=== block 1 ===
--- src/rtl/note_voice_allocator.sv ---
// Key debounce, edge scan and oldest-steal voice allocation with pitchshift.
// Define NOTE_VOICE_SUSTAIN_EN to add the sustain input.
module note_voice_allocator #(
    parameter int NUM_KEYS   = 10,
    parameter int NUM_VOICES = 4,
    parameter int DB_COUNT   = 255,
    parameter int DB_WIDTH   = 8,
    parameter int SHIFT_W    = 5,
    parameter int SHIFT_MAX  = 24,
    parameter int SHIFT_INIT = 12,
    localparam int KW = (NUM_KEYS > 1) ? $clog2(NUM_KEYS) : 1,
    localparam int VW = (NUM_VOICES > 1) ? $clog2(NUM_VOICES) : 1
) (
    input  logic                     clk,
    input  logic                     rst_n,
    input  logic [NUM_KEYS-1:0]      key_in,
    input  logic                     shift_up,
    input  logic                     shift_dn,
    input  logic                     shift_clr,
`ifdef NOTE_VOICE_SUSTAIN_EN
    input  logic                     sustain,
`endif
    output logic [NUM_KEYS-1:0]      held,
    output logic [NUM_VOICES-1:0]    voice_active,
    output logic [NUM_VOICES*KW-1:0] voice_key,
    output logic                     ev_valid,
    output logic                     ev_on,
    output logic                     ev_steal,
    output logic [VW-1:0]            ev_voice,
    output logic [KW-1:0]            ev_key,
    output logic [SHIFT_W-1:0]       pitchshift
);

    logic [NUM_KEYS-1:0]   sync1, sync2;
    logic [NUM_KEYS-1:0]   pend_on, pend_off;
    logic [NUM_KEYS-1:0]   tog;
    logic [DB_WIDTH-1:0]   db_cnt [NUM_KEYS];
    logic [KW-1:0]         scan_p;
    logic [VW-1:0]         age [NUM_VOICES];
    logic [NUM_VOICES-1:0] sus;
    logic                  sus_lvl;

`ifdef NOTE_VOICE_SUSTAIN_EN
    assign sus_lvl = sustain;
`else
    assign sus_lvl = 1'b0;
`endif

    logic          do_off, do_on, flush;
    logic          hit, any_free, any_sus;
    logic [VW-1:0] hit_v, free_v, old_v, flush_v, alloc_v;
    logic [VW-1:0] best_age;

    always_comb begin
        for (int k = 0; k < NUM_KEYS; k++) begin
            tog[k] = (sync2[k] != held[k]) &&
                     (db_cnt[k] == DB_WIDTH'(DB_COUNT));
        end
    end

    always_comb begin
        hit      = 1'b0;
        hit_v    = '0;
        any_free = 1'b0;
        free_v   = '0;
        any_sus  = 1'b0;
        flush_v  = '0;
        old_v    = '0;
        best_age = age[0];
        for (int v = NUM_VOICES - 1; v >= 0; v--) begin
            if (voice_active[v] && voice_key[v*KW +: KW] == scan_p) begin
                hit   = 1'b1;
                hit_v = VW'(v);
            end
            if (!voice_active[v]) begin
                any_free = 1'b1;
                free_v   = VW'(v);
            end
            if (sus[v]) begin
                any_sus = 1'b1;
                flush_v = VW'(v);
            end
        end
        // strict compare keeps the lowest index on equal ages
        for (int v = 1; v < NUM_VOICES; v++) begin
            if (age[v] > best_age) begin
                best_age = age[v];
                old_v    = VW'(v);
            end
        end
        alloc_v = hit ? hit_v : (any_free ? free_v : old_v);
        flush   = !sus_lvl && any_sus;
        do_off  = pend_off[scan_p];
        do_on   = !pend_off[scan_p] && pend_on[scan_p];
    end

    always_ff @(posedge clk or negedge rst_n) begin
        if (!rst_n) begin
            sync1        <= '0;
            sync2        <= '0;
            held         <= '0;
            pend_on      <= '0;
            pend_off     <= '0;
            scan_p       <= '0;
            sus          <= '0;
            voice_active <= '0;
            voice_key    <= '0;
            ev_valid     <= 1'b0;
            ev_on        <= 1'b0;
            ev_steal     <= 1'b0;
            ev_voice     <= '0;
            ev_key       <= '0;
            for (int k = 0; k < NUM_KEYS; k++) db_cnt[k] <= '0;
            for (int v = 0; v < NUM_VOICES; v++) age[v] <= '0;
        end else begin
            sync1 <= key_in;
            sync2 <= sync1;
            for (int k = 0; k < NUM_KEYS; k++) begin
                if (sync2[k] == held[k]) begin
                    db_cnt[k] <= '0;
                end else if (tog[k]) begin
                    db_cnt[k] <= '0;
                    held[k]   <= ~held[k];
                end else begin
                    db_cnt[k] <= db_cnt[k] + 1'b1;
                end
            end

            scan_p <= (scan_p == KW'(NUM_KEYS - 1)) ? '0 : scan_p + 1'b1;

            ev_valid <= 1'b0;
            ev_on    <= 1'b0;
            ev_steal <= 1'b0;
            ev_voice <= '0;
            ev_key   <= '0;

            // sustain flush pre-empts the scan; pend flags stay put
            if (flush) begin
                voice_active[flush_v] <= 1'b0;
                sus[flush_v]          <= 1'b0;
                ev_valid              <= 1'b1;
                ev_voice              <= flush_v;
                ev_key                <= voice_key[flush_v*KW +: KW];
            end else if (do_off) begin
                pend_off[scan_p] <= 1'b0;
                if (hit && sus_lvl) begin
                    sus[hit_v] <= 1'b1;
                end else if (hit) begin
                    voice_active[hit_v] <= 1'b0;
                    ev_valid            <= 1'b1;
                    ev_voice            <= hit_v;
                    ev_key              <= scan_p;
                end
            end else if (do_on) begin
                pend_on[scan_p]              <= 1'b0;
                voice_active[alloc_v]        <= 1'b1;
                voice_key[alloc_v*KW +: KW]  <= scan_p;
                sus[alloc_v]                 <= 1'b0;
                ev_valid                     <= 1'b1;
                ev_on                        <= 1'b1;
                ev_steal                     <= !hit && !any_free;
                ev_voice                     <= alloc_v;
                ev_key                       <= scan_p;
                for (int v = 0; v < NUM_VOICES; v++) begin
                    if (VW'(v) == alloc_v) begin
                        age[v] <= '0;
                    end else if (voice_active[v] &&
                                 age[v] != VW'(NUM_VOICES - 1)) begin
                        age[v] <= age[v] + 1'b1;
                    end
                end
            end

            // new edges win over same-cycle scan clears
            for (int k = 0; k < NUM_KEYS; k++) begin
                if (tog[k] && held[k]) begin
                    pend_off[k] <= 1'b1;
                    pend_on[k]  <= 1'b0;
                end else if (tog[k]) begin
                    pend_on[k] <= 1'b1;
                end
            end
        end
    end

    always_ff @(posedge clk or negedge rst_n) begin
        if (!rst_n) begin
            pitchshift <= SHIFT_W'(SHIFT_INIT);
        end else if (shift_clr) begin
            pitchshift <= SHIFT_W'(SHIFT_INIT);
        end else if (shift_up && shift_dn) begin
            pitchshift <= pitchshift;
        end else if (shift_up) begin
            if (pitchshift != SHIFT_W'(SHIFT_MAX)) pitchshift <= pitchshift + 1'b1;
        end else if (shift_dn) begin
            if (pitchshift != '0) pitchshift <= pitchshift - 1'b1;
        end
    end

endmodule

--- config.mk ---
export PLATFORM = sky130hd
export DESIGN_NAME = note_voice_allocator
export DESIGN_NICKNAME = d
export VERILOG_FILES = /design/src/rtl/note_voice_allocator.sv
export SDC_FILE = /design/constraint.sdc
export NUM_CORES = 1
export LEC_CHECK = 0
export CAP_MARGIN = 15
export CORE_ASPECT_RATIO = 2
export CORE_UTILIZATION = 45
export CTS_BUF_LIST = sky130_fd_sc_hd__clkbuf_8
export DETAILED_ROUTE_END_ITERATION = 7
export HOLD_SLACK_MARGIN = 0.02
export PLACE_DENSITY = 0.75
export SYNTH_ARGS = -nofsm -noshare
export SYNTH_HDL_FRONTEND = slang
export SYNTH_SLANG_ARGS = --single-unit
--- constraint.sdc ---
create_clock -name clk -period 7.8 [get_ports clk]
set_input_delay 1.56 -clock clk [delete_from_list [all_inputs] [get_ports clk]]
set_output_delay 1.56 -clock clk [all_outputs]
set_load 0.005 [all_outputs]
block_1/m1.png
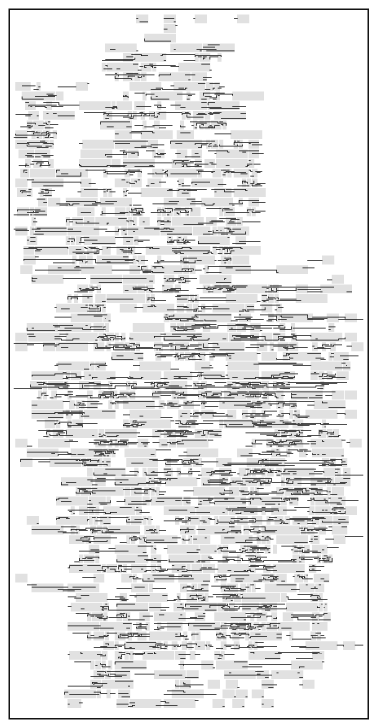
The layer holds 37% of the routed length. The wires run mostly horizontal.
met1 usage: 20.2%
via count of the routed design: 6,422

block_1/m2.png
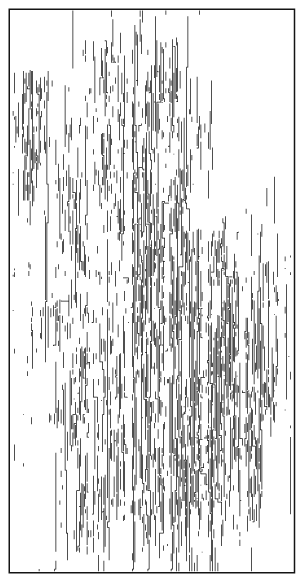
The layer holds 55% of the routed length. The wires run mostly vertical.
met2 GRT Util: 36.9%
DRT Wirelength: 18,100 µm

## through the flow
stage          instances  cell area (µm²)
5_1_grt             1209            10000
2_1_floorplan        878             8790
6_report            1209            10000
3_3_place_gp        1176             9600
3_5_place_dp        1176             9600
4_1_cts             1208            10000
## per-layer routing
metal	up-vias	GRT usage, %	share of wire [%]	wire length (µm)
li1	3124	-	-	-
met3	49	3.15	2.8	508
met1	3111	20.2	37	6740
met2	138	36.9	55	10000
met4	0	12.2	4.9	880
met5	-	0	0	0
## cell families (layout without fill, tap and decap cells)
logic type               after synthesis  count (layout)  synth area share (%)
flip-flops                           180             180                  51.2
adder cells (fa/ha/maj)               33              33                  4.78
XOR/XNOR                              91              91                  9.06
multiplexers                          13              13                  1.84
buffers and inverters                 60             132                  3.09
AND/OR/NAND/NOR                      340             340                  17.7
AND-OR/OR-AND                        160             160                  12.2
other                                  1               1                0.0426
## report_power, final
| part | internal, W | switching [W] |
|---|---|---|
| Combinational | 0.0000427 | 0.0000556 |
| Sequential | 0.000956 | 0.0000213 |
| Clock | 0.000329 | 0.000344 |
| Total | 0.00133 | 0.000421 |
==> results.txt <==
Entry: Yosys synthesis followed by OpenROAD place and route.

Global routing:
- The run gives the wire length of the first global-routing pass as 31,000 µm.

Finish:
- Measured on the final layout, buffering overhead outside the clock network stands at 6.25%.
- The run puts the number of antenna diodes at 0.
- The run puts the logic share of the area at 40.0%.

Yosys:
- Yosys reports that the most numerous cell types are 178 x dfrtp_1, 123 x nor2_1, 87 x nand2_1, 56 x nand3_1, 48 x xor2_1.

Timing:
- Per the timing report, the achievable frequency comes out to 207 MHz.
- The run gives the worst-case clock skew as 0.0183 ns.

Placed design:
- The run gives the count of port buffers added during placement as 58.

Floorplan:
- The run gives the height of the die as 200 µm.

Hold path:
- For the worst min-delay path, the startpoint reported by OpenROAD is sync1[3]$_DFF_PN0_.

Critical path:
- STA lists the endpoint of the worst register-to-register path as voice_key[11]$_DFFE_PN0P_.

Power and ir drop:
- The run puts the power density over the cells at 174 nW/µm².

Clock network:
- The number of gates resized after CTS was 0.
- Clock latency on the worst-skew pair, taken at its later pin, is 0.47 ns.

Run status:
- The run finished with clean final reports.

=== block 2 ===
block_2/m1.png
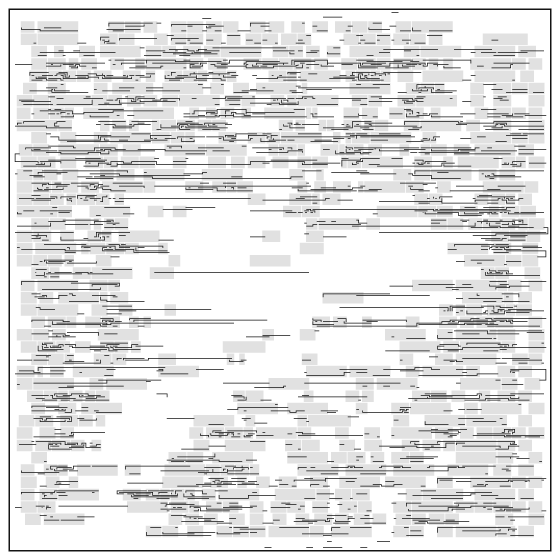
block_2/m2.png
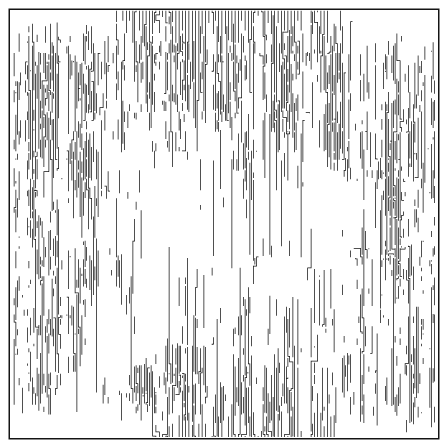
block_2/m4.png
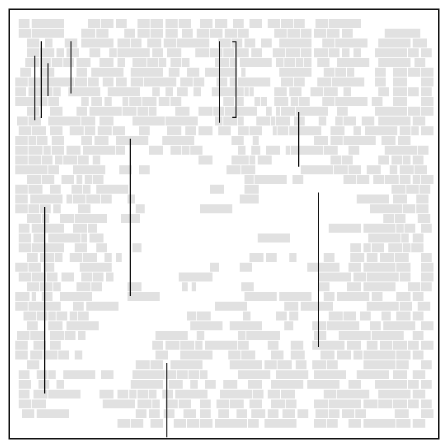
### config.mk
export PLATFORM = sky130hd
export DESIGN_NAME = fmul_arbiter
export DESIGN_NICKNAME = d
export VERILOG_FILES = /design/src/rtl/fpu_pkg.sv /design/src/rtl/fmul_tag_pipe.sv /design/src/rtl/fmul_arbiter.sv
export SDC_FILE = /design/constraint.sdc
export NUM_CORES = 1
export LEC_CHECK = 0
export CAP_MARGIN = 10
export CORE_MARGIN = 1
export CORE_UTILIZATION = 36
export DETAILED_ROUTE_END_ITERATION = 16
export GPL_TIMING_DRIVEN = 0
export PLACE_DENSITY = 0.89
export SKIP_LAST_GASP = 1
export SLEW_MARGIN = 20
export SYNTH_ARGS = -nofsm -noshare
export SYNTH_HDL_FRONTEND = slang
export SYNTH_SLANG_ARGS = --single-unit
### constraint.sdc
create_clock -name clk -period 1.3 [get_ports clk]
set_input_delay 0.13 -clock clk [delete_from_list [all_inputs] [get_ports clk]]
set_output_delay 0.13 -clock clk [all_outputs]
set_load 0.02 [all_outputs]
### src/rtl/fpu_pkg.sv
// Shared FPU constants and the in-flight tag type used by the multiplier arbiter.
package fpu_pkg;

    localparam int FP_W         = 32;
    localparam int NREQ         = 2;
    localparam int FMUL_LATENCY = 1;

    typedef struct packed {
        logic valid;
        logic id;
    } fmul_tag_t;

endpackage

### src/rtl/fmul_tag_pipe.sv
// LATENCY+1 stage shift register of issue tags; the last stage lines up with the
// multiplier output so the result can be steered back to its requester.
import fpu_pkg::*;

module fmul_tag_pipe #(
    parameter int LATENCY = FMUL_LATENCY
) (
    input  logic      clk,
    input  logic      rstn,
    input  fmul_tag_t tag_i,
    output fmul_tag_t tag_o,
    output logic      any_valid_o
);

    fmul_tag_t tag_q [LATENCY+1];

    always_ff @(posedge clk or negedge rstn) begin
        if (!rstn) begin
            for (int i = 0; i <= LATENCY; i++) begin
                tag_q[i] <= '0;
            end
        end else begin
            tag_q[0] <= tag_i;
            for (int i = 1; i <= LATENCY; i++) begin
                tag_q[i] <= tag_q[i-1];
            end
        end
    end

    always_comb begin
        any_valid_o = 1'b0;
        for (int i = 0; i <= LATENCY; i++) begin
            any_valid_o = any_valid_o | tag_q[i].valid;
        end
    end

    assign tag_o = tag_q[LATENCY];

endmodule

### src/rtl/fmul_arbiter.sv
// Round-robin sharing of one fixed-latency pipelined multiplier between two
// requesters; results are steered back by a tag that travels alongside the product.
import fpu_pkg::*;

module fmul_arbiter #(
    parameter int LATENCY = FMUL_LATENCY
) (
    input  logic                 clk,
    input  logic                 rstn,
    input  logic [NREQ-1:0]      req_valid,
    output logic [NREQ-1:0]      req_ready,
    input  logic [NREQ*FP_W-1:0] req_x1,
    input  logic [NREQ*FP_W-1:0] req_x2,
    output logic [FP_W-1:0]      mul_x1,
    output logic [FP_W-1:0]      mul_x2,
    input  logic [FP_W-1:0]      mul_y,
    input  logic                 mul_ovf,
    output logic [NREQ-1:0]      res_valid,
    output logic [FP_W-1:0]      res_y,
    output logic                 res_ovf,
    output logic                 busy
);

    logic            rr_last_q;
    logic            hs;
    logic            gnt_id;
    logic [FP_W-1:0] mul_x1_q, mul_x1_d;
    logic [FP_W-1:0] mul_x2_q, mul_x2_d;
    logic [NREQ-1:0] res_valid_q;
    logic [FP_W-1:0] res_y_q;
    logic            res_ovf_q;
    fmul_tag_t       tag_in;
    fmul_tag_t       tag_out;
    logic            tags_busy;

    // The multiplier never stalls, so a lone valid requester is always granted.
    always_comb begin
        req_ready = '0;
        if (req_valid[0] && (!req_valid[1] || rr_last_q)) begin
            req_ready = 2'b01;
        end else if (req_valid[1]) begin
            req_ready = 2'b10;
        end
    end

    assign hs       = |req_ready;
    assign gnt_id   = req_ready[1];
    assign mul_x1_d = gnt_id ? req_x1[FP_W +: FP_W] : req_x1[0 +: FP_W];
    assign mul_x2_d = gnt_id ? req_x2[FP_W +: FP_W] : req_x2[0 +: FP_W];

    always_comb begin
        tag_in       = '0;
        tag_in.valid = hs;
        tag_in.id    = gnt_id;
    end

    always_ff @(posedge clk or negedge rstn) begin
        if (!rstn) begin
            rr_last_q <= 1'b1;
            mul_x1_q  <= '0;
            mul_x2_q  <= '0;
        end else if (hs) begin
            rr_last_q <= gnt_id;
            mul_x1_q  <= mul_x1_d;
            mul_x2_q  <= mul_x2_d;
        end
    end

    fmul_tag_pipe #(
        .LATENCY (LATENCY)
    ) u_tag_pipe (
        .clk         (clk),
        .rstn        (rstn),
        .tag_i       (tag_in),
        .tag_o       (tag_out),
        .any_valid_o (tags_busy)
    );

    always_ff @(posedge clk or negedge rstn) begin
        if (!rstn) begin
            res_valid_q <= '0;
            res_y_q     <= '0;
            res_ovf_q   <= 1'b0;
        end else if (tag_out.valid) begin
            res_valid_q <= {tag_out.id, ~tag_out.id};
            res_y_q     <= mul_y;
            res_ovf_q   <= mul_ovf;
        end else begin
            res_valid_q <= '0;
        end
    end

    assign mul_x1    = mul_x1_q;
    assign mul_x2    = mul_x2_q;
    assign res_valid = res_valid_q;
    assign res_y     = res_y_q;
    assign res_ovf   = res_ovf_q;
    assign busy      = tags_busy;

endmodule

==> results.txt <==
Entry: Yosys synthesis followed by OpenROAD place and route.

Run status:
- The run finished, with violations left.
- The final reports fail on negative setup slack.

Finish:
- Fill cells in the final layout number 1,090.
- At the end of the flow, the number of nets in the layout was 826.
- The run gives the count of non-CTS inverters in the layout as 2.
- The run puts the number of flip-flops and latches at 104.

Yosys:
- The synthesis report lists the most area-consuming cells as dfrtp_1 52%, o221a_2 15%, a211o_1 11%, nor2b_1 8.2%, mux2_2 7.5%.
- The run puts the compound-gate portion of the synthesized area at 26.1%.
- In this run the biggest area consumer among cell types represents 52.0% of the synthesized area.
- The run gives the chip area from the yosys synthesis statistics as 4960 µm².
- After synthesis, the netlist uses 17 different library cells.
- The run puts the number of cell instances after yosys synthesis at 379.

Power and ir drop:
- The run gives the combinational share of power as 29.8%.
- The run gives the switching component of the power as 0.00282 W.
- The internal portion of the total power is 0.00642 W.
- The run gives the switching part of the total power as 30.5%.

Critical path:
- In this run the critical register-to-register path is captured at mul_x2[28]$_DFFE_PN0P_.
- For reference, the critical path is launched at rr_last_q$_DFFE_PN1P_.
- The run puts the largest stage delay on the critical path at 0.54 ns.
- The worst setup path is captured at an output pin.
- The critical path goes through nand2b_4, nand2_4, buf_8, buf_8, inv_2, buf_6.

Floorplan:
- The run gives the initial core utilization as 37.1%.

Timing:
- The run gives the minimum setup slack in the final design as -0.301 ns.
- The run puts the post-route worst hold slack at 0.303 ns.
- The run gives the worst-case clock skew as 0.00639 ns.
- The last timing report of the flow puts the setup violation total at 58.
- The run gives the count of final max-slew check failures as 0.

Clock network:
- The run puts the count of buffers added by post-CTS timing repair for setup at 5.
About block_2/m1.png:
The layer holds 38% of the routed length. The longest straight run is 36.8 µm. 707 nets have wire on it. The wires run mostly horizontal.

About block_2/m2.png:
The layer carries 8,380 µm of wire. 753 nets have wire on it.

About block_2/m4.png:
9 nets have wire on it. The longest straight run is 51.7 µm.
via count of the routed design: 4,482
DRT Wirelength: 16,100 µm

[per-layer routing]
layer	track usage, %	wire, µm	vias up
met3	5.99	1300	24
met1	26.2	6110	2202
met5	0	0	-
li1	-	-	2037
met2	40.7	8380	219
met4	8.52	280	0
[synth_stat cells]
master / instances
nand2_1: 1
inv_1: 2
mux2_2: 33
and2_1: 1
a211o_1: 64
nor2b_1: 65
dfstp_2: 1
or2_2: 2
o221a_2: 64
buf_4: 3
nand2b_1: 1
clkbuf_1: 9
a21boi_0: 1
buf_2: 20
buf_6: 8
dfrtp_1: 103
o21ai_0: 1
[worst reg2reg max path: stages, from the launching register on]
cell	delay (ns)
dfstp_2	0.54
nand2b_4	0.14
nand2_4	0.06
buf_8	0.13
buf_4	0.17
buf_6	0.16
o221a_2	0.26
[state kept, by name, indices dropped and copies added (netlist names)]
| register | cells |
|---|---|
| mul_x1 | 32 |
| mul_x2 | 32 |
| res_y | 32 |
| rr_last_q | 1 |
| res_ovf | 1 |
| u_tag_pipe.tag_q | 2 |
| res_valid | 2 |
| u_tag_pipe.tag_o | 2 |

=== block 3 ===
block_3/congestion_map.png
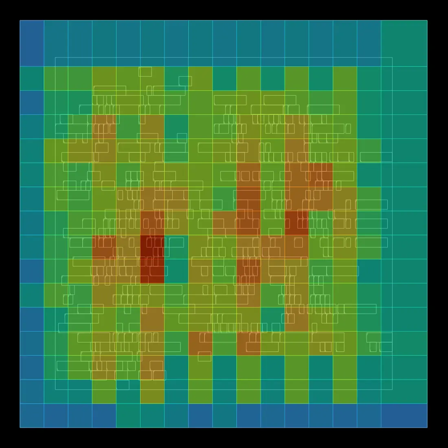
block_3/m2.png
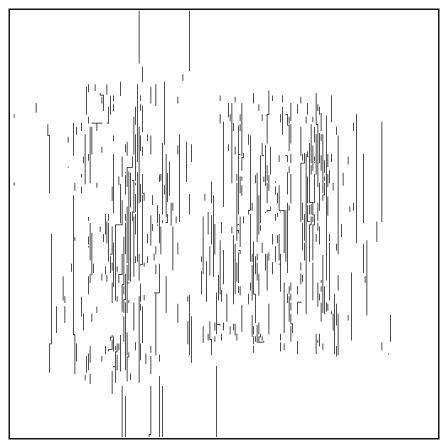
===== src/rtl/osc_meas_pkg.sv =====
// Shared constants for the oscillator measurement scheduler: FSM encodings,
// default timing parameters and small elaboration-time helpers.
package osc_meas_pkg;

  localparam int GATE_CYC_DEF = 10_000_000;
  localparam int NUM_CH_DEF   = 3;
  localparam int STP_SMPL_DEF = 30;
  localparam int REST_CYC_DEF = 10_000_000;
  localparam int TMO_CYC_DEF  = 1024;

  localparam logic [2:0] ST_IDLE    = 3'd0;
  localparam logic [2:0] ST_CLEAR   = 3'd1;
  localparam logic [2:0] ST_GATE    = 3'd2;
  localparam logic [2:0] ST_LATCH   = 3'd3;
  localparam logic [2:0] ST_SEND    = 3'd4;
  localparam logic [2:0] ST_WAIT_TX = 3'd5;
  localparam logic [2:0] ST_REST    = 3'd6;

  function automatic int max3(input int a, input int b, input int c);
    int m;
    m = (a > b) ? a : b;
    return (m > c) ? m : c;
  endfunction

  // Bit width able to hold 0..n-1, never narrower than one bit.
  function automatic int width_of(input int n);
    return (n > 1) ? $clog2(n) : 1;
  endfunction

endpackage


===== src/rtl/osc_sched_timer.sv =====
// Loadable down-counter with a zero flag; one instance is time-shared by the
// gate, rest and handshake-timeout phases.
module osc_sched_timer #(
  parameter int W = 8
) (
  input  logic         clk,
  input  logic         arst_n,
  input  logic         load,
  input  logic [W-1:0] load_val,
  input  logic         dec,
  output logic         zero
);

  logic [W-1:0] count;

  always_ff @(posedge clk or negedge arst_n) begin
    if (!arst_n) begin
      count <= '0;
    end else if (load) begin
      count <= load_val;
    end else if (dec && (count != '0)) begin
      count <= count - 1'b1;
    end
  end

  assign zero = (count == '0);

endmodule


===== src/rtl/osc_meas_sched.sv =====
// Sequencer for ring-oscillator frequency measurement: clear, gate, latch all
// channels, ship one UART frame, repeat STP_SMPL times, then rest halted.
module osc_meas_sched
  import osc_meas_pkg::*;
#(
  parameter int GATE_CYC = GATE_CYC_DEF,
  parameter int NUM_CH   = NUM_CH_DEF,
  parameter int STP_SMPL = STP_SMPL_DEF,
  parameter int REST_CYC = REST_CYC_DEF,
  parameter int TMO_CYC  = TMO_CYC_DEF
) (
  input  logic                          clk,
  input  logic                          arst_n,
  input  logic                          enable,
  output logic                          osc_rst,
  output logic                          osc_halt,
  output logic                          latch_req,
  input  logic [NUM_CH-1:0]             latch_ack,
  output logic [NUM_CH-1:0]             ack_mask,
  output logic                          tx_start,
  input  logic                          tx_busy,
  output logic [width_of(STP_SMPL)-1:0] sample_idx,
  output logic                          tmo_err,
  output logic [2:0]                    state_dbg
);

  localparam int TW  = width_of(max3(GATE_CYC, REST_CYC, TMO_CYC));
  localparam int SIW = width_of(STP_SMPL);
  localparam logic [TW-1:0]  GATE_LD  = TW'(GATE_CYC - 1);
  localparam logic [TW-1:0]  REST_LD  = TW'(REST_CYC - 1);
  localparam logic [TW-1:0]  TMO_LD   = TW'(TMO_CYC - 1);
  localparam logic [SIW-1:0] LAST_IDX = SIW'(STP_SMPL - 1);

  // Handshakes: latch_req is held until every latch_ack bit has been seen
  // (bits may arrive on different cycles and need not stay high); tx_start is
  // a single-cycle request issued only while tx_busy is low, and the frame is
  // complete once tx_busy has gone high and then low again.

  logic [2:0]        state, nxt_state;
  logic [NUM_CH-1:0] ack_seen, nxt_ack_seen, ack_acc, nxt_ack_mask;
  logic              busy_seen, nxt_busy_seen;
  logic [SIW-1:0]    nxt_idx;
  logic              nxt_tmo, nxt_tx_start, tx_done;
  logic              tmr_load, tmr_dec, tmr_zero;
  logic [TW-1:0]     tmr_val;

  osc_sched_timer #(.W(TW)) u_timer (
    .clk      (clk),
    .arst_n   (arst_n),
    .load     (tmr_load),
    .load_val (tmr_val),
    .dec      (tmr_dec),
    .zero     (tmr_zero)
  );

  always_comb begin
    nxt_state     = state;
    nxt_ack_seen  = ack_seen;
    nxt_ack_mask  = ack_mask;
    nxt_busy_seen = busy_seen;
    nxt_idx       = sample_idx;
    nxt_tmo       = tmo_err;
    nxt_tx_start  = 1'b0;
    tx_done       = 1'b0;
    tmr_load      = 1'b0;
    tmr_val       = '0;
    tmr_dec       = 1'b0;
    ack_acc       = ack_seen | latch_ack;
    case (state)
      ST_IDLE: if (enable) nxt_state = ST_CLEAR;
      ST_CLEAR: begin
        if (!enable) begin
          nxt_state = ST_IDLE;
          nxt_idx   = '0;
        end else begin
          nxt_state = ST_GATE;
          tmr_load  = 1'b1;
          tmr_val   = GATE_LD;
        end
      end
      ST_GATE: begin
        if (!enable) begin
          nxt_state = ST_IDLE;
          nxt_idx   = '0;
        end else if (tmr_zero) begin
          nxt_state    = ST_LATCH;
          nxt_ack_seen = '0;
          tmr_load     = 1'b1;
          tmr_val      = TMO_LD;
        end else begin
          tmr_dec = 1'b1;
        end
      end
      ST_LATCH: begin
        if (!enable) begin
          nxt_state = ST_IDLE;
          nxt_idx   = '0;
        end else if (&ack_acc) begin
          nxt_state    = ST_SEND;
          nxt_ack_mask = ack_acc;
        end else if (tmr_zero) begin
          nxt_state    = ST_SEND;
          nxt_ack_mask = ack_acc;
          nxt_tmo      = 1'b1;
        end else begin
          nxt_ack_seen = ack_acc;
          tmr_dec      = 1'b1;
        end
      end
      ST_SEND: begin
        if (!tx_busy) begin
          nxt_state     = ST_WAIT_TX;
          nxt_tx_start  = 1'b1;
          nxt_busy_seen = 1'b0;
          tmr_load      = 1'b1;
          tmr_val       = TMO_LD;
        end
      end
      ST_WAIT_TX: begin
        // The timeout only guards a UART that never raises busy at all.
        if (busy_seen && !tx_busy) begin
          tx_done = 1'b1;
        end else if (!busy_seen && !tx_busy && tmr_zero) begin
          tx_done = 1'b1;
          nxt_tmo = 1'b1;
        end else begin
          if (tx_busy) nxt_busy_seen = 1'b1;
          if (!busy_seen) tmr_dec = 1'b1;
        end
        if (tx_done) begin
          if (!enable) begin
            nxt_state = ST_IDLE;
            nxt_idx   = '0;
          end else if (sample_idx == LAST_IDX) begin
            nxt_state = ST_REST;
            nxt_idx   = '0;
            tmr_load  = 1'b1;
            tmr_val   = REST_LD;
          end else begin
            nxt_state = ST_CLEAR;
            nxt_idx   = sample_idx + 1'b1;
          end
        end
      end
      ST_REST: begin
        if (!enable) begin
          nxt_state = ST_IDLE;
          nxt_idx   = '0;
        end else if (tmr_zero) begin
          nxt_state = ST_CLEAR;
        end else begin
          tmr_dec = 1'b1;
        end
      end
      default: nxt_state = ST_IDLE;
    endcase
  end

  // Outputs are decoded from the next state so they change with the state.
  always_ff @(posedge clk or negedge arst_n) begin
    if (!arst_n) begin
      state      <= ST_IDLE;
      osc_rst    <= 1'b0;
      osc_halt   <= 1'b1;
      latch_req  <= 1'b0;
      tx_start   <= 1'b0;
      ack_mask   <= '0;
      ack_seen   <= '0;
      busy_seen  <= 1'b0;
      sample_idx <= '0;
      tmo_err    <= 1'b0;
    end else begin
      state      <= nxt_state;
      osc_rst    <= (nxt_state == ST_CLEAR);
      osc_halt   <= !((nxt_state == ST_CLEAR) || (nxt_state == ST_GATE));
      latch_req  <= (nxt_state == ST_LATCH);
      tx_start   <= nxt_tx_start;
      ack_mask   <= nxt_ack_mask;
      ack_seen   <= nxt_ack_seen;
      busy_seen  <= nxt_busy_seen;
      sample_idx <= nxt_idx;
      tmo_err    <= nxt_tmo;
    end
  end

  assign state_dbg = state;

endmodule


===== config.mk =====
export PLATFORM = sky130hd
export DESIGN_NAME = osc_meas_sched
export DESIGN_NICKNAME = d
export VERILOG_FILES = /design/src/rtl/osc_meas_pkg.sv /design/src/rtl/osc_sched_timer.sv /design/src/rtl/osc_meas_sched.sv
export SDC_FILE = /design/constraint.sdc
export NUM_CORES = 1
export LEC_CHECK = 0
export ABC_AREA = 1
export CAP_MARGIN = 10
export CORE_MARGIN = 10
export CORE_UTILIZATION = 30
export CTS_CLUSTER_DIAMETER = 30
export DETAILED_ROUTE_END_ITERATION = 10
export GPL_TIMING_DRIVEN = 0
export PLACE_DENSITY_LB_ADDON = 0.12
export SLEW_MARGIN = 20
export SYNTH_ARGS = -nofsm -noshare
export SYNTH_HDL_FRONTEND = slang
export SYNTH_SLANG_ARGS = --single-unit

===== constraint.sdc =====
create_clock -name clk -period 2.1 [get_ports clk]
set_input_delay 0.315 -clock clk [delete_from_list [all_inputs] [get_ports clk]]
set_output_delay 0.315 -clock clk [all_outputs]
set_load 0.02 [all_outputs]

==> results.txt <==
Entry: Yosys synthesis followed by OpenROAD place and route.

Run status:
- The run finished with clean final reports.

Placed design:
- The run puts the total half-perimeter wirelength after legalization and detailed placement at 5120 µm.
- The run gives the number of cells after detailed placement as 508.
- The run puts the worst setup slack after placement at -0.110 ns.

Critical path:
- Per STA, the worst path is made up of clkdlybuf4s50_1, inv_2, nor2_1, nand2_2, nor2_8, nor2_8, inv_4, nor2_8, buf_6, nand3_2, nand2_1.
- The run gives the reg-to-reg endpoint as u_timer.count[16]$_DFFE_PN0P_.
- The slowest stage of the critical path belongs to the cell clkdlybuf4s50_1.
- Per STA, the highest per-stage delay on the worst path measures 0.69 ns.
- In this run the critical register-to-register path is launched from u_timer.count[0]$_DFFE_PN0P_.

Yosys:
- The run gives the most instantiated flip-flop cell in the synthesis netlist as dfrtp_1.
- The run puts the net count after synthesis at 384.
- The cell type that accounts for the most area after synthesis is dfrtp_1.
- The run gives the number of warning messages in the yosys log as 0.
- nand2_1 is the most common cell in the netlist.

Timing:
- The run gives the relative slew slack as 66.6%.
- The run gives the slew at the pin closest to its max-slew limit as 0.501 ns.
- Hold-check failures listed in the final report amount to 0.
- The run puts the worst-case clock skew at 0.00343 ns.
- The run gives the final setup TNS as 0 ns.

Drt:
- Dividing the detail-routed via count by the number of cells gives 4.54.
- The routed wirelength on the met1 layer is recorded as 3190 µm.
- The routed design uses 390 µm of met3 wire.

Finish:
- The largest registers in the layout are u_timer.count: 24 flops, sample_idx: 5 flops.
- The run gives the largest register by flop count as u_timer.count.

Clock network:
- The clock drives 44 sinks.

Global routing:
- In the global route stage, met3 resource usage came out at 3.24%.

Power and ir drop:
- The power report puts the leakage power at 1.66 nW.

Floorplan:
- The run gives the number of placement rows as 35.
About block_3/congestion_map.png:
Top Usage Layer GRT: met2
met1 usage: 13.9%
met2 GRT Util: 16.4%

About block_3/m2.png:
The layer holds 44% of the routed length. The longest straight run is 44.9 µm. The layer carries 2,930 µm of wire.
via count of the routed design: 2,355
DRT Wirelength: 6590 µm

area by class of cell:
cell class | count | area, µm² | area share (%)
clock buffers | 5 | 68.8 | 2.08
well taps | 111 | 139 | 4.19
multi-input cells | 267 | 1460 | 43.9
inverters | 59 | 224 | 6.75
plain buffers | 4 | 41.3 | 1.25
flip-flops and latches | 44 | 1100 | 33.2
clock inverters | 3 | 23.8 | 0.717
repair buffers | 26 | 260 | 7.85
worst max-delay path: cells and delay by family:
kind / cells / cell delay (ns)
buffers and inverters: 4 / 1.05
AND/OR/NAND/NOR: 7 / 0.72
power groups by stage:
stage / Clock (W) / Combinational, W / Sequential, W
6_report: 0.000563 / 0.00165 / 0.00128
5_1_grt: 0.000629 / 0.00189 / 0.00132
4_1_cts: 0.000600 / 0.00167 / 0.00128
3_5_place_dp: 0 / 0.00166 / 0.00129
3_3_place_gp: 0 / 0.00166 / 0.00129
2_1_floorplan: 0 / 0.00107 / 0.00137
cell families after synthesis:
family	after synthesis	share of synthesized area, %
AND/OR/NAND/NOR	222	39.4
buffers and inverters	63	9.45
flip-flops	44	39.3
AND-OR/OR-AND	27	5.84
XOR/XNOR	14	4.37
adder cells (fa/ha/maj)	3	1.34
multiplexers	1	0.357

=== block 4 ===
block_4/m1.png
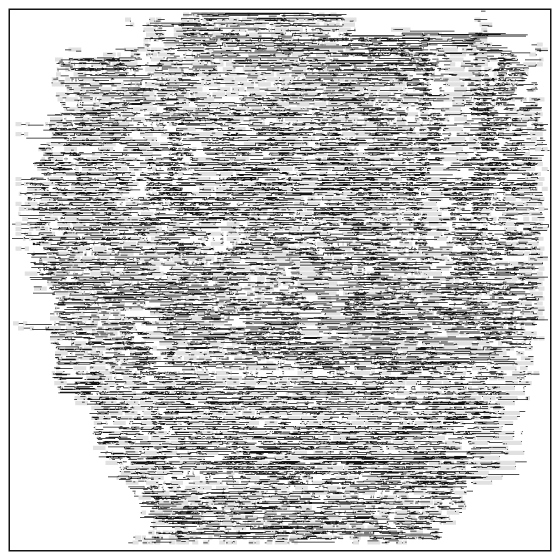
block_4/m2.png
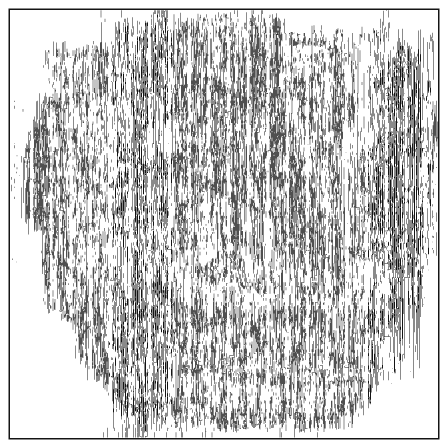
block_4/m4.png
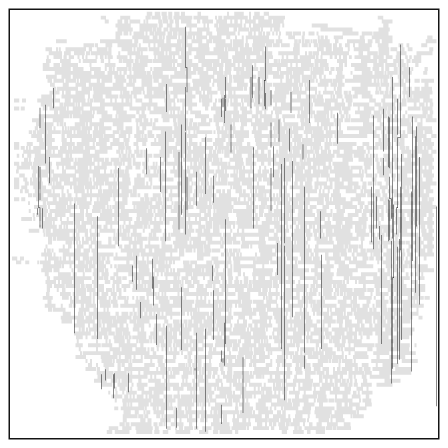
`src/rtl/vector_mul_pipe.sv`:
```
// vector_mul_pipe: two-stage pipelined WIDTHxWIDTH multiplier supporting
// MUL / MULH / MULHSU / MULHU, built from 17x17 signed limb products, with
// a collapsing valid/ready pipeline and a pass-through tag.

// 17x17 signed limb multiplier; the only multiply operator in the datapath.
module vproc_mul_block (
  input  logic signed [16:0] i_a,
  input  logic signed [16:0] i_b,
  output logic signed [33:0] o_p
);
  assign o_p = i_a * i_b;
endmodule

module vector_mul_pipe #(
  parameter int unsigned WIDTH = 32,
  parameter int unsigned TAG_W = 4
) (
  input  logic               clk_i,
  input  logic               rst_ni,
  input  logic               flush_i,
  input  logic               in_valid_i,
  output logic               in_ready_o,
  input  logic [1:0]         in_op_i,
  input  logic [WIDTH-1:0]   in_a_i,
  input  logic [WIDTH-1:0]   in_b_i,
  input  logic [TAG_W-1:0]   in_tag_i,
  output logic               out_valid_o,
  input  logic               out_ready_i,
  output logic [WIDTH-1:0]   out_result_o,
  output logic [TAG_W-1:0]   out_tag_o
);

  localparam int unsigned N   = WIDTH / 16;
  localparam int unsigned NPP = N * N;
  localparam int unsigned PW  = 2 * WIDTH;
  // Sum width leaves room for a full 34-bit limb product even when WIDTH=16.
  localparam int unsigned SW  = PW + 34;

  logic                    w_a_sgn;
  logic                    w_b_sgn;
  logic signed [16:0]      w_a_limb [N];
  logic signed [16:0]      w_b_limb [N];
  logic signed [33:0]      w_pp     [NPP];
  logic                    w_s2_load;
  logic                    w_s1_load;
  logic [SW-1:0]           w_sum;
  logic [WIDTH-1:0]        w_res;

  logic                    r_s1_valid;
  logic [1:0]              r_s1_op;
  logic [TAG_W-1:0]        r_s1_tag;
  logic signed [33:0]      r_s1_pp  [NPP];
  logic                    r_s2_valid;
  logic [WIDTH-1:0]        r_s2_result;
  logic [TAG_W-1:0]        r_s2_tag;

  // Operand signedness by op: a is unsigned only for MULHU, b is signed for MUL/MULH.
  always_comb begin
    w_a_sgn = (in_op_i != 2'b11);
    w_b_sgn = (in_op_i[1] == 1'b0);
  end

  // Limb split: lower limbs zero-extended, top limb extended by operand sign.
  for (genvar i = 0; i < int'(N); i++) begin : g_limb
    if (i == int'(N) - 1) begin : g_top
      assign w_a_limb[i] = {w_a_sgn & in_a_i[WIDTH-1], in_a_i[16*i +: 16]};
      assign w_b_limb[i] = {w_b_sgn & in_b_i[WIDTH-1], in_b_i[16*i +: 16]};
    end else begin : g_low
      assign w_a_limb[i] = {1'b0, in_a_i[16*i +: 16]};
      assign w_b_limb[i] = {1'b0, in_b_i[16*i +: 16]};
    end
  end

  // N*N partial products, index i*N+j carries weight 2^(16*(i+j)).
  for (genvar i = 0; i < int'(N); i++) begin : g_pp_i
    for (genvar j = 0; j < int'(N); j++) begin : g_pp_j
      vproc_mul_block u_pp (
        .i_a (w_a_limb[i]),
        .i_b (w_b_limb[j]),
        .o_p (w_pp[i*int'(N)+j])
      );
    end
  end

  // Collapsing handshake: a stage loads when empty or when its successor moves.
  always_comb begin
    w_s2_load  = !r_s2_valid || out_ready_i;
    w_s1_load  = !r_s1_valid || w_s2_load;
    in_ready_o = rst_ni && w_s1_load;
  end

  // Stage 1 register: partial products, op, tag and valid.
  always_ff @(posedge clk_i) begin
    if (!rst_ni) begin
      r_s1_valid <= 1'b0;
      r_s1_op    <= 2'b00;
      r_s1_tag   <= '0;
      for (int k = 0; k < int'(NPP); k++) r_s1_pp[k] <= '0;
    end else begin
      if (w_s1_load) begin
        r_s1_valid <= in_valid_i;
        if (in_valid_i) begin
          r_s1_op  <= in_op_i;
          r_s1_tag <= in_tag_i;
          for (int k = 0; k < int'(NPP); k++) r_s1_pp[k] <= w_pp[k];
        end
      end
      if (flush_i) r_s1_valid <= 1'b0;
    end
  end

  // Stage 2 combinational accumulate of shifted, sign-extended partial products.
  always_comb begin
    w_sum = '0;
    for (int i = 0; i < int'(N); i++) begin
      for (int j = 0; j < int'(N); j++) begin
        w_sum = w_sum + (SW'(r_s1_pp[i*int'(N)+j]) << (16 * (i + j)));
      end
    end
    w_res = (r_s1_op == 2'b00) ? w_sum[WIDTH-1:0] : w_sum[PW-1:WIDTH];
  end

  // Stage 2 register: selected product half, tag and valid.
  always_ff @(posedge clk_i) begin
    if (!rst_ni) begin
      r_s2_valid  <= 1'b0;
      r_s2_result <= '0;
      r_s2_tag    <= '0;
    end else begin
      if (w_s2_load) begin
        r_s2_valid <= r_s1_valid;
        if (r_s1_valid) begin
          r_s2_result <= w_res;
          r_s2_tag    <= r_s1_tag;
        end
      end
      if (flush_i) r_s2_valid <= 1'b0;
    end
  end

  assign out_valid_o  = r_s2_valid;
  assign out_result_o = r_s2_result;
  assign out_tag_o    = r_s2_tag;

endmodule

```
`config.mk`:
```
export PLATFORM = sky130hd
export DESIGN_NAME = vector_mul_pipe
export DESIGN_NICKNAME = d
export VERILOG_FILES = /design/src/rtl/vector_mul_pipe.sv
export SDC_FILE = /design/constraint.sdc
export NUM_CORES = 2
export LEC_CHECK = 0
export CORE_UTILIZATION = 57
export DETAILED_ROUTE_END_ITERATION = 7
export GPL_ROUTABILITY_DRIVEN = 0
export PLACE_DENSITY = 0.73
export SYNTH_ARGS = -nofsm -noshare
export SYNTH_HDL_FRONTEND = slang
export SYNTH_SLANG_ARGS = --single-unit
```
`constraint.sdc`:
```
create_clock -name clk_i -period 15.1 [get_ports clk_i]
set_clock_uncertainty 0.2 [all_clocks]
set_input_delay 1.51 -clock clk_i [delete_from_list [all_inputs] [get_ports clk_i]]
set_output_delay 1.51 -clock clk_i [all_outputs]
set_load 0.02 [all_outputs]
```
==> results.txt <==
Entry: Yosys synthesis followed by OpenROAD place and route.

Run status:
- The flow ran to the end, and the final reports show no timing, DRC or antenna violations.

Critical path:
- STA classifies the critical path startpoint as an input pin.
- For reference, the critical path cell chain is clkdlybuf4s50_1, buf_4, nand2b_1, buf_4, or2_2, fa_1, fa_1, fa_1, fa_1, inv_1, fa_1, fa_1, ha_1, a21o_1, a21oi_1, nor2_1, o41ai_1, a2bb2oi_1, o211ai_1, a2111oi_0, o21ai_0, nor3b_1.
- The run gives the required time at the endpoint of the critical path as 15.11 ns.

Global routing:
- The run gives the maximum number of pins on one net before global-route repair as 88.

Clock network:
- TritonCTS built the clock tree.

Timing:
- The run gives the hold violation count in the final report as 0.
- Summed over all failing endpoints, the final setup total negative slack is 0 ns.
- For this run, the top clock speed supported by timing is 117 MHz.

Yosys:
- The run puts the number of distinct library cell variants in the gate-level netlist after synthesis at 82.
- The number of nets in the synthesized netlist is 6,908.
- The run gives the proportion of synthesized chip area in sequential cells as 9.90%.

Run:
- The report counts max-capacitance violations totalling 0.

Hold path:
- The run puts the worst hold path cell count at 2.

Drt:
- The detailed router reports a met2 wire length of 58,600 µm.
About block_4/m1.png:
The layer holds 41% of the routed length. The longest straight run is 74.5 µm. The layer carries 52.0 mm of wire.

About block_4/m2.png:
5,859 nets have wire on it. The layer carries 58.6 mm of wire. The layer holds 47% of the routed length.
via count of the routed design: 36,406
DRT Wirelength: 126,000 µm
met2 GRT Util: 50.2%

About block_4/m4.png:
The layer holds 3.6% of the routed length. The layer carries 4,510 µm of wire. The wires run mostly vertical. The longest straight run is 137 µm. 72 nets have wire on it.

## path summary, 6_finish.rpt
kind                                start                       endpoint  slack (ns)
max                            in_b_i[31]   r_s1_pp[1][33]$_SDFFCE_PN0P_        6.59
min             out_tag_o[0]$_SDFFE_PN0P_      out_tag_o[0]$_SDFFE_PN0P_        0.26
max reg2reg  r_s1_pp[2][33]$_SDFFCE_PN0P_  out_result_o[28]$_SDFFE_PN0P_       10.38
min reg2reg     out_tag_o[0]$_SDFFE_PN0P_      out_tag_o[0]$_SDFFE_PN0P_        0.26
## sequential cells by signal (all words and copies together) (netlist names)
register	count
r_s1_pp	132
out_tag_o	4
r_s1_op	2
out_valid_o	1
r_s1_valid	1
out_result_o	32
r_s1_tag	4
## logic make-up after synthesis
logic type               Yosys count
AND-OR/OR-AND                    539
multiplexers                      10
flip-flops                       176
AND/OR/NAND/NOR                 1625
XOR/XNOR                         125
buffers and inverters           1440
adder cells (fa/ha/maj)         1459
## area by class of cell
cell class / count / area [µm²]
flip-flops and latches: 176 / 4840
clock inverters: 15 / 174
clock buffers: 17 / 425
fillers: 7342 / 33500
inverters: 1186 / 4450
multi-input cells: 3758 / 38700
repair buffers: 182 / 1630
well taps: 1144 / 1430

=== block 5 ===
block_5/m1.png
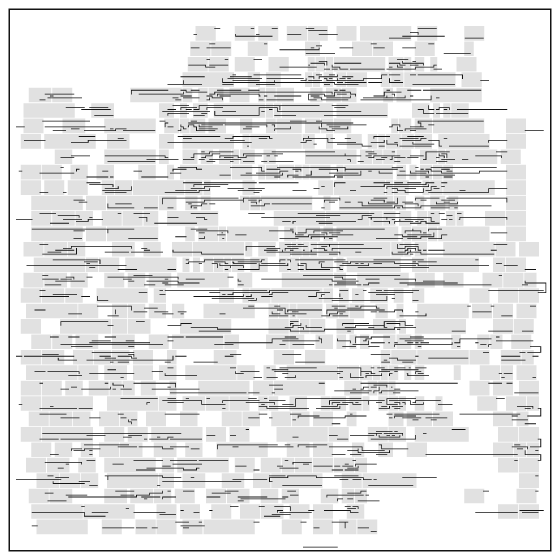
File: src/rtl/pipeline_run_ctrl.sv
// pipeline_run_ctrl: run controller for the 5-stage MIPS pipeline.
// Owns the pipeline enable/reset, sequences clear, free-run, single-step,
// stop, PC breakpoint and halt-and-drain, and counts pipeline advances.
//
//   state   | meaning
//   --------+------------------------------------------------------------
//   IDLE    | pipeline frozen, waiting for a command
//   CLEAR   | pipe_rst held for CLEAR_CYCLES cycles, then IDLE
//   RUN     | free-run until halt fetch, STOP or breakpoint
//   STEP    | exactly one advance, then IDLE (or DRAIN on halt fetch)
//   DRAIN   | DRAIN_CYCLES bubble advances to flush ID..WB
//   HALTED  | program finished; only CLEAR or SET_BP have an effect
module pipeline_run_ctrl #(
  parameter logic [31:0] HALT_OPCODE  = 32'hFFFF_FFFF,
  parameter int unsigned DRAIN_CYCLES = 4,
  parameter int unsigned CLEAR_CYCLES = 2,
  parameter int unsigned CNT_WIDTH    = 32
) (
  input  logic                 clk,
  input  logic                 reset,
  input  logic                 cmd_valid,
  input  logic [2:0]           cmd_op,
  input  logic [31:0]          cmd_arg,
  output logic                 cmd_ready,
  input  logic [31:0]          if_pc,
  input  logic [31:0]          if_instruction,
  output logic                 pipe_ena,
  output logic                 pipe_rst,
  output logic                 fetch_bubble,
  output logic [2:0]           state,
  output logic                 halted,
  output logic                 done_pulse,
  output logic [CNT_WIDTH-1:0] cycle_count
);

  typedef enum logic [2:0] {
    ST_IDLE   = 3'd0,
    ST_CLEAR  = 3'd1,
    ST_RUN    = 3'd2,
    ST_STEP   = 3'd3,
    ST_DRAIN  = 3'd4,
    ST_HALTED = 3'd5
  } state_t;

  localparam logic [2:0] OP_RUN    = 3'd1;
  localparam logic [2:0] OP_STEP   = 3'd2;
  localparam logic [2:0] OP_STOP   = 3'd3;
  localparam logic [2:0] OP_CLEAR  = 3'd4;
  localparam logic [2:0] OP_SET_BP = 3'd5;

  // One shared down-counter serves both CLEAR and DRAIN; size it for the larger.
  localparam int unsigned CTR_MAX = (DRAIN_CYCLES > CLEAR_CYCLES) ? DRAIN_CYCLES : CLEAR_CYCLES;
  localparam int unsigned CTR_W   = (CTR_MAX < 2) ? 1 : $clog2(CTR_MAX + 1);
  localparam logic [CTR_W-1:0] DRAIN_LOAD = CTR_W'(DRAIN_CYCLES);
  localparam logic [CTR_W-1:0] CLEAR_LOAD = CTR_W'(CLEAR_CYCLES);
  localparam logic [CTR_W-1:0] CTR_ONE    = CTR_W'(1);

  state_t             state_r, state_nxt;
  logic [CTR_W-1:0]   ctr_r, ctr_nxt;
  logic [31:0]        bp_pc_r, bp_pc_nxt;
  logic               bp_valid_r, bp_valid_nxt;
  logic               done_nxt;
  logic               cnt_clr;
  logic               accepted;
  logic               halt_hit;

  // State, counter, breakpoint and done-pulse registers.
  always_ff @(posedge clk or negedge reset) begin
    if (!reset) begin
      state_r    <= ST_CLEAR;
      ctr_r      <= CLEAR_LOAD;
      bp_pc_r    <= '0;
      bp_valid_r <= 1'b0;
      done_pulse <= 1'b0;
    end else begin
      state_r    <= state_nxt;
      ctr_r      <= ctr_nxt;
      bp_pc_r    <= bp_pc_nxt;
      bp_valid_r <= bp_valid_nxt;
      done_pulse <= done_nxt;
    end
  end

  // Next-state logic plus outputs decoded from the registered state only.
  always_comb begin
    state_nxt    = state_r;
    ctr_nxt      = ctr_r;
    bp_pc_nxt    = bp_pc_r;
    bp_valid_nxt = bp_valid_r;
    cnt_clr      = 1'b0;
    pipe_ena     = 1'b0;
    pipe_rst     = 1'b0;
    fetch_bubble = 1'b0;
    halted       = 1'b0;
    cmd_ready    = 1'b1;

    case (state_r)
      ST_CLEAR:  begin pipe_rst = 1'b1; cmd_ready = 1'b0; end
      ST_RUN:    pipe_ena = 1'b1;
      ST_STEP:   pipe_ena = 1'b1;
      ST_DRAIN:  begin pipe_ena = 1'b1; fetch_bubble = 1'b1; cmd_ready = 1'b0; end
      ST_HALTED: halted = 1'b1;
      default:   ;
    endcase

    accepted = cmd_valid && cmd_ready;
    halt_hit = (if_instruction == HALT_OPCODE);

    case (state_r)
      ST_IDLE: begin
        if (accepted) begin
          case (cmd_op)
            OP_RUN:    state_nxt = ST_RUN;
            OP_STEP:   state_nxt = ST_STEP;
            OP_CLEAR:  begin state_nxt = ST_CLEAR; ctr_nxt = CLEAR_LOAD; cnt_clr = 1'b1; end
            OP_SET_BP: begin bp_pc_nxt = cmd_arg; bp_valid_nxt = 1'b1; end
            default:   ;
          endcase
        end
      end
      ST_CLEAR: begin
        if (ctr_r <= CTR_ONE) begin
          state_nxt = ST_IDLE;
          ctr_nxt   = '0;
        end else begin
          ctr_nxt = ctr_r - CTR_ONE;
        end
      end
      ST_RUN: begin
        // Halt fetch wins over STOP, which wins over the breakpoint.
        if (halt_hit) begin
          state_nxt = ST_DRAIN;
          ctr_nxt   = DRAIN_LOAD;
        end else if (accepted && cmd_op == OP_STOP) begin
          state_nxt = ST_IDLE;
        end else if (bp_valid_r && if_pc == bp_pc_r) begin
          state_nxt = ST_IDLE;
        end
      end
      ST_STEP: begin
        if (halt_hit) begin
          state_nxt = ST_DRAIN;
          ctr_nxt   = DRAIN_LOAD;
        end else begin
          state_nxt = ST_IDLE;
        end
      end
      ST_DRAIN: begin
        if (ctr_r <= CTR_ONE) begin
          state_nxt = ST_HALTED;
          ctr_nxt   = '0;
        end else begin
          ctr_nxt = ctr_r - CTR_ONE;
        end
      end
      ST_HALTED: begin
        if (accepted && cmd_op == OP_CLEAR) begin
          state_nxt = ST_CLEAR;
          ctr_nxt   = CLEAR_LOAD;
          cnt_clr   = 1'b1;
        end else if (accepted && cmd_op == OP_SET_BP) begin
          bp_pc_nxt    = cmd_arg;
          bp_valid_nxt = 1'b1;
        end
      end
      default: begin
        // Unused encodings recover through a clean pipeline clear.
        state_nxt = ST_CLEAR;
        ctr_nxt   = CLEAR_LOAD;
      end
    endcase

    done_nxt = (state_nxt == ST_HALTED) && (state_r != ST_HALTED);
  end

  // Saturating advance counter, zeroed on entry to CLEAR.
  always_ff @(posedge clk or negedge reset) begin
    if (!reset) begin
      cycle_count <= '0;
    end else if (cnt_clr) begin
      cycle_count <= '0;
    end else if (pipe_ena && cycle_count != '1) begin
      cycle_count <= cycle_count + CNT_WIDTH'(1);
    end
  end

  assign state = state_r;

endmodule

File: config.mk
export PLATFORM = sky130hd
export DESIGN_NAME = pipeline_run_ctrl
export DESIGN_NICKNAME = d
export VERILOG_FILES = /design/src/rtl/pipeline_run_ctrl.sv
export SDC_FILE = /design/constraint.sdc
export NUM_CORES = 1
export LEC_CHECK = 0
export CORE_MARGIN = 1.5
export CORE_UTILIZATION = 47
export CTS_BUF_LIST = sky130_fd_sc_hd__clkbuf_4
export DETAILED_ROUTE_END_ITERATION = 6
export PLACE_DENSITY = 0.85
export SLEW_MARGIN = 20
export SYNTH_ARGS = -nofsm -noshare
export SYNTH_HDL_FRONTEND = slang
export SYNTH_SLANG_ARGS = --single-unit
export TNS_END_PERCENT = 20
File: constraint.sdc
create_clock -name clk -period 2.9 [get_ports clk]
set_input_delay 0.29 -clock clk [delete_from_list [all_inputs] [get_ports clk]]
set_output_delay 0.29 -clock clk [all_outputs]
set_load 0.02 [all_outputs]
==> results.txt <==
Entry: Yosys synthesis followed by OpenROAD place and route.

Run status:
- The run finished with clean final reports.

Finish:
- By instance count after routing, the leading logic cell types are 141 x clkdlybuf4s50_1, 70 x dfrtp_1, 32 x mux2_2.
- The run puts the total number of multi-input combinational cells at 284.
- The run gives the highest-count logic cell in the final layout as clkdlybuf4s50_1.
- In the final layout, the share of cells above drive strength 1 is 13.2%.
- The run puts the count of non-CTS inverters in the layout at 13.
- The run puts the clock-cell share of area at 2.54%.
- The flow measured a signed area growth from synthesis to layout of 41.6%.

Clock network:
- The run gives the buffer levels on the longest clock path as 2.
- TritonCTS built the clock tree.
- The run gives the total clock sinks as 72.
- The run gives the post-CTS clock slew at the launch and capture registers of the worst setup and hold paths as 0.13 ns.

Global routing:
- The number of antenna violations at the first check in global routing is 0.
- The first global-routing pass estimated 16,700 µm of wire.
- Summed over all routing layers, the global router reports a total usage of 23.8%.

Critical path:
- The run gives the path type of the worst setup path as flip-flop to output pin.
- The run gives the arrival time at the worst endpoint as 2.30 ns.

Power and ir drop:
- The run puts the peak supply drop at 438 µV.
- The run puts the power density over the cells at 808 nW/µm².

Yosys:
- The share of synthesized area in the top cell type comes to 43.8%.
- Of the total synthesized cell area, the portion taken by AND, OR, NAND and NOR gates is 20.0%.
- The run gives the number of warning messages in the yosys log as 0.
- Summing the areas of all xor and xnor instances in the mapped netlist gives 9.64% of the synthesized area.

Run:
- Summing over the stages, the warning tally comes to 27.

Timing:
- Summed over all failing endpoints, the final setup total negative slack is 0 ns.

Hold path:
- The path class of the tightest hold or removal check is input pin to async pin.
Notes on block_5/m1.png above:
527 nets have wire on it. The layer holds 37% of the routed length. The longest straight run is 29.0 µm. The layer carries 3,770 µm of wire.

-- critical path, stage by stage (launching register included) --
cell	delay [ns]
dfrtp_1	0.59
or3b_4	0.46
nand2_2	0.19
clkdlybuf4s50_1	0.64
-- where the power goes --
part | switching (W) | leakage (nW) | internal, W | total (W)
combinational | 0.000891 | 1.26 | 0.00106 | 0.00195
sequential | 0.000499 | 0.903 | 0.00147 | 0.00197
clock | 0.000380 | 0.0770 | 0.000277 | 0.000657
-- layer usage --
layer  vias to the layer above  GRT usage (%)  routed length, µm
li1                       1699              -                  -
met5                         -              0                  0
met4                         0           9.70                293
met3                        23           7.26                975
met1                      1704           26.6               3770
met2                       150           42.0               5130
-- state kept, by name (all words and copies together) (netlist names) --
register,count
bp_pc_r,32
cycle_count,32
ctr_r,3
state,3
bp_valid_r,1
done_pulse,1
-- Yosys cell counts, drive strengths merged (3+ instances only) --
cell type  number
dfrtp          70
mux2           32
a21oi          24
nand2          23
xnor2          22
xor2           22
nand4          19
nor2           19
nand3          16
nor4           16
inv            12
o21ai          12
or4             8
and3            7
clkbuf          7
buf             6
o31ai           6
nor3            5
or3             5
mux2i           4
nand2b          4
a211oi          3
a21o            3
and2            3
and4            3
ha              3
or2             3

=== block 6 ===
$ cat config.mk
export PLATFORM = sky130hd
export DESIGN_NAME = mc_controller
export DESIGN_NICKNAME = d
export VERILOG_FILES = /design/src/rtl/mc_controller.sv
export SDC_FILE = /design/constraint.sdc
export NUM_CORES = 1
export LEC_CHECK = 0
export ABC_AREA = 1
export CORE_MARGIN = 8
export CORE_UTILIZATION = 39
export DETAILED_ROUTE_END_ITERATION = 8
export PLACE_DENSITY = 0.87
export SLEW_MARGIN = 10
export SYNTH_ARGS = -nofsm -noshare
export SYNTH_HDL_FRONTEND = slang
export SYNTH_SLANG_ARGS = --single-unit
export TNS_END_PERCENT = 20
$ cat constraint.sdc
create_clock -name clk -period 3.1 [get_ports clk]
set_input_delay 0.465 -clock clk [delete_from_list [all_inputs] [get_ports clk]]
set_output_delay 0.465 -clock clk [all_outputs]
set_load 0.01 [all_outputs]
$ cat src/rtl/mc_controller.sv
// Multicycle MIPS sequencing controller: Moore FSM plus funct decoder driving the datapath.
// Latency: outputs are combinational from the state (op/funct/zero fold in where needed); one state per clock.
// No backpressure; MC_CTRL_BNE_EN adds a bne state (op 000101), otherwise bne executes as a NOP.
module mc_controller (
    input  logic       clk,
    input  logic       reset,
    input  logic [5:0] op,
    input  logic [5:0] funct,
    input  logic       zero,
    output logic [3:0] alucontrol,
    output logic       alusrca,
    output logic [1:0] alusrcb,
    output logic [1:0] pcsrc,
    output logic       iord,
    output logic       irwrite,
    output logic       memwrite,
    output logic       regwrite,
    output logic       regdst,
    output logic       memtoreg,
    output logic       pcen,
    output logic       retire
);

    localparam logic [5:0] OP_RTYPE = 6'b000000;
    localparam logic [5:0] OP_LW    = 6'b100011;
    localparam logic [5:0] OP_SW    = 6'b101011;
    localparam logic [5:0] OP_BEQ   = 6'b000100;
    localparam logic [5:0] OP_ADDI  = 6'b001000;
    localparam logic [5:0] OP_J     = 6'b000010;
`ifdef MC_CTRL_BNE_EN
    localparam logic [5:0] OP_BNE   = 6'b000101;
`endif

    localparam logic [3:0] ALU_AND  = 4'b0000;
    localparam logic [3:0] ALU_OR   = 4'b0001;
    localparam logic [3:0] ALU_ADD  = 4'b0010;
    localparam logic [3:0] ALU_SUB  = 4'b0110;
    localparam logic [3:0] ALU_SLT  = 4'b0111;
    localparam logic [3:0] ALU_SLTU = 4'b1111;

    typedef enum logic [3:0] {
        S_FETCH   = 4'd0,
        S_DECODE  = 4'd1,
        S_MEMADR  = 4'd2,
        S_MEMRD   = 4'd3,
        S_MEMWB   = 4'd4,
        S_MEMWR   = 4'd5,
        S_RTYPEEX = 4'd6,
        S_RTYPEWB = 4'd7,
        S_BEQEX   = 4'd8,
        S_ADDIEX  = 4'd9,
        S_ADDIWB  = 4'd10,
        S_JEX     = 4'd11
`ifdef MC_CTRL_BNE_EN
        , S_BNEEX = 4'd12
`endif
    } state_t;

    state_t     r_state;
    state_t     w_next;

    logic [3:0] w_funct_alu;
    logic       w_irwrite;
    logic       w_memwrite;
    logic       w_regwrite;
    logic       w_pcwrite;
    logic       w_branch;
    logic       w_nbranch;
    logic       w_retire;

    always_ff @(posedge clk) begin
        if (reset) begin
            r_state <= S_FETCH;
        end else begin
            r_state <= w_next;
        end
    end

    always_comb begin
        case (funct)
            6'b100000: w_funct_alu = ALU_ADD;
            6'b100010: w_funct_alu = ALU_SUB;
            6'b100100: w_funct_alu = ALU_AND;
            6'b100101: w_funct_alu = ALU_OR;
            6'b101010: w_funct_alu = ALU_SLT;
            6'b101011: w_funct_alu = ALU_SLTU;
            default:   w_funct_alu = ALU_ADD;
        endcase
    end

    always_comb begin
        w_next     = S_FETCH;
        alucontrol = ALU_ADD;
        alusrca    = 1'b0;
        alusrcb    = 2'b00;
        pcsrc      = 2'b00;
        iord       = 1'b0;
        w_irwrite  = 1'b0;
        w_memwrite = 1'b0;
        w_regwrite = 1'b0;
        regdst     = 1'b0;
        memtoreg   = 1'b0;
        w_pcwrite  = 1'b0;
        w_branch   = 1'b0;
        w_nbranch  = 1'b0;
        w_retire   = 1'b0;

        case (r_state)
            S_FETCH: begin
                w_next    = S_DECODE;
                w_irwrite = 1'b1;
                w_pcwrite = 1'b1;
                alusrcb   = 2'b01;
            end
            S_DECODE: begin
                // ALU precomputes the branch target while the opcode is decoded
                alusrcb = 2'b11;
                case (op)
                    OP_LW, OP_SW: w_next = S_MEMADR;
                    OP_RTYPE:     w_next = S_RTYPEEX;
                    OP_BEQ:       w_next = S_BEQEX;
                    OP_ADDI:      w_next = S_ADDIEX;
                    OP_J:         w_next = S_JEX;
`ifdef MC_CTRL_BNE_EN
                    OP_BNE:       w_next = S_BNEEX;
`endif
                    default: begin
                        w_next   = S_FETCH;
                        w_retire = 1'b1;
                    end
                endcase
            end
            S_MEMADR: begin
                w_next  = (op == OP_LW) ? S_MEMRD : S_MEMWR;
                alusrca = 1'b1;
                alusrcb = 2'b10;
            end
            S_MEMRD: begin
                w_next = S_MEMWB;
                iord   = 1'b1;
            end
            S_MEMWB: begin
                w_regwrite = 1'b1;
                memtoreg   = 1'b1;
                w_retire   = 1'b1;
            end
            S_MEMWR: begin
                iord       = 1'b1;
                w_memwrite = 1'b1;
                w_retire   = 1'b1;
            end
            S_RTYPEEX: begin
                w_next     = S_RTYPEWB;
                alusrca    = 1'b1;
                alucontrol = w_funct_alu;
            end
            S_RTYPEWB: begin
                w_regwrite = 1'b1;
                regdst     = 1'b1;
                w_retire   = 1'b1;
            end
            S_BEQEX: begin
                alusrca    = 1'b1;
                alucontrol = ALU_SUB;
                pcsrc      = 2'b01;
                w_branch   = 1'b1;
                w_retire   = 1'b1;
            end
`ifdef MC_CTRL_BNE_EN
            S_BNEEX: begin
                alusrca    = 1'b1;
                alucontrol = ALU_SUB;
                pcsrc      = 2'b01;
                w_nbranch  = 1'b1;
                w_retire   = 1'b1;
            end
`endif
            S_ADDIEX: begin
                w_next  = S_ADDIWB;
                alusrca = 1'b1;
                alusrcb = 2'b10;
            end
            S_ADDIWB: begin
                w_regwrite = 1'b1;
                w_retire   = 1'b1;
            end
            S_JEX: begin
                pcsrc     = 2'b10;
                w_pcwrite = 1'b1;
                w_retire  = 1'b1;
            end
            default: w_next = S_FETCH;
        endcase
    end

    // Reset masks every architectural side effect, including one interrupted mid-instruction
    assign irwrite  = w_irwrite  & ~reset;
    assign memwrite = w_memwrite & ~reset;
    assign regwrite = w_regwrite & ~reset;
    assign retire   = w_retire   & ~reset;
    assign pcen     = (w_pcwrite | (w_branch & zero) | (w_nbranch & ~zero)) & ~reset;

endmodule

block_6/congestion_map.png
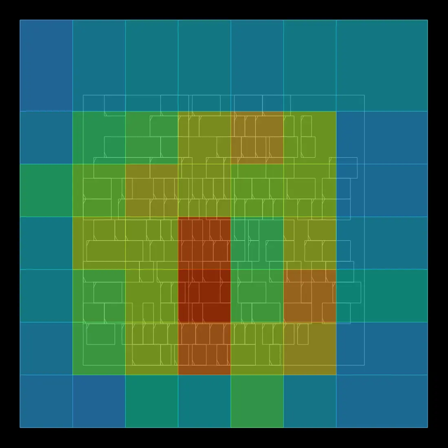
met1 usage: 15.6%
Top Usage Layer GRT: met2
GRT met3 Usage: 2.24%
Overall Global Routing Usage: 12.3%

==> results.txt <==
Entry: Yosys synthesis followed by OpenROAD place and route.

Hold path:
- The worst hold path belongs to the class flip-flop to flip-flop.

Global routing:
- The first global-routing pass estimated 2700 µm of wire.

Run status:
- The flow ran to the end, and the final reports show no timing, DRC or antenna violations.

Critical path:
- The run gives the endpoint kind of the worst setup timing path as an output pin.
- The run gives the top fanout value on the critical path as 3.

Yosys:
- Summing all multiplexer cells gives an area fraction of 0%.
- Synthesis produced 101 cells.
- The run gives the net count after synthesis as 116.

Floorplan:
- The run gives the number of top-level pins as 32.
- The run gives the area of the chip as 2850 µm².

Clock network:
- The run gives the total clock sinks as 4.
- Per the CTS log, the buffer count on the longest clock path is 2.

Finish:
- After the flow finishes, the layout carries non-filler instances totaling 149.

Placed design:
- The detailed placer reported the number of placed instances as 146.

Timing:
- The run puts the slew at the pin closest to its max-slew limit at 0.344 ns.
block_6/m1.png
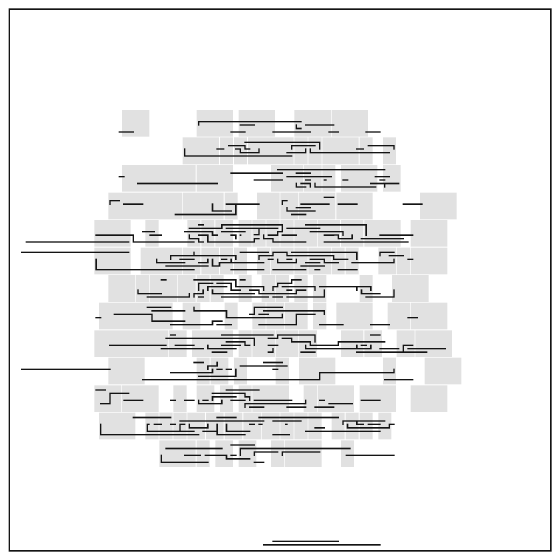
The longest straight run is 17.5 µm. 133 nets have wire on it. The wires run mostly horizontal. The layer carries 765 µm of wire. The layer holds 44% of the routed length.

## metrics by stage
step           util, %  setup slack [ns]  hold slack (ns)
2_1_floorplan        -              1.57            0.641
3_3_place_gp      66.5             0.620            0.679
3_5_place_dp      66.5             0.559            0.698
4_1_cts           68.3             0.564            0.705
5_1_grt           68.3             0.376            0.744
6_report          68.3             0.550            0.708
## final cells by class
| type | instances | area [µm²] |
|---|---|---|
| repair buffers | 31 | 310 |
| fillers | 115 | 413 |
| inverters | 19 | 71.3 |
| well taps | 15 | 18.8 |
| flip-flops and latches | 4 | 80.1 |
| clock buffers | 3 | 22.5 |
| multi-input cells | 77 | 385 |
## kinds of logic after synthesis
family                 after synthesis
AND-OR/OR-AND                       13
flip-flops                           4
AND/OR/NAND/NOR                     64
buffers and inverters               20
## routing by layer
layer,share of wire (%),track usage (%)
met1,44,15.6
met4,0.86,6.30
met5,0,0
met2,46,19.1
met3,9.6,2.24
## synthesized netlist by cell type (all sizes together)
cell    instances
nor2           28
nand2          20
inv            19
nand3          13
o21ai           5
a21oi           4
dfxtp           4
nor3            2
o22ai           2
a31oi           1
buf             1
nand4           1
o21bai          1

=== block 7 ===
`src/rtl/led_7seg_scan.sv`:
```
// led_7seg_scan: multiplexed 7-segment driver with one lit digit per scan slot.
// Supports hex/decimal decode, decimal points, leading-zero blanking,
// per-digit blink, a frame-coherent input snapshot and an anti-ghost blank tail.
// Segment and common outputs are active low and registered.
module led_7seg_scan #(
    parameter int DIGITS       = 4,
    parameter int SCAN_DIV     = 16384,
    parameter int BLANK_CYC    = 4096,
    parameter int BLINK_FRAMES = 64
) (
    input  logic                  i_clk,
    input  logic                  i_xrst,
    input  logic                  i_en,
    input  logic                  i_hexMode,
    input  logic                  i_lzb,
    input  logic [4*DIGITS-1:0]   i_data,
    input  logic [DIGITS-1:0]     i_dp,
    input  logic [DIGITS-1:0]     i_blink,
    output logic [7:0]            o_led7Seg,
    output logic [DIGITS-1:0]     o_led7Com,
    output logic                  o_frame
);

    localparam int SC_W = $clog2(SCAN_DIV);
    localparam int DI_W = $clog2(DIGITS);
    localparam int FC_W = (BLINK_FRAMES > 1) ? $clog2(BLINK_FRAMES) : 1;

    localparam logic [SC_W-1:0] SC_LAST    = SC_W'(SCAN_DIV - 1);
    localparam logic [SC_W:0]   SC_LIT_END = (SC_W + 1)'(SCAN_DIV - BLANK_CYC);
    localparam logic [DI_W-1:0] DI_LAST    = DI_W'(DIGITS - 1);
    localparam logic [FC_W-1:0] FC_LAST    = FC_W'(BLINK_FRAMES - 1);

    logic [SC_W-1:0]     r_sc;
    logic [DI_W-1:0]     r_di;
    logic [FC_W-1:0]     r_fc;
    logic                r_bp;

    logic [4*DIGITS-1:0] r_dataSnap;
    logic [DIGITS-1:0]   r_dpSnap;
    logic [DIGITS-1:0]   r_blinkSnap;
    logic                r_hexSnap;
    logic                r_lzbSnap;

    logic [7:0]          r_seg;
    logic [DIGITS-1:0]   r_com;
    logic                r_frame;

    logic                w_slotEnd;
    logic                w_frameEnd;
    logic                w_lit;
    logic [3:0]          w_nibble;
    logic                w_dpBit;
    logic                w_blinkBit;
    logic                w_lzBlank;
    logic [DIGITS-1:0]   w_lzMask;
    logic [6:0]          w_seg7;
    logic [7:0]          w_segNext;
    logic [DIGITS-1:0]   w_comNext;

    assign w_slotEnd  = (r_sc == SC_LAST);
    assign w_frameEnd = w_slotEnd && (r_di == DI_LAST);
    assign w_lit      = ({1'b0, r_sc} < SC_LIT_END);

    // Leading-zero mask: a digit above 0 is blank when it and every higher nibble is zero
    always_comb begin
        logic zeroRun;
        zeroRun  = 1'b1;
        w_lzMask = '0;
        for (int i = DIGITS - 1; i >= 0; i--) begin
            zeroRun     = zeroRun && (r_dataSnap[4*i +: 4] == 4'h0);
            w_lzMask[i] = zeroRun && (i != 0) && r_lzbSnap;
        end
    end

    // Select the snapshot fields of the digit currently being scanned
    always_comb begin
        w_nibble   = 4'h0;
        w_dpBit    = 1'b0;
        w_blinkBit = 1'b0;
        w_lzBlank  = 1'b0;
        for (int i = 0; i < DIGITS; i++) begin
            if (r_di == DI_W'(i)) begin
                w_nibble   = r_dataSnap[4*i +: 4];
                w_dpBit    = r_dpSnap[i];
                w_blinkBit = r_blinkSnap[i];
                w_lzBlank  = w_lzMask[i];
            end
        end
    end

    // Nibble to g..a pattern, with decimal-mode and leading-zero blanking
    always_comb begin
        case (w_nibble)
            4'h0: w_seg7 = 7'b1000000;
            4'h1: w_seg7 = 7'b1111001;
            4'h2: w_seg7 = 7'b0100100;
            4'h3: w_seg7 = 7'b0110000;
            4'h4: w_seg7 = 7'b0011001;
            4'h5: w_seg7 = 7'b0010010;
            4'h6: w_seg7 = 7'b0000010;
            4'h7: w_seg7 = 7'b1111000;
            4'h8: w_seg7 = 7'b0000000;
            4'h9: w_seg7 = 7'b0010000;
            4'hA: w_seg7 = 7'b0001000;
            4'hB: w_seg7 = 7'b0000011;
            4'hC: w_seg7 = 7'b1000110;
            4'hD: w_seg7 = 7'b0100001;
            4'hE: w_seg7 = 7'b0000110;
            default: w_seg7 = 7'b0001110;
        endcase
        if (w_lzBlank || (!r_hexSnap && (w_nibble > 4'h9))) begin
            w_seg7 = 7'b1111111;
        end
    end

    // Next segment byte (blink overrides everything) and next common pattern
    always_comb begin
        w_segNext = {~w_dpBit, w_seg7};
        if (w_blinkBit && r_bp) begin
            w_segNext = 8'hFF;
        end
        w_comNext = '1;
        for (int i = 0; i < DIGITS; i++) begin
            w_comNext[i] = ~(w_lit && (r_di == DI_W'(i)));
        end
    end

    // Scan counters, input snapshot and registered outputs
    always_ff @(posedge i_clk) begin
        if (i_xrst) begin
            r_sc        <= '0;
            r_di        <= '0;
            r_fc        <= '0;
            r_bp        <= 1'b0;
            r_dataSnap  <= '0;
            r_dpSnap    <= '0;
            r_blinkSnap <= '0;
            r_hexSnap   <= 1'b0;
            r_lzbSnap   <= 1'b0;
            r_seg       <= 8'hFF;
            r_com       <= '1;
            r_frame     <= 1'b0;
        end else if (!i_en) begin
            r_sc        <= '0;
            r_di        <= '0;
            r_fc        <= '0;
            r_bp        <= 1'b0;
            r_dataSnap  <= i_data;
            r_dpSnap    <= i_dp;
            r_blinkSnap <= i_blink;
            r_hexSnap   <= i_hexMode;
            r_lzbSnap   <= i_lzb;
            r_seg       <= 8'hFF;
            r_com       <= '1;
            r_frame     <= 1'b0;
        end else begin
            r_seg   <= w_segNext;
            r_com   <= w_comNext;
            r_frame <= w_frameEnd;
            if (w_slotEnd) begin
                r_sc <= '0;
                r_di <= (r_di == DI_LAST) ? '0 : r_di + 1'b1;
            end else begin
                r_sc <= r_sc + 1'b1;
            end
            if (w_frameEnd) begin
                r_dataSnap  <= i_data;
                r_dpSnap    <= i_dp;
                r_blinkSnap <= i_blink;
                r_hexSnap   <= i_hexMode;
                r_lzbSnap   <= i_lzb;
                if (r_fc == FC_LAST) begin
                    r_fc <= '0;
                    r_bp <= ~r_bp;
                end else begin
                    r_fc <= r_fc + 1'b1;
                end
            end
        end
    end

    assign o_led7Seg = r_seg;
    assign o_led7Com = r_com;
    assign o_frame   = r_frame;

endmodule

```
`config.mk`:
```
export PLATFORM = sky130hd
export DESIGN_NAME = led_7seg_scan
export DESIGN_NICKNAME = d
export VERILOG_FILES = /design/src/rtl/led_7seg_scan.sv
export SDC_FILE = /design/constraint.sdc
export NUM_CORES = 1
export LEC_CHECK = 0
export CAP_MARGIN = 5
export CORE_MARGIN = 5
export CORE_UTILIZATION = 25
export DETAILED_ROUTE_END_ITERATION = 12
export PLACE_DENSITY = 0.51
export RECOVER_POWER = 25
export REMOVE_ABC_BUFFERS = 1
export SETUP_SLACK_MARGIN = 0.02
export SYNTH_ARGS = -nofsm -noshare
export SYNTH_HDL_FRONTEND = slang
export SYNTH_SLANG_ARGS = --single-unit
```
`constraint.sdc`:
```
create_clock -name i_clk -period 3.1 [get_ports i_clk]
set_clock_uncertainty 0.15 [all_clocks]
set_input_delay 0.31 -clock i_clk [delete_from_list [all_inputs] [get_ports i_clk]]
set_output_delay 0.31 -clock i_clk [all_outputs]
set_load 0.01 [all_outputs]
```
block_7/m1.png
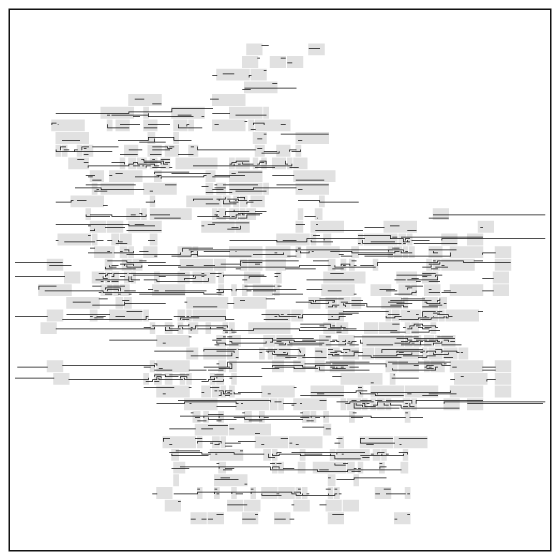
367 nets have wire on it. The layer holds 48% of the routed length. The longest straight run is 46.0 µm.

block_7/util_map.png
The bar under the picture is 20 µm long. 12 x 12 tiles, from dark blue (low) to red (high), 0 to 100% covered.
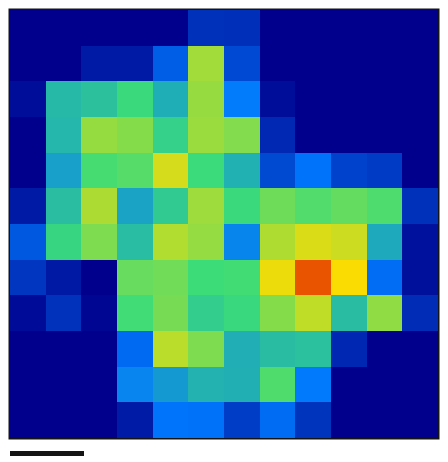
The fullest tile reaches 90%. 33% of the tiles are nearly empty. The densest ninth of the die: center. The mean over all tiles is 26%. The emptiest ninth of the die: upper right. 0.70% of the tiles are over 75% full.

==> results.txt <==
Entry: Yosys synthesis followed by OpenROAD place and route.

Yosys:
- Sorting the synthesized cells by area gives the leading types as dfxtp_1 44%, nand2_1 9.6%, a21oi_1 6.6%, ha_1 5.4%, nor2_1 4.2%.
- The run gives the number of cell instances after yosys synthesis as 333.
- The run gives the count of library flops with an enable pin as 0.
- The run puts the number of distinct library cell variants in the gate-level netlist after synthesis at 41.
- Looking at the cell usage after synthesis, the top flip-flop cell is dfxtp_1.
- The run gives the multiplexer share of the synthesized area as 1.43%.

Critical path:
- At the worst endpoint, the required time is 3.16 ns.

Floorplan:
- The run gives the number of placement rows as 38.
- The run puts the area of the chip at 13,400 µm².

Drt:
- After detailed routing, the number of vias per cell comes to 4.54.
- The routed layout reports a DRC error count of 0.

Clock network:
- The run puts the buffer levels on the longest clock path at 2.
- Once the clock tree was built, the setup fixing pass inserted 0 buffers.
- The run gives the insertion delay at the late pin of the worst-skew pair as 0.32 ns.
- Per the TritonCTS log, the buffer count is 9.

Placed design:
- After its last routability iteration, the placer logged a weighted congestion of 0.772.

Run status:
- The run finished with clean final reports.

Finish:
- The run puts the number of antenna diodes at 0.

Timing:
- The run puts the shortest period the worst path allows at 2.84 ns.
- The run puts the post-route worst hold slack at 0.286 ns.

Power and ir drop:
- The run gives the static leakage power as 1.34 nW.

Run:
- The run gives the stage-log warning count as 33.
block_7/sizing.png
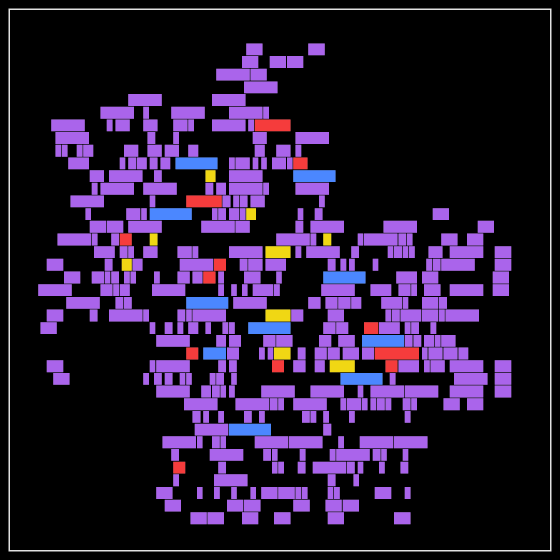
Yellow stands for x2, cells 9. Blue stands for x6 and larger, cells 10, most used clkbuf_16. Red stands for x3 and x4, cells 12, most used buf_4. Purple stands for x1 and smaller, cells 349, most used nand2_1.
Area Overhead vs Synth: 30.6%
Non-clock buffers: 48
min setup slack post-route: 0.261 ns
post-route standard cell area excluding fillers: 3660 µm²

routing by layer:
metal / up-vias / share of wire, %
met2: 38 / 47
li1: 1216 / -
met1: 1099 / 48
met3: 9 / 3.9
met5: - / 0
met4: 0 / 1.5
layout make-up:
class | count | area [µm²]
Timing Repair Buffer | 48 | 459
Clock inverter | 5 | 35.0
Multi-Input combinational cell | 245 | 1470
Tap cell | 140 | 175
Clock buffer | 11 | 243
Inverter | 9 | 33.8
Sequential cell | 62 | 1240
Fill cell | 1152 | 7280
power by group through the flow:
| stage | combinational [W] | sequential, W | clock (W) |
|---|---|---|---|
| global placement | 0.000156 | 0.000857 | 0 |
| floorplan | 0.0000718 | 0.000856 | 0 |
| CTS | 0.000157 | 0.000840 | 0.000949 |
| detailed placement | 0.000156 | 0.000857 | 0 |
| global route | 0.000172 | 0.000843 | 0.000978 |
| finish | 0.000154 | 0.000840 | 0.000920 |
worst max-delay path, stage by stage (launching register included):
cell	delay, ns
dfxtp_1	0.39
ha_1	0.47
a211oi_1	0.08
a221o_1	0.45
inv_1	0.13
ha_1	0.26
nor2_1	0.08
nor2_1	0.18
o311ai_4	0.16
a311o_1	0.36

=== block 8 ===
block_8/sizing.png
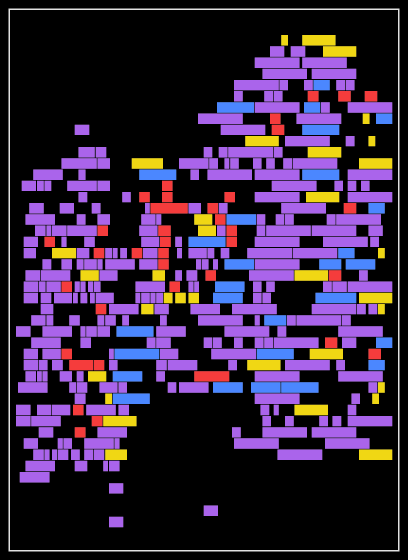
block_8/m2.png
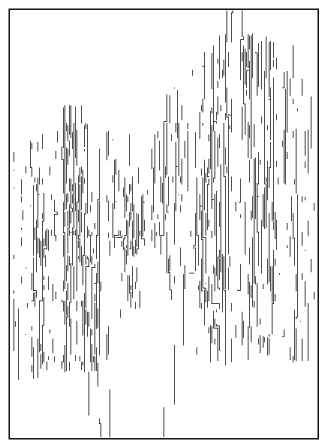
block_8/m1.png
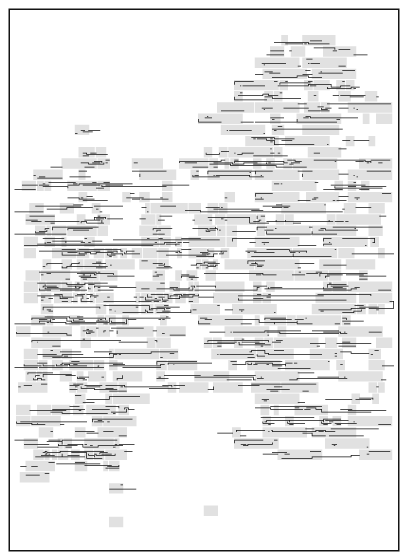
==> config.mk <==
export PLATFORM = sky130hd
export DESIGN_NAME = gbsha_fir_sched
export DESIGN_NICKNAME = d
export VERILOG_FILES = /design/src/rtl/gbsha_fir_sched.sv
export SDC_FILE = /design/constraint.sdc
export NUM_CORES = 1
export LEC_CHECK = 0
export CAP_MARGIN = 20
export CORE_ASPECT_RATIO = 1.4
export CORE_MARGIN = 1
export CORE_UTILIZATION = 30
export DETAILED_ROUTE_END_ITERATION = 7
export HOLD_SLACK_MARGIN = 0.06
export SLEW_MARGIN = 20
export SYNTH_ARGS = -nofsm -noshare
export SYNTH_HDL_FRONTEND = slang
export SYNTH_SLANG_ARGS = --single-unit
==> constraint.sdc <==
create_clock -name clk -period 2 [get_ports clk]
set_input_delay 0.4 -clock clk [delete_from_list [all_inputs] [get_ports clk]]
set_output_delay 0.4 -clock clk [all_outputs]
set_load 0.005 [all_outputs]
==> src/rtl/gbsha_fir_sched.sv <==
// Sequencer for a time-shared FIR: serial coefficient load, delay-line shift per sample,
// N_TAPS multiply-accumulate cycles through one external multiplier, then a valid/ready result.
module gbsha_fir_sched #(
  parameter int N_TAPS     = 4,
  parameter int BW_in      = 6,
  parameter int BW_product = 12,
  parameter int BW_acc     = 14,
  parameter int BW_out     = 8
) (
  input  logic                         clk,
  input  logic                         reset_n,
  input  logic                         in_valid,
  output logic                         in_ready,
  input  logic signed [BW_in-1:0]      x_in,
  output logic signed [BW_in-1:0]      mul_a,
  output logic signed [BW_in-1:0]      mul_b,
  input  logic signed [BW_product-1:0] mul_p,
  output logic                         y_valid,
  input  logic                         y_ready,
  output logic        [BW_out-1:0]     y_out
);

  localparam int TAP_W = (N_TAPS > 1) ? $clog2(N_TAPS) : 1;
  localparam logic [TAP_W-1:0] LAST = TAP_W'(N_TAPS - 1);

  typedef enum logic [1:0] {S_LOAD, S_IDLE, S_MAC, S_OUT} state_t;

  state_t                   r_state;
  state_t                   w_next;
  logic [TAP_W-1:0]         r_k;
  logic [TAP_W-1:0]         r_tap;
  logic signed [BW_in-1:0]  r_coeff [N_TAPS];
  logic signed [BW_in-1:0]  r_x     [N_TAPS];
  logic signed [BW_acc-1:0] r_acc;
  logic [BW_acc-1:0]        w_acc_sum;
  logic [BW_out-1:0]        r_y_out;
  logic                     w_in_xfer;
  logic                     w_y_xfer;

  assign w_in_xfer = in_valid && in_ready;
  assign w_y_xfer  = y_valid && y_ready;
  assign y_out     = r_y_out;

  // Accumulator wraps modulo 2^BW_acc; the product is sign-extended explicitly.
  assign w_acc_sum = r_acc + {{(BW_acc - BW_product){mul_p[BW_product-1]}}, mul_p};

  // NOTE: sequential state uses non-blocking assignments so every register samples pre-edge values.
  always_ff @(posedge clk) begin
    if (!reset_n) r_state <= S_LOAD;
    else          r_state <= w_next;
  end

  // NOTE: every always_comb output gets a default first, so no path can infer a latch.
  always_comb begin
    w_next = r_state;
    case (r_state)
      S_LOAD:  if (w_in_xfer && (r_k == LAST)) w_next = S_IDLE;
      S_IDLE:  if (w_in_xfer)                  w_next = S_MAC;
      S_MAC:   if (r_tap == LAST)              w_next = S_OUT;
      S_OUT:   if (w_y_xfer)                   w_next = S_IDLE;
      default:                                 w_next = S_LOAD;
    endcase
  end

  always_comb begin
    in_ready = 1'b0;
    y_valid  = 1'b0;
    mul_a    = '0;
    mul_b    = '0;
    case (r_state)
      S_LOAD, S_IDLE: in_ready = 1'b1;
      S_MAC: begin
        mul_a = r_x[r_tap];
        mul_b = r_coeff[r_tap];
      end
      S_OUT:   y_valid = 1'b1;
      default: ;
    endcase
  end

  // NOTE: coefficient and delay-line arrays are reset because a reset must clear stale history.
  always_ff @(posedge clk) begin
    if (!reset_n) begin
      r_k     <= '0;
      r_tap   <= '0;
      r_acc   <= '0;
      r_y_out <= '0;
      for (int i = 0; i < N_TAPS; i++) begin
        r_coeff[i] <= '0;
        r_x[i]     <= '0;
      end
    end else begin
      if ((r_state == S_LOAD) && w_in_xfer) begin
        r_coeff[r_k] <= x_in;
        r_k          <= r_k + 1'b1;
      end
      if ((r_state == S_IDLE) && w_in_xfer) begin
        r_x[0] <= x_in;
        for (int i = 1; i < N_TAPS; i++) r_x[i] <= r_x[i-1];
        r_acc <= '0;
        r_tap <= '0;
      end
      if (r_state == S_MAC) begin
        r_acc <= w_acc_sum;
        r_tap <= (r_tap == LAST) ? '0 : r_tap + 1'b1;
        // y_out is captured once so it stays put through OUT and afterwards.
        if (r_tap == LAST) r_y_out <= w_acc_sum[BW_out-1:0];
      end
    end
  end

endmodule

==> results.txt <==
Entry: Yosys synthesis followed by OpenROAD place and route.

Run status:
- The run finished, with violations left.
- The final reports fail on negative setup slack.

Critical path:
- The worst register-to-register path has a depth of 8.
- The run gives the path type of the worst setup path as flip-flop to output pin.

Finish:
- The net count of the finished layout is 397.
- The run gives the utilization after layout as 42.0%.
- The largest registers in the layout are r_coeff: 24 flops, r_x: 24 flops.
- 0 antenna diodes ended up in the layout.
- The run puts the total number of multi-input combinational cells at 196.

Power and ir drop:
- The largest part of the power goes to registers.
- The run gives the sequential-cell power consumption as 0.00187 W.
- The net switching power in the latest report is 0.00106 W.
- The run puts the combinational share of power at 20.1%.
- The run puts the cell internal power dissipation at 0.00320 W.

Timing:
- The run gives the minimum setup slack in the final design as -0.110 ns.
- The run puts the final setup violation count at 12.

Yosys:
- The run gives the compound-gate portion of the synthesized area as 8.20%.
- The run puts the chip area from the yosys synthesis statistics at 3570 µm².
- Summed over all instances, the cell type with the most area after synthesis is edfxtp_1.

Floorplan:
- The run gives the die span in x as 94.2 µm.

Clock network:
- The run gives the total clock sinks as 72.
- The run gives the number of hold buffers added after cts as 0.
- In this run, CTS created clock tree buffers numbering 9.
- The run puts the post-CTS clock slew at the launch and capture registers of the worst setup and hold paths at 0.06 ns.

Run:
- The run puts the max-cap check violation count at 0.

Placed design:
- Once detailed placement completed, the half-perimeter wirelength came to 5180 µm.
- The run gives the number of cells after detailed placement as 486.
## Picture notes: block_8/sizing.png
Purple stands for x1 and smaller, cells 267, most used and2_1. Blue stands for x6 and larger, cells 28, most used clkbuf_16. Red stands for x3 and x4, cells 37, most used buf_4. Yellow stands for x2, cells 33, most used mux4_2.
Area Overhead vs Synth: 34.7%
post-route standard cell area excluding fillers: 4810 µm²
Non-clock buffers: 77
min setup slack post-route: -0.110 ns

## Picture notes: block_8/m2.png
The longest straight run is 47.3 µm. The layer carries 3,980 µm of wire.
met2 GRT Util: 23.3%
via count of the routed design: 2,434
DRT Wirelength: 7640 µm

## Picture notes: block_8/m1.png
The layer carries 3,250 µm of wire. The wires run mostly horizontal.
met1 usage: 15.6%

[worst min path at each step]
stage / startpoint / slack (ns) / to
5_1_grt: y_out[4]$_SDFFE_PN0P_ / 0.49 / y_out[4]$_SDFFE_PN0P_
2_1_floorplan: r_acc[6]$_SDFFE_PN0N_ / 0.45 / r_acc[6]$_SDFFE_PN0N_
4_1_cts: y_out[3]$_SDFFE_PN0P_ / 0.47 / y_out[3]$_SDFFE_PN0P_
3_3_place_gp: y_out[3]$_SDFFE_PN0P_ / 0.45 / y_out[3]$_SDFFE_PN0P_
3_5_place_dp: y_out[3]$_SDFFE_PN0P_ / 0.46 / y_out[3]$_SDFFE_PN0P_
6_report: y_out[4]$_SDFFE_PN0P_ / 0.46 / y_out[4]$_SDFFE_PN0P_
[layer usage]
metal | wire, µm | track usage, %
met1 | 3250 | 15.6
met2 | 3980 | 23.3
met3 | 323 | 3.82
met4 | 93 | 4.87
met5 | 0 | 0
[worst max-delay path: stages, from the launching register on]
cell and delay (ns):
dfxtp_4 0.39, buf_12 0.13, buf_4 0.10, mux4_2 0.47, and2_4 0.17, buf_2 0.12

=== block 9 ===
block_9/m1.png
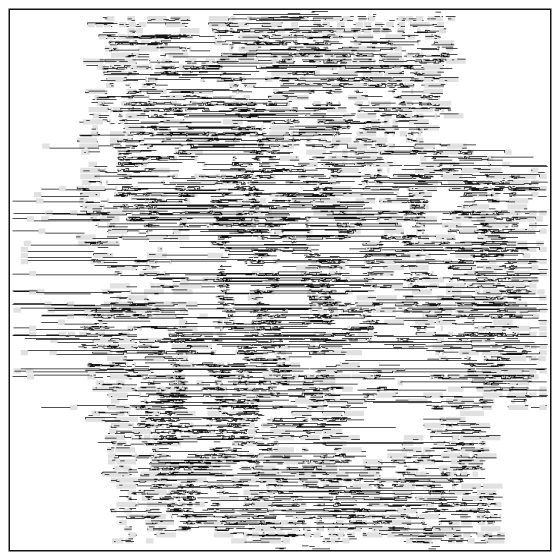
[src/rtl/restoring_divider.sv]
// restoring_divider: multi-cycle restoring divider, one quotient bit per clock.
//
// Build option: DIVIDER_SIGNED_EN -- when defined, operands and results are two's
// complement (quotient truncates toward zero, remainder takes the dividend's sign).
// When undefined, everything is unsigned. Latency is identical in both builds.
//
// Ports:
//   clk          clock, rising-edge
//   rst          asynchronous reset, active low
//   start        request a division; sampled only while idle
//   dividend     numerator, captured when start is accepted
//   divisor      denominator, captured when start is accepted
//   quotient     registered result
//   remainder    registered result
//   done         one-cycle pulse: results valid
//   busy         high from acceptance of start until done
//   div_by_zero  divisor was zero; valid with the results
//
// Timing: done is seen N+1 edges after the accepting edge (N+2 edges counting that
// edge); a zero divisor skips the iterations and finishes one edge after acceptance.
module restoring_divider #(
   parameter int unsigned N = 64
) (
   input  logic         clk,
   input  logic         rst,
   input  logic         start,
   input  logic [N-1:0] dividend,
   input  logic [N-1:0] divisor,
   output logic [N-1:0] quotient,
   output logic [N-1:0] remainder,
   output logic         done,
   output logic         busy,
   output logic         div_by_zero
);

   localparam int unsigned CW = $clog2(N) + 1;
   localparam logic [CW-1:0] LastIter = CW'(N - 1);

   typedef enum logic [1:0] {StIdle, StCalc, StFix, StDone} state_e;

   state_e         state_q, state_d;
   logic [CW-1:0]  cnt_q;
   logic [N-1:0]   quo_q;   // dividend magnitude shifting out, quotient bits shifting in
   logic [N-1:0]   rem_q;   // partial remainder
   logic [N-1:0]   dsr_q;   // divisor magnitude
   logic           dbz_q;

   logic [N-1:0]   mag_a, mag_b;
   logic [N:0]     r_sh;
   logic [N+1:0]   diff;
   logic           fits;
   logic           unused_diff_msb;

`ifdef DIVIDER_SIGNED_EN
   logic sign_a, sign_b;
   logic neg_quo_q, neg_rem_q;

   assign sign_a = dividend[N-1];
   assign sign_b = divisor[N-1];
   // Negating MIN gives MIN, which read as unsigned is the correct magnitude 2^(N-1).
   assign mag_a  = sign_a ? -dividend : dividend;
   assign mag_b  = sign_b ? -divisor : divisor;
`else
   assign mag_a  = dividend;
   assign mag_b  = divisor;
`endif

   // One restoring step: shift {rem,quo} left, trial-subtract the divisor.
   assign r_sh = {rem_q, quo_q[N-1]};
   assign diff = {1'b0, r_sh} - {2'b00, dsr_q};
   assign fits = ~diff[N+1];
   // A successful subtraction leaves a value below the divisor, so bit N is always 0.
   assign unused_diff_msb = diff[N];

   always_comb begin
      state_d = state_q;
      unique case (state_q)
         StIdle: begin
            if (start) begin
               state_d = (divisor == '0) ? StFix : StCalc;
            end
         end
         StCalc: begin
            if (cnt_q == LastIter) begin
               state_d = StFix;
            end
         end
         StFix:   state_d = StDone;
         StDone:  state_d = StIdle;
         default: state_d = StIdle;
      endcase
   end

   always_ff @(posedge clk or negedge rst) begin
      if (!rst) begin
         state_q <= StIdle;
      end else begin
         state_q <= state_d;
      end
   end

   always_ff @(posedge clk or negedge rst) begin
      if (!rst) begin
         cnt_q       <= '0;
         quo_q       <= '0;
         rem_q       <= '0;
         dsr_q       <= '0;
         dbz_q       <= 1'b0;
         quotient    <= '0;
         remainder   <= '0;
         div_by_zero <= 1'b0;
`ifdef DIVIDER_SIGNED_EN
         neg_quo_q   <= 1'b0;
         neg_rem_q   <= 1'b0;
`endif
      end else begin
         unique case (state_q)
            StIdle: begin
               if (start) begin
                  quo_q     <= mag_a;
                  rem_q     <= '0;
                  dsr_q     <= mag_b;
                  cnt_q     <= '0;
                  dbz_q     <= (divisor == '0);
`ifdef DIVIDER_SIGNED_EN
                  neg_quo_q <= sign_a ^ sign_b;
                  neg_rem_q <= sign_a;
`endif
               end
            end
            StCalc: begin
               cnt_q <= cnt_q + 1'b1;
               quo_q <= {quo_q[N-2:0], fits};
               rem_q <= fits ? diff[N-1:0] : r_sh[N-1:0];
            end
            StFix: begin
               div_by_zero <= dbz_q;
               if (dbz_q) begin
                  // quo_q still holds the untouched dividend magnitude.
                  quotient <= '1;
`ifdef DIVIDER_SIGNED_EN
                  remainder <= neg_rem_q ? -quo_q : quo_q;
`else
                  remainder <= quo_q;
`endif
               end else begin
`ifdef DIVIDER_SIGNED_EN
                  quotient  <= neg_quo_q ? -quo_q : quo_q;
                  remainder <= neg_rem_q ? -rem_q : rem_q;
`else
                  quotient  <= quo_q;
                  remainder <= rem_q;
`endif
               end
            end
            default: ;
         endcase
      end
   end

   assign done = (state_q == StDone);
   assign busy = (state_q != StIdle);

endmodule

[config.mk]
export PLATFORM = sky130hd
export DESIGN_NAME = restoring_divider
export DESIGN_NICKNAME = d
export VERILOG_FILES = /design/src/rtl/restoring_divider.sv
export SDC_FILE = /design/constraint.sdc
export NUM_CORES = 1
export LEC_CHECK = 0
export ABC_CLOCK_PERIOD_IN_PS = 3600
export CORE_MARGIN = 1
export CORE_UTILIZATION = 32
export DETAILED_ROUTE_END_ITERATION = 10
export SLEW_MARGIN = 20
export SYNTH_ARGS = -nofsm -noshare
export SYNTH_HDL_FRONTEND = slang
export SYNTH_SLANG_ARGS = --single-unit
[constraint.sdc]
create_clock -name clk -period 3.6 [get_ports clk]
set_input_delay 0.72 -clock clk [delete_from_list [all_inputs] [get_ports clk]]
set_output_delay 0.72 -clock clk [all_outputs]
set_load 0.1 [all_outputs]
==> results.txt <==
Entry: Yosys synthesis followed by OpenROAD place and route.

Run status:
- The run finished with clean final reports.

Yosys:
- The run puts the average cell area after synthesis at 9.30 µm².
- The run gives the number of cell instances after yosys synthesis as 1,980.
- In the synthesized netlist the async set-or-reset flop fraction comes to 100%.

Global routing:
- The run gives the met2 track demand over resource as 29.7%.
- The run gives the number of antenna violations at the first check in global routing as 0.
- Entering global routing, the biggest net connects 134 pins.
- The run puts the number of global-route vias before repair at 15,086.

Power and ir drop:
- The run puts the sequential-cell power consumption at 0.00651 W.

Clock network:
- The timing report gives the clock slew at the launch and capture registers of the worst setup and hold paths as 0.07 ns.
- The run puts the number of resized instances in the post-cts repair step at 0.

Timing:
- The worst path needs 3.43 ns of the cycle, external delays included.

Floorplan:
- The run puts the core area at 56,600 µm².
- The run gives the initial core utilization as 32.5%.

Drt:
- The highest metal layer carrying signal wires in the routed design is met4.
- The run gives the count of nets left with antenna violations after detail routing as 0.
- The run gives the met3 wirelength from detailed routing as 3130 µm.

Finish:
- The run puts the clock-cell share of area at 5.24%.
- The run gives the post-layout net count as 2,411.
- The run puts the clock buffer count in the final layout at 57.
- Non-clock buffers make up 13.3% of the layout cell area.

Critical path:
- The run puts the largest stage delay on the critical path at 0.41 ns.
- The run gives the top fanout value on the critical path as 3.

Run:
- The run gives the stage-log warning count as 31.

Placed design:
- The run gives the number of cells after detailed placement as 2,926.

Hold path:
- Note that the worst hold path type here is input pin to async pin.
Notes on block_9/m1.png above:
2,244 nets have wire on it. The layer carries 29.6 mm of wire.

-- placed cells by master, fill, tap and decap left out, drive strengths merged, types with 3 or more instances in the layout --
cell type	count
dfrtp	331
clkbuf	57
nor2b	7
nor4	22
o21a	14
buf	78
a21oi	217
clkinv	3
ha	69
o31ai	11
o211ai	5
o21ai	173
a211oi	4
a221oi	5
o41ai	3
clkdlybuf4s50	237
nor3	15
nor4b	3
mux2i	163
a211o	4
nor2	264
nand4	32
nand3	8
xor2	28
nand2	186
inv	80
xnor2	33
a21o	33
a21boi	7
o21bai	13
a221o	5
a22oi	13
mux2	66
a31oi	8
-- cell families (layout without fill, tap and decap cells) --
family	Yosys count	count (layout)	share of synthesized area [%]
buffers and inverters	203	458	4.39
XOR/XNOR	61	61	2.90
flip-flops	331	331	45.0
multiplexers	229	229	12.9
AND/OR/NAND/NOR	551	551	12.6
adder cells (fa/ha/maj)	70	70	4.80
AND-OR/OR-AND	535	535	17.4
-- flip-flops by register name, summed over array words and instances, names as in the netlist, 2 cells and up --
name,count
rem_q,64
dsr_q,64
cnt_q,7
state_q,2
quo_q,64
remainder,64
quotient,64

=== block 10 ===
block_10/m1.png
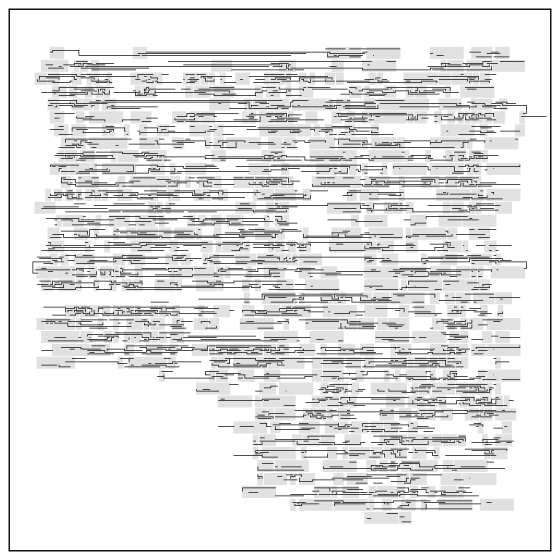
<file path="config.mk">
export PLATFORM = sky130hd
export DESIGN_NAME = alu_seq
export DESIGN_NICKNAME = d
export VERILOG_FILES = /design/src/rtl/alu_pkg.sv /design/src/rtl/alu_mul_seq.sv /design/src/rtl/alu_seq.sv
export SDC_FILE = /design/constraint.sdc
export NUM_CORES = 1
export LEC_CHECK = 0
export CORE_MARGIN = 5
export CORE_UTILIZATION = 50
export DETAILED_ROUTE_END_ITERATION = 10
export DONT_BUFFER_PORTS = 1
export PLACE_DENSITY = 0.68
export SYNTH_ARGS = -nofsm -noshare
export SYNTH_HDL_FRONTEND = slang
export SYNTH_SLANG_ARGS = --single-unit
</file>
<file path="constraint.sdc">
create_clock -name clk -period 3.6 [get_ports clk]
set_clock_uncertainty 0.15 [all_clocks]
set_input_delay 0.54 -clock clk [delete_from_list [all_inputs] [get_ports clk]]
set_output_delay 0.54 -clock clk [all_outputs]
set_load 0.02 [all_outputs]
</file>
<file path="src/rtl/alu_pkg.sv">
// Shared types for the sequential ALU: the 4-bit opcode set and the control FSM states.
package alu_pkg;

   typedef enum logic [3:0] {
      OP_ADD = 4'd0,
      OP_SUB = 4'd1,
      OP_AND = 4'd2,
      OP_OR  = 4'd3,
      OP_XOR = 4'd4,
      OP_NOT = 4'd5,
      OP_SHL = 4'd6,
      OP_SHR = 4'd7,
      OP_MUL = 4'd8,
      OP_ADC = 4'd9,
      OP_SBB = 4'd10
   } op_t;

   typedef enum logic [1:0] {
      IDLE,
      BUSY,
      DONE
   } state_t;

endpackage

</file>
<file path="src/rtl/alu_mul_seq.sv">
// Shift-add unsigned multiplier: one partial product per cycle, WIDTH cycles after start.
module alu_mul_seq
#(
   parameter int WIDTH = 8
)
(
   input  logic               clk,
   input  logic               rst,
   input  logic               start,
   input  logic [WIDTH-1:0]   a,
   input  logic [WIDTH-1:0]   b,
   output logic               done,
   output logic [2*WIDTH-1:0] product
);

   localparam int CW = $clog2(WIDTH);
   localparam logic [CW-1:0] LAST = CW'(WIDTH - 1);

   logic               busy;
   logic [CW-1:0]      count;
   logic [2*WIDTH-1:0] mcand;
   logic [WIDTH-1:0]   mplier;
   logic [2*WIDTH-1:0] prod;
   logic [2*WIDTH-1:0] prod_nxt;

   // The final step's sum is exposed directly so the caller can capture it on the done edge.
   assign prod_nxt = prod + (mplier[0] ? mcand : '0);
   assign done     = busy && (count == LAST);
   assign product  = prod_nxt;

   always_ff @(posedge clk) begin
      if (rst) begin
         busy   <= 1'b0;
         count  <= '0;
         mcand  <= '0;
         mplier <= '0;
         prod   <= '0;
      end else if (start) begin
         busy   <= 1'b1;
         count  <= '0;
         mcand  <= {{WIDTH{1'b0}}, a};
         mplier <= b;
         prod   <= '0;
      end else if (busy) begin
         prod   <= prod_nxt;
         mcand  <= mcand << 1;
         mplier <= mplier >> 1;
         if (done) begin
            busy <= 1'b0;
         end else begin
            count <= count + 1'b1;
         end
      end
   end

endmodule

</file>
<file path="src/rtl/alu_seq.sv">
// Sequential ALU with valid/ready handshakes; single-cycle ops plus a multi-cycle multiply.
module alu_seq
   import alu_pkg::*;
#(
   parameter int WIDTH = 8
)
(
   input  logic             clk,
   input  logic             rst,
   input  logic             in_valid,
   output logic             in_ready,
   input  logic [WIDTH-1:0] a,
   input  logic [WIDTH-1:0] b,
   input  logic [3:0]       op,
   output logic             out_valid,
   input  logic             out_ready,
   output logic [WIDTH-1:0] result,
   output logic             zero,
   output logic             carry,
   output logic             ovf,
   output logic             neg,
   output logic             err
);

   localparam int SHW = $clog2(WIDTH);

   state_t             state;
   state_t             state_nxt;
   logic               take;
   logic               load_alu;
   logic               load_mul;
   logic               mul_start;
   logic               mul_done;
   logic [2*WIDTH-1:0] mul_product;
   logic               cf;

   logic               cin;
   logic [SHW-1:0]     amt;
   logic [WIDTH:0]     sum;
   logic [WIDTH:0]     diff;
   logic [WIDTH:0]     shl_ext;
   logic [WIDTH:0]     shr_ext;
   logic [WIDTH-1:0]   alu_res;
   logic               alu_carry;
   logic               alu_ovf;
   logic               alu_err;

   alu_mul_seq #(.WIDTH(WIDTH)) u_mul (
      .clk     (clk),
      .rst     (rst),
      .start   (mul_start),
      .a       (a),
      .b       (b),
      .done    (mul_done),
      .product (mul_product)
   );

   // Shifts use one extra bit so the last bit shifted out lands at a fixed position.
   always_comb begin
      cin       = (op == OP_ADC || op == OP_SBB) ? cf : 1'b0;
      amt       = b[SHW-1:0];
      sum       = {1'b0, a} + {1'b0, b} + {{WIDTH{1'b0}}, cin};
      diff      = {1'b0, a} - {1'b0, b} - {{WIDTH{1'b0}}, cin};
      shl_ext   = {1'b0, a} << amt;
      shr_ext   = {a, 1'b0} >> amt;
      alu_res   = '0;
      alu_carry = 1'b0;
      alu_ovf   = 1'b0;
      alu_err   = 1'b0;
      case (op)
         OP_ADD, OP_ADC: begin
            alu_res   = sum[WIDTH-1:0];
            alu_carry = sum[WIDTH];
            alu_ovf   = (a[WIDTH-1] == b[WIDTH-1]) && (sum[WIDTH-1] != a[WIDTH-1]);
         end
         OP_SUB, OP_SBB: begin
            alu_res   = diff[WIDTH-1:0];
            alu_carry = diff[WIDTH];
            alu_ovf   = (a[WIDTH-1] != b[WIDTH-1]) && (diff[WIDTH-1] != a[WIDTH-1]);
         end
         OP_AND: alu_res = a & b;
         OP_OR:  alu_res = a | b;
         OP_XOR: alu_res = a ^ b;
         OP_NOT: alu_res = ~a;
         OP_SHL: begin
            alu_res   = shl_ext[WIDTH-1:0];
            alu_carry = shl_ext[WIDTH];
         end
         OP_SHR: begin
            alu_res   = shr_ext[WIDTH:1];
            alu_carry = shr_ext[0];
         end
         OP_MUL: ;
         default: alu_err = 1'b1;
      endcase
   end

   // A beat taken in DONE (output handshake with in_valid) reloads immediately, no bubble.
   always_comb begin
      state_nxt = state;
      in_ready  = 1'b0;
      load_alu  = 1'b0;
      load_mul  = 1'b0;
      mul_start = 1'b0;
      case (state)
         IDLE:    in_ready = 1'b1;
         DONE:    in_ready = out_ready;
         default: ;
      endcase
      if (rst) begin
         in_ready = 1'b0;
      end
      take = in_valid && in_ready;
      case (state)
         BUSY: begin
            if (mul_done) begin
               state_nxt = DONE;
               load_mul  = 1'b1;
            end
         end
         DONE: begin
            if (out_ready) begin
               state_nxt = IDLE;
            end
         end
         default: ;
      endcase
      if (take) begin
         if (op == OP_MUL) begin
            state_nxt = BUSY;
            mul_start = 1'b1;
         end else begin
            state_nxt = DONE;
            load_alu  = 1'b1;
         end
      end
   end

   assign out_valid = (state == DONE);

   always_ff @(posedge clk) begin
      if (rst) begin
         state <= IDLE;
      end else begin
         state <= state_nxt;
      end
   end

   // Result and flags only change on entry to DONE, so they hold through any output stall.
   always_ff @(posedge clk) begin
      if (rst) begin
         result <= '0;
         zero   <= 1'b0;
         carry  <= 1'b0;
         ovf    <= 1'b0;
         neg    <= 1'b0;
         err    <= 1'b0;
         cf     <= 1'b0;
      end else if (load_alu) begin
         result <= alu_res;
         zero   <= (alu_res == '0);
         carry  <= alu_carry;
         ovf    <= alu_ovf;
         neg    <= alu_res[WIDTH-1];
         err    <= alu_err;
         if (!alu_err) begin
            cf <= alu_carry;
         end
      end else if (load_mul) begin
         result <= mul_product[WIDTH-1:0];
         zero   <= (mul_product[WIDTH-1:0] == '0);
         carry  <= |mul_product[2*WIDTH-1:WIDTH];
         ovf    <= 1'b0;
         neg    <= mul_product[WIDTH-1];
         err    <= 1'b0;
         cf     <= |mul_product[2*WIDTH-1:WIDTH];
      end
   end

endmodule

</file>
==> results.txt <==
Entry: Yosys synthesis followed by OpenROAD place and route.

Run status:
- The flow ran to the end, and the final reports show no timing, DRC or antenna violations.

Critical path:
- Looking at the setup timing report, the critical path kind is flip-flop to flip-flop.
- The startpoint identified for the worst register-to-register timing path is u_mul.mcand[0]$_SDFFE_PP0P_.
- The worst setup path is launched from a flip-flop.
- The worst register-to-register path has a depth of 12.
- The STA report counts the stages on the worst setup path as 12.
- The capture point of the critical path was reported as carry$_SDFFE_PP0P_.

Finish:
- The run puts the utilization after layout at 53.7%.
- The run gives the fraction of layout cells with a size suffix above 1 as 8.96%.
- The most common logic cells in the final layout are 82 x nor2_1, 58 x dfxtp_1, 51 x a21oi_1.
- The run puts the layout overhead on the synthesized area at 4.02%.

Yosys:
- The run gives the main logic family after synthesis as AND-OR/OR-AND gates.
- The run gives the post-synthesis share of cell area spent on and, or, nand and nor gates as 19.0%.
- The run puts the synthesized area at 5380 µm².
- The run gives the xor/xnor share of the synthesized area as 4.07%.
- In the synthesized netlist the dominant register cell turns out to be dfxtp_1.
- The run puts the top-area cell type share of the netlist area at 21.9%.
- The run gives the net count after synthesis as 738.

Floorplan:
- The run gives the height of the die as 114 µm.
- The run gives the count of inserted tapcells as 136.

Placed design:
- The run gives the worst setup slack after placement as 0.197 ns.
- The run puts the number of cells after detailed placement at 767.
- The run gives the final weighted congestion in routability-driven placement as 0.929.

Power and ir drop:
- The run puts the portion of total power attributed to sequential cells at 41.8%.
- Combinational power for this build is 0.000348 W.

Timing:
- The tightest hold path in the finished design has a slack of 0.0989 ns.
- For this run, the top clock speed supported by timing is 310 MHz.
- Setup repair after global routing left no endpoint under its margin.

Drt:
- The run puts the first-iteration detailed-routing DRC count at 390.

Global routing:
- The number of global-route vias before repair was 4,562.
Notes on block_10/m1.png above:
The wires run mostly horizontal. The longest straight run is 49.2 µm. The layer holds 47% of the routed length. 670 nets have wire on it. The layer carries 6,710 µm of wire.
DRT Wirelength: 14,400 µm
via count of the routed design: 4,769
met1 usage: 31.0%

==> logic make-up after synthesis <==
family | after synthesis
compound gates | 184
simple gates | 208
xor+xnor | 25
mux | 53
fa+ha+maj | 53
buf+inv | 79
flops | 59
==> how the worst min path moves through the flow <==
stage,cells after the start,start,slack (ns),endpoint
after floorplan,2,u_mul.prod[12]$_SDFFE_PP0P_,0.31,u_mul.prod[12]$_SDFFE_PP0P_
after global placement,2,u_mul.prod[12]$_SDFFE_PP0P_,0.33,u_mul.prod[12]$_SDFFE_PP0P_
after detailed placement,2,u_mul.prod[8]$_SDFFE_PP0P_,0.34,u_mul.prod[8]$_SDFFE_PP0P_
after CTS,1,rst,0.08,u_mul.busy$_SDFF_PP0_
after global routing,1,rst,0.09,state[1]$_SDFFE_PP0P_
final,1,rst,0.1,u_mul.busy$_SDFF_PP0_
==> registers in the layout (all words and copies together) (netlist names), 2 cells and up <==
signal / count
u_mul.count: 3
u_mul.mcand: 16
result: 8
u_mul.prod: 16
state: 2
u_mul.mplier: 8
==> metal layers <==
layer  up-vias  GRT usage, %  routed length (µm)
met3        20          4.77                1000
met5         -             0                   0
met4         0          7.13                 233
met2       162          35.2                6450
met1      2243          31.0                6710
li1       2344             -                   -

=== block 11 ===
block_11/m1.png
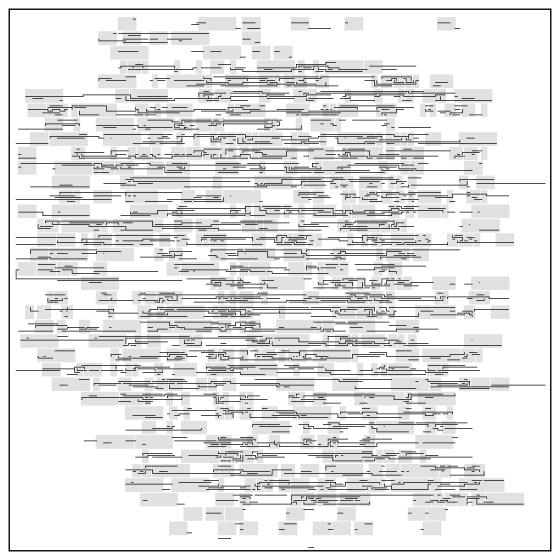
block_11/m2.png
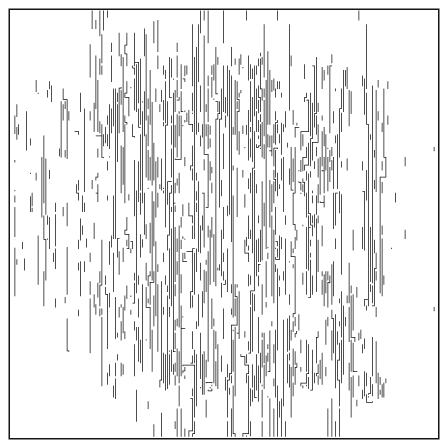
block_11/m4.png
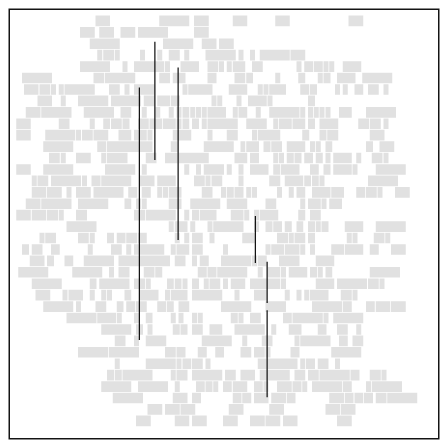
File: config.mk
export PLATFORM = sky130hd
export DESIGN_NAME = mul_16_seq
export DESIGN_NICKNAME = d
export VERILOG_FILES = /design/src/rtl/mul_16_seq_pkg.sv /design/src/rtl/mul_16_seq_alu.sv /design/src/rtl/mul_16_seq.sv
export SDC_FILE = /design/constraint.sdc
export NUM_CORES = 1
export LEC_CHECK = 0
export CAP_MARGIN = 20
export CORE_UTILIZATION = 40
export DETAILED_ROUTE_END_ITERATION = 16
export GPL_TIMING_DRIVEN = 1
export HOLD_SLACK_MARGIN = 0.08
export MAX_ROUTING_LAYER = met4
export PLACE_DENSITY_LB_ADDON = 0.25
export SYNTH_ARGS = -nofsm -noshare
export SYNTH_HDL_FRONTEND = slang
export SYNTH_SLANG_ARGS = --single-unit
File: constraint.sdc
create_clock -name clk -period 6.3 [get_ports clk]
set_input_delay 1.26 -clock clk [delete_from_list [all_inputs] [get_ports clk]]
set_output_delay 1.26 -clock clk [all_outputs]
set_load 0.1 [all_outputs]
File: src/rtl/mul_16_seq_pkg.sv
`default_nettype none
// ============================================================================
// Module      : mul_16_seq_pkg
// Description : Shared definitions for the 16-bit sequential multiplier:
//               datapath widths, ALU control word, the ADD control
//               constant and the FSM state encoding.
// Revision    : 1.0 - initial release
// ============================================================================
package mul_16_seq_pkg;

    localparam int DATA_W = 16;
    localparam int CNT_W  = 5;

    // Classic zx/nx/zy/ny/f/no ALU control word.
    typedef struct packed {
        logic zx;
        logic nx;
        logic zy;
        logic ny;
        logic f;
        logic no;
    } alu_ctrl_t;

    // x + y : no zeroing, no negation, adder selected, output not inverted.
    localparam alu_ctrl_t ALU_ADD = '{zx: 1'b0, nx: 1'b0, zy: 1'b0,
                                      ny: 1'b0, f: 1'b1, no: 1'b0};

    typedef enum logic [1:0] {
        IDLE = 2'd0,
        ADD  = 2'd1,
        DBL  = 2'd2,
        DONE = 2'd3
    } state_t;

    // Iteration index of the final (16th) doubling step.
    localparam logic [CNT_W-1:0] LAST_CNT = 5'd15;

endpackage
`default_nettype wire

File: src/rtl/mul_16_seq_alu.sv
`default_nettype none
// ============================================================================
// Module      : alu
// Description : 16-bit combinational ALU (zx/nx/zy/ny/f/no style). Holds the
//               only adder of the multiplier datapath.
// Ports       : x, y  - operands
//               ctrl  - control word (alu_ctrl_t)
//               out   - result
// Revision    : 1.0 - initial release
// ============================================================================
module alu
    import mul_16_seq_pkg::*;
(
    input  logic [DATA_W-1:0] x,
    input  logic [DATA_W-1:0] y,
    input  alu_ctrl_t         ctrl,
    output logic [DATA_W-1:0] out
);

    logic [DATA_W-1:0] x_z;
    logic [DATA_W-1:0] x_n;
    logic [DATA_W-1:0] y_z;
    logic [DATA_W-1:0] y_n;
    logic [DATA_W-1:0] f_out;

    always_comb begin
        x_z   = ctrl.zx ? '0 : x;
        x_n   = ctrl.nx ? ~x_z : x_z;
        y_z   = ctrl.zy ? '0 : y;
        y_n   = ctrl.ny ? ~y_z : y_z;
        // Carry out of bit 15 is dropped: products wrap modulo 2^16.
        f_out = ctrl.f ? (x_n + y_n) : (x_n & y_n);
        out   = ctrl.no ? ~f_out : f_out;
    end

endmodule
`default_nettype wire

File: src/rtl/mul_16_seq.sv
`default_nettype none
// ============================================================================
// Module      : mul_16_seq
// Description : 16x16 -> low-16 unsigned shift-and-add multiplier. One
//               shared ALU performs both the accumulate (ADD) and the
//               multiplicand doubling (DBL). Iterations stop as soon as the
//               remaining multiplier bits are all zero.
// Ports       : clk     - rising-edge clock
//               reset   - synchronous active-high reset
//               start   - begin a multiply (only honoured in IDLE)
//               a, b    - multiplicand / multiplier, captured on start
//               busy    - high in every state except IDLE
//               done    - one-cycle pulse, product valid
//               product - low 16 bits of a*b, held until the next done
//               zr, ng  - product == 0 / product[15]
// Revision    : 1.0 - initial release
// ============================================================================
module mul_16_seq
    import mul_16_seq_pkg::*;
(
    input  logic              clk,
    input  logic              reset,
    input  logic              start,
    input  logic [DATA_W-1:0] a,
    input  logic [DATA_W-1:0] b,
    output logic              busy,
    output logic              done,
    output logic [DATA_W-1:0] product,
    output logic              zr,
    output logic              ng
);

    state_t            state_q,   state_d;
    logic [DATA_W-1:0] acc_q,     acc_d;
    logic [DATA_W-1:0] mcand_q,   mcand_d;
    logic [DATA_W-1:0] mplier_q,  mplier_d;
    logic [CNT_W-1:0]  cnt_q,     cnt_d;
    logic              busy_q,    busy_d;
    logic              done_q,    done_d;
    logic [DATA_W-1:0] product_q, product_d;
    logic              zr_q,      zr_d;
    logic              ng_q,      ng_d;

    logic [DATA_W-1:0] alu_x;
    logic [DATA_W-1:0] alu_y;
    logic [DATA_W-1:0] alu_out;

    alu u_alu (
        .x    (alu_x),
        .y    (alu_y),
        .ctrl (ALU_ADD),
        .out  (alu_out)
    );

    always_comb begin
        state_d   = state_q;
        acc_d     = acc_q;
        mcand_d   = mcand_q;
        mplier_d  = mplier_q;
        cnt_d     = cnt_q;
        product_d = product_q;
        zr_d      = zr_q;
        ng_d      = ng_q;
        // ADD operands by default; DBL re-steers x to the multiplicand.
        alu_x     = acc_q;
        alu_y     = mcand_q;

        case (state_q)
            IDLE: begin
                if (start) begin
                    acc_d    = '0;
                    mcand_d  = a;
                    mplier_d = b;
                    cnt_d    = '0;
                    state_d  = (b != '0) ? ADD : DONE;
                end
            end
            ADD: begin
                if (mplier_q[0]) begin
                    acc_d = alu_out;
                end
                state_d = DBL;
            end
            DBL: begin
                alu_x    = mcand_q;
                mcand_d  = alu_out;
                mplier_d = mplier_q >> 1;
                // Iteration counter only; the datapath sum goes through the ALU.
                cnt_d    = cnt_q + 5'd1;
                state_d  = ((mplier_q >> 1) == '0 || cnt_q == LAST_CNT) ? DONE : ADD;
            end
            DONE: begin
                state_d = IDLE;
            end
            default: begin
                state_d = IDLE;
            end
        endcase

        // Outputs are registered: they are loaded on the edge that enters
        // DONE so they are valid during the DONE cycle itself. Using acc_d
        // covers both the DBL exit and the b==0 shortcut from IDLE.
        done_d = (state_d == DONE);
        busy_d = (state_d != IDLE);
        if (state_d == DONE) begin
            product_d = acc_d;
            zr_d      = (acc_d == '0);
            ng_d      = acc_d[DATA_W-1];
        end
    end

    always_ff @(posedge clk) begin
        if (reset) begin
            state_q   <= IDLE;
            acc_q     <= '0;
            mcand_q   <= '0;
            mplier_q  <= '0;
            cnt_q     <= '0;
            busy_q    <= 1'b0;
            done_q    <= 1'b0;
            product_q <= '0;
            zr_q      <= 1'b1;
            ng_q      <= 1'b0;
        end else begin
            state_q   <= state_d;
            acc_q     <= acc_d;
            mcand_q   <= mcand_d;
            mplier_q  <= mplier_d;
            cnt_q     <= cnt_d;
            busy_q    <= busy_d;
            done_q    <= done_d;
            product_q <= product_d;
            zr_q      <= zr_d;
            ng_q      <= ng_d;
        end
    end

    assign busy    = busy_q;
    assign done    = done_q;
    assign product = product_q;
    assign zr      = zr_q;
    assign ng      = ng_q;

endmodule
`default_nettype wire

==> results.txt <==
Entry: Yosys synthesis followed by OpenROAD place and route.

Run status:
- The flow ran to the end, and the final reports show no timing, DRC or antenna violations.

Floorplan:
- The run gives the height of the die as 102 µm.

Yosys:
- For this run, asynchronously set or reset flops after synthesis account for 0%.
- In the synthesized netlist, the dominant kind of combinational cell is AND-OR/OR-AND gates.

Global routing:
- The run gives the number of antenna violations at the first check in global routing as 0.
- Global routing used 23.7% of the available tracks across all layers.

Power and ir drop:
- The run gives the power density over the cells as 225 nW/µm².
- The design draws 0.00108 W.

Critical path:
- STA classifies the critical path endpoint as a flip-flop.
- The worst setup path is of the flip-flop to flip-flop kind.
- The run gives the library cell appearing most often on the critical path as nand2_1.

Timing:
- The run puts the relative slew slack at 30.4%.
- The run puts the minimum setup slack in the final design at 1.46 ns.
- Setup repair after global routing left no endpoint under its margin.

Drt:
- Detailed routing placed a total of 5060 µm of wire on met2.
- The count of nets left with antenna violations once routing finished came out at 0.
- The run gives the highest metal layer with signal wires as met4.

Placed design:
- The run gives the post-detailed-placement cell area as 4600 µm².

Clock network:
- The run gives the root cell of the clock tree as clkbuf_8.
- The run puts the number of resized instances in the post-cts repair step at 0.

Run:
- The run puts the stage-log warning count at 30.
Notes on block_11/m1.png above:
The wires run mostly horizontal. 560 nets have wire on it. The longest straight run is 40.0 µm.
via count of the routed design: 3,851
DRT Wirelength: 11,400 µm
met1 usage: 32.7%

Notes on block_11/m2.png above:
The longest straight run is 61.5 µm. The layer carries 5,060 µm of wire.
met2 GRT Util: 36.2%

Notes on block_11/m4.png above:
4 nets have wire on it. The layer carries 169 µm of wire. The longest straight run is 59.8 µm.

Yosys cell counts, types with 2 or more instances:
library cell	number
mux2i_1	3
nand2b_1	2
a21boi_0	2
buf_4	2
nor2_1	86
a211oi_1	42
xnor2_1	3
ha_1	21
a32oi_1	2
a21o_1	3
o221ai_1	2
a21oi_1	24
buf_2	3
o211a_1	2
nand4_1	3
nor3_1	9
or3_1	4
buf_1	2
nor4_1	8
nand3_1	6
inv_1	15
a22oi_1	9
o21a_1	2
dfxtp_1	74
clkbuf_1	27
a31oi_1	2
and4_1	2
a211oi_2	3
o211ai_1	3
xor2_1	6
and3_1	3
a22o_1	2
nor2b_1	6
o21ai_0	15
a41oi_1	2
o22ai_1	25
a221oi_1	2
nand2_1	62
layout make-up:
class	instances	share of cell area (%)
multi-input cells	381	48.3
repair buffers	61	12.3
well taps	133	3.46
clock inverters	6	1.41
inverters	15	1.17
flip-flops and latches	74	30.8
clock buffers	9	2.58
state kept, by name, summed over array words and instances (netlist names):
signal	count
alu_y	16
done	1
zr	1
mplier_q	16
product	16
busy	1
acc_q	16
cnt_q	5
state_q	2

=== block 12 ===
block_12/m1.png
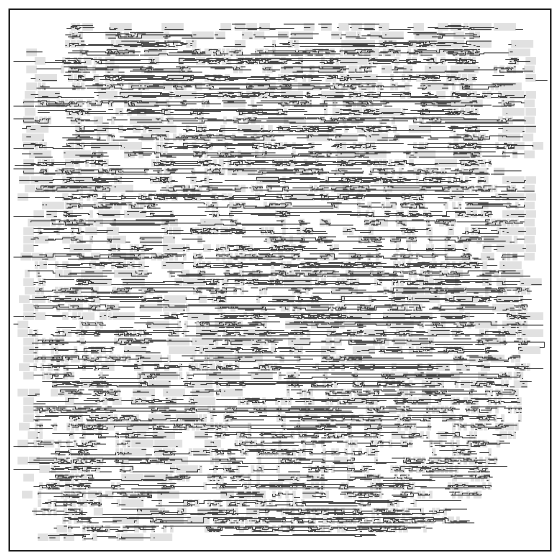
block_12/m2.png
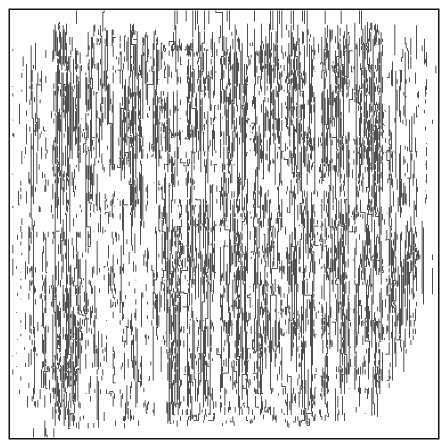
block_12/m4.png
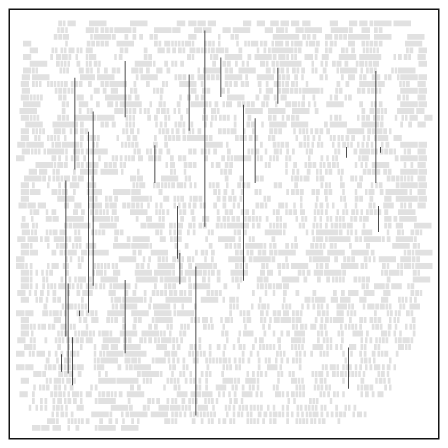
$ cat src/rtl/muldiv_div_sequencer.sv
// Multi-cycle radix-2 restoring divider for DIV/DIVU/REM/REMU. It stalls the pipeline while iterating
// and returns one registered result; divide-by-zero and signed overflow complete without iterating.
module muldiv_div_sequencer #(
  parameter int XLEN = 32
) (
  input  logic            clk,
  input  logic            rst_n,
  input  logic            start_i,
  input  logic [3:0]      m_con_i,
  input  logic [XLEN-1:0] op_a_i,
  input  logic [XLEN-1:0] op_b_i,
  input  logic            flush_i,
  output logic            stall_o,
  output logic            done_o,
  output logic [XLEN-1:0] result_o,
  output logic            busy_o
);

  localparam int CW = $clog2(XLEN);
  localparam logic [XLEN-1:0] MIN_NEG = {1'b1, {(XLEN-1){1'b0}}};

  typedef enum logic [1:0] {IDLE, CALC, FIX, DONE} state_t;

  state_t          state, state_next;
  logic [XLEN-1:0] quo, rem, dvs, result;
  logic [CW-1:0]   count;
  logic [1:0]      op;
  logic            sign_q, sign_r;

  logic            accept, signed_in, signed_op, div_zero, ovf, special;
  logic [XLEN-1:0] a_mag, b_mag, special_result, q_fix, r_fix;
  logic [XLEN:0]   rem_wide, trial;
  logic            fits;

  assign accept    = start_i && (m_con_i[3:2] == 2'b10) && (state == IDLE) && !flush_i;
  assign signed_in = ~m_con_i[0];
  assign signed_op = ~op[0];

  assign stall_o  = accept || (state == CALC) || (state == FIX);
  assign busy_o   = (state != IDLE);
  assign done_o   = (state == DONE);
  assign result_o = result;

  // Operand magnitudes and the cases resolved without iterating.
  always_comb begin
    a_mag    = (signed_in && op_a_i[XLEN-1]) ? -op_a_i : op_a_i;
    b_mag    = (signed_in && op_b_i[XLEN-1]) ? -op_b_i : op_b_i;
    div_zero = (op_b_i == '0);
    ovf      = signed_in && (op_a_i == MIN_NEG) && (op_b_i == '1);
    special  = div_zero || ovf;
    if (div_zero) special_result = m_con_i[1] ? op_a_i : '1;
    else          special_result = m_con_i[1] ? '0 : MIN_NEG;
  end

  // One extra bit on the partial remainder keeps the compare/subtract exact for unsigned divisors.
  always_comb begin
    rem_wide = {rem, quo[XLEN-1]};
    trial    = rem_wide - {1'b0, dvs};
    fits     = ~trial[XLEN];
    q_fix    = (signed_op && sign_q) ? -quo : quo;
    r_fix    = (signed_op && sign_r) ? -rem : rem;
  end

  always_comb begin
    state_next = state;
    case (state)
      IDLE: if (accept) state_next = special ? DONE : CALC;
      CALC: begin
        if (flush_i)          state_next = IDLE;
        else if (count == '0) state_next = FIX;
      end
      FIX:  state_next = flush_i ? IDLE : DONE;
      DONE: state_next = IDLE;
      default: state_next = IDLE;
    endcase
  end

  always_ff @(posedge clk) begin
    if (!rst_n) begin
      state  <= IDLE;
      quo    <= '0;
      rem    <= '0;
      dvs    <= '0;
      result <= '0;
      count  <= '0;
      op     <= '0;
      sign_q <= 1'b0;
      sign_r <= 1'b0;
    end else begin
      state <= state_next;
      case (state)
        IDLE: begin
          if (accept) begin
            op     <= m_con_i[1:0];
            sign_q <= op_a_i[XLEN-1] ^ op_b_i[XLEN-1];
            sign_r <= op_a_i[XLEN-1];
            quo    <= a_mag;
            dvs    <= b_mag;
            rem    <= '0;
            count  <= CW'(XLEN-1);
            if (special) result <= special_result;
          end
        end
        CALC: begin
          if (!flush_i) begin
            rem <= fits ? trial[XLEN-1:0] : rem_wide[XLEN-1:0];
            quo <= {quo[XLEN-2:0], fits};
            if (count != '0) count <= count - 1'b1;
          end
        end
        FIX: begin
          if (!flush_i) result <= op[1] ? r_fix : q_fix;
        end
        default: ;
      endcase
    end
  end

endmodule
$ cat config.mk
export PLATFORM = sky130hd
export DESIGN_NAME = muldiv_div_sequencer
export DESIGN_NICKNAME = d
export VERILOG_FILES = /design/src/rtl/muldiv_div_sequencer.sv
export SDC_FILE = /design/constraint.sdc
export NUM_CORES = 1
export LEC_CHECK = 0
export ABC_AREA = 1
export CAP_MARGIN = 20
export CORE_MARGIN = 2
export CORE_UTILIZATION = 45
export CTS_BUF_LIST = sky130_fd_sc_hd__clkbuf_16
export DETAILED_ROUTE_END_ITERATION = 8
export GPL_TIMING_DRIVEN = 1
export PLACE_DENSITY_LB_ADDON = 0.05
export SYNTH_ARGS = -nofsm -noshare
export SYNTH_HDL_FRONTEND = slang
export SYNTH_SLANG_ARGS = --single-unit
$ cat constraint.sdc
create_clock -name clk -period 3.6 [get_ports clk]
set_input_delay 0.72 -clock clk [delete_from_list [all_inputs] [get_ports clk]]
set_output_delay 0.72 -clock clk [all_outputs]
set_load 0.05 [all_outputs]
==> results.txt <==
Entry: Yosys synthesis followed by OpenROAD place and route.

Run status:
- The run finished with clean final reports.

Yosys:
- The run puts the synthesized area at 12,800 µm².
- Yosys instantiated no cell more often than nand2_1.
- The post-synth count of flops with an enable pin is 0.

Global routing:
- The run gives the met2 track demand over resource as 47.4%.
- The number of global-route vias before repair came to 13,395.
- The run puts the maximum number of pins on one net before global-route repair at 84.
- The run puts the global-route met3 utilization at 4.02%.
- The run puts the number of antenna violations at the first check in global routing at 1.

Finish:
- From synthesis to final layout, the design area changed by 15.9%.

Critical path:
- The run gives the library cell appearing most often on the critical path as nand2_1.
- By startpoint and endpoint, the worst setup path is classified as flip-flop to flip-flop.
- The run puts the logic depth of the worst setup path including buffers at 17.
- The run gives the worst setup path endpoint as rem[19]$_SDFFE_PN0P_.
- STA classifies the critical path endpoint as a flip-flop.

Hold path:
- The type recorded for the worst min-delay path is flip-flop to flip-flop.

Placed design:
- The run gives the worst setup slack after placement as 0.296 ns.
- The run puts the count of port buffers added during placement at 106.

Power and ir drop:
- The run puts the combinational share of power at 26.3%.
- In this run the power density over the cells is 318 nW/µm².
- The run puts the switching component of the power at 0.00168 W.
- The run puts the cell internal power dissipation at 0.00304 W.
- The run gives the combinational cell power as 0.00124 W.

Clock network:
- The run gives the number of hold buffers added after cts as 0.
- TritonCTS built the clock tree.

Drt:
- The run puts the remaining routing DRC violations at 0.
- The detailed router finished its first iteration with 1,384 violations.

Timing:
- The final report lists the setup-violating endpoint count as 0.
Notes on block_12/m1.png above:
The layer holds 48% of the routed length. The longest straight run is 100 µm. The wires run mostly horizontal.
via count of the routed design: 14,967
met1 usage: 42.4%
DRT Wirelength: 45,000 µm

Notes on block_12/m2.png above:
The longest straight run is 63.2 µm. The wires run mostly vertical. 1,904 nets have wire on it. The layer carries 19,900 µm of wire. The layer holds 44% of the routed length.

Notes on block_12/m4.png above:
20 nets have wire on it. The layer carries 771 µm of wire. The wires run mostly vertical. The longest straight run is 78.9 µm.

layout make-up:
| type | count | area [µm²] |
|---|---|---|
| inverter | 326 | 1220 |
| tap | 378 | 473 |
| sequential | 139 | 2780 |
| clock buffer | 17 | 425 |
| multi-input combinational | 1787 | 8450 |
| clock inverter | 15 | 178 |
| fill | 3008 | 13100 |
| timing repair buffer | 137 | 1310 |
kinds of logic after synthesis:
logic type	after synthesis	share of synthesized area [%]
adders and majority gates	40	3.97
and+or+nand+nor	1273	41.5
AOI/OAI and AO/OA	435	17.8
xor gates and xnor gates	39	2.67
DFF	139	21.7
buffers and inverters	408	12.3
placed cells by master, fill, tap and decap left out, drive strengths merged, types with 6 or more instances in the layout:
master	Yosys	routed
or2	6	6
o211ai	10	10
nor3	18	18
a31oi	9	9
nand4	23	23
o21bai	6	6
nand3	207	207
xor2	30	30
and2	6	6
ha	39	39
a21oi	177	177
inv	324	333
nand3b	19	19
o21ai	214	214
dfxtp	139	139
nor2	328	328
clkbuf	56	17
o221ai	8	8
clkdlybuf4s50	0	104
xnor2	9	9
nand2	663	663
buf	26	33

=== block 13 ===
File: src/rtl/wb_buf_pkg.sv
// Shared memory-interface types for the write-back buffer and its neighbours.
package wb_buf_pkg;

    localparam int XLEN    = 32;
    localparam int OFF_LEN = 2;

    typedef logic bool;
    localparam bool TRUE  = 1'b1;
    localparam bool FALSE = 1'b0;

    typedef logic [XLEN-1:0]       mem_blk_t;
    typedef logic [XLEN-OFF_LEN-1:0] mem_idx_t;
    typedef logic [3:0]            mem_tag_t;

    typedef enum logic [1:0] {
        MEM_CMD_NONE  = 2'd0,
        MEM_CMD_LOAD  = 2'd1,
        MEM_CMD_STORE = 2'd2
    } mem_cmd_t;

endpackage

File: src/rtl/wb_buf.sv
// Victim buffer: queues evicted blocks, drains them oldest-first as stores,
// merges re-evictions and answers same-cycle miss lookups.
module wb_buf
    import wb_buf_pkg::*;
#(
    parameter int DEPTH = 4
) (
    input  logic                     clock,
    input  logic                     reset,
    input  logic                     evict_valid,
    input  mem_idx_t                 evict_idx,
    input  mem_blk_t                 evict_blk,
    output logic                     evict_ready,
    input  logic                     lkup_valid,
    input  mem_idx_t                 lkup_idx,
    output logic                     lkup_hit,
    output mem_blk_t                 lkup_blk,
    output mem_cmd_t                 mem_qry_cmd,
    output mem_idx_t                 mem_qry_idx,
    output mem_blk_t                 mem_qry_blk,
    input  mem_tag_t                 mem_ack,
    output logic [$clog2(DEPTH):0]   count
);

    localparam int PW = $clog2(DEPTH);
    localparam int CW = PW + 1;

    typedef struct packed {
        logic     valid;
        mem_idx_t idx;
        mem_blk_t blk;
    } wb_entry_t;

    wb_entry_t       entries     [DEPTH];
    wb_entry_t       entries_nxt [DEPTH];
    logic [PW-1:0]   head, head_nxt, tail, tail_nxt;
    logic [CW-1:0]   cnt, cnt_nxt;
    bool             push, pop, merge_hit;
    logic [PW-1:0]   merge_sel;

    assign evict_ready = (cnt != CW'(DEPTH));
    assign push        = evict_valid && evict_ready;
    assign pop         = (cnt != '0) && (mem_ack != '0);
    assign count       = cnt;

    // The popping head is excluded from merging so its data still leaves with the old store.
    always_comb begin
        merge_hit = FALSE;
        merge_sel = '0;
        for (int i = 0; i < DEPTH; i++) begin
            if (entries[i].valid && entries[i].idx == evict_idx
                && !(pop && head == PW'(i))) begin
                merge_hit = TRUE;
                merge_sel = PW'(i);
            end
        end

        entries_nxt = entries;
        head_nxt    = head;
        tail_nxt    = tail;
        cnt_nxt     = cnt;

        if (pop) begin
            entries_nxt[head].valid = 1'b0;
            head_nxt                = head + 1'b1;
            cnt_nxt                 = cnt_nxt - CW'(1);
        end
        if (push) begin
            if (merge_hit) begin
                entries_nxt[merge_sel].blk = evict_blk;
            end else begin
                entries_nxt[tail] = '{valid: 1'b1, idx: evict_idx, blk: evict_blk};
                tail_nxt          = tail + 1'b1;
                cnt_nxt           = cnt_nxt + CW'(1);
            end
        end
    end

    always_ff @(posedge clock or negedge reset) begin
        if (!reset) begin
            head <= '0;
            tail <= '0;
            cnt  <= '0;
            for (int i = 0; i < DEPTH; i++) begin
                entries[i] <= '0;
            end
        end else begin
            head <= head_nxt;
            tail <= tail_nxt;
            cnt  <= cnt_nxt;
            for (int i = 0; i < DEPTH; i++) begin
                entries[i] <= entries_nxt[i];
            end
        end
    end

    // Lookup sees registered state only; merging keeps matches unique.
    always_comb begin
        lkup_hit = 1'b0;
        lkup_blk = '0;
        for (int i = 0; i < DEPTH; i++) begin
            if (lkup_valid && entries[i].valid && entries[i].idx == lkup_idx) begin
                lkup_hit = 1'b1;
                lkup_blk = entries[i].blk;
            end
        end
    end

    always_comb begin
        mem_qry_cmd = MEM_CMD_NONE;
        mem_qry_idx = '0;
        mem_qry_blk = '0;
        if (cnt != '0) begin
            mem_qry_cmd = MEM_CMD_STORE;
            mem_qry_idx = entries[head].idx;
            mem_qry_blk = entries[head].blk;
        end
    end

endmodule
File: config.mk
export PLATFORM = sky130hd
export DESIGN_NAME = wb_buf
export DESIGN_NICKNAME = d
export VERILOG_FILES = /design/src/rtl/wb_buf_pkg.sv /design/src/rtl/wb_buf.sv
export SDC_FILE = /design/constraint.sdc
export NUM_CORES = 1
export LEC_CHECK = 0
export CAP_MARGIN = 40
export CORE_ASPECT_RATIO = 1.25
export CORE_UTILIZATION = 40
export DETAILED_ROUTE_END_ITERATION = 8
export HOLD_SLACK_MARGIN = 0.15
export PLACE_DENSITY_LB_ADDON = 0.15
export SYNTH_ARGS = -nofsm -noshare
export SYNTH_HDL_FRONTEND = slang
export SYNTH_SLANG_ARGS = --single-unit
File: constraint.sdc
create_clock -name clock -period 3.7 [get_ports clock]
set_input_delay 0.74 -clock clock [delete_from_list [all_inputs] [get_ports clock]]
set_output_delay 0.74 -clock clock [all_outputs]
set_load 0.1 [all_outputs]
block_13/m1.png
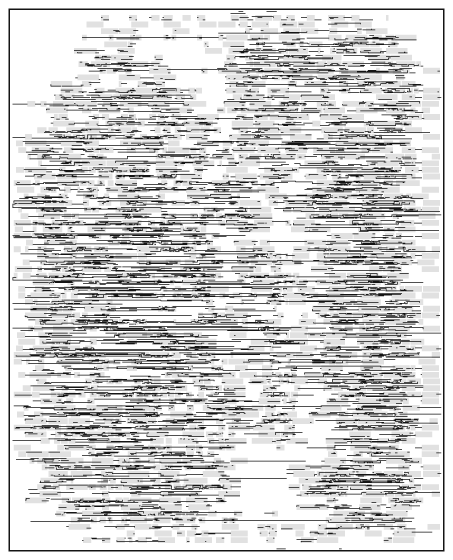
The wires run mostly horizontal. The longest straight run is 56.1 µm. The layer carries 20.6 mm of wire. The layer holds 40% of the routed length.
via count of the routed design: 11,450
DRT Wirelength: 51,900 µm
met1 usage: 33.6%

==> results.txt <==
Entry: Yosys synthesis followed by OpenROAD place and route.

Global routing:
- The run gives the maximum number of pins on one net before global-route repair as 110.
- The number of antenna violations at the first check in global routing came to 0.
- The run gives the wire length of the first global-routing pass as 78,700 µm.

Floorplan:
- The die is 178 µm wide.
- The die covers 39,600 µm².

Timing:
- Hold timing on the final database bottoms out at a slack of 0.216 ns.
- The run puts the final setup violation count at 32.
- The run gives the final setup TNS as -6.79 ns.
- The run gives the minimum setup slack in the final design as -0.281 ns.
- The run gives the count of final max-slew check failures as 0.

Clock network:
- The run puts the depth of the CTS H-tree at 1.

Finish:
- The run puts the count of non-CTS inverters in the layout at 8.
- The layout report lists the non-clock buffer share of cell area as 21.3%.
- The run gives the number of antenna diodes as 1.
- The run puts the clock buffer count in the final layout at 41.
- Leaving out buffers and inverters, the combinational logic in the layout accounts for 9510 µm².
- The run gives the final design area excluding fillers as 22,300 µm².

Placed design:
- The run puts the post-detailed-placement cell area at 20,600 µm².

Run status:
- The flow ran to the end, but the final reports show violations.
- The final reports fail on negative setup slack.

Yosys:
- The number of nets in the synthesized netlist is 1,363.
- The run gives the average cell area after synthesis as 12.4 µm².

Run:
- The run puts the stage-log warning count at 38.
==> per-layer routing <==
| layer | track usage (%) | vias to the layer above | routed length, µm |
|---|---|---|---|
| met5 | 0 | - | 0 |
| met4 | 13.6 | 0 | 2760 |
| met3 | 3.08 | 103 | 2200 |
| met2 | 46.1 | 361 | 26300 |
| met1 | 33.6 | 5875 | 20600 |
| li1 | - | 5111 | - |
==> critical path, cell delays in order <==
cell and delay (ns):
clkdlybuf4s50_1 0.56, xnor2_1 0.17, nand4_1 0.23, nor4_4 0.23, buf_4 0.17, a211oi_4 0.06, buf_12 0.14, buf_12 0.13
buf_16 0.14, a22o_1 0.21, mux2i_2 0.21, o21ai_4 0.10, buf_12 0.17
==> timing repair <==
action | in CTS | in global routing
cloned | 7 | 0
setup endpoints to repair | 33 | 33
pin swaps | 34 | 40
gates resized | 125 | 51
buffers inserted | 17 | 2
==> synth_stat cells (31+ instances only) <==
cell      number
buf_2         56
xor2_1        93
a22o_1        32
mux4_2        62
nor4_1        31
mux2_2       191
nand4_1       40
xnor2_1      153
clkbuf_1      34
and2_1        63
nand2_1       46
mux2_1        59
mux2i_1       32
dfrtp_1      259

=== block 14 ===
block_14/m1.png
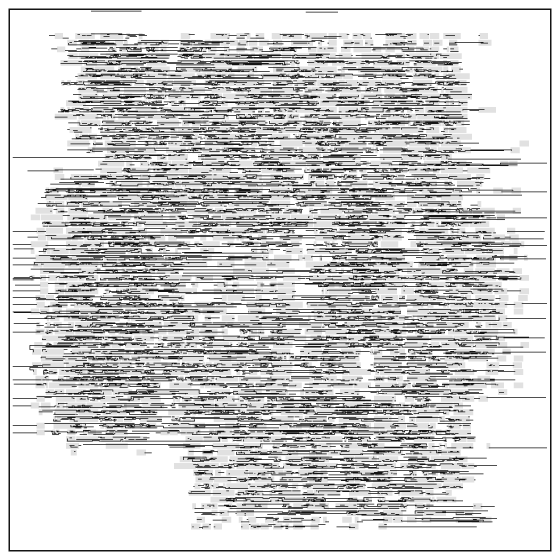
block_14/m2.png
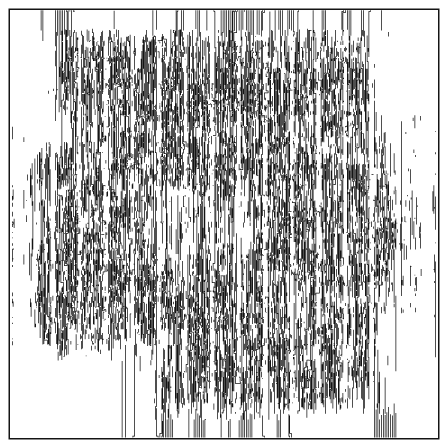
==> src/rtl/regfile_pkg.sv <==
// Shared constants and types for the two-slot VLIW register file.
package regfile_pkg;
  localparam int DATA_W = 32;
  localparam int ADDR_W = 3;
  localparam int NREGS  = 2 ** ADDR_W;

  typedef logic [ADDR_W-1:0] reg_addr_t;
  typedef logic [DATA_W-1:0] reg_data_t;
endpackage

==> src/rtl/regfile_read_port.sv <==
// One combinational read port: mux over the storage array.
// With REGFILE_BYPASS_EN defined, same-cycle write data is forwarded (ALU over mem).
module regfile_read_port
  import regfile_pkg::*;
#(
  parameter int DATA_W = regfile_pkg::DATA_W,
  parameter int ADDR_W = regfile_pkg::ADDR_W,
  localparam int NREGS = 2 ** ADDR_W
) (
  input  logic [NREGS-1:0][DATA_W-1:0] regs,
  input  logic [ADDR_W-1:0]            addr,
`ifdef REGFILE_BYPASS_EN
  input  logic                         rst_n,
  input  logic                         mem_we,
  input  logic [ADDR_W-1:0]            mem_wa,
  input  logic [DATA_W-1:0]            mem_wd,
  input  logic                         alu_we,
  input  logic [ADDR_W-1:0]            alu_wa,
  input  logic [DATA_W-1:0]            alu_wd,
`endif
  output logic [DATA_W-1:0]            data
);

  always_comb begin
    data = regs[addr];
`ifdef REGFILE_BYPASS_EN
    // ALU checked last so it wins a shared-address hit, matching the write conflict rule
    if (rst_n) begin
      if (mem_we && (mem_wa == addr)) data = mem_wd;
      if (alu_we && (alu_wa == addr)) data = alu_wd;
    end
`endif
  end

endmodule

==> src/rtl/vliw_register_file.sv <==
// 8x32 register file, two write ports (mem, ALU) and four combinational read ports.
// Define REGFILE_BYPASS_EN for same-cycle write-through forwarding on all reads.
module vliw_register_file
  import regfile_pkg::*;
#(
  parameter int DATA_W = regfile_pkg::DATA_W,
  parameter int ADDR_W = regfile_pkg::ADDR_W
) (
  input  logic              clk,
  input  logic              reset,
  input  logic              mem_regWrite,
  input  logic [ADDR_W-1:0] mem_rn,
  input  logic [ADDR_W-1:0] mem_rd,
  input  logic [DATA_W-1:0] mem_writeData,
  input  logic              alu_regWrite,
  input  logic [ADDR_W-1:0] alu_rn,
  input  logic [ADDR_W-1:0] alu_rm,
  input  logic [ADDR_W-1:0] alu_rd,
  input  logic [DATA_W-1:0] alu_writeData,
  output logic [DATA_W-1:0] mem_reg_rn,
  output logic [DATA_W-1:0] mem_reg_rd,
  output logic [DATA_W-1:0] alu_reg_rn,
  output logic [DATA_W-1:0] alu_reg_rm
);

  localparam int NREGS = 2 ** ADDR_W;
  localparam int NRP   = 4;

  logic [NREGS-1:0][DATA_W-1:0] regs;
  logic [NRP-1:0][ADDR_W-1:0]   rp_addr;
  logic [NRP-1:0][DATA_W-1:0]   rp_data;

  // ALU write is issued second so it overwrites the mem write on an address clash
  always_ff @(posedge clk or negedge reset) begin
    if (!reset) begin
      regs <= '0;
    end else begin
      if (mem_regWrite) regs[mem_rd] <= mem_writeData;
      if (alu_regWrite) regs[alu_rd] <= alu_writeData;
    end
  end

  assign rp_addr = {alu_rm, alu_rn, mem_rd, mem_rn};

  for (genvar p = 0; p < NRP; p++) begin : g_rp
    regfile_read_port #(.DATA_W(DATA_W), .ADDR_W(ADDR_W)) u_rp (
      .regs   (regs),
      .addr   (rp_addr[p]),
`ifdef REGFILE_BYPASS_EN
      .rst_n  (reset),
      .mem_we (mem_regWrite),
      .mem_wa (mem_rd),
      .mem_wd (mem_writeData),
      .alu_we (alu_regWrite),
      .alu_wa (alu_rd),
      .alu_wd (alu_writeData),
`endif
      .data   (rp_data[p])
    );
  end

  assign mem_reg_rn = rp_data[0];
  assign mem_reg_rd = rp_data[1];
  assign alu_reg_rn = rp_data[2];
  assign alu_reg_rm = rp_data[3];

endmodule

==> config.mk <==
export PLATFORM = sky130hd
export DESIGN_NAME = vliw_register_file
export DESIGN_NICKNAME = d
export VERILOG_FILES = /design/src/rtl/regfile_pkg.sv /design/src/rtl/regfile_read_port.sv /design/src/rtl/vliw_register_file.sv
export SDC_FILE = /design/constraint.sdc
export NUM_CORES = 1
export LEC_CHECK = 0
export CORE_MARGIN = 8
export CORE_UTILIZATION = 50
export DETAILED_ROUTE_END_ITERATION = 8
export PLACE_DENSITY = 0.72
export SYNTH_ARGS = -nofsm -noshare
export SYNTH_HDL_FRONTEND = slang
export SYNTH_SLANG_ARGS = --single-unit
==> constraint.sdc <==
create_clock -name clk -period 2.11 [get_ports clk]
set_input_delay 0.422 -clock clk [delete_from_list [all_inputs] [get_ports clk]]
set_output_delay 0.422 -clock clk [all_outputs]
set_load 0.01 [all_outputs]
==> results.txt <==
Entry: Yosys synthesis followed by OpenROAD place and route.

Floorplan:
- The run gives the number of placement rows as 74.
- After floorplanning, the die was sized to cover 47,800 µm².

Timing:
- The run gives the minimum setup slack in the final design as -0.290 ns.
- The last timing report of the flow puts the setup violation total at 126.

Yosys:
- The run gives the average cell area after synthesis as 11.6 µm².
- The run gives the net count after synthesis as 1,853.

Drt:
- The run puts the met1 routed wirelength after detailed routing at 28,500 µm.

Critical path:
- The number of buffers and inverters on the critical path is 2.
- The run gives the gate family responsible for the most delay along the worst path as multiplexers.

Finish:
- The run gives the largest register by flop count as regs.
- The run puts the number of antenna diodes at 0.

Placed design:
- The congestion estimate from routability-driven global placement came to 0.913.

Clock network:
- The run gives the count of buffers added by post-CTS timing repair for setup as 83.
- The run gives the CTS buffer count as 34.

Run status:
- The run finished, with violations left.
- The final reports fail on negative setup slack.
Notes on block_14/m1.png above:
The longest straight run is 49.7 µm. The layer holds 36% of the routed length. 2,042 nets have wire on it. The layer carries 28.5 mm of wire. The wires run mostly horizontal.

Notes on block_14/m2.png above:
The layer carries 35.9 mm of wire. The wires run mostly vertical.

## cell usage in the layout (no fill, tap or decap), types with 4 or more instances in the layout
master and n:
mux2i_1 262, dfrtp_1 236, buf_4 227, mux4_2 203, buf_6 156, nand2_1 142
nor2_1 128, a21oi_1 128, mux2_4 108, o21ai_0 96, clkdlybuf4s50_1 69, buf_12 67
mux2_2 38, clkbuf_16 37, buf_2 31, o21ai_2 28, a22oi_2 22, dfrtp_2 20
a22oi_1 19, nand2_2 18, o221ai_2 11, a32oi_2 10, buf_16 10, o211ai_1 8
clkbuf_1 7, o21ai_1 6, clkbuf_8 6, bufinv_16 6, mux4_1 5, nand4b_1 4
and4bb_2 4, clkinv_2 4
## power by group
part           switching, W  leakage (nW)  total, W  internal [W]
Combinational       0.00400          8.39    0.0102       0.00621
Sequential          0.00142          2.99   0.00744       0.00602
Clock               0.00228         0.608   0.00640       0.00412
## layout make-up
| class | count | area (µm²) |
|---|---|---|
| Timing Repair Buffer | 565 | 6030 |
| Inverter | 2 | 7.51 |
| Tap cell | 532 | 666 |
| Multi-Input combinational cell | 1275 | 13200 |
| Sequential cell | 256 | 6430 |
| Clock buffer | 50 | 1030 |
| Fill cell | 2806 | 13100 |
| Clock inverter | 10 | 200 |

=== block 15 ===
## src/rtl/ram_dp_be_pkg.sv

```systemverilog
// Shared types and helpers for the byte-enable dual-port RAM.
package ram_dp_be_pkg;

    typedef enum logic {
        CLEAR = 1'b0,
        IDLE  = 1'b1
    } state_e;

    localparam int RDW_READ_FIRST  = 0;
    localparam int RDW_WRITE_FIRST = 1;

    function automatic int calc_nbytes(input int data_width, input int byte_width);
        return data_width / byte_width;
    endfunction

endpackage

```

## src/rtl/ram_be_merge.sv

```systemverilog
// Byte-lane merge: enabled lanes take wdata, the rest keep the old word.
module ram_be_merge
    import ram_dp_be_pkg::*;
#(
    parameter int DATA_WIDTH = 8,
    parameter int BYTE_WIDTH = 8,
    parameter int NBYTES     = calc_nbytes(DATA_WIDTH, BYTE_WIDTH)
) (
    input  logic [DATA_WIDTH-1:0] old_i,
    input  logic [DATA_WIDTH-1:0] wdata_i,
    input  logic [NBYTES-1:0]     wbe_i,
    output logic [DATA_WIDTH-1:0] merged_o
);

    always_comb begin
        merged_o = old_i;
        for (int i = 0; i < NBYTES; i++) begin
            if (wbe_i[i]) begin
                merged_o[i*BYTE_WIDTH +: BYTE_WIDTH] = wdata_i[i*BYTE_WIDTH +: BYTE_WIDTH];
            end
        end
    end

endmodule

```

## src/rtl/ram_dp_be.sv

```systemverilog
// Simple dual-port RAM: byte-enable write port, registered read port with
// valid strobe, and a clear sequencer that fills the array with INIT_VALUE.
module ram_dp_be
    import ram_dp_be_pkg::*;
#(
    parameter int                  DATA_WIDTH = 8,
    parameter int                  ADDR_WIDTH = 3,
    parameter int unsigned         DEPTH      = 1 << ADDR_WIDTH,
    parameter int                  BYTE_WIDTH = 8,
    parameter int                  RDW_MODE   = 0,
    parameter logic [DATA_WIDTH-1:0] INIT_VALUE = '0,
    localparam int                 NBYTES     = calc_nbytes(DATA_WIDTH, BYTE_WIDTH)
) (
    input  logic                  clk,
    input  logic                  rst,
    input  logic                  clr_req,
    output logic                  busy,
    input  logic                  we,
    input  logic [ADDR_WIDTH-1:0] waddr,
    input  logic [DATA_WIDTH-1:0] wdata,
    input  logic [NBYTES-1:0]     wbe,
    input  logic                  re,
    input  logic [ADDR_WIDTH-1:0] raddr,
    output logic [DATA_WIDTH-1:0] rdata,
    output logic                  rvalid
);

    // One extra counter bit so DEPTH == 2^ADDR_WIDTH is representable.
    localparam int unsigned        LAST_I  = DEPTH - 1;
    localparam logic [ADDR_WIDTH:0] DEPTH_W = DEPTH[ADDR_WIDTH:0];
    localparam logic [ADDR_WIDTH:0] LAST_W  = LAST_I[ADDR_WIDTH:0];

    logic [DATA_WIDTH-1:0] mem_q [DEPTH];

    state_e                state_q;
    logic [ADDR_WIDTH:0]   cnt_q;
    logic [DATA_WIDTH-1:0] rdata_q;
    logic                  rvalid_q;
    logic [DATA_WIDTH-1:0] rdata_d;

    logic                  idle;
    logic                  w_in_range;
    logic                  r_in_range;
    logic                  wr_en;
    logic [DATA_WIDTH-1:0] merged;

    assign idle       = (state_q == IDLE);
    assign w_in_range = ({1'b0, waddr} < DEPTH_W);
    assign r_in_range = ({1'b0, raddr} < DEPTH_W);
    assign wr_en      = idle && we && (|wbe) && w_in_range;

    ram_be_merge #(
        .DATA_WIDTH (DATA_WIDTH),
        .BYTE_WIDTH (BYTE_WIDTH),
        .NBYTES     (NBYTES)
    ) u_merge (
        .old_i    (mem_q[waddr]),
        .wdata_i  (wdata),
        .wbe_i    (wbe),
        .merged_o (merged)
    );

    // Write-first mode forwards the merged word on a same-address collision.
    always_comb begin
        rdata_d = '0;
        if (r_in_range) begin
            if (RDW_MODE == RDW_WRITE_FIRST && wr_en && waddr == raddr) begin
                rdata_d = merged;
            end else begin
                rdata_d = mem_q[raddr];
            end
        end
    end

    always_ff @(posedge clk) begin
        if (state_q == CLEAR) begin
            mem_q[cnt_q[ADDR_WIDTH-1:0]] <= INIT_VALUE;
        end else if (wr_en) begin
            mem_q[waddr] <= merged;
        end
    end

    always_ff @(posedge clk or posedge rst) begin
        if (rst) begin
            state_q  <= CLEAR;
            cnt_q    <= '0;
            rdata_q  <= '0;
            rvalid_q <= 1'b0;
        end else begin
            case (state_q)
                CLEAR: begin
                    rvalid_q <= 1'b0;
                    if (cnt_q == LAST_W) begin
                        state_q <= IDLE;
                        cnt_q   <= '0;
                    end else begin
                        cnt_q <= cnt_q + (ADDR_WIDTH+1)'(1);
                    end
                end
                IDLE: begin
                    rvalid_q <= re;
                    if (re) begin
                        rdata_q <= rdata_d;
                    end
                    if (clr_req) begin
                        state_q <= CLEAR;
                        cnt_q   <= '0;
                    end
                end
                default: begin
                    state_q <= CLEAR;
                    cnt_q   <= '0;
                end
            endcase
        end
    end

    assign busy   = (state_q == CLEAR);
    assign rdata  = rdata_q;
    assign rvalid = rvalid_q;

endmodule

```

## config.mk

```make
export PLATFORM = sky130hd
export DESIGN_NAME = ram_dp_be
export DESIGN_NICKNAME = d
export VERILOG_FILES = /design/src/rtl/ram_dp_be_pkg.sv /design/src/rtl/ram_be_merge.sv /design/src/rtl/ram_dp_be.sv
export SDC_FILE = /design/constraint.sdc
export NUM_CORES = 1
export LEC_CHECK = 0
export ABC_AREA = 1
export CAP_MARGIN = 0
export CORE_MARGIN = 1
export CORE_UTILIZATION = 52
export DETAILED_ROUTE_END_ITERATION = 10
export HOLD_SLACK_MARGIN = 0.03
export PLACE_DENSITY = 0.75
export SYNTH_ARGS = -nofsm -noshare
export SYNTH_HDL_FRONTEND = slang
export SYNTH_SLANG_ARGS = --single-unit
```

## constraint.sdc

```tcl
create_clock -name clk -period 1.5 [get_ports clk]
set_input_delay 0.225 -clock clk [delete_from_list [all_inputs] [get_ports clk]]
set_output_delay 0.225 -clock clk [all_outputs]
set_load 0.02 [all_outputs]
```

==> results.txt <==
Entry: Yosys synthesis followed by OpenROAD place and route.

Run status:
- The run finished, with violations left.
- The final reports fail on negative setup slack.

Clock network:
- In this run the number of H-tree levels came out at 3.
- The run gives the CTS buffer count as 9.

Finish:
- The sequential cells in the finished layout cover a total of 2270 µm².
- The run gives the cell kind with the greatest summed area as sequential cells.
- The net count of the finished layout is 429.
- The run puts the tally of non-filler cells in the final layout at 490.
- The run gives the utilization after layout as 68.1%.
- The run puts the count of non-CTS inverters in the layout at 68.

Placed design:
- The run gives the number of cells after detailed placement as 472.
- The run puts the worst setup slack after placement at -0.373 ns.
- The run puts the total half-perimeter wirelength after legalization and detailed placement at 4850 µm.

Yosys:
- Ranked by instance count, the synthesized netlist is headed by 110 x nand2_1, 65 x inv_1, 64 x edfxtp_1, 49 x nand3_1, 17 x nor2_1.

Global routing:
- The run gives the overflow left after global routing as 0.

Critical path:
- STA classifies the critical path startpoint as a flip-flop.
- The run gives the sum of buffers and inverters on the critical path as 2.
- Following the worst setup path forward leads to its endpoint at mem_q[0][1]$_DFFE_PP_.
- The run puts the arrival time at the worst endpoint at 1.59 ns.

Timing:
- Across all hold checks on the routed design, the worst slack comes to 0.164 ns.
- The run gives the worst-case clock skew as 0.00943 ns.
- The run gives the minimum setup slack in the final design as -0.0278 ns.
- The run puts the share of the cycle needed by the critical path after routing at 102%.
- Setup repair after global routing could not meet its margin everywhere.
- The run gives the final setup violation count as 24.

Power and ir drop:
- The run gives the switching part of the total power as 30.9%.
- Total power for the finished layout comes to 0.00723 W.
- Per the power-grid run, VDD falls by no more than 1070 µV.

Drt:
- The run gives the number of optimization iterations in the first detailed-route pass as 4.
==> logic make-up (layout without fill, tap and decap cells) <==
logic type | after synthesis | in the layout | share of synthesized area (%)
buffers and inverters | 81 | 142 | 9.95
XOR/XNOR | 1 | 1 | 0.253
adder cells (fa/ha/maj) | 1 | 1 | 0.362
flip-flops | 78 | 78 | 65.7
AND-OR/OR-AND | 10 | 10 | 1.81
AND/OR/NAND/NOR | 180 | 181 | 21.9
==> per-layer routing <==
metal | vias up | part of all wire [%] | GRT usage (%)
met5 | - | 0 | 0
met4 | 0 | 1.9 | 11.4
met3 | 8 | 5.7 | 4.45
met2 | 83 | 50 | 36.9
met1 | 1165 | 42 | 29.5
li1 | 1226 | - | -
==> timing repair <==
| item | CTS | global route |
|---|---|---|
| setup endpoints to repair | 74 | 87 |
| setup buffers | 1 | 0 |
| gates resized | 22 | 10 |
| gates cloned | 1 | 0 |
| pin swaps | 7 | 3 |
==> sequential cells by signal, summed over array words and instances (netlist names) <==
register  count
cnt_q         4
rdata         8
mem_q        64
rvalid        1
idle          1
block_15/m2.png
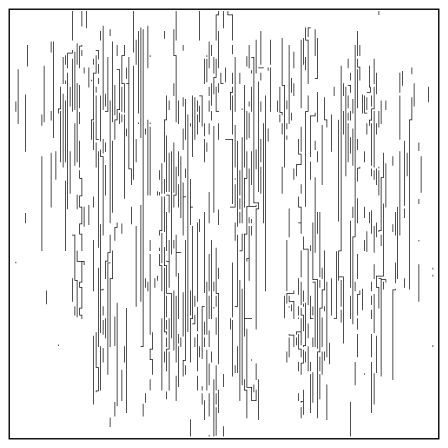
The wires run mostly vertical. The longest straight run is 61.9 µm. The layer carries 3,620 µm of wire. The layer holds 50% of the routed length. 331 nets have wire on it.
DRT Wirelength: 7220 µm
via count of the routed design: 2,482
met2 GRT Util: 36.9%

block_15/util_map.png
The bar under the picture is 20 µm long. 8 x 8 tiles, from dark blue (low) to red (high), 0 to 100% covered.
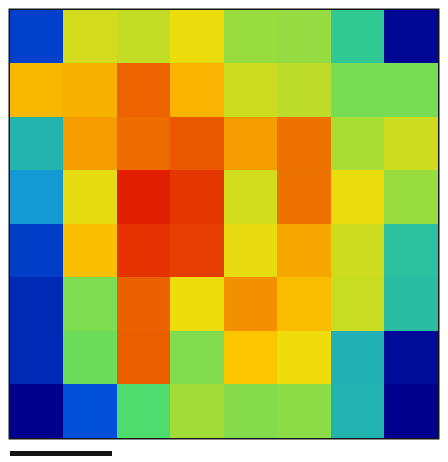
4.7% of the tiles are nearly empty. The mean over all tiles is 61%. The densest ninth of the die: center.

block_15/m1.png
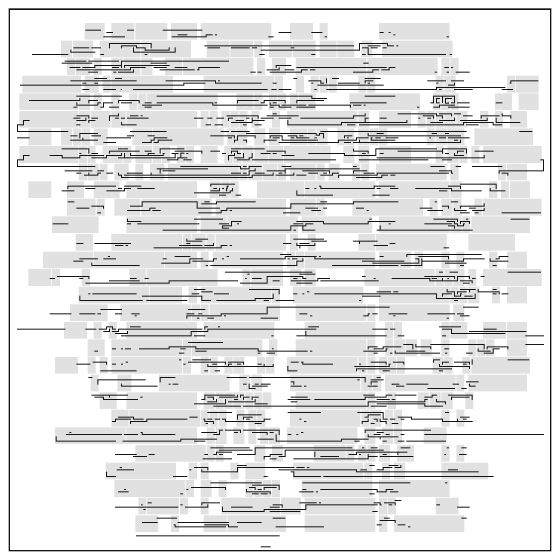
The layer holds 42% of the routed length. The layer carries 3,040 µm of wire. The longest straight run is 26.2 µm. 394 nets have wire on it. The wires run mostly horizontal.


=== block 16 ===
block_16/m1.png
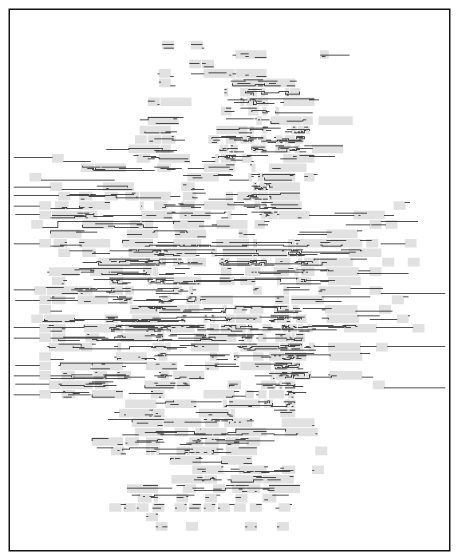
block_16/congestion_map.png
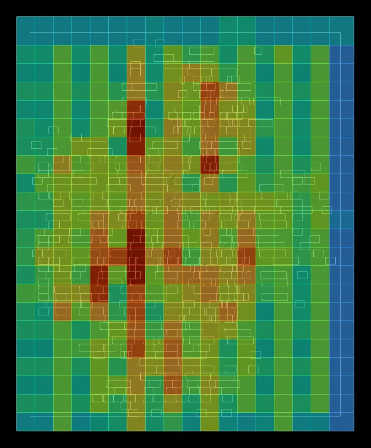
block_16/util_map.png
The bar under the picture is 50 µm long. 13 x 16 tiles, from dark blue (low) to red (high), 0 to 100% covered.
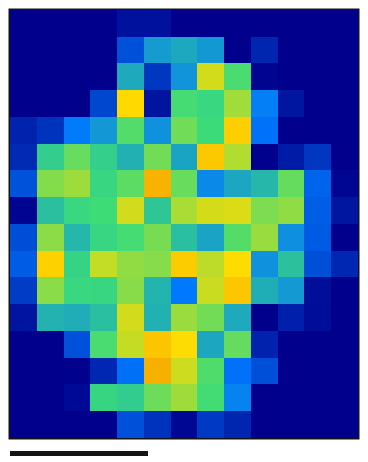
$ cat src/rtl/sseg_scan_driver.sv
// rtl/sseg_scan_driver.sv - multiplexed 8-digit seven-segment scan driver
//
// Drives one digit of an 8-digit common-anode display at a time. Each digit
// is shown for DIV clock cycles. The displayed data comes from a snapshot
// that is captured only on a load strobe.
//
// Ports:
//   clk        - system clock, rising edge
//   reset      - asynchronous active-low reset
//   load       - one-cycle strobe that captures hex/dp_in/en_in/lzb
//   hex        - eight 4-bit digits, digit k = hex[4k+3:4k]
//   dp_in      - per-digit decimal point enables (1 = lit)
//   en_in      - per-digit enables (0 = blank)
//   lzb        - leading-zero blanking enable
//   an         - active-low anode selects, an[k] drives digit k
//   sseg       - active-low segments {g,f,e,d,c,b,a}
//   dp         - active-low decimal point
//   frame_tick - one-cycle pulse when digit 0 of a new scan is presented
module sseg_scan_driver #(
  parameter int DIV = 100_000
) (
  input  logic        clk,
  input  logic        reset,
  input  logic        load,
  input  logic [31:0] hex,
  input  logic [7:0]  dp_in,
  input  logic [7:0]  en_in,
  input  logic        lzb,
  output logic [7:0]  an,
  output logic [6:0]  sseg,
  output logic        dp,
  output logic        frame_tick
);

  // A one-bit prescaler is kept even for DIV=1. It then simply stays at 0.
  localparam int            PW   = (DIV > 1) ? $clog2(DIV) : 1;
  localparam logic [PW-1:0] LAST = PW'(DIV - 1);

  logic [PW-1:0] r_presc;
  logic [2:0]    r_idx;
  logic [31:0]   r_hex_snap;
  logic [7:0]    r_dp_snap;
  logic [7:0]    r_en_snap;
  logic          r_lzb_snap;
  logic          r_wrap;

  logic          w_adv;
  logic [3:0]    w_digit;
  logic          w_lz_blank;
  logic          w_blank;
  logic [6:0]    w_seg;

  function automatic logic [6:0] seg_decode(input logic [3:0] d);
    logic [6:0] s;
    case (d)
      4'h0:    s = 7'b1000000;
      4'h1:    s = 7'b1111001;
      4'h2:    s = 7'b0100100;
      4'h3:    s = 7'b0110000;
      4'h4:    s = 7'b0011001;
      4'h5:    s = 7'b0010010;
      4'h6:    s = 7'b0000010;
      4'h7:    s = 7'b1111000;
      4'h8:    s = 7'b0000000;
      4'h9:    s = 7'b0010000;
      4'hA:    s = 7'b0001000;
      4'hB:    s = 7'b0000011;
      4'hC:    s = 7'b1000110;
      4'hD:    s = 7'b0100001;
      4'hE:    s = 7'b0000110;
      default: s = 7'b0001110;
    endcase
    return s;
  endfunction

  assign w_adv = (r_presc == LAST);

  always_comb begin
    w_digit    = r_hex_snap[{r_idx, 2'b00} +: 4];
    // The digit is a leading zero when it and every digit above it are zero.
    // Digit 0 is exempt, so a zero value still shows a single 0.
    w_lz_blank = r_lzb_snap && (r_idx != 3'd0) &&
                 ((r_hex_snap >> {r_idx, 2'b00}) == 32'd0);
    w_blank    = !r_en_snap[r_idx] || w_lz_blank;
    w_seg      = seg_decode(w_digit);
  end

  always_ff @(posedge clk or negedge reset) begin
    if (!reset) begin
      r_presc    <= '0;
      r_idx      <= 3'd0;
      r_hex_snap <= 32'd0;
      r_dp_snap  <= 8'd0;
      r_en_snap  <= 8'h00;
      r_lzb_snap <= 1'b0;
      r_wrap     <= 1'b0;
      an         <= 8'hFF;
      sseg       <= 7'h7F;
      dp         <= 1'b1;
      frame_tick <= 1'b0;
    end else begin
      if (w_adv) begin
        r_presc <= '0;
        r_idx   <= r_idx + 3'd1;
      end else begin
        r_presc <= r_presc + 1'b1;
      end

      if (load) begin
        r_hex_snap <= hex;
        r_dp_snap  <= dp_in;
        r_en_snap  <= en_in;
        r_lzb_snap <= lzb;
      end

      // r_wrap marks the first cycle of idx==0 after a 7->0 wrap. It is
      // delayed one more cycle so that it lines up with the registered digit 0.
      r_wrap     <= w_adv && (r_idx == 3'd7);
      frame_tick <= r_wrap;

      if (w_blank) begin
        an   <= 8'hFF;
        sseg <= 7'h7F;
        dp   <= 1'b1;
      end else begin
        an   <= ~(8'd1 << r_idx);
        sseg <= w_seg;
        dp   <= ~r_dp_snap[r_idx];
      end
    end
  end

endmodule
$ cat config.mk
export PLATFORM = sky130hd
export DESIGN_NAME = sseg_scan_driver
export DESIGN_NICKNAME = d
export VERILOG_FILES = /design/src/rtl/sseg_scan_driver.sv
export SDC_FILE = /design/constraint.sdc
export NUM_CORES = 1
export LEC_CHECK = 0
export CAP_MARGIN = 15
export CORE_ASPECT_RATIO = 1.25
export CORE_MARGIN = 5
export CORE_UTILIZATION = 25
export CTS_BUF_LIST = sky130_fd_sc_hd__clkbuf_16
export DETAILED_ROUTE_END_ITERATION = 12
export GPL_TIMING_DRIVEN = 0
export PLACE_DENSITY = 0.52
export SETUP_SLACK_MARGIN = 0.4
export SYNTH_ARGS = -nofsm -noshare
export SYNTH_HDL_FRONTEND = slang
export SYNTH_SLANG_ARGS = --single-unit
$ cat constraint.sdc
create_clock -name clk -period 3.14 [get_ports clk]
set_clock_uncertainty 0.1 [all_clocks]
set_input_delay 0.628 -clock clk [delete_from_list [all_inputs] [get_ports clk]]
set_output_delay 0.628 -clock clk [all_outputs]
set_load 0.03 [all_outputs]
==> results.txt <==
Entry: Yosys synthesis followed by OpenROAD place and route.

Hold path:
- The run gives the worst min-delay path category as input pin to async pin.

Placed design:
- The run gives the final weighted congestion in routability-driven placement as 0.832.
- The detailed placer reported the number of placed instances as 610.
- The run puts the count of port buffers added during placement at 67.

Critical path:
- The run gives the endpoint kind of the worst setup timing path as a flip-flop.
- The run gives the critical path launch point type as a flip-flop.

Yosys:
- When the netlist entered floorplanning its net count stood at 387.
- In this run, synthesis inferred 0 flip-flops with an integrated enable.
- In the synthesized netlist, the cells that appear most often are 71 x dfrtp_1, 54 x mux2_2, 20 x nand2_1, 17 x nor2_1, 16 x dfstp_2.
- The run gives the most frequent cell after synthesis as dfrtp_1.
- The run gives the number of cell instances after yosys synthesis as 322.
- The portion of synthesized area spent on multiplexers is 23.7%.
- Summing the sequential cell areas from Yosys gives 51.8% of the chip area.
- The run gives the main logic family after synthesis as multiplexers.

Run status:
- The flow ran to the end, and the final reports show no timing, DRC or antenna violations.

Timing:
- The run puts the count of final max-slew check failures at 0.
- The run puts the share of the cycle needed by the critical path after routing at 83.4%.

Power and ir drop:
- The run gives the combinational share of power as 15.2%.
- The run gives the power density over the cells as 499 nW/µm².

Global routing:
- The run gives the wire length of the first global-routing pass as 16,800 µm.

Drt:
- The run gives the count of nets left with antenna violations after detail routing as 0.

Finish:
- The run puts the multi-input combinational cell area at 1960 µm².
## Picture notes: block_16/m1.png
The wires run mostly horizontal. 422 nets have wire on it. The layer carries 4,270 µm of wire. The longest straight run is 24.8 µm. The layer holds 43% of the routed length.

## Picture notes: block_16/congestion_map.png
GRT met3 Usage: 2.29%
Overall Global Routing Usage: 10.7%
Top Usage Layer GRT: met2

## Picture notes: block_16/util_map.png
The fullest tile reaches 80%. 34% of the tiles are nearly empty. The emptiest ninth of the die: lower right. The densest ninth of the die: center.
standard cell core area: 16,800 µm²
fraction of the core area covered by cells at the end of the flow: 33.7%
Core Density at Floorplan: 25.3%

final cells by class:
| class | count | area share [%] |
|---|---|---|
| tap | 220 | 4.87 |
| clock buffer | 9 | 3.98 |
| timing repair buffer | 78 | 13.6 |
| clock inverter | 7 | 1.57 |
| sequential | 87 | 38.9 |
| multi-input combinational | 212 | 34.7 |
| inverter | 8 | 0.597 |
| buffer | 15 | 1.77 |
repair_timing:
action | CTS | global route
pin swaps | 0 | 1
hold endpoints to repair | 0 | 0
setup buffers | 3 | 7
gates resized | 8 | 4
endpoints found under the setup margin | 15 | 13
critical path, cell delays in order, from the launching register on:
cell,delay (ns)
dfrtp_2,0.44
buf_6,0.18
mux4_2,0.56
mux2i_4,0.26
ha_4,0.19
nand2_1,0.06
a211oi_2,0.30
a31oi_4,0.14
buf_6,0.16
o21ai_1,0.14
registers in the layout, indices dropped and copies added, names as in the netlist:
register	count
an	8
r_hex_snap	32
r_en_snap	8
dp	1
r_wrap	1
r_lzb_snap	1
r_idx	3
frame_tick	1
r_dp_snap	8
r_presc	17
sseg	7

=== block 17 ===
block_17/util_map.png
The bar under the picture is 20 µm long. 11 x 11 tiles, from dark blue (low) to red (high), 0 to 100% covered.
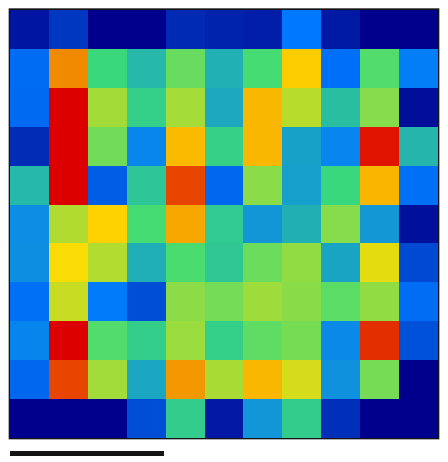
--- src/rtl/gray_counter.sv ---
// gray_counter
// Dual binary/Gray pointer counter for one side of an asynchronous FIFO.
// The binary count addresses the FIFO RAM. The registered Gray count is the
// value that crosses into the other clock domain. The full and empty
// comparison logic lives outside this block.
//
// Parameters:
//   size    pointer width in bits (>= 3); RAM address width is size-1
//
// Ports:
//   clk     in   1        pointer-domain clock, rising edge
//   rst_n   in   1        asynchronous active-low reset
//   inc     in   1        increment request (push on write / pop on read)
//   status  in   1        inhibit (full on write side, empty on read side)
//   adr     out  size-1   binary RAM address, bin[size-2:0]
//   ptr     out  size     registered Gray pointer including the wrap bit
//
// Optional build macro:
//   GRAY_CNT_CHECK_EN  compiles in simulation-only assertions. It adds no
//                      ports and changes no logic.

module gray_counter #(
  parameter int size = 8
) (
  input  logic            clk,
  input  logic            rst_n,
  input  logic            inc,
  input  logic            status,
  output logic [size-2:0] adr,
  output logic [size-1:0] ptr
);

  logic [size-1:0] bin_q;
  logic [size-1:0] bin_d;
  logic [size-1:0] ptr_q;
  logic [size-1:0] ptr_d;
  logic            step;

  // Next-state logic.
  // Advance by at most one per cycle, and only when not inhibited.
  // The Gray value is derived from the *next* binary value, so ptr can be
  // registered directly. This leaves no logic between the flop and the
  // clock-domain crossing.
  always_comb begin
    step  = inc & ~status;
    bin_d = bin_q + {{(size-1){1'b0}}, step};
    ptr_d = (bin_d >> 1) ^ bin_d;
  end

  // State registers, cleared immediately by reset.
  always_ff @(posedge clk or negedge rst_n) begin
    if (!rst_n) begin
      bin_q <= '0;
      ptr_q <= '0;
    end else begin
      bin_q <= bin_d;
      ptr_q <= ptr_d;
    end
  end

  assign adr = bin_q[size-2:0];
  assign ptr = ptr_q;

`ifdef GRAY_CNT_CHECK_EN
  // Gray pointer moves by at most one bit per clock.
  a_one_bit: assert property (@(posedge clk) disable iff (!rst_n)
    $countones(ptr_q ^ $past(ptr_q)) <= 1);

  // Gray pointer always tracks the binary count.
  a_gray_match: assert property (@(posedge clk) disable iff (!rst_n)
    ptr_q == (bin_q ^ (bin_q >> 1)));

  // An inhibited request leaves the state untouched.
  a_hold_blocked: assert property (@(posedge clk) disable iff (!rst_n)
    $past(inc & status) |-> (bin_q == $past(bin_q)) && (ptr_q == $past(ptr_q)));
`else
  // Checks not compiled in; the logic is identical either way.
`endif

endmodule

--- config.mk ---
export PLATFORM = sky130hd
export DESIGN_NAME = gray_counter
export DESIGN_NICKNAME = d
export VERILOG_FILES = /design/src/rtl/gray_counter.sv
export SDC_FILE = /design/constraint.sdc
export NUM_CORES = 1
export LEC_CHECK = 0
export CAP_MARGIN = 20
export CELL_PAD_IN_SITES_DETAIL_PLACEMENT = 2
export CELL_PAD_IN_SITES_GLOBAL_PLACEMENT = 2
export CORE_MARGIN = 1.5
export CORE_UTILIZATION = 25
export CTS_CLUSTER_SIZE = 8
export DETAILED_ROUTE_END_ITERATION = 16
export PLACE_DENSITY_LB_ADDON = 0.25
export SLEW_MARGIN = 20
export SYNTH_ARGS = -nofsm -noshare
export SYNTH_HDL_FRONTEND = slang
export SYNTH_SLANG_ARGS = --single-unit
--- constraint.sdc ---
create_clock -name clk -period 1.4 [get_ports clk]
set_clock_uncertainty 0.15 [all_clocks]
set_input_delay 0.28 -clock clk [delete_from_list [all_inputs] [get_ports clk]]
set_output_delay 0.28 -clock clk [all_outputs]
set_load 0.05 [all_outputs]
==> results.txt <==
Entry: Yosys synthesis followed by OpenROAD place and route.

Yosys:
- The main area contributors are dfrtp_1 55%, xnor2_1 8.9%, xor2_1 7.6%, ha_1 3.6%, nand4_4 3.1%.
- The run puts the synthesized area at 688 µm².
- The run puts the chip area from the yosys synthesis statistics at 688 µm².

Timing:
- The run puts the post-route worst hold slack at 0.152 ns.
- The run gives the hold violation count in the final report as 0.
- The run puts the highest achievable clock rate at 652 MHz.
- The run puts the minimum setup slack in the final design at -0.135 ns.
- The run puts the final setup violation count at 9.
- The run gives the relative slew slack as 83.6%.

Run:
- OpenROAD emitted warnings numbering 30.

Power and ir drop:
- The run puts the portion of total power attributed to sequential cells at 25.2%.
- The run puts the switching part of the total power at 43.4%.
- Looking at the power breakdown, the clock network takes 7.8% of the total.

Clock network:
- For this design, the CTS-stage hold fixing added 0 buffers.
- The run gives the CTS buffer count as 3.

Critical path:
- The OpenROAD report gives the critical path a required time of 1.43 ns.

Global routing:
- Global routing consumed, on the met2 layer, 19.6% of the routing resources.
- The run gives the global routing usage on met1 as 14.4%.

Run status:
- The run finished, with violations left.
- The final reports fail on negative setup slack.

Drt:
- The run gives the detail-routed via count per cell as 4.49.
- In the detailed route, the total length drawn on met2 is 1000 µm.

Floorplan:
- The run puts the area of the chip at 3080 µm².
- The run puts the die span in x at 55.5 µm.
- The vertical die dimension reported for this design is 55.5 µm.

Finish:
- The run puts the tally of non-filler cells in the final layout at 125.
About block_17/util_map.png:
The fullest tile reaches 100%. The mean over all tiles is 43%. 8.3% of the tiles are nearly empty. 15% of the tiles are over 75% full.
fraction of the core area covered by cells at the end of the flow: 53.9%
Core Density at Floorplan: 27.0%
standard cell core area: 2540 µm²

==> worst paths after layout <==
path / to / slack [ns] / cells past startpoint
min in group clk: bin_q[0]$_DFF_PN0_ / 0.38 / 3
max in group asynchronous: bin_q[2]$_DFF_PN0_ / 0.75 / 2
max reg2reg: ptr[6]$_DFF_PN0_ / -0.13 / 6
min reg2reg: bin_q[6]$_DFF_PN0_ / 0.42 / 1
max: ptr[6]$_DFF_PN0_ / -0.13 / 6
min: ptr[5]$_DFF_PN0_ / 0.15 / 2
==> power groups by stage <==
stage | registers (W) | logic (W) | clock network [W]
final | 0.000812 | 0.00216 | 0.000251
after global routing | 0.000838 | 0.00227 | 0.000279
after CTS | 0.000791 | 0.00209 | 0.000267
after detailed placement | 0.000818 | 0.00190 | 0
after global placement | 0.000813 | 0.00188 | 0
after floorplan | 0.00134 | 0.000395 | 0
==> sequential cells by signal, summed over array words and instances, names as in the netlist <==
name and cells:
ptr 7, bin_q 8
==> final cells by class <==
class                      instances  area [µm²]
tap                               30        37.5
fill                             233        1170
inverter                           5        18.8
multi-input combinational         34         413
timing repair buffer              37         493
sequential                        15         384
clock buffer                       4        26.3

=== block 18 ===
`src/rtl/clk_div_pkg.sv`:
```
// Shared definitions for the programmable clock divider: default width,
// operating-mode encoding and divisor helper functions.
package clk_div_pkg;

  localparam int CLK_DIV_CNT_WIDTH = 16;

  typedef enum logic [1:0] {
    MODE_STOP = 2'd0,
    MODE_ONE  = 2'd1,
    MODE_NORM = 2'd2
  } div_mode_t;

  // High-phase length; odd divisors give the extra cycle to the low phase.
  function automatic logic [31:0] half_period(input logic [31:0] n);
    return n >> 1;
  endfunction

  function automatic logic is_stop(input logic [31:0] n);
    return (n == 32'd0);
  endfunction

endpackage

```
`src/rtl/clk_div_prog.sv`:
```
// Runtime-programmable integer clock divider with tick strobe. New divisors
// are staged as pending and only switched in at a period boundary.
module clk_div_prog
  import clk_div_pkg::*;
#(
  parameter int P_CNT_WIDTH = CLK_DIV_CNT_WIDTH,
  parameter int P_DIV_RESET = 10
) (
  input  logic                   i_clk,
  input  logic                   i_rst,
  input  logic                   i_en,
  input  logic [P_CNT_WIDTH-1:0] i_div_val,
  input  logic                   i_div_load,
  output logic                   o_clk_div,
  output logic                   o_tick,
  output logic [P_CNT_WIDTH-1:0] o_div_cur,
  output logic                   o_pend
);

  localparam logic [P_CNT_WIDTH-1:0] C_ONE     = P_CNT_WIDTH'(1);
  localparam logic [P_CNT_WIDTH-1:0] C_DIV_RST = P_CNT_WIDTH'(P_DIV_RESET);

  logic [P_CNT_WIDTH-1:0] r_cnt;
  logic                   r_clk_div;
  logic                   r_tick;
  logic [P_CNT_WIDTH-1:0] r_div_cur;
  logic                   r_pend;
  logic [P_CNT_WIDTH-1:0] r_pend_val;

  logic [P_CNT_WIDTH-1:0] w_cnt_next;
  logic                   w_clk_next;
  logic                   w_tick_next;
  logic [P_CNT_WIDTH-1:0] w_div_next;
  logic                   w_pend_next;
  logic [P_CNT_WIDTH-1:0] w_pend_val_next;

  div_mode_t              w_mode;
  logic [P_CNT_WIDTH-1:0] w_half;
  logic                   w_last;
  logic                   w_fall;
  logic                   w_apply;

  assign w_mode = is_stop(32'(r_div_cur)) ? MODE_STOP :
                  (r_div_cur == C_ONE)    ? MODE_ONE  : MODE_NORM;
  assign w_half = P_CNT_WIDTH'(half_period(32'(r_div_cur)));

  // Both subtractions are only meaningful in MODE_NORM, where N>=2 and H>=1.
  assign w_last = (r_cnt == (r_div_cur - C_ONE));
  assign w_fall = (r_cnt == (w_half - C_ONE));

  // Only a value registered on an earlier cycle may be applied.
  assign w_apply = i_en && r_pend && ((w_mode != MODE_NORM) || w_last);

  always_comb begin
    w_cnt_next      = r_cnt;
    w_clk_next      = r_clk_div;
    w_tick_next     = 1'b0;
    w_div_next      = r_div_cur;
    w_pend_next     = r_pend;
    w_pend_val_next = r_pend_val;

    if (i_div_load) begin
      w_pend_val_next = i_div_val;
      w_pend_next     = 1'b1;
    end

    if (w_apply) begin
      w_div_next = r_pend_val;
      w_cnt_next = '0;
      if (!i_div_load) begin
        w_pend_next = 1'b0;
      end
      if (w_mode == MODE_NORM) begin
        w_clk_next  = 1'b1;
        w_tick_next = 1'b1;
      end else begin
        w_clk_next  = (r_pend_val == C_ONE);
      end
    end else if (i_en) begin
      case (w_mode)
        MODE_STOP: begin
          w_cnt_next = '0;
          w_clk_next = 1'b0;
        end
        MODE_ONE: begin
          w_cnt_next  = '0;
          w_clk_next  = 1'b1;
          w_tick_next = 1'b1;
        end
        default: begin
          if (w_last) begin
            w_cnt_next  = '0;
            w_clk_next  = 1'b1;
            w_tick_next = 1'b1;
          end else begin
            w_cnt_next = r_cnt + C_ONE;
            if (w_fall) begin
              w_clk_next = 1'b0;
            end
          end
        end
      endcase
    end
  end

  always_ff @(posedge i_clk) begin
    if (i_rst) begin
      r_cnt      <= '0;
      r_clk_div  <= 1'b0;
      r_tick     <= 1'b0;
      r_div_cur  <= C_DIV_RST;
      r_pend     <= 1'b0;
      r_pend_val <= '0;
    end else begin
      r_cnt      <= w_cnt_next;
      r_clk_div  <= w_clk_next;
      r_tick     <= w_tick_next;
      r_div_cur  <= w_div_next;
      r_pend     <= w_pend_next;
      r_pend_val <= w_pend_val_next;
    end
  end

  assign o_clk_div = r_clk_div;
  assign o_tick    = r_tick;
  assign o_div_cur = r_div_cur;
  assign o_pend    = r_pend;

endmodule
```
`config.mk`:
```
export PLATFORM = sky130hd
export DESIGN_NAME = clk_div_prog
export DESIGN_NICKNAME = d
export VERILOG_FILES = /design/src/rtl/clk_div_pkg.sv /design/src/rtl/clk_div_prog.sv
export SDC_FILE = /design/constraint.sdc
export NUM_CORES = 1
export LEC_CHECK = 0
export CORE_MARGIN = 5
export CORE_UTILIZATION = 50
export DETAILED_ROUTE_END_ITERATION = 8
export GPL_TIMING_DRIVEN = 0
export PLACE_DENSITY = 0.75
export SLEW_MARGIN = 20
export SYNTH_ARGS = -nofsm -noshare
export SYNTH_HDL_FRONTEND = slang
export SYNTH_SLANG_ARGS = --single-unit
```
`constraint.sdc`:
```
create_clock -name i_clk -period 2.95 [get_ports i_clk]
set_input_delay 0.4425 -clock i_clk [delete_from_list [all_inputs] [get_ports i_clk]]
set_output_delay 0.4425 -clock i_clk [all_outputs]
set_load 0.02 [all_outputs]
```
block_18/m1.png
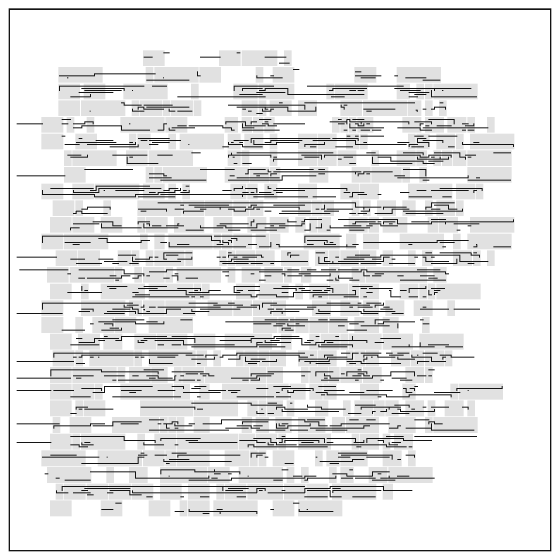
The layer holds 44% of the routed length. The longest straight run is 39.6 µm. 401 nets have wire on it.

block_18/m2.png
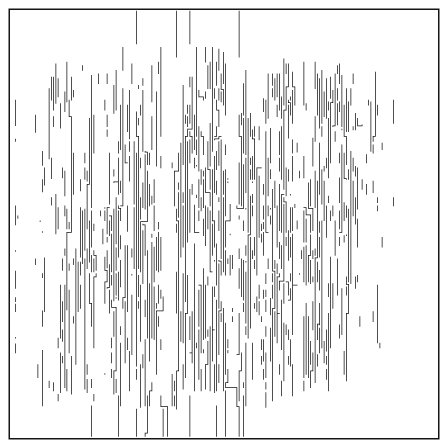
388 nets have wire on it. The wires run mostly vertical. The layer holds 50% of the routed length. The longest straight run is 43.9 µm. The layer carries 3,890 µm of wire.
DRT Wirelength: 7820 µm
met2 GRT Util: 38.2%

==> results.txt <==
Entry: Yosys synthesis followed by OpenROAD place and route.

Timing:
- Of the available clock period, the critical path in the final layout requires 101%.
- The run puts the count of final max-slew check failures at 0.
- The run puts the minimum setup slack in the final design at -0.0408 ns.
- The run gives the relative slew slack as 53.6%.
- Setup violations remaining at the end of the flow were counted as 2.

Finish:
- In the layout the commonest cells are 60 x nor2_1, 46 x dfxtp_1, 37 x clkdlybuf4s50_1.
- The run puts the fraction of layout cells with a size suffix above 1 at 12.0%.
- The net count of the finished layout is 441.

Critical path:
- The run gives the arrival time at the worst endpoint as 3.18 ns.
- The run gives the startpoint of the most critical setup path as o_div_cur[4]$_SDFFE_PP0P_.
- The run gives the path type of the worst setup path as flip-flop to flip-flop.
- Per STA, the library cell used most along the worst path is or4_4.

Run:
- The run puts the max-cap check violation count at 0.

Global routing:
- The run puts the overall global routing resource usage at 21.5%.
- The run puts the global-route met3 utilization at 3.48%.

Run status:
- The flow ran to the end, but the final reports show violations.
- The checks that failed: negative setup slack.

Hold path:
- The path with the worst hold slack has its endpoint at r_pend_val[8]$_SDFFE_PP0P_.
- The report gives the cell count of the worst hold path as 2.

Floorplan:
- The run gives the area of the chip as 7760 µm².

Power and ir drop:
- The run puts the peak supply drop at 267 µV.

Drt:
- The detailed router reports a met3 wire length of 325 µm.
block_18/m4.png
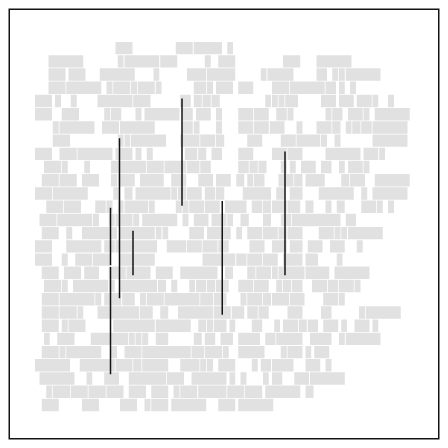
The wires run mostly vertical. 6 nets have wire on it.
via count of the routed design: 2,807

==> registers in the layout (all words and copies together), names as in the netlist <==
signal and count:
o_clk_div 1, r_pend_val 16, o_div_cur 16, o_pend 1, o_tick 1, r_cnt 16
==> synthesized netlist by cell type, types with 2 or more instances <==
cell type   n  area share [%]
nor2_1     60             7.4
dfxtp_1    51              33
xnor2_1    35              10
mux2i_1    32              11
clkbuf_1   24             3.0
xor2_1     21             6.0
nand2_1    19             2.3
a21oi_1    11             1.8
nand3_1    11             1.8
nor4_1     11             2.3
inv_1       9             1.1
nor3_1      8             1.3
and3_1      6             1.2
nand4_1     6             1.2
nor2b_1     5             1.0
a31oi_1     4            0.82
ha_1        4             1.6
nand2b_1    4            0.82
o21ai_0     4            0.66
or3_1       4            0.82
buf_6       3             1.1
nor4b_1     3            0.86
or4_1       3            0.74
a311oi_1    2            0.57
buf_1       2            0.25
buf_2       2            0.33
o211ai_1    2            0.49
==> tightest hold or removal path, delay by kind of cell (launching register included) <==
family        cells  cell delay (ns)
simple gates      1             0.07
mux               1             0.08
flops             1             0.36

=== block 19 ===
**src/rtl/alu_arbiter.sv**
```systemverilog
// Round-robin arbiter sharing one combinational ALU between two requesters.
// Operands are registered, the ALU result is captured one cycle later and held until the owner accepts it.
module alu_arbiter #(
    parameter int N     = 32,
    parameter int CNT_W = 16
) (
    input  logic             clk_i,
    input  logic             rst_i,
    input  logic             r0_valid_i,
    output logic             r0_ready_o,
    input  logic [3:0]       r0_op_sel_i,
    input  logic [N-1:0]     r0_op_a_i,
    input  logic [N-1:0]     r0_op_b_i,
    output logic             r0_rsp_valid_o,
    output logic [N-1:0]     r0_rsp_data_o,
    input  logic             r0_rsp_ready_i,
    input  logic             r1_valid_i,
    output logic             r1_ready_o,
    input  logic [3:0]       r1_op_sel_i,
    input  logic [N-1:0]     r1_op_a_i,
    input  logic [N-1:0]     r1_op_b_i,
    output logic             r1_rsp_valid_o,
    output logic [N-1:0]     r1_rsp_data_o,
    input  logic             r1_rsp_ready_i,
    output logic [3:0]       alu_op_sel_o,
    output logic [N-1:0]     alu_op_a_o,
    output logic [N-1:0]     alu_op_b_o,
    input  logic [N-1:0]     alu_res_i,
    output logic             busy_o,
    output logic             owner_o,
    output logic [CNT_W-1:0] op_count_o
);

    typedef enum logic [1:0] {
        IDLE = 2'd0,
        EXEC = 2'd1,
        RESP = 2'd2
    } state_t;

    state_t           state_reg;
    logic             owner_reg;
    logic             last_grant_reg;
    logic [3:0]       op_reg;
    logic [N-1:0]     a_reg;
    logic [N-1:0]     b_reg;
    logic [N-1:0]     res_reg;
    logic [CNT_W-1:0] op_count_reg;

    logic [1:0] req_valid;
    logic [1:0] grant;
    logic [1:0] req_ready;
    logic [1:0] rsp_valid;
    logic [1:0] rsp_ready;

    assign req_valid = {r1_valid_i, r0_valid_i};
    assign rsp_ready = {r1_rsp_ready_i, r0_rsp_ready_i};

    // On a tie the requester that was not served last wins.
    generate
        for (genvar gi = 0; gi < 2; gi++) begin : g_req
            assign grant[gi]     = req_valid[gi] &
                                   (!req_valid[1-gi] || (last_grant_reg != 1'(gi)));
            assign req_ready[gi] = (state_reg == IDLE) && grant[gi] && !rst_i;
            assign rsp_valid[gi] = (state_reg == RESP) && (owner_reg == 1'(gi)) && !rst_i;
        end
    endgenerate

    assign r0_ready_o     = req_ready[0];
    assign r1_ready_o     = req_ready[1];
    assign r0_rsp_valid_o = rsp_valid[0];
    assign r1_rsp_valid_o = rsp_valid[1];
    assign r0_rsp_data_o  = res_reg;
    assign r1_rsp_data_o  = res_reg;

    assign alu_op_sel_o = op_reg;
    assign alu_op_a_o   = a_reg;
    assign alu_op_b_o   = b_reg;
    assign busy_o       = (state_reg != IDLE);
    assign owner_o      = owner_reg;
    assign op_count_o   = op_count_reg;

    always_ff @(posedge clk_i) begin
        if (rst_i) begin
            state_reg      <= IDLE;
            owner_reg      <= 1'b0;
            last_grant_reg <= 1'b1;
            op_reg         <= '0;
            a_reg          <= '0;
            b_reg          <= '0;
            res_reg        <= '0;
            op_count_reg   <= '0;
        end else begin
            case (state_reg)
                IDLE: begin
                    if (req_ready[1]) begin
                        op_reg    <= r1_op_sel_i;
                        a_reg     <= r1_op_a_i;
                        b_reg     <= r1_op_b_i;
                        owner_reg <= 1'b1;
                        state_reg <= EXEC;
                    end else if (req_ready[0]) begin
                        op_reg    <= r0_op_sel_i;
                        a_reg     <= r0_op_a_i;
                        b_reg     <= r0_op_b_i;
                        owner_reg <= 1'b0;
                        state_reg <= EXEC;
                    end
                end
                EXEC: begin
                    res_reg   <= alu_res_i;
                    state_reg <= RESP;
                end
                RESP: begin
                    if (rsp_ready[owner_reg]) begin
                        last_grant_reg <= owner_reg;
                        op_count_reg   <= op_count_reg + 1'b1;
                        state_reg      <= IDLE;
                    end
                end
                default: state_reg <= IDLE;
            endcase
        end
    end

endmodule

```
**config.mk**
```make
export PLATFORM = sky130hd
export DESIGN_NAME = alu_arbiter
export DESIGN_NICKNAME = d
export VERILOG_FILES = /design/src/rtl/alu_arbiter.sv
export SDC_FILE = /design/constraint.sdc
export NUM_CORES = 1
export LEC_CHECK = 0
export ABC_AREA = 1
export CORE_ASPECT_RATIO = 0.7
export CORE_MARGIN = 2
export CORE_UTILIZATION = 34
export DETAILED_ROUTE_END_ITERATION = 10
export PLACE_DENSITY_LB_ADDON = 0.12
export SLEW_MARGIN = 10
export SYNTH_ARGS = -nofsm -noshare
export SYNTH_HDL_FRONTEND = slang
export SYNTH_SLANG_ARGS = --single-unit
```
**constraint.sdc**
```tcl
create_clock -name clk_i -period 1.6 [get_ports clk_i]
set_clock_uncertainty 0.15 [all_clocks]
set_input_delay 0.24 -clock clk_i [delete_from_list [all_inputs] [get_ports clk_i]]
set_output_delay 0.24 -clock clk_i [all_outputs]
set_load 0.02 [all_outputs]
```
block_19/m1.png
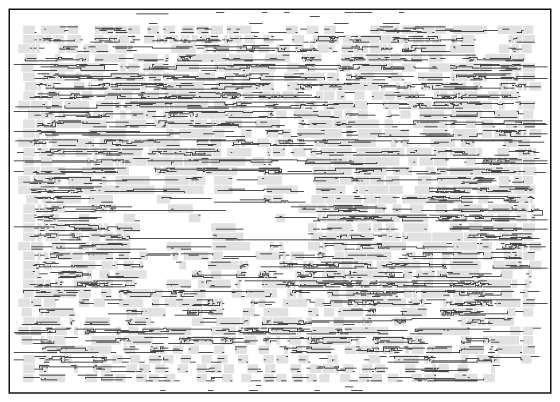
1,139 nets have wire on it. The layer holds 42% of the routed length. The wires run mostly horizontal. The layer carries 8,980 µm of wire.

block_19/m2.png
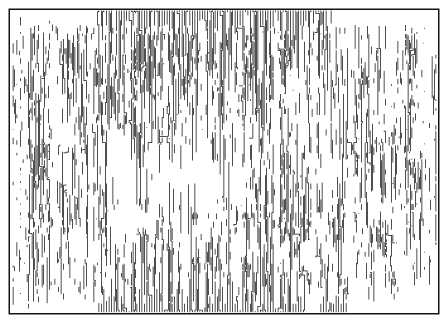
The longest straight run is 48.3 µm. The wires run mostly vertical. 1,010 nets have wire on it.
via count of the routed design: 6,267
met2 GRT Util: 39.5%
DRT Wirelength: 21,500 µm

==> results.txt <==
Entry: Yosys synthesis followed by OpenROAD place and route.

Clock network:
- The run gives the TritonCTS clock tree as yes.

Finish:
- Per the layout report, the design carries 19 clock buffers.
- The run puts the logic share of the area at 25.9%.
- The run gives the utilization after layout as 67.3%.

Power and ir drop:
- The run gives the power in the clock group as 0.00402 W.

Yosys:
- The run gives the compound-gate portion of the synthesized area as 20.8%.
- The run gives the gate count after technology mapping as 766.

Run status:
- The final reports fail on negative setup slack.
- The flow ran to the end, but the final reports show violations.

Global routing:
- The first global-routing pass estimated 33,100 µm of wire.
- Looking at the global route congestion table, the highest-usage layer is met2.
- The run puts the maximum number of pins on one net before global-route repair at 71.

Timing:
- The run gives the final setup violation count as 74.
- The run puts the minimum setup slack in the final design at -0.295 ns.

Critical path:
- For this design, the slowest cell found on the critical path is dfxtp_4.
block_19/m4.png
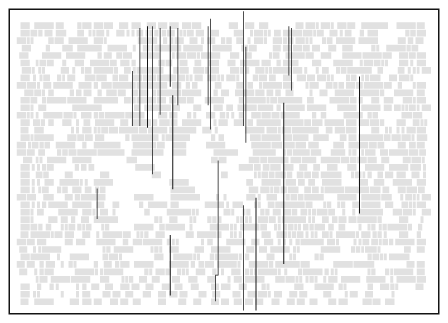
The layer holds 3.3% of the routed length. The layer carries 717 µm of wire.

[per-stage QoR]
step | hold slack, ns | setup TNS (ns)
2_1_floorplan | 0.225 | 0
3_3_place_gp | 0.300 | -35.70
5_1_grt | 0.166 | -17.95
6_report | 0.144 | -13.87
3_5_place_dp | 0.305 | -37.88
4_1_cts | 0.133 | -10.50
[worst max-delay path by stage]
stage,startpoint,to,slack [ns],cells after the start
6_report,state_reg[1]$_SDFFE_PP0P_,alu_op_a_o[14]$_SDFFE_PP0P_,-0.29,11
5_1_grt,state_reg[1]$_SDFFE_PP0P_,alu_op_a_o[14]$_SDFFE_PP0P_,-0.35,11
4_1_cts,state_reg[1]$_SDFFE_PP0P_,r1_rsp_valid_o,-0.26,5
3_5_place_dp,r1_valid_i,alu_op_a_o[22]$_SDFFE_PP0P_,-0.52,9
3_3_place_gp,r1_valid_i,r1_ready_o,-0.49,6
2_1_floorplan,owner_o$_SDFFE_PP0P_,op_count_o[9]$_SDFFE_PP0P_,0.05,8
[what timing repair did]
item / in CTS / in global routing
setup buffers: 23 / 13
pin swaps: 34 / 26
resized: 300 / 110
gates cloned: 17 / 0
endpoints found under the hold margin: 0 / 0
endpoints found under the setup margin: 228 / 103

=== block 20 ===
block_20/congestion_map.png
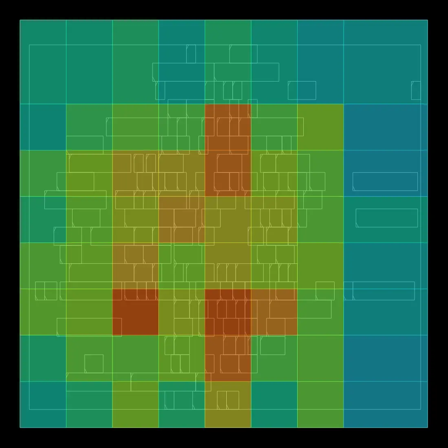
`src/rtl/cmi_xfer_seq.sv`:
```
// CMI transfer sequencer: arbitrates for the CMI, drives the address and write-data
// phases via the MDR driver enable, then waits for slave status. On a read it strobes
// the MDR read-data latch once per ACK. Finishes with a one-cycle done/error pulse.
//
// Optional feature: define CMI_XFER_TIMEOUT_EN to enable the WAIT-state timeout
// counter (limit TMO_MAX). Without it WAIT holds until status arrives and tmo_h is 0.
module cmi_xfer_seq #(
  parameter int unsigned TMO_MAX = 31
) (
  input  logic       b_clk_l,
  input  logic       reset_l,
  input  logic       req_h,
  input  logic       wr_h,
  input  logic [1:0] len_h,
  input  logic       cmi_grant_l,
  input  logic       cmi_busy_l,
  input  logic [1:0] cmi_stat_h,
  output logic       cmi_req_l,
  output logic       ena_cmi_l,
  output logic       snapshot_cmi_l,
  output logic       busy_h,
  output logic       done_h,
  output logic       err_h,
  output logic       tmo_h,
  output logic [1:0] wcnt_h
);

  // The timeout counter is 5 bits wide, so the limit must fit in 1..31.
  if (TMO_MAX < 1 || TMO_MAX > 31) begin : g_tmo_max_range
    $error("cmi_xfer_seq: TMO_MAX must be in 1..31");
  end

  typedef enum logic [2:0] {
    StIdle,
    StArb,
    StAddr,
    StWdata,
    StWait,
    StDone,
    StErr
  } state_e;

  localparam logic [1:0] StatAck = 2'b01;

  state_e     state;
  logic       wr_lat;   // transfer direction captured at request time
  logic [1:0] len_lat;  // word count minus one captured at request time

`ifdef CMI_XFER_TIMEOUT_EN
  // Counter value seen in the last WAIT cycle before the timeout fires.
  localparam logic [4:0] TmoLast = 5'(TMO_MAX - 1);
  logic [4:0] tmo_cnt;
`else
  assign tmo_h = 1'b0;
`endif

  // Single-process state machine; every output is a flop updated alongside the state
  // so its value is valid for the whole cycle spent in the new state.
  always_ff @(posedge b_clk_l or negedge reset_l) begin
    if (!reset_l) begin
      state          <= StIdle;
      wr_lat         <= 1'b0;
      len_lat        <= 2'd0;
      cmi_req_l      <= 1'b1;
      ena_cmi_l      <= 1'b1;
      snapshot_cmi_l <= 1'b1;
      busy_h         <= 1'b0;
      done_h         <= 1'b0;
      err_h          <= 1'b0;
      wcnt_h         <= 2'd0;
`ifdef CMI_XFER_TIMEOUT_EN
      tmo_h          <= 1'b0;
      tmo_cnt        <= 5'd0;
`endif
    end else begin
      // Pulse outputs default to inactive each cycle.
      snapshot_cmi_l <= 1'b1;
      done_h         <= 1'b0;
      err_h          <= 1'b0;
`ifdef CMI_XFER_TIMEOUT_EN
      tmo_h          <= 1'b0;
`endif
      unique case (state)
        StIdle: begin
          if (req_h) begin
            wr_lat    <= wr_h;
            len_lat   <= len_h;
            wcnt_h    <= len_h;
            busy_h    <= 1'b1;
            cmi_req_l <= 1'b0;
            state     <= StArb;
          end
        end

        StArb: begin
          // A grant only counts while nobody else holds the bus.
          if (!cmi_grant_l && cmi_busy_l) begin
            ena_cmi_l <= 1'b0;
            state     <= StAddr;
          end
        end

        StAddr: begin
          if (wr_lat) begin
            state <= StWdata;
          end else begin
            cmi_req_l <= 1'b1;
            ena_cmi_l <= 1'b1;
            wcnt_h    <= len_lat;
`ifdef CMI_XFER_TIMEOUT_EN
            tmo_cnt   <= 5'd0;
`endif
            state     <= StWait;
          end
        end

        StWdata: begin
          // One data word per cycle; leave after the word with wcnt_h == 0.
          if (wcnt_h == 2'd0) begin
            cmi_req_l <= 1'b1;
            ena_cmi_l <= 1'b1;
`ifdef CMI_XFER_TIMEOUT_EN
            tmo_cnt   <= 5'd0;
`endif
            state     <= StWait;
          end else begin
            wcnt_h <= wcnt_h - 2'd1;
          end
        end

        StWait: begin
          // Error and reserved status take priority over any ACK, including the last.
          if (cmi_stat_h[1]) begin
            done_h <= 1'b1;
            err_h  <= 1'b1;
            state  <= StErr;
          end else if (cmi_stat_h == StatAck) begin
            if (wr_lat) begin
              done_h <= 1'b1;
              state  <= StDone;
            end else begin
              snapshot_cmi_l <= 1'b0;
              if (wcnt_h == 2'd0) begin
                done_h <= 1'b1;
                state  <= StDone;
              end else begin
                wcnt_h <= wcnt_h - 2'd1;
`ifdef CMI_XFER_TIMEOUT_EN
                tmo_cnt <= 5'd0;
`endif
              end
            end
          end
`ifdef CMI_XFER_TIMEOUT_EN
          else if (tmo_cnt == TmoLast) begin
            done_h <= 1'b1;
            err_h  <= 1'b1;
            tmo_h  <= 1'b1;
            state  <= StErr;
          end else begin
            tmo_cnt <= tmo_cnt + 5'd1;
          end
`endif
        end

        StDone, StErr: begin
          busy_h <= 1'b0;
          state  <= StIdle;
        end

        default: begin
          state <= StIdle;
        end
      endcase
    end
  end

endmodule

```
`config.mk`:
```
export PLATFORM = sky130hd
export DESIGN_NAME = cmi_xfer_seq
export DESIGN_NICKNAME = d
export VERILOG_FILES = /design/src/rtl/cmi_xfer_seq.sv
export SDC_FILE = /design/constraint.sdc
export NUM_CORES = 1
export LEC_CHECK = 0
export ABC_AREA = 1
export CAP_MARGIN = 20
export CORE_MARGIN = 1
export CORE_UTILIZATION = 24
export CTS_BUF_LIST = sky130_fd_sc_hd__clkbuf_4 sky130_fd_sc_hd__clkbuf_8 sky130_fd_sc_hd__clkbuf_16
export CTS_CLUSTER_DIAMETER = 120
export DETAILED_ROUTE_END_ITERATION = 16
export DONT_BUFFER_PORTS = 1
export PLACE_DENSITY = 0.45
export SYNTH_ARGS = -nofsm -noshare
export SYNTH_HDL_FRONTEND = slang
export SYNTH_SLANG_ARGS = --single-unit
```
`constraint.sdc`:
```
create_clock -name b_clk_l -period 1.1 [get_ports b_clk_l]
set_input_delay 0.22 -clock b_clk_l [delete_from_list [all_inputs] [get_ports b_clk_l]]
set_output_delay 0.22 -clock b_clk_l [all_outputs]
set_load 0.02 [all_outputs]
```
==> results.txt <==
Entry: Yosys synthesis followed by OpenROAD place and route.

Run status:
- The flow ran to the end, but the final reports show violations.
- The final reports fail on negative setup slack.

Drt:
- Once detail routing completed, the nets flagged for antenna violations numbered 0.
- The run gives the detail-routed via count per cell as 4.54.

Hold path:
- In the hold report, the worst path ends at len_lat[1]$_DFFE_PN0P_.

Timing:
- The run puts the slew at the pin closest to its max-slew limit at 0.652 ns.
- After layout, the worst setup slack is -0.173 ns.
- Setup repair after global routing could not meet its margin everywhere.
- The run puts the relative slew slack at 56.4%.
- The last timing report of the flow puts the setup violation total at 14.

Global routing:
- The run puts the number of global-route vias before repair at 727.
- The run gives the maximum number of pins on one net before global-route repair as 15.

Clock network:
- The post-CTS hold buffer count recorded in the log is 1.
- Per the CTS log, the buffer count on the longest clock path is 2.

Finish:
- The most common logic cells in the final layout are 25 x nand2_1, 20 x buf_4, 11 x nand3_1.
- There are 14 flip-flops and latches.

Yosys:
- The synthesized netlist devotes 37.3% of its cell area to simple gates.
- The run gives the number of cell instances after yosys synthesis as 112.
- The main area contributors are dfrtp_1 33%, nand2_1 14%, dfstp_2 9.5%, nand3_1 8.4%, inv_1 5.0%.

Power and ir drop:
- Summing internal, switching and leakage power gives 0.00356 W.

Floorplan:
- The run puts the core area at 3180 µm².
Notes on block_20/congestion_map.png above:
fraction of the core area covered by cells at the end of the flow: 39.1%
Routed wire per std cell: 11.5 µm

[cell usage after synthesis]
| master | count |
|---|---|
| o21ai_1 | 2 |
| inv_2 | 4 |
| mux2_1 | 2 |
| inv_1 | 11 |
| nor3_1 | 2 |
| nor2_2 | 4 |
| a21oi_1 | 3 |
| dfstp_2 | 3 |
| clkinv_1 | 1 |
| a21boi_2 | 1 |
| ha_1 | 1 |
| conb_1 | 1 |
| nand2_1 | 31 |
| buf_4 | 1 |
| nor2_4 | 1 |
| nor2_1 | 10 |
| nand3_2 | 1 |
| nand3b_2 | 1 |
| nand2_2 | 3 |
| dfrtp_1 | 11 |
| o21a_1 | 1 |
| a31oi_1 | 1 |
| o21ai_0 | 2 |
| nand3_1 | 14 |
[power groups by stage]
stage,combinational (W),clock [W],sequential (W)
after floorplan,0.00117,0,0.00103
after global placement,0.00187,0,0.000999
after detailed placement,0.00187,0,0.00100
after CTS,0.00196,0.000397,0.000997
after global routing,0.00242,0.000420,0.00103
final,0.00219,0.000368,0.00100
[worst max-delay path, delay by kind of cell, from the launching register on]
kind,cells,cell delay (ns)
simple gates,7,0.62
flops,1,0.46
buf+inv,1,0.08

=== block 21 ===
===== config.mk =====
export PLATFORM = sky130hd
export DESIGN_NAME = dff_bank_arbiter
export DESIGN_NICKNAME = d
export VERILOG_FILES = /design/src/rtl/dff_bank_arbiter.sv
export SDC_FILE = /design/constraint.sdc
export NUM_CORES = 1
export LEC_CHECK = 0
export ABC_AREA = 0
export CAP_MARGIN = 25
export CELL_PAD_IN_SITES_DETAIL_PLACEMENT = 1
export CELL_PAD_IN_SITES_GLOBAL_PLACEMENT = 1
export CORE_MARGIN = 8
export CORE_UTILIZATION = 30
export DETAILED_ROUTE_END_ITERATION = 10
export GPL_TIMING_DRIVEN = 0
export PLACE_DENSITY_LB_ADDON = 0.1
export SLEW_MARGIN = 20
export SYNTH_ARGS = -nofsm -noshare
export SYNTH_HDL_FRONTEND = slang
export SYNTH_SLANG_ARGS = --single-unit

===== constraint.sdc =====
create_clock -name clk -period 2.05 [get_ports clk]
set_input_delay 0.205 -clock clk [delete_from_list [all_inputs] [get_ports clk]]
set_output_delay 0.205 -clock clk [all_outputs]
set_load 0.02 [all_outputs]

===== src/rtl/dff_bank_arbiter.sv =====
// Round-robin arbiter that shares a bank of DEPTH x WIDTH flops among NREQ requesters.
// Each transaction runs select -> grant (bank access) -> ack, one transaction per three cycles.
module dff_bank_arbiter #(
    parameter int NREQ  = 4,
    parameter int WIDTH = 8,
    parameter int DEPTH = 4,
    parameter int AW    = 2
) (
    input  logic                    clk,
    input  logic                    rst,
    input  logic [NREQ-1:0]         req,
    input  logic [NREQ-1:0]         wr,
    input  logic [NREQ*AW-1:0]      addr,
    input  logic [NREQ*WIDTH-1:0]   wdata,
    output logic [NREQ-1:0]         gnt,
    output logic [NREQ-1:0]         ack,
    output logic [WIDTH-1:0]        rdata,
    output logic                    busy,
    output logic [DEPTH*WIDTH-1:0]  q_bank
);

    localparam int PW = $clog2(NREQ);

    typedef enum logic [1:0] {
        IDLE,
        GRANT,
        ACK
    } state_t;

    state_t                 state;
    logic [PW-1:0]          ptr;
    logic [PW-1:0]          win;
    logic                   op_wr;
    logic [AW-1:0]          op_addr;
    logic [WIDTH-1:0]       op_wdata;
    logic [DEPTH*WIDTH-1:0] bank;

    logic [PW-1:0]          pick;
    logic                   pick_valid;
    logic [WIDTH-1:0]       rd_word;
    logic [PW-1:0]          next_ptr;

    function automatic logic [PW-1:0] wrap_add(input logic [PW-1:0] base, input int off);
        int s;
        s = int'(base) + off;
        if (s >= NREQ) s = s - NREQ;
        return PW'(s);
    endfunction

    // Scanning offsets from high to low lets the lowest offset from ptr win.
    always_comb begin
        pick       = '0;
        pick_valid = 1'b0;
        for (int k = NREQ - 1; k >= 0; k--) begin
            if (req[wrap_add(ptr, k)]) begin
                pick       = wrap_add(ptr, k);
                pick_valid = 1'b1;
            end
        end
    end

    // Addresses at or beyond DEPTH match no word, so reads of them return zero.
    always_comb begin
        rd_word = '0;
        for (int j = 0; j < DEPTH; j++) begin
            if (op_addr == AW'(j)) rd_word = bank[j*WIDTH +: WIDTH];
        end
    end

    assign next_ptr = wrap_add(win, 1);
    assign q_bank   = bank;

    always_ff @(posedge clk or posedge rst) begin
        if (rst) begin
            state    <= IDLE;
            ptr      <= '0;
            win      <= '0;
            op_wr    <= 1'b0;
            op_addr  <= '0;
            op_wdata <= '0;
            bank     <= '0;
            gnt      <= '0;
            ack      <= '0;
            rdata    <= '0;
            busy     <= 1'b0;
        end else begin
            case (state)
                IDLE: begin
                    if (pick_valid) begin
                        win      <= pick;
                        op_wr    <= wr[pick];
                        op_addr  <= addr[pick*AW +: AW];
                        op_wdata <= wdata[pick*WIDTH +: WIDTH];
                        gnt      <= {{(NREQ-1){1'b0}}, 1'b1} << pick;
                        busy     <= 1'b1;
                        state    <= GRANT;
                    end
                end
                GRANT: begin
                    if (op_wr) begin
                        for (int j = 0; j < DEPTH; j++) begin
                            if (op_addr == AW'(j)) bank[j*WIDTH +: WIDTH] <= op_wdata;
                        end
                    end else begin
                        rdata <= rd_word;
                    end
                    gnt   <= '0;
                    ack   <= gnt;
                    state <= ACK;
                end
                ACK: begin
                    ack   <= '0;
                    busy  <= 1'b0;
                    ptr   <= next_ptr;
                    state <= IDLE;
                end
                default: state <= IDLE;
            endcase
        end
    end

endmodule


block_21/util_map.png
The bar under the picture is 20 µm long. 12 x 12 tiles, from dark blue (low) to red (high), 0 to 100% covered.
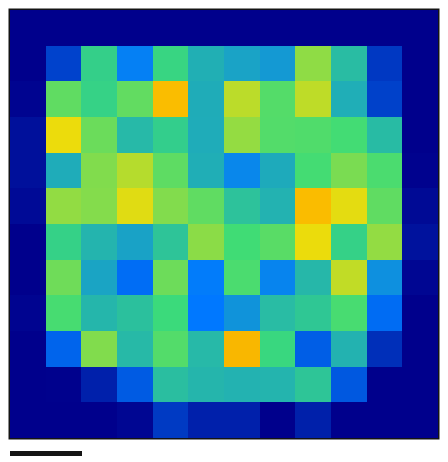
26% of the tiles are nearly empty. The fullest tile reaches 79%. The mean over all tiles is 31%. 2.1% of the tiles are over 75% full.
standard cell core area: 10,400 µm²
fraction of the core area covered by cells at the end of the flow: 44.6%
Core Density at Floorplan: 30.9%

==> results.txt <==
Entry: Yosys synthesis followed by OpenROAD place and route.

Run status:
- The run finished with clean final reports.

Floorplan:
- The run puts the height of the die at 119 µm.
- Per the OpenROAD floorplan log, the width of the die is 119 µm.

Drt:
- In the routed design, unresolved DRC markers number 0.
- The run puts the number of optimization iterations in the first detailed-route pass at 4.

Run:
- The run puts the max-cap check violation count at 0.

Clock network:
- TritonCTS built the clock tree.

Critical path:
- The run puts the setup slack of the most critical reg-to-reg path at 0.12 ns.
- The cell sequence reported for the critical path is inv_1, ha_1, buf_2, nand2_1, nor2_1, nand2_1, mux2_2.
- The run puts the arrival time at the worst endpoint at 2.14 ns.

Yosys:
- A synthesized cell averages 12.8 µm².
- The run puts the fraction of the mapped netlist area in adder cells at 1.56%.
- The main area contributors are dfrtp_1 51%, mux2_2 14%, mux4_2 5.6%, mux2i_1 3.4%, o21ai_0 3.0%.
- Per the synthesis report, the dominant area consumer among library cells is dfrtp_1.

Global routing:
- The run puts the number of antenna violations at the first check in global routing at 0.
- The run puts the maximum number of pins on one net before global-route repair at 48.

Power and ir drop:
- Per the power-grid run, VDD falls by no more than 574 µV.

Finish:
- For this run, the number of standard cells in the final layout without fillers is 503.
- In the final design database the tool counted 416 nets.
- The run puts the register share of the cell area at 35.7%.

Placed design:
- The run gives the worst setup slack after placement as -0.140 ns.

Timing:
- Setup repair after global routing left no endpoint under its margin.
## metrics by stage
step	total power, W	area [µm²]	hold slack (ns)
after floorplan	0.00487	3210	0.404
after global placement	0.00651	4360	0.482
final	0.00774	4630	0.183
after CTS	0.00785	4610	0.185
after global routing	0.00824	4630	0.224
after detailed placement	0.00660	4390	0.487
## power by group through the flow
stage	clock [W]	combinational [W]	sequential, W
floorplan	0	0.00197	0.00289
global placement	0	0.00402	0.00248
detailed placement	0	0.00410	0.00250
CTS	0.00124	0.00413	0.00248
global route	0.00131	0.00437	0.00257
finish	0.00121	0.00406	0.00246
## registers in the layout, indices dropped and copies added, names as in the netlist, 2 cells and up
signal    count
op_addr       2
op_wdata      8
ptr           2
gnt           4
rdata         8
q_bank       32
state         2
win           2
ack           4
## layer usage
| layer | track usage (%) | share of wire [%] | vias to the layer above |
|---|---|---|---|
| li1 | - | - | 1155 |
| met1 | 18.0 | 45 | 1220 |
| met2 | 22.6 | 48 | 59 |
| met3 | 4.44 | 6.3 | 6 |
| met4 | 4.22 | 0.58 | 0 |
| met5 | 0 | 0 | - |
## cell families after synthesis
logic type,count (synthesis)
simple gates,41
buf+inv,22
flops,66
mux,59
fa+ha+maj,4
xor+xnor,1
compound gates,57

=== block 22 ===
block_22/sizing.png
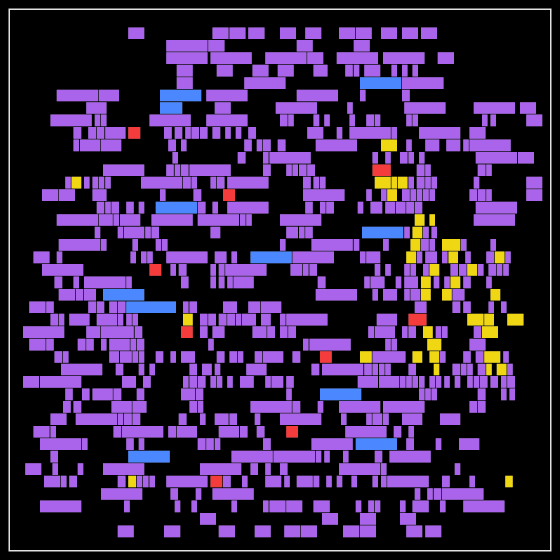
block_22/m1.png
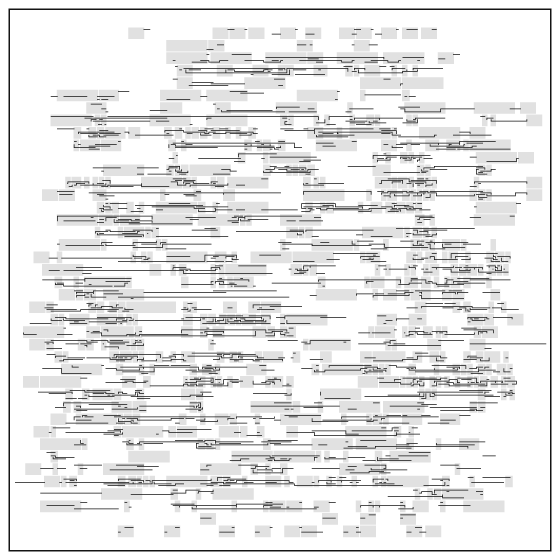
`config.mk`:
```
export PLATFORM = sky130hd
export DESIGN_NAME = fdiv16_seq
export DESIGN_NICKNAME = d
export VERILOG_FILES = /design/src/rtl/fdiv16_seq.sv
export SDC_FILE = /design/constraint.sdc
export NUM_CORES = 1
export LEC_CHECK = 0
export ABC_AREA = 1
export CORE_MARGIN = 1.5
export CORE_UTILIZATION = 33
export DETAILED_ROUTE_END_ITERATION = 8
export PLACE_DENSITY = 0.49
export SLEW_MARGIN = 15
export SYNTH_ARGS = -nofsm -noshare
export SYNTH_HDL_FRONTEND = slang
export SYNTH_SLANG_ARGS = --single-unit
export TNS_END_PERCENT = 50
```
`constraint.sdc`:
```
create_clock -name clk -period 3.7 [get_ports clk]
set_input_delay 0.37 -clock clk [delete_from_list [all_inputs] [get_ports clk]]
set_output_delay 0.37 -clock clk [all_outputs]
set_load 0.01 [all_outputs]
```
`src/rtl/fdiv16_seq.sv`:
```
// Iterative restoring divider for the 16-bit FP format shared with fmul16.
// One quotient bit per cycle; start-to-done latency is fixed at 14 cycles.
module fdiv16_seq #(
  parameter int EXP_W = 5,
  parameter int MAN_W = 10,
  parameter int BIAS  = 15
) (
  input  logic                   clk,
  input  logic                   reset,
  input  logic                   start,
  input  logic [EXP_W+MAN_W:0]   A,
  input  logic [EXP_W+MAN_W:0]   B,
  output logic                   busy,
  output logic                   done,
  output logic [EXP_W+MAN_W:0]   Result,
  output logic [3:0]             ALUFlags
);

  localparam int QW = MAN_W + 2;
  localparam int CW = $clog2(QW + 1);
  localparam int EW = EXP_W + 2;
  localparam logic [EXP_W-1:0] EMAX = '1;

  typedef enum logic [1:0] {IDLE, DIV, NORM, DONE} state_t;

  typedef struct packed {
    logic             sign;
    logic [EXP_W-1:0] ea;
    logic [EXP_W-1:0] eb;
  } op_t;

  state_t              state, state_nx;
  op_t                 op;
  logic [CW-1:0]       cnt;
  logic [QW-1:0]       rem, dvs, q;
  logic [EXP_W+MAN_W:0] res_q, res_n;
  logic [3:0]          flg_q, flg_n;

  logic signed [EW-1:0] e0, e1;
  logic [MAN_W-1:0]     frac;
  logic                 azero, bzero, ovf, unf;

  // State register
  always_ff @(posedge clk or negedge reset) begin
    if (!reset) state <= IDLE;
    else        state <= state_nx;
  end

  // DIV holds one extra cycle after the last quotient bit (cnt==QW);
  // that cycle is what makes the start-to-done latency 14 edges.
  always_comb begin
    state_nx = state;
    case (state)
      IDLE: if (start) state_nx = DIV;
      DIV:  if (cnt == CW'(QW)) state_nx = NORM;
      NORM: state_nx = DONE;
      DONE: state_nx = IDLE;
      default: state_nx = IDLE;
    endcase
  end

  always_comb begin
    busy = (state != IDLE);
    done = (state == DONE);
  end

  // Datapath: operand latch, restoring iteration, result commit
  always_ff @(posedge clk or negedge reset) begin
    if (!reset) begin
      op    <= '0;
      cnt   <= '0;
      rem   <= '0;
      dvs   <= '0;
      q     <= '0;
      res_q <= '0;
      flg_q <= '0;
    end else begin
      case (state)
        IDLE: if (start) begin
          op.sign <= A[EXP_W+MAN_W] ^ B[EXP_W+MAN_W];
          op.ea   <= A[EXP_W+MAN_W-1:MAN_W];
          op.eb   <= B[EXP_W+MAN_W-1:MAN_W];
          rem     <= {2'b01, A[MAN_W-1:0]};
          dvs     <= {2'b01, B[MAN_W-1:0]};
          q       <= '0;
          cnt     <= '0;
        end
        DIV: if (cnt != CW'(QW)) begin
          // rem < 2*dvs always holds, so the shift never drops a set bit
          if (rem >= dvs) begin
            rem <= (rem - dvs) << 1;
            q   <= {q[QW-2:0], 1'b1};
          end else begin
            rem <= rem << 1;
            q   <= {q[QW-2:0], 1'b0};
          end
          cnt <= cnt + CW'(1);
        end
        NORM: begin
          res_q <= res_n;
          flg_q <= flg_n;
        end
        default: ;
      endcase
    end
  end

  // Normalisation and special cases (truncating, no rounding)
  always_comb begin
    azero = (op.ea == '0);
    bzero = (op.eb == '0);
    e0    = $signed({2'b00, op.ea}) - $signed({2'b00, op.eb}) + $signed(EW'(BIAS));
    if (q[QW-1]) begin
      frac = q[QW-2:1];
      e1   = e0;
    end else begin
      frac = q[MAN_W-1:0];
      e1   = e0 - $signed(EW'(1));
    end
    ovf = !e1[EW-1] && (e1 >= $signed({2'b00, EMAX}));
    unf = e1[EW-1] || (e1 == $signed(EW'(0)));

    res_n = {op.sign, e1[EXP_W-1:0], frac};
    flg_n = '0;
    if (bzero) begin
      res_n    = {op.sign, EMAX, {MAN_W{1'b0}}};
      flg_n[1] = 1'b1;
    end else if (azero) begin
      res_n = {op.sign, {(EXP_W+MAN_W){1'b0}}};
    end else if (ovf) begin
      res_n    = {op.sign, EMAX, {MAN_W{1'b0}}};
      flg_n[0] = 1'b1;
    end else if (unf) begin
      res_n    = {op.sign, {(EXP_W+MAN_W){1'b0}}};
      flg_n[0] = 1'b1;
    end
    flg_n[3] = res_n[EXP_W+MAN_W];
    flg_n[2] = (res_n[EXP_W+MAN_W-1:0] == '0);
  end

  assign Result   = res_q;
  assign ALUFlags = flg_q;

endmodule

```
==> results.txt <==
Entry: Yosys synthesis followed by OpenROAD place and route.

Run status:
- The flow ran to the end, and the final reports show no timing, DRC or antenna violations.

Yosys:
- The run gives the number of warning messages in the yosys log as 0.
- For reference, the top cells by area after synthesis are dfrtp_1 41%, nand2_1 10%, ha_1 7.2%, o21ai_0 5.6%, inv_1 5.5%.
- The run puts the count of library flops with an enable pin at 0.
- For reference, the top cells by count after synthesis are 116 x nand2_1, 71 x dfrtp_1, 64 x inv_1, 49 x o21ai_0, 44 x a21oi_1.

Floorplan:
- For this configuration, the core starts out at a cell density of 34.1%.
- The run puts the core area at 12,800 µm².

Critical path:
- Listed in order, past its start point the critical path passes inv_1, ha_1, inv_1, fa_1, inv_1, ha_1, nand2_1, nand3b_1, nand3b_1, nand2_1, nand2_1, a21oi_1, nor2_2, inv_2, nand2_2, a21oi_1, nor2_1, nand2_1, nand2_1.
- The critical path runs through a total of 19 cells.

Finish:
- The run gives the logic share of the area as 41.7%.
- The run gives the count of non-CTS inverters in the layout as 69.
- The largest cell class by area is multi-input combinational cells.
- The finished layout reports a core utilization of 42.2%.
- Of the total standard cell area in the layout, the sequential portion is 32.9%.
- The run puts the fraction of layout cells with a size suffix above 1 at 9.24%.

Global routing:
- Looking at the global route congestion table, the highest-usage layer is met2.

Drt:
- The run puts the remaining routing DRC violations at 0.
- The highest layer touched by signal routing is met4.

Clock network:
- Looking at the clock tree report, the maximum root-to-sink buffer count equals 2.
- Buffers inserted to repair hold after CTS numbered 0.
- Post-CTS repair ended up resizing 0 cells.
- The run puts the count of buffers added by post-CTS timing repair for setup at 0.
- The run gives the insertion delay at the late pin of the worst-skew pair as 0.34 ns.

Placed design:
- The run gives the post-detailed-placement cell area as 5100 µm².
- The run puts the worst setup slack after placement at 0.727 ns.
About block_22/sizing.png:
Blue stands for x6 and larger, cells 11, most used clkbuf_16. Red stands for x3 and x4, cells 9, most used buf_4. Purple stands for x1 and smaller, cells 560, most used nand2_1. Yellow stands for x2, cells 37, most used nand2_2.

About block_22/m1.png:
The wires run mostly horizontal. 606 nets have wire on it. The layer holds 48% of the routed length. The layer carries 4,860 µm of wire.

-- placed cells by master (no fill, tap or decap), types with 2 or more instances in the layout --
cell type,netlist,layout
nor2_2,5,5
nand2_1,116,116
o22a_1,2,2
xor2_1,10,10
clkbuf_16,0,9
clkdlybuf4s50_1,0,55
nor3_2,2,2
a32o_1,7,7
nor2_1,39,39
a21o_1,3,3
inv_2,4,4
a21oi_1,44,44
ha_1,25,25
buf_4,1,6
inv_1,64,64
xnor2_1,4,4
nor3_1,4,4
a31oi_1,2,2
nand3_2,4,4
or2_2,2,2
nand2_2,15,15
nand3_1,41,41
nand3b_1,3,3
o2111ai_1,2,2
clkbuf_1,13,3
nand4_1,4,4
o21ai_0,49,49
fa_1,2,2
o31ai_1,3,3
dfrtp_1,71,71
-- cells by family after synthesis --
logic type,after synthesis,share of synthesized area (%)
simple gates,239,25.0
flops,71,40.7
buf+inv,86,7.69
fa+ha+maj,27,8.09
compound gates,119,15.7
xor+xnor,14,2.81

=== block 23 ===
block_23/congestion_map.png
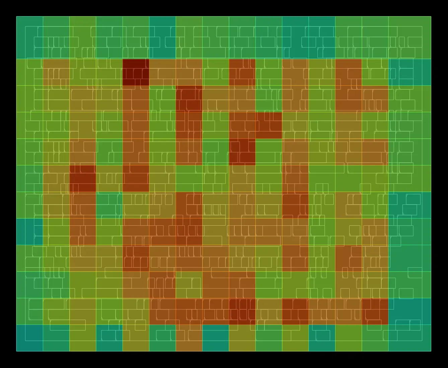
block_23/util_map.png
The bar under the picture is 20 µm long. 11 x 9 tiles, from dark blue (low) to red (high), 0 to 100% covered.
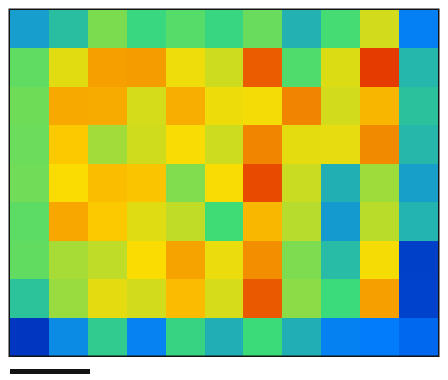
`config.mk`:
```
export PLATFORM = sky130hd
export DESIGN_NAME = regfile_write_arbiter_flat
export DESIGN_NICKNAME = d
export VERILOG_FILES = /design/src/rtl/regfile_write_arbiter_pkg.sv /design/src/rtl/regfile_write_arbiter_if.sv /design/src/rtl/regfile_write_arbiter_rf_scoreboard.sv /design/src/rtl/regfile_write_arbiter.sv /design/src/flat_wrapper.sv
export SDC_FILE = /design/constraint.sdc
export NUM_CORES = 1
export LEC_CHECK = 0
export ABC_AREA = 0
export CORE_ASPECT_RATIO = 0.8
export CORE_MARGIN = 2
export CORE_UTILIZATION = 50
export CTS_CLUSTER_SIZE = 14
export DETAILED_ROUTE_END_ITERATION = 7
export PLACE_DENSITY_LB_ADDON = 0.08
export SETUP_SLACK_MARGIN = 0.05
export SYNTH_ARGS = -nofsm -noshare
export SYNTH_HDL_FRONTEND = slang
export SYNTH_HIERARCHICAL = 1
export SYNTH_SLANG_ARGS = --single-unit
```
`constraint.sdc`:
```
create_clock -name clk -period 4.4 [get_ports clk]
set_input_delay 0.44 -clock clk [delete_from_list [all_inputs] [get_ports clk]]
set_output_delay 0.44 -clock clk [all_outputs]
set_load 0.05 [all_outputs]
```
`src/rtl/regfile_write_arbiter_pkg.sv`:
```
// Purpose : shared widths, register-file constants and grant encoding for the writeback arbiter.
// Latency : n/a (declarations only).
// Backpressure: n/a.
package regfile_write_arbiter_pkg;

  // Default register-file geometry: 32 registers of 32 bits.
  localparam int RF_ADDR_W = 5;
  localparam int RF_DATA_W = 32;
  localparam int NUM_REGS  = 1 << RF_ADDR_W;

  // Register 0 is hard-wired to zero: writes to it are dropped and it is never pending.
  localparam logic [RF_ADDR_W-1:0] REG_ZERO = 5'd0;

  // Default number of refusals B tolerates before it is promoted over A.
  localparam int DEF_MAX_WAIT = 4;

  // Winner of the shared write port in a given cycle.
  typedef enum logic [1:0] {
    GNT_NONE = 2'd0,
    GNT_A    = 2'd1,
    GNT_B    = 2'd2
  } grant_t;

endpackage

```
`src/rtl/regfile_write_arbiter_if.sv`:
```
// Purpose : bundles both writeback requesters, the issue-time mark, decode read ports and the RF write port.
// Latency : n/a (wires only).
// Backpressure: a_ready/b_ready are the only stall signals; the RF write port never stalls.
interface regfile_write_arbiter_if
  import regfile_write_arbiter_pkg::*;
#(
  parameter int ADDR_W = RF_ADDR_W,
  parameter int DATA_W = RF_DATA_W
);

  // Source A: in-order pipeline writeback stage.
  logic              a_valid;
  logic              a_ready;
  logic [ADDR_W-1:0] a_addr;
  logic [DATA_W-1:0] a_data;

  // Source B: multi-cycle unit (mul/div) writeback.
  logic              b_valid;
  logic              b_ready;
  logic [ADDR_W-1:0] b_addr;
  logic [DATA_W-1:0] b_data;

  // Issue of a B operation: its destination becomes pending.
  logic              mark_valid;
  logic [ADDR_W-1:0] mark_addr;

  // Decode source registers and their hazard flags.
  logic [ADDR_W-1:0] read1;
  logic [ADDR_W-1:0] read2;
  logic              hazard1;
  logic              hazard2;

  // Register-file write port.
  logic              RegWrite;
  logic [ADDR_W-1:0] write;
  logic [DATA_W-1:0] writeData;

  // Arbiter side.
  modport slave (
    input  a_valid, a_addr, a_data,
    input  b_valid, b_addr, b_data,
    input  mark_valid, mark_addr,
    input  read1, read2,
    output a_ready, b_ready,
    output hazard1, hazard2,
    output RegWrite, write, writeData
  );

  // Requester / pipeline side.
  modport master (
    output a_valid, a_addr, a_data,
    output b_valid, b_addr, b_data,
    output mark_valid, mark_addr,
    output read1, read2,
    input  a_ready, b_ready,
    input  hazard1, hazard2,
    input  RegWrite, write, writeData
  );

endinterface

```
`src/rtl/regfile_write_arbiter_rf_scoreboard.sv`:
```
// Purpose : one pending bit per register for outstanding B results, with two combinational lookups.
// Latency : set/clear visible on hit1/hit2 the cycle after the edge; lookups are combinational.
// Backpressure: none; set and clear are accepted every cycle.
module regfile_write_arbiter_rf_scoreboard
  import regfile_write_arbiter_pkg::*;
#(
  parameter int ADDR_W = RF_ADDR_W
)(
  input  logic              clk,
  input  logic              rst,
  input  logic              set_vld,
  input  logic [ADDR_W-1:0] set_addr,
  input  logic              clr_vld,
  input  logic [ADDR_W-1:0] clr_addr,
  input  logic [ADDR_W-1:0] rd1_addr,
  input  logic [ADDR_W-1:0] rd2_addr,
  output logic              hit1,
  output logic              hit2
);

  localparam int NREGS = 1 << ADDR_W;

  logic [NREGS-1:0] pend;
  logic [NREGS-1:0] set_mask;
  logic [NREGS-1:0] clr_mask;

  // Decode set/clear into one-hot masks; register 0 can never become pending.
  always_comb begin
    set_mask = '0;
    clr_mask = '0;
    if (set_vld) begin
      set_mask[set_addr] = 1'b1;
    end
    if (clr_vld) begin
      clr_mask[clr_addr] = 1'b1;
    end
    set_mask[0] = 1'b0;
  end

  // Clear first, then set, so a new issue to a register that is retiring
  // in the same cycle stays pending for the new operation.
  always_ff @(posedge clk or posedge rst) begin
    if (rst) begin
      pend <= '0;
    end else begin
      pend <= (pend & ~clr_mask) | set_mask;
    end
  end

  // No bypass: a result retiring this cycle still reports a hazard until the edge.
  assign hit1 = pend[rd1_addr];
  assign hit2 = pend[rd2_addr];

endmodule

```
`src/rtl/regfile_write_arbiter.sv`:
```
// Purpose : shares the single register-file write port between pipeline WB (A) and the mul/div unit (B).
// Latency : 1 cycle from accepted request to RegWrite/write/writeData.
// Backpressure: A has fixed priority; B is promoted after MAX_WAIT consecutive refusals. RF port never stalls.
module regfile_write_arbiter
  import regfile_write_arbiter_pkg::*;
#(
  parameter int ADDR_W   = RF_ADDR_W,
  parameter int DATA_W   = RF_DATA_W,
  parameter int MAX_WAIT = DEF_MAX_WAIT
)(
  input  logic                   clk,
  input  logic                   rst,
  regfile_write_arbiter_if.slave bus
);

  // Counter only needs to reach MAX_WAIT, where it saturates.
  localparam int              CW      = $clog2(MAX_WAIT + 1);
  localparam logic [CW-1:0]   MAX_CNT = CW'(MAX_WAIT);

  // Registered register-file write.
  typedef struct packed {
    logic              vld;
    logic [ADDR_W-1:0] addr;
    logic [DATA_W-1:0] data;
  } wb_t;

  logic [CW-1:0]     wait_cnt;
  logic              starve;
  grant_t            gnt;
  logic              xfer;
  logic              b_xfer;
  logic [ADDR_W-1:0] win_addr;
  logic [DATA_W-1:0] win_data;
  wb_t               wb_q;

  assign starve = (wait_cnt >= MAX_CNT);

  // Fixed priority to A unless B has been refused long enough to be starving.
  always_comb begin
    gnt = GNT_NONE;
    if (starve && bus.b_valid) begin
      gnt = GNT_B;
    end else if (bus.a_valid) begin
      gnt = GNT_A;
    end else if (bus.b_valid) begin
      gnt = GNT_B;
    end
  end

  assign bus.a_ready = (gnt == GNT_A);
  assign bus.b_ready = (gnt == GNT_B);

  // The ready already implies the matching valid, so any grant is a transfer.
  assign xfer   = (gnt != GNT_NONE);
  assign b_xfer = (gnt == GNT_B);

  // Select the winner's payload for the output register.
  always_comb begin
    win_addr = bus.a_addr;
    win_data = bus.a_data;
    if (gnt == GNT_B) begin
      win_addr = bus.b_addr;
      win_data = bus.b_data;
    end
  end

  // Count consecutive refusals of B; any B grant or idle B restarts the count.
  always_ff @(posedge clk or posedge rst) begin
    if (rst) begin
      wait_cnt <= '0;
    end else if (bus.b_valid && !bus.b_ready) begin
      if (!starve) begin
        wait_cnt <= wait_cnt + 1'b1;
      end
    end else begin
      wait_cnt <= '0;
    end
  end

  // Output stage: register the winning write; writes to r0 complete the
  // handshake but never raise the enable. Address/data hold when idle.
  always_ff @(posedge clk or posedge rst) begin
    if (rst) begin
      wb_q <= '0;
    end else begin
      wb_q.vld <= xfer && (win_addr != '0);
      if (xfer) begin
        wb_q.addr <= win_addr;
        wb_q.data <= win_data;
      end
    end
  end

  assign bus.RegWrite  = wb_q.vld;
  assign bus.write     = wb_q.addr;
  assign bus.writeData = wb_q.data;

  // Pending-write tracking for decode hazard detection; only B results are tracked.
  regfile_write_arbiter_rf_scoreboard #(
    .ADDR_W (ADDR_W)
  ) u_scoreboard (
    .clk      (clk),
    .rst      (rst),
    .set_vld  (bus.mark_valid),
    .set_addr (bus.mark_addr),
    .clr_vld  (b_xfer),
    .clr_addr (bus.b_addr),
    .rd1_addr (bus.read1),
    .rd2_addr (bus.read2),
    .hit1     (bus.hazard1),
    .hit2     (bus.hazard2)
  );

endmodule

```
`src/flat_wrapper.sv`:
```
// flat-port wrapper written by rule: the top's interface ports become plain ports
module regfile_write_arbiter_flat import regfile_write_arbiter_pkg::*;
#(
  parameter int ADDR_W   = RF_ADDR_W,
  parameter int DATA_W   = RF_DATA_W,
  parameter int MAX_WAIT = DEF_MAX_WAIT
)
  (clk, rst, bus_a_valid, bus_a_addr, bus_a_data, bus_b_valid, bus_b_addr, bus_b_data, bus_mark_valid, bus_mark_addr, bus_read1, bus_read2, bus_a_ready, bus_b_ready, bus_hazard1, bus_hazard2, bus_RegWrite, bus_write, bus_writeData);
  regfile_write_arbiter_if #(.ADDR_W(ADDR_W), .DATA_W(DATA_W)) bus_i ();
  input  logic clk;
  input  logic rst;
  input wire logic [$bits(bus_i.a_valid)-1:0] bus_a_valid;
  input wire logic [$bits(bus_i.a_addr)-1:0] bus_a_addr;
  input wire logic [$bits(bus_i.a_data)-1:0] bus_a_data;
  input wire logic [$bits(bus_i.b_valid)-1:0] bus_b_valid;
  input wire logic [$bits(bus_i.b_addr)-1:0] bus_b_addr;
  input wire logic [$bits(bus_i.b_data)-1:0] bus_b_data;
  input wire logic [$bits(bus_i.mark_valid)-1:0] bus_mark_valid;
  input wire logic [$bits(bus_i.mark_addr)-1:0] bus_mark_addr;
  input wire logic [$bits(bus_i.read1)-1:0] bus_read1;
  input wire logic [$bits(bus_i.read2)-1:0] bus_read2;
  output wire logic [$bits(bus_i.a_ready)-1:0] bus_a_ready;
  output wire logic [$bits(bus_i.b_ready)-1:0] bus_b_ready;
  output wire logic [$bits(bus_i.hazard1)-1:0] bus_hazard1;
  output wire logic [$bits(bus_i.hazard2)-1:0] bus_hazard2;
  output wire logic [$bits(bus_i.RegWrite)-1:0] bus_RegWrite;
  output wire logic [$bits(bus_i.write)-1:0] bus_write;
  output wire logic [$bits(bus_i.writeData)-1:0] bus_writeData;
  assign bus_i.a_valid = bus_a_valid;
  assign bus_i.a_addr = bus_a_addr;
  assign bus_i.a_data = bus_a_data;
  assign bus_i.b_valid = bus_b_valid;
  assign bus_i.b_addr = bus_b_addr;
  assign bus_i.b_data = bus_b_data;
  assign bus_i.mark_valid = bus_mark_valid;
  assign bus_i.mark_addr = bus_mark_addr;
  assign bus_i.read1 = bus_read1;
  assign bus_i.read2 = bus_read2;
  assign bus_a_ready = bus_i.a_ready;
  assign bus_b_ready = bus_i.b_ready;
  assign bus_hazard1 = bus_i.hazard1;
  assign bus_hazard2 = bus_i.hazard2;
  assign bus_RegWrite = bus_i.RegWrite;
  assign bus_write = bus_i.write;
  assign bus_writeData = bus_i.writeData;
  regfile_write_arbiter #(.ADDR_W(ADDR_W), .DATA_W(DATA_W), .MAX_WAIT(MAX_WAIT)) u_core (.clk(clk), .rst(rst), .bus(bus_i));
endmodule
```
==> results.txt <==
Entry: Yosys synthesis followed by OpenROAD place and route.

Clock network:
- The registers of the reported paths see a clock transition of 0.07 ns.
- The clock H-tree reported by CTS has 3 levels.
- The run gives the root cell of the clock tree as clkbuf_8.

Critical path:
- In this run the critical register-to-register path is captured at u_core/u_scoreboard/pend[4]$_DFF_PP0_.

Timing:
- The run puts the post-route worst hold slack at 0.484 ns.
- The run puts the shortest period the worst path allows at 3.45 ns.

Yosys:
- The mapped netlist covers 4300 µm².
- At floorplan, the net count of the design was reported as 525.
- The run puts the count of library flops with an enable pin at 0.
- The run gives the synthesis-stage register bit count as 73.

Global routing:
- Entering global routing, the biggest net connects 42 pins.

Run:
- The run gives the max-cap check violation count as 0.

Placed design:
- The run puts the post-detailed-placement cell area at 5630 µm².

Floorplan:
- The run gives the die span in x as 108 µm.

Run status:
- The run finished with clean final reports.
## Picture notes: block_23/congestion_map.png
GRT met3 Usage: 8.00%
fraction of the core area covered by cells at the end of the flow: 69.1%
met1 usage: 38.2%
Top Usage Layer GRT: met2

## Picture notes: block_23/util_map.png
The fullest tile reaches 94%. The emptiest ninth of the die: lower right. The mean over all tiles is 61%. 23% of the tiles are over 75% full.

flip-flops by register name, indices dropped and copies added (netlist names):
| name | cells |
|---|---|
| u_core/wait_cnt | 3 |
| u_core/bus.RegWrite | 1 |
| u_core/bus.writeData | 32 |
| u_core/bus.write | 5 |
| u_core/u_scoreboard/pend | 32 |
final cells by class:
| class | instances | area [µm²] | share of cell area (%) |
|---|---|---|---|
| flip-flops and latches | 73 | 1830 | 31.4 |
| well taps | 112 | 140 | 2.41 |
| inverters | 5 | 18.8 | 0.323 |
| repair buffers | 141 | 1390 | 23.9 |
| multi-input cells | 330 | 2250 | 38.8 |
| clock inverters | 6 | 42.5 | 0.732 |
| clock buffers | 10 | 138 | 2.37 |
routing by layer:
layer / GRT usage (%) / up-vias / wire length [µm]
li1: - / 1823 / -
met1: 38.2 / 1884 / 5370
met2: 40.5 / 190 / 5610
met3: 8.00 / 8 / 1200
met4: 4.90 / 0 / 82
met5: 0 / - / 0
metrics by stage:
stage	total power (W)	util [%]
global route	0.00207	69.1
global placement	0.00148	67.0
finish	0.00197	69.1
detailed placement	0.00149	67.0
floorplan	0.00124	-
CTS	0.00197	69.1

=== block 24 ===
block_24/m2.png
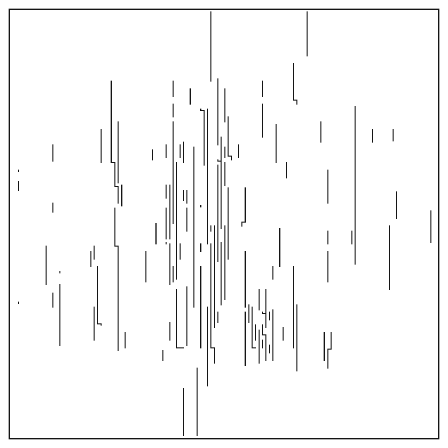
block_24/congestion_map.png
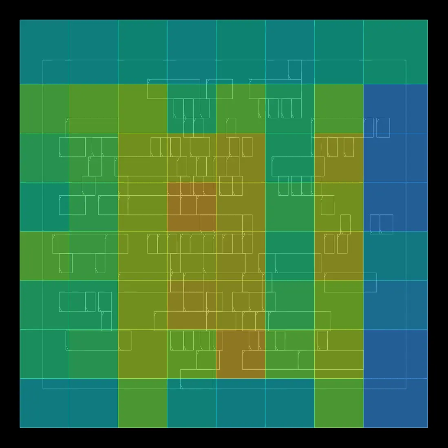
===== src/rtl/sipo_frame_rx.sv =====
// MSB-first serial-to-parallel frame receiver with a single-entry valid/ready
// output register and sticky overrun / framing-error flags.
module sipo_frame_rx #(
    parameter int N = 4
) (
    input  logic         clk,
    input  logic         rst,
    input  logic         serial_in,
    input  logic         bit_valid,
    input  logic         frame_start,
    input  logic         clr_err,
    input  logic         out_ready,
    output logic [N-1:0] data_out,
    output logic         data_valid,
    output logic         busy,
    output logic         overrun,
    output logic         frame_err
);

    localparam int CW = (N > 2) ? $clog2(N) : 1;
    localparam logic [CW-1:0] LAST = CW'(N - 1);

    typedef enum logic {
        IDLE  = 1'b0,
        SHIFT = 1'b1
    } state_t;

    state_t          state;
    logic [N-2:0]    shreg;
    logic [CW-1:0]   cnt;

    always_ff @(posedge clk) begin
        if (rst) begin
            state      <= IDLE;
            shreg      <= '0;
            cnt        <= '0;
            data_out   <= '0;
            data_valid <= 1'b0;
            busy       <= 1'b0;
            overrun    <= 1'b0;
            frame_err  <= 1'b0;
        end else begin
            // clr_err first so that a flag set later in this block wins
            if (clr_err) begin
                overrun   <= 1'b0;
                frame_err <= 1'b0;
            end

            if (data_valid && out_ready)
                data_valid <= 1'b0;

            case (state)
                IDLE: begin
                    if (bit_valid && frame_start) begin
                        shreg <= (N-1)'(serial_in);
                        cnt   <= CW'(1);
                        state <= SHIFT;
                        busy  <= 1'b1;
                    end
                end
                SHIFT: begin
                    if (bit_valid) begin
                        if (frame_start) begin
                            frame_err <= 1'b1;
                            shreg     <= (N-1)'(serial_in);
                            cnt       <= CW'(1);
                        end else if (cnt == LAST) begin
                            state <= IDLE;
                            cnt   <= '0;
                            busy  <= 1'b0;
                            if (!data_valid || out_ready) begin
                                data_out   <= {shreg, serial_in};
                                data_valid <= 1'b1;
                            end else begin
                                overrun <= 1'b1;
                            end
                        end else begin
                            shreg <= (N-1)'({shreg, serial_in});
                            cnt   <= cnt + CW'(1);
                        end
                    end
                end
                default: begin
                    state <= IDLE;
                    busy  <= 1'b0;
                end
            endcase
        end
    end

endmodule


===== config.mk =====
export PLATFORM = sky130hd
export DESIGN_NAME = sipo_frame_rx
export DESIGN_NICKNAME = d
export VERILOG_FILES = /design/src/rtl/sipo_frame_rx.sv
export SDC_FILE = /design/constraint.sdc
export NUM_CORES = 1
export LEC_CHECK = 0
export ABC_AREA = 1
export ABC_CLOCK_PERIOD_IN_PS = 1300
export CAP_MARGIN = 20
export CORE_MARGIN = 3
export CORE_UTILIZATION = 25
export DETAILED_ROUTE_END_ITERATION = 6
export PLACE_DENSITY_LB_ADDON = 0.1
export SETUP_SLACK_MARGIN = 0.1
export SLEW_MARGIN = 25
export SYNTH_ARGS = -nofsm -noshare
export SYNTH_HDL_FRONTEND = slang
export SYNTH_SLANG_ARGS = --single-unit

===== constraint.sdc =====
create_clock -name clk -period 1.3 [get_ports clk]
set_input_delay 0.325 -clock clk [delete_from_list [all_inputs] [get_ports clk]]
set_output_delay 0.325 -clock clk [all_outputs]
set_load 0.02 [all_outputs]

==> results.txt <==
Entry: Yosys synthesis followed by OpenROAD place and route.

Critical path:
- In this run the critical register-to-register path is launched from cnt[0]$_SDFFE_PP0P_.
- The run gives the top fanout value on the critical path as 2.
- The run gives the reg-to-reg endpoint as data_out[1]$_SDFFE_PP0P_.
- Traced cell by cell, the critical path runs through buf_2.

Finish:
- The run gives the post-layout net count as 125.
- The run puts the clock buffer count in the final layout at 3.
- The largest registers in the layout are data_out: 4 flops, shreg: 3 flops, cnt: 2 flops.
- The run gives the sequential cell area as 285 µm².

Floorplan:
- The report lists the number of standard-cell rows as 17.

Timing:
- Setup repair after global routing left no endpoint under its margin.
- The run puts the final setup TNS at 0 ns.
- The run gives the relative slew slack as 84.4%.
- The run puts the worst-case clock skew at 0.000719 ns.

Drt:
- The run puts the detail-routed via count per cell at 4.08.

Power and ir drop:
- The run puts the static leakage power at 0.418 nW.
- The flow reported a cell area power density of 921 nW/µm².
- In this run the power spent charging and discharging nets is 0.000204 W.

Yosys:
- The run puts the chip area from the yosys synthesis statistics at 658 µm².
- The biggest area contributor in the post-synthesis netlist is dfxtp_1.

Run status:
- The flow ran to the end, and the final reports show no timing, DRC or antenna violations.

Clock network:
- The run gives the insertion delay at the late pin of the worst-skew pair as 0.27 ns.
Notes on block_24/m2.png above:
The layer holds 41% of the routed length. The wires run mostly vertical.
DRT Wirelength: 1390 µm
met2 GRT Util: 13.4%
via count of the routed design: 583

Notes on block_24/congestion_map.png above:
fraction of the core area covered by cells at the end of the flow: 36.8%
Top Usage Layer GRT: met2
Overall Global Routing Usage: 9.14%

-- tightest hold or removal path, cell delays in order --
cell            delay, ns
dlymetal6s2s_1       0.18
nand2_1              0.07
nand2_1              0.05
a21oi_1              0.05
-- Yosys cell counts (all sizes together) --
master,count
inv,18
nand2,28
ha,1
a31oi,1
o21ai,2
dfxtp,14
nor2,17
nand3,8
a21oi,5
clkinv,1
-- routing by layer --
metal  GRT usage, %  up-vias  routed length (µm)
met3           2.04        2                  66
li1               -      325                   -
met4           4.97        0                  15
met2           13.4       13                 571
met1           12.4      243                 734
met5              0        -                   0
-- cells by family (layout without fill, tap and decap cells) --
kind of cell,after synthesis,in the layout,share of synthesized area (%)
buf+inv,19,39,11.0
fa+ha+maj,1,1,1.90
simple gates,53,53,37.1
compound gates,8,8,7.41
flops,14,14,42.6
-- what timing repair did --
action	4_1_cts	5_1_grt
gates resized	34	8
endpoints found under the setup margin	12	11
pin swaps	1	1
-- cells in the final DEF (no fill, tap or decap), types with 2 or more instances in the layout --
cell type and count:
nand2_1 23, inv_1 16, nor2_1 15, dfxtp_1 12
buf_2 8, nand3_1 7, nand2_2 4, a21oi_1 4
clkdlybuf4s50_1 4, clkbuf_4 3, buf_4 3, inv_2 2

=== block 25 ===
$ cat config.mk
export PLATFORM = sky130hd
export DESIGN_NAME = if_stage_flat
export DESIGN_NICKNAME = d
export VERILOG_FILES = /design/src/rtl/if_pkg.sv /design/src/rtl/if_stage_if.sv /design/src/rtl/if_stage_if_id_reg.sv /design/src/rtl/if_stage.sv /design/src/flat_wrapper.sv
export SDC_FILE = /design/constraint.sdc
export NUM_CORES = 1
export LEC_CHECK = 0
export ABC_AREA = 1
export CORE_ASPECT_RATIO = 0.5
export CORE_MARGIN = 2
export CORE_UTILIZATION = 52
export CTS_BUF_LIST = sky130_fd_sc_hd__clkbuf_16
export CTS_CLUSTER_DIAMETER = 40
export DETAILED_ROUTE_END_ITERATION = 8
export PLACE_DENSITY = 0.92
export RECOVER_POWER = 25
export SKIP_LAST_GASP = 1
export SLEW_MARGIN = 20
export SYNTH_ARGS = -nofsm -noshare
export SYNTH_HDL_FRONTEND = slang
export SYNTH_HIERARCHICAL = 1
export SYNTH_SLANG_ARGS = --single-unit
$ cat constraint.sdc
create_clock -name clk -period 7.2 [get_ports clk]
set_input_delay 1.44 -clock clk [delete_from_list [all_inputs] [get_ports clk]]
set_output_delay 1.44 -clock clk [all_outputs]
set_load 0.02 [all_outputs]
$ cat src/rtl/if_pkg.sv
// Shared types and constants for the instruction-fetch stage and the
// stage registers that reuse its IF/ID register.
package if_pkg;

  // addi x0,x0,0: the bubble placed in a stage register on reset or flush
  localparam logic [31:0] NOP_INST = 32'h0000_0013;

  // REQ: request on the bus; WAIT: granted, awaiting data;
  // HOLD: data captured in skid while stalled; DRAIN: discard a flushed response
  typedef enum logic [1:0] {
    REQ   = 2'd0,
    WAIT  = 2'd1,
    HOLD  = 2'd2,
    DRAIN = 2'd3
  } fetch_state_e;

  typedef struct packed {
    logic [31:0] pc;
    logic [31:0] inst;
    logic        valid;
  } if_id_t;

endpackage

$ cat src/rtl/if_stage_if.sv
// Instruction-memory request/response bus: one outstanding request,
// req/gnt handshake followed by rvalid on a later cycle.
interface if_stage_if;
  logic        imem_req;
  logic [31:0] imem_addr;
  logic        imem_gnt;
  logic        imem_rvalid;
  logic [31:0] imem_rdata;

  modport master (
    output imem_req, imem_addr,
    input  imem_gnt, imem_rvalid, imem_rdata
  );

  modport slave (
    input  imem_req, imem_addr,
    output imem_gnt, imem_rvalid, imem_rdata
  );
endinterface

$ cat src/rtl/if_stage_if_id_reg.sv
// Generic pipeline stage register holding {pc, inst, valid}.
// Flush and reset both insert a bubble; with neither load nor stall the
// valid bit drops so a stale instruction is never re-presented downstream.
module if_id_reg
  import if_pkg::*;
#(
  parameter logic [31:0] RST_INST = NOP_INST
) (
  input  logic   clk,
  input  logic   rst,
  input  logic   i_load,
  input  logic   i_flush,
  input  logic   i_stall,
  input  if_id_t i_d,
  output if_id_t o_q
);

  if_id_t r_q;

  // Bubble on reset/flush, capture on load, otherwise hold (stall) or invalidate
  always_ff @(posedge clk) begin
    if (rst || i_flush) begin
      r_q <= '{pc: 32'h0, inst: RST_INST, valid: 1'b0};
    end else if (i_load) begin
      r_q <= i_d;
    end else if (!i_stall) begin
      r_q.valid <= 1'b0;
    end
  end

  assign o_q = r_q;

endmodule

$ cat src/rtl/if_stage.sv
// Instruction-fetch stage: owns the architectural PC, runs the fetch FSM
// against instruction memory, buffers a response that arrives during a
// stall, and feeds the IF/ID register. The next PC always comes from the
// external PC mux; this block never increments the PC itself.
module if_stage #(
  parameter logic [31:0] RESET_PC = 32'h0000_0000,
  parameter logic [31:0] NOP_INST = 32'h0000_0013
) (
  input  logic        clk,
  input  logic        rst,
  input  logic [31:0] pc_in,
  input  logic        redirect,
  input  logic        stall,
  output logic [31:0] pc_out,
  if_stage_if.master  imem,
  output logic [31:0] if_id_pc,
  output logic [31:0] if_id_inst,
  output logic        if_id_valid
);

  import if_pkg::*;

  fetch_state_e r_state;
  fetch_state_e w_state_nxt;
  logic [31:0]  r_pc;
  logic [31:0]  r_skid_pc;
  logic [31:0]  r_skid_inst;
  logic         r_skid_vld;

  logic         w_pc_load;
  logic         w_skid_load;
  logic         w_skid_clr;
  logic         w_ifid_load;
  logic         w_ifid_flush;
  if_id_t       w_ifid_d;
  if_id_t       w_ifid_q;

  // State and PC register; the PC only moves when an instruction retires
  // into IF/ID or on a redirect, so it is stable across REQ/WAIT
  always_ff @(posedge clk) begin
    if (rst) begin
      r_state <= REQ;
      r_pc    <= RESET_PC;
    end else begin
      r_state <= w_state_nxt;
      if (w_pc_load) r_pc <= pc_in;
    end
  end

  // Skid occupancy flag: set when a response lands during a stall
  always_ff @(posedge clk) begin
    if (rst || w_skid_clr) begin
      r_skid_vld <= 1'b0;
    end else if (w_skid_load) begin
      r_skid_vld <= 1'b1;
    end else if (w_ifid_load) begin
      r_skid_vld <= 1'b0;
    end
  end

  // Skid payload: only meaningful while the flag is set, so it needs no reset
  always_ff @(posedge clk) begin
    if (w_skid_load) begin
      r_skid_pc   <= r_pc;
      r_skid_inst <= imem.imem_rdata;
    end
  end

  // Next-state and control decode; redirect overrides stall and rvalid
  always_comb begin
    w_state_nxt  = r_state;
    w_pc_load    = 1'b0;
    w_skid_load  = 1'b0;
    w_skid_clr   = 1'b0;
    w_ifid_load  = 1'b0;
    w_ifid_flush = 1'b0;
    if (redirect) begin
      w_pc_load    = 1'b1;
      w_skid_clr   = 1'b1;
      w_ifid_flush = 1'b1;
      case (r_state)
        REQ:     if (imem.imem_gnt) w_state_nxt = DRAIN;
        WAIT:    w_state_nxt = imem.imem_rvalid ? REQ : DRAIN;
        HOLD:    w_state_nxt = REQ;
        DRAIN:   if (imem.imem_rvalid) w_state_nxt = REQ;
        default: w_state_nxt = REQ;
      endcase
    end else begin
      case (r_state)
        REQ: begin
          if (imem.imem_gnt) w_state_nxt = WAIT;
        end
        WAIT: begin
          if (imem.imem_rvalid) begin
            if (stall) begin
              w_skid_load = 1'b1;
              w_state_nxt = HOLD;
            end else begin
              w_ifid_load = 1'b1;
              w_pc_load   = 1'b1;
              w_state_nxt = REQ;
            end
          end
        end
        HOLD: begin
          if (!stall) begin
            w_ifid_load = 1'b1;
            w_pc_load   = 1'b1;
            w_state_nxt = REQ;
          end
        end
        DRAIN: begin
          if (imem.imem_rvalid) w_state_nxt = REQ;
        end
        default: w_state_nxt = REQ;
      endcase
    end
  end

  // IF/ID source: skid contents when releasing from HOLD, else the live response
  always_comb begin
    w_ifid_d.pc    = r_skid_vld ? r_skid_pc   : r_pc;
    w_ifid_d.inst  = r_skid_vld ? r_skid_inst : imem.imem_rdata;
    w_ifid_d.valid = 1'b1;
  end

  if_id_reg #(
    .RST_INST (NOP_INST)
  ) u_if_id_reg (
    .clk     (clk),
    .rst     (rst),
    .i_load  (w_ifid_load),
    .i_flush (w_ifid_flush),
    .i_stall (stall),
    .i_d     (w_ifid_d),
    .o_q     (w_ifid_q)
  );

  assign imem.imem_req  = (r_state == REQ) && !rst;
  assign imem.imem_addr = {r_pc[31:2], 2'b00};
  assign pc_out         = r_pc;
  assign if_id_pc       = w_ifid_q.pc;
  assign if_id_inst     = w_ifid_q.inst;
  assign if_id_valid    = w_ifid_q.valid;

endmodule

$ cat src/flat_wrapper.sv
// flat-port wrapper written by rule: the top's interface ports become plain ports
module if_stage_flat import if_pkg::*;
#(
  parameter logic [31:0] RESET_PC = 32'h0000_0000,
  parameter logic [31:0] NOP_INST = 32'h0000_0013
)
  (clk, rst, pc_in, redirect, stall, pc_out, if_id_pc, if_id_inst, if_id_valid, imem_imem_req, imem_imem_addr, imem_imem_gnt, imem_imem_rvalid, imem_imem_rdata);
  if_stage_if imem_i ();
  input  logic clk;
  input  logic rst;
  input  logic [31:0] pc_in;
  input  logic redirect;
  input  logic stall;
  output logic [31:0] pc_out;
  output logic [31:0] if_id_pc;
  output logic [31:0] if_id_inst;
  output logic if_id_valid;
  output wire logic [$bits(imem_i.imem_req)-1:0] imem_imem_req;
  output wire logic [$bits(imem_i.imem_addr)-1:0] imem_imem_addr;
  input wire logic [$bits(imem_i.imem_gnt)-1:0] imem_imem_gnt;
  input wire logic [$bits(imem_i.imem_rvalid)-1:0] imem_imem_rvalid;
  input wire logic [$bits(imem_i.imem_rdata)-1:0] imem_imem_rdata;
  assign imem_imem_req = imem_i.imem_req;
  assign imem_imem_addr = imem_i.imem_addr;
  assign imem_i.imem_gnt = imem_imem_gnt;
  assign imem_i.imem_rvalid = imem_imem_rvalid;
  assign imem_i.imem_rdata = imem_imem_rdata;
  if_stage #(.RESET_PC(RESET_PC), .NOP_INST(NOP_INST)) u_core (.clk(clk), .rst(rst), .pc_in(pc_in), .redirect(redirect), .stall(stall), .pc_out(pc_out), .imem(imem_i), .if_id_pc(if_id_pc), .if_id_inst(if_id_inst), .if_id_valid(if_id_valid));
endmodule
block_25/congestion_map.png
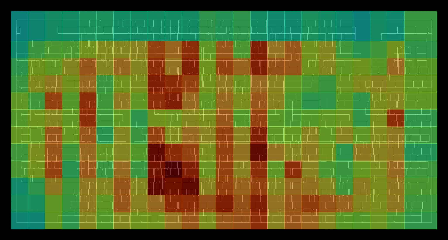
Overall Global Routing Usage: 22.8%
met1 usage: 26.6%
met2 GRT Util: 42.9%

==> results.txt <==
Entry: Yosys synthesis followed by OpenROAD place and route.

Run status:
- The flow ran to the end, and the final reports show no timing, DRC or antenna violations.

Power and ir drop:
- Per the OpenROAD power report, leakage power amounts to 3.84 nW.
- The run gives the cell internal power dissipation as 0.00168 W.
- The run puts the combinational share of power at 18.1%.

Clock network:
- Once the clock tree was built, the resizer swapped 0 gates to a different size.
- The run gives the count of buffers added by post-CTS timing repair for setup as 0.
- Looking at the clock tree report, the maximum root-to-sink buffer count equals 2.

Critical path:
- The run gives the reg-to-reg endpoint as u_core/u_if_id_reg/o_q[5]$_SDFFE_PP1P_.
- The run gives the worst setup path endpoint as u_core/u_if_id_reg/o_q[61]$_SDFFE_PP0P_.

Global routing:
- The run gives the overflow left after global routing as 0.
- The run puts the global-route met3 utilization at 3.80%.
- Global routing put the most usage on met2.

Yosys:
- After synthesis, the most frequently instantiated cells are 215 x nand2_1, 163 x nor2_1, 104 x inv_1, 100 x dfxtp_1, 64 x edfxtp_1.
- In this run, synthesis inferred 64 flip-flops with an integrated enable.
- The run puts the proportion of synthesized chip area in sequential cells at 53.5%.
- The run puts the gate count after technology mapping at 878.

Timing:
- Setup repair after global routing left no endpoint under its margin.
- The run gives the count of final max-slew check failures as 0.
- The run puts the slew at the pin closest to its max-slew limit at 0.967 ns.
- The run puts the worst-case clock skew at 0.0100 ns.

Finish:
- The run gives the layout filler cell count as 1,074.
- The run puts the utilization after layout at 70.5%.
- After the flow finishes, the layout carries non-filler instances totaling 1,224.
- The area taken by sequential standard cells is reported as 3930 µm².

Floorplan:
- The run gives the number of placement rows as 30.
- At the floorplan stage, the core utilization is reported as 53.7%.

Drt:
- The run puts the number of optimization iterations in the first detailed-route pass at 5.
## cell type report
type                    instances  share of cell area (%)
well taps                     192                    2.49
repair buffers                201                    21.0
clock inverters                15                    1.51
flip-flops and latches        164                    40.8
inverters                     107                    4.20
clock buffers                  17                    4.42
multi-input cells             528                    25.6
## power groups by stage
stage	Combinational [W]	Clock [W]	Sequential (W)
final	0.000422	0.000875	0.00104
after global routing	0.000462	0.000924	0.00105
after CTS	0.000423	0.000887	0.00105
after detailed placement	0.000419	0	0.00107
after global placement	0.000405	0	0.00106
after floorplan	0.000252	0	0.00109
## critical path: stages
cell and delay [ns]:
clkdlybuf4s50_1 0.65, clkinv_2 0.83, nand4_1 0.48, clkinv_2 0.43, buf_4 0.54, nand2_1 0.23
nand2_1 0.09, nor2_1 0.12
## cells in the final DEF (no fill, tap or decap), drive strengths merged
master,netlist,final
clkinvlp,0,3
clkbuf,6,17
bufinv,0,1
ha,5,5
dfxtp,100,100
nor2,163,163
mux2,32,32
dlygate4sd3,0,57
conb,2,3
nand4,2,2
buf,74,4
nand3,41,41
inv,107,113
nand2,216,216
clkinv,0,5
o21ai,32,32
a21oi,34,34
edfxtp,64,64
clkdlybuf4s50,0,140


==> notes/layouts.md <==
Pictures saved along the way, in no particular order.

M2 wires.
(a)
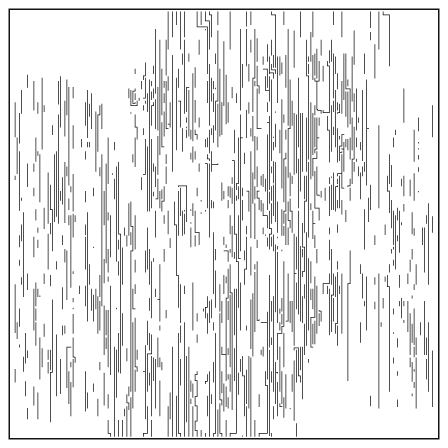
(b)
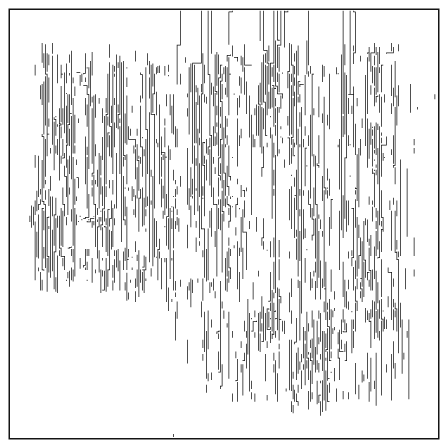
(c)
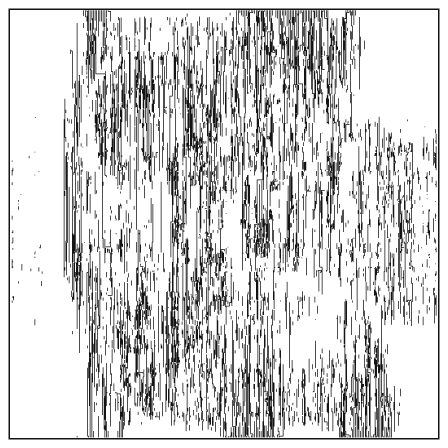
(d)
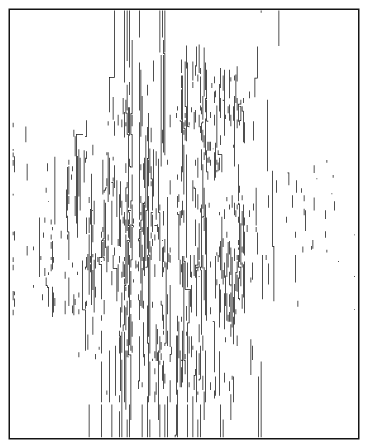
(e)
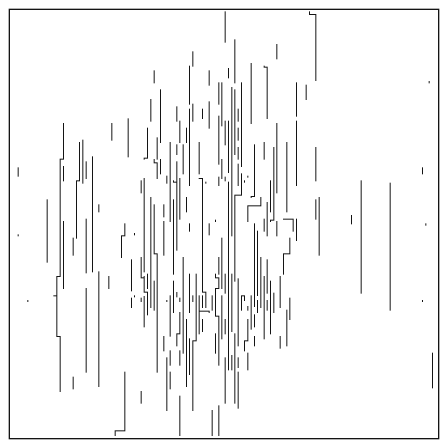
(f)
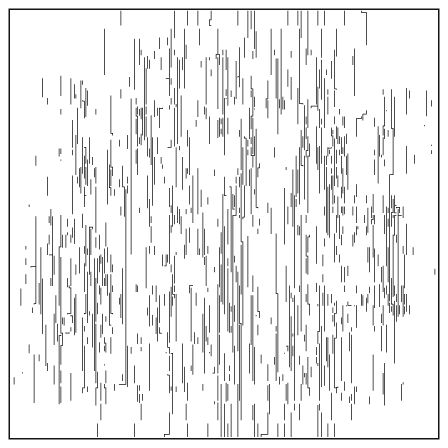
Block 9 is (c).
Block 20 is (e).
Block 22 is (f).
Block 10 is (b).
Block 16 is (d).
Block 5 is (a).

Key to (f):
The wires run mostly vertical. The layer carries 4,870 µm of wire.


==> screenshots <==
Cell sizes after repair.
picture 1
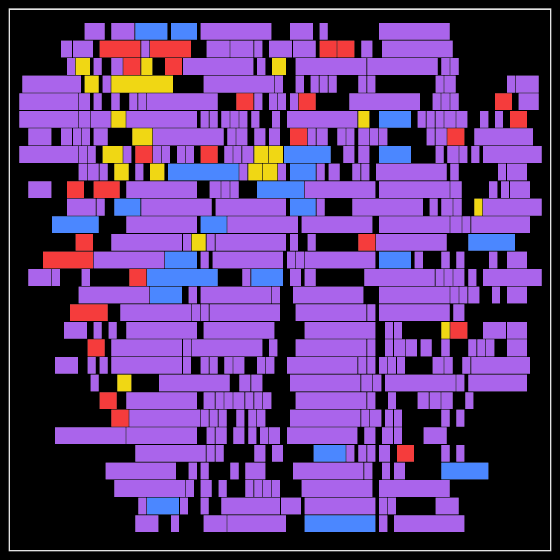
picture 2
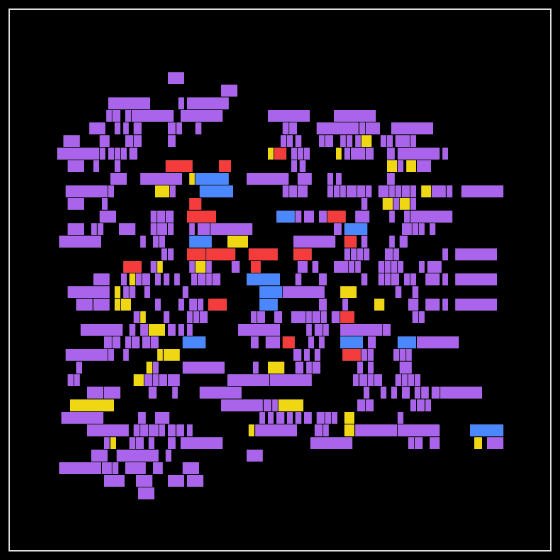
picture 3
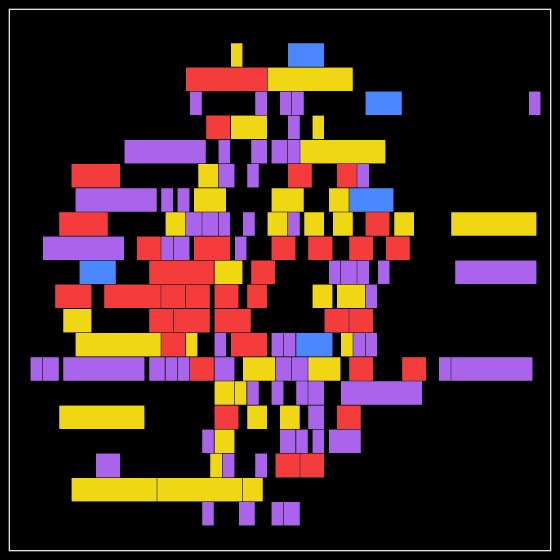
picture 4
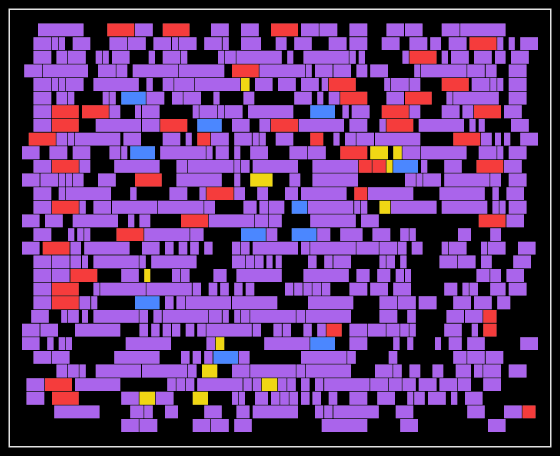
picture 5
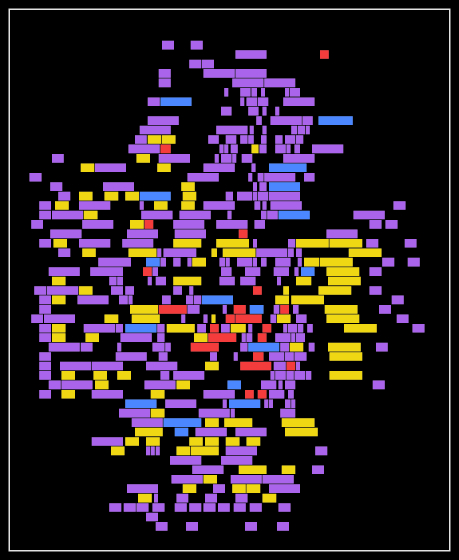
picture 6
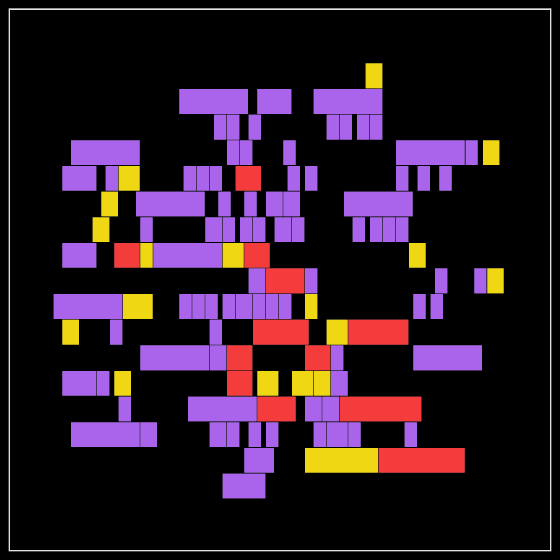
Picture 5 comes from block 16.
Picture 4 comes from block 23.
Picture 6 comes from block 24.
Picture 3 comes from block 20.
Picture 2 comes from block 3.
Picture 1 comes from block 15.
Of these, fewest cells: picture 6

Power and IR drop assume default switching activity.
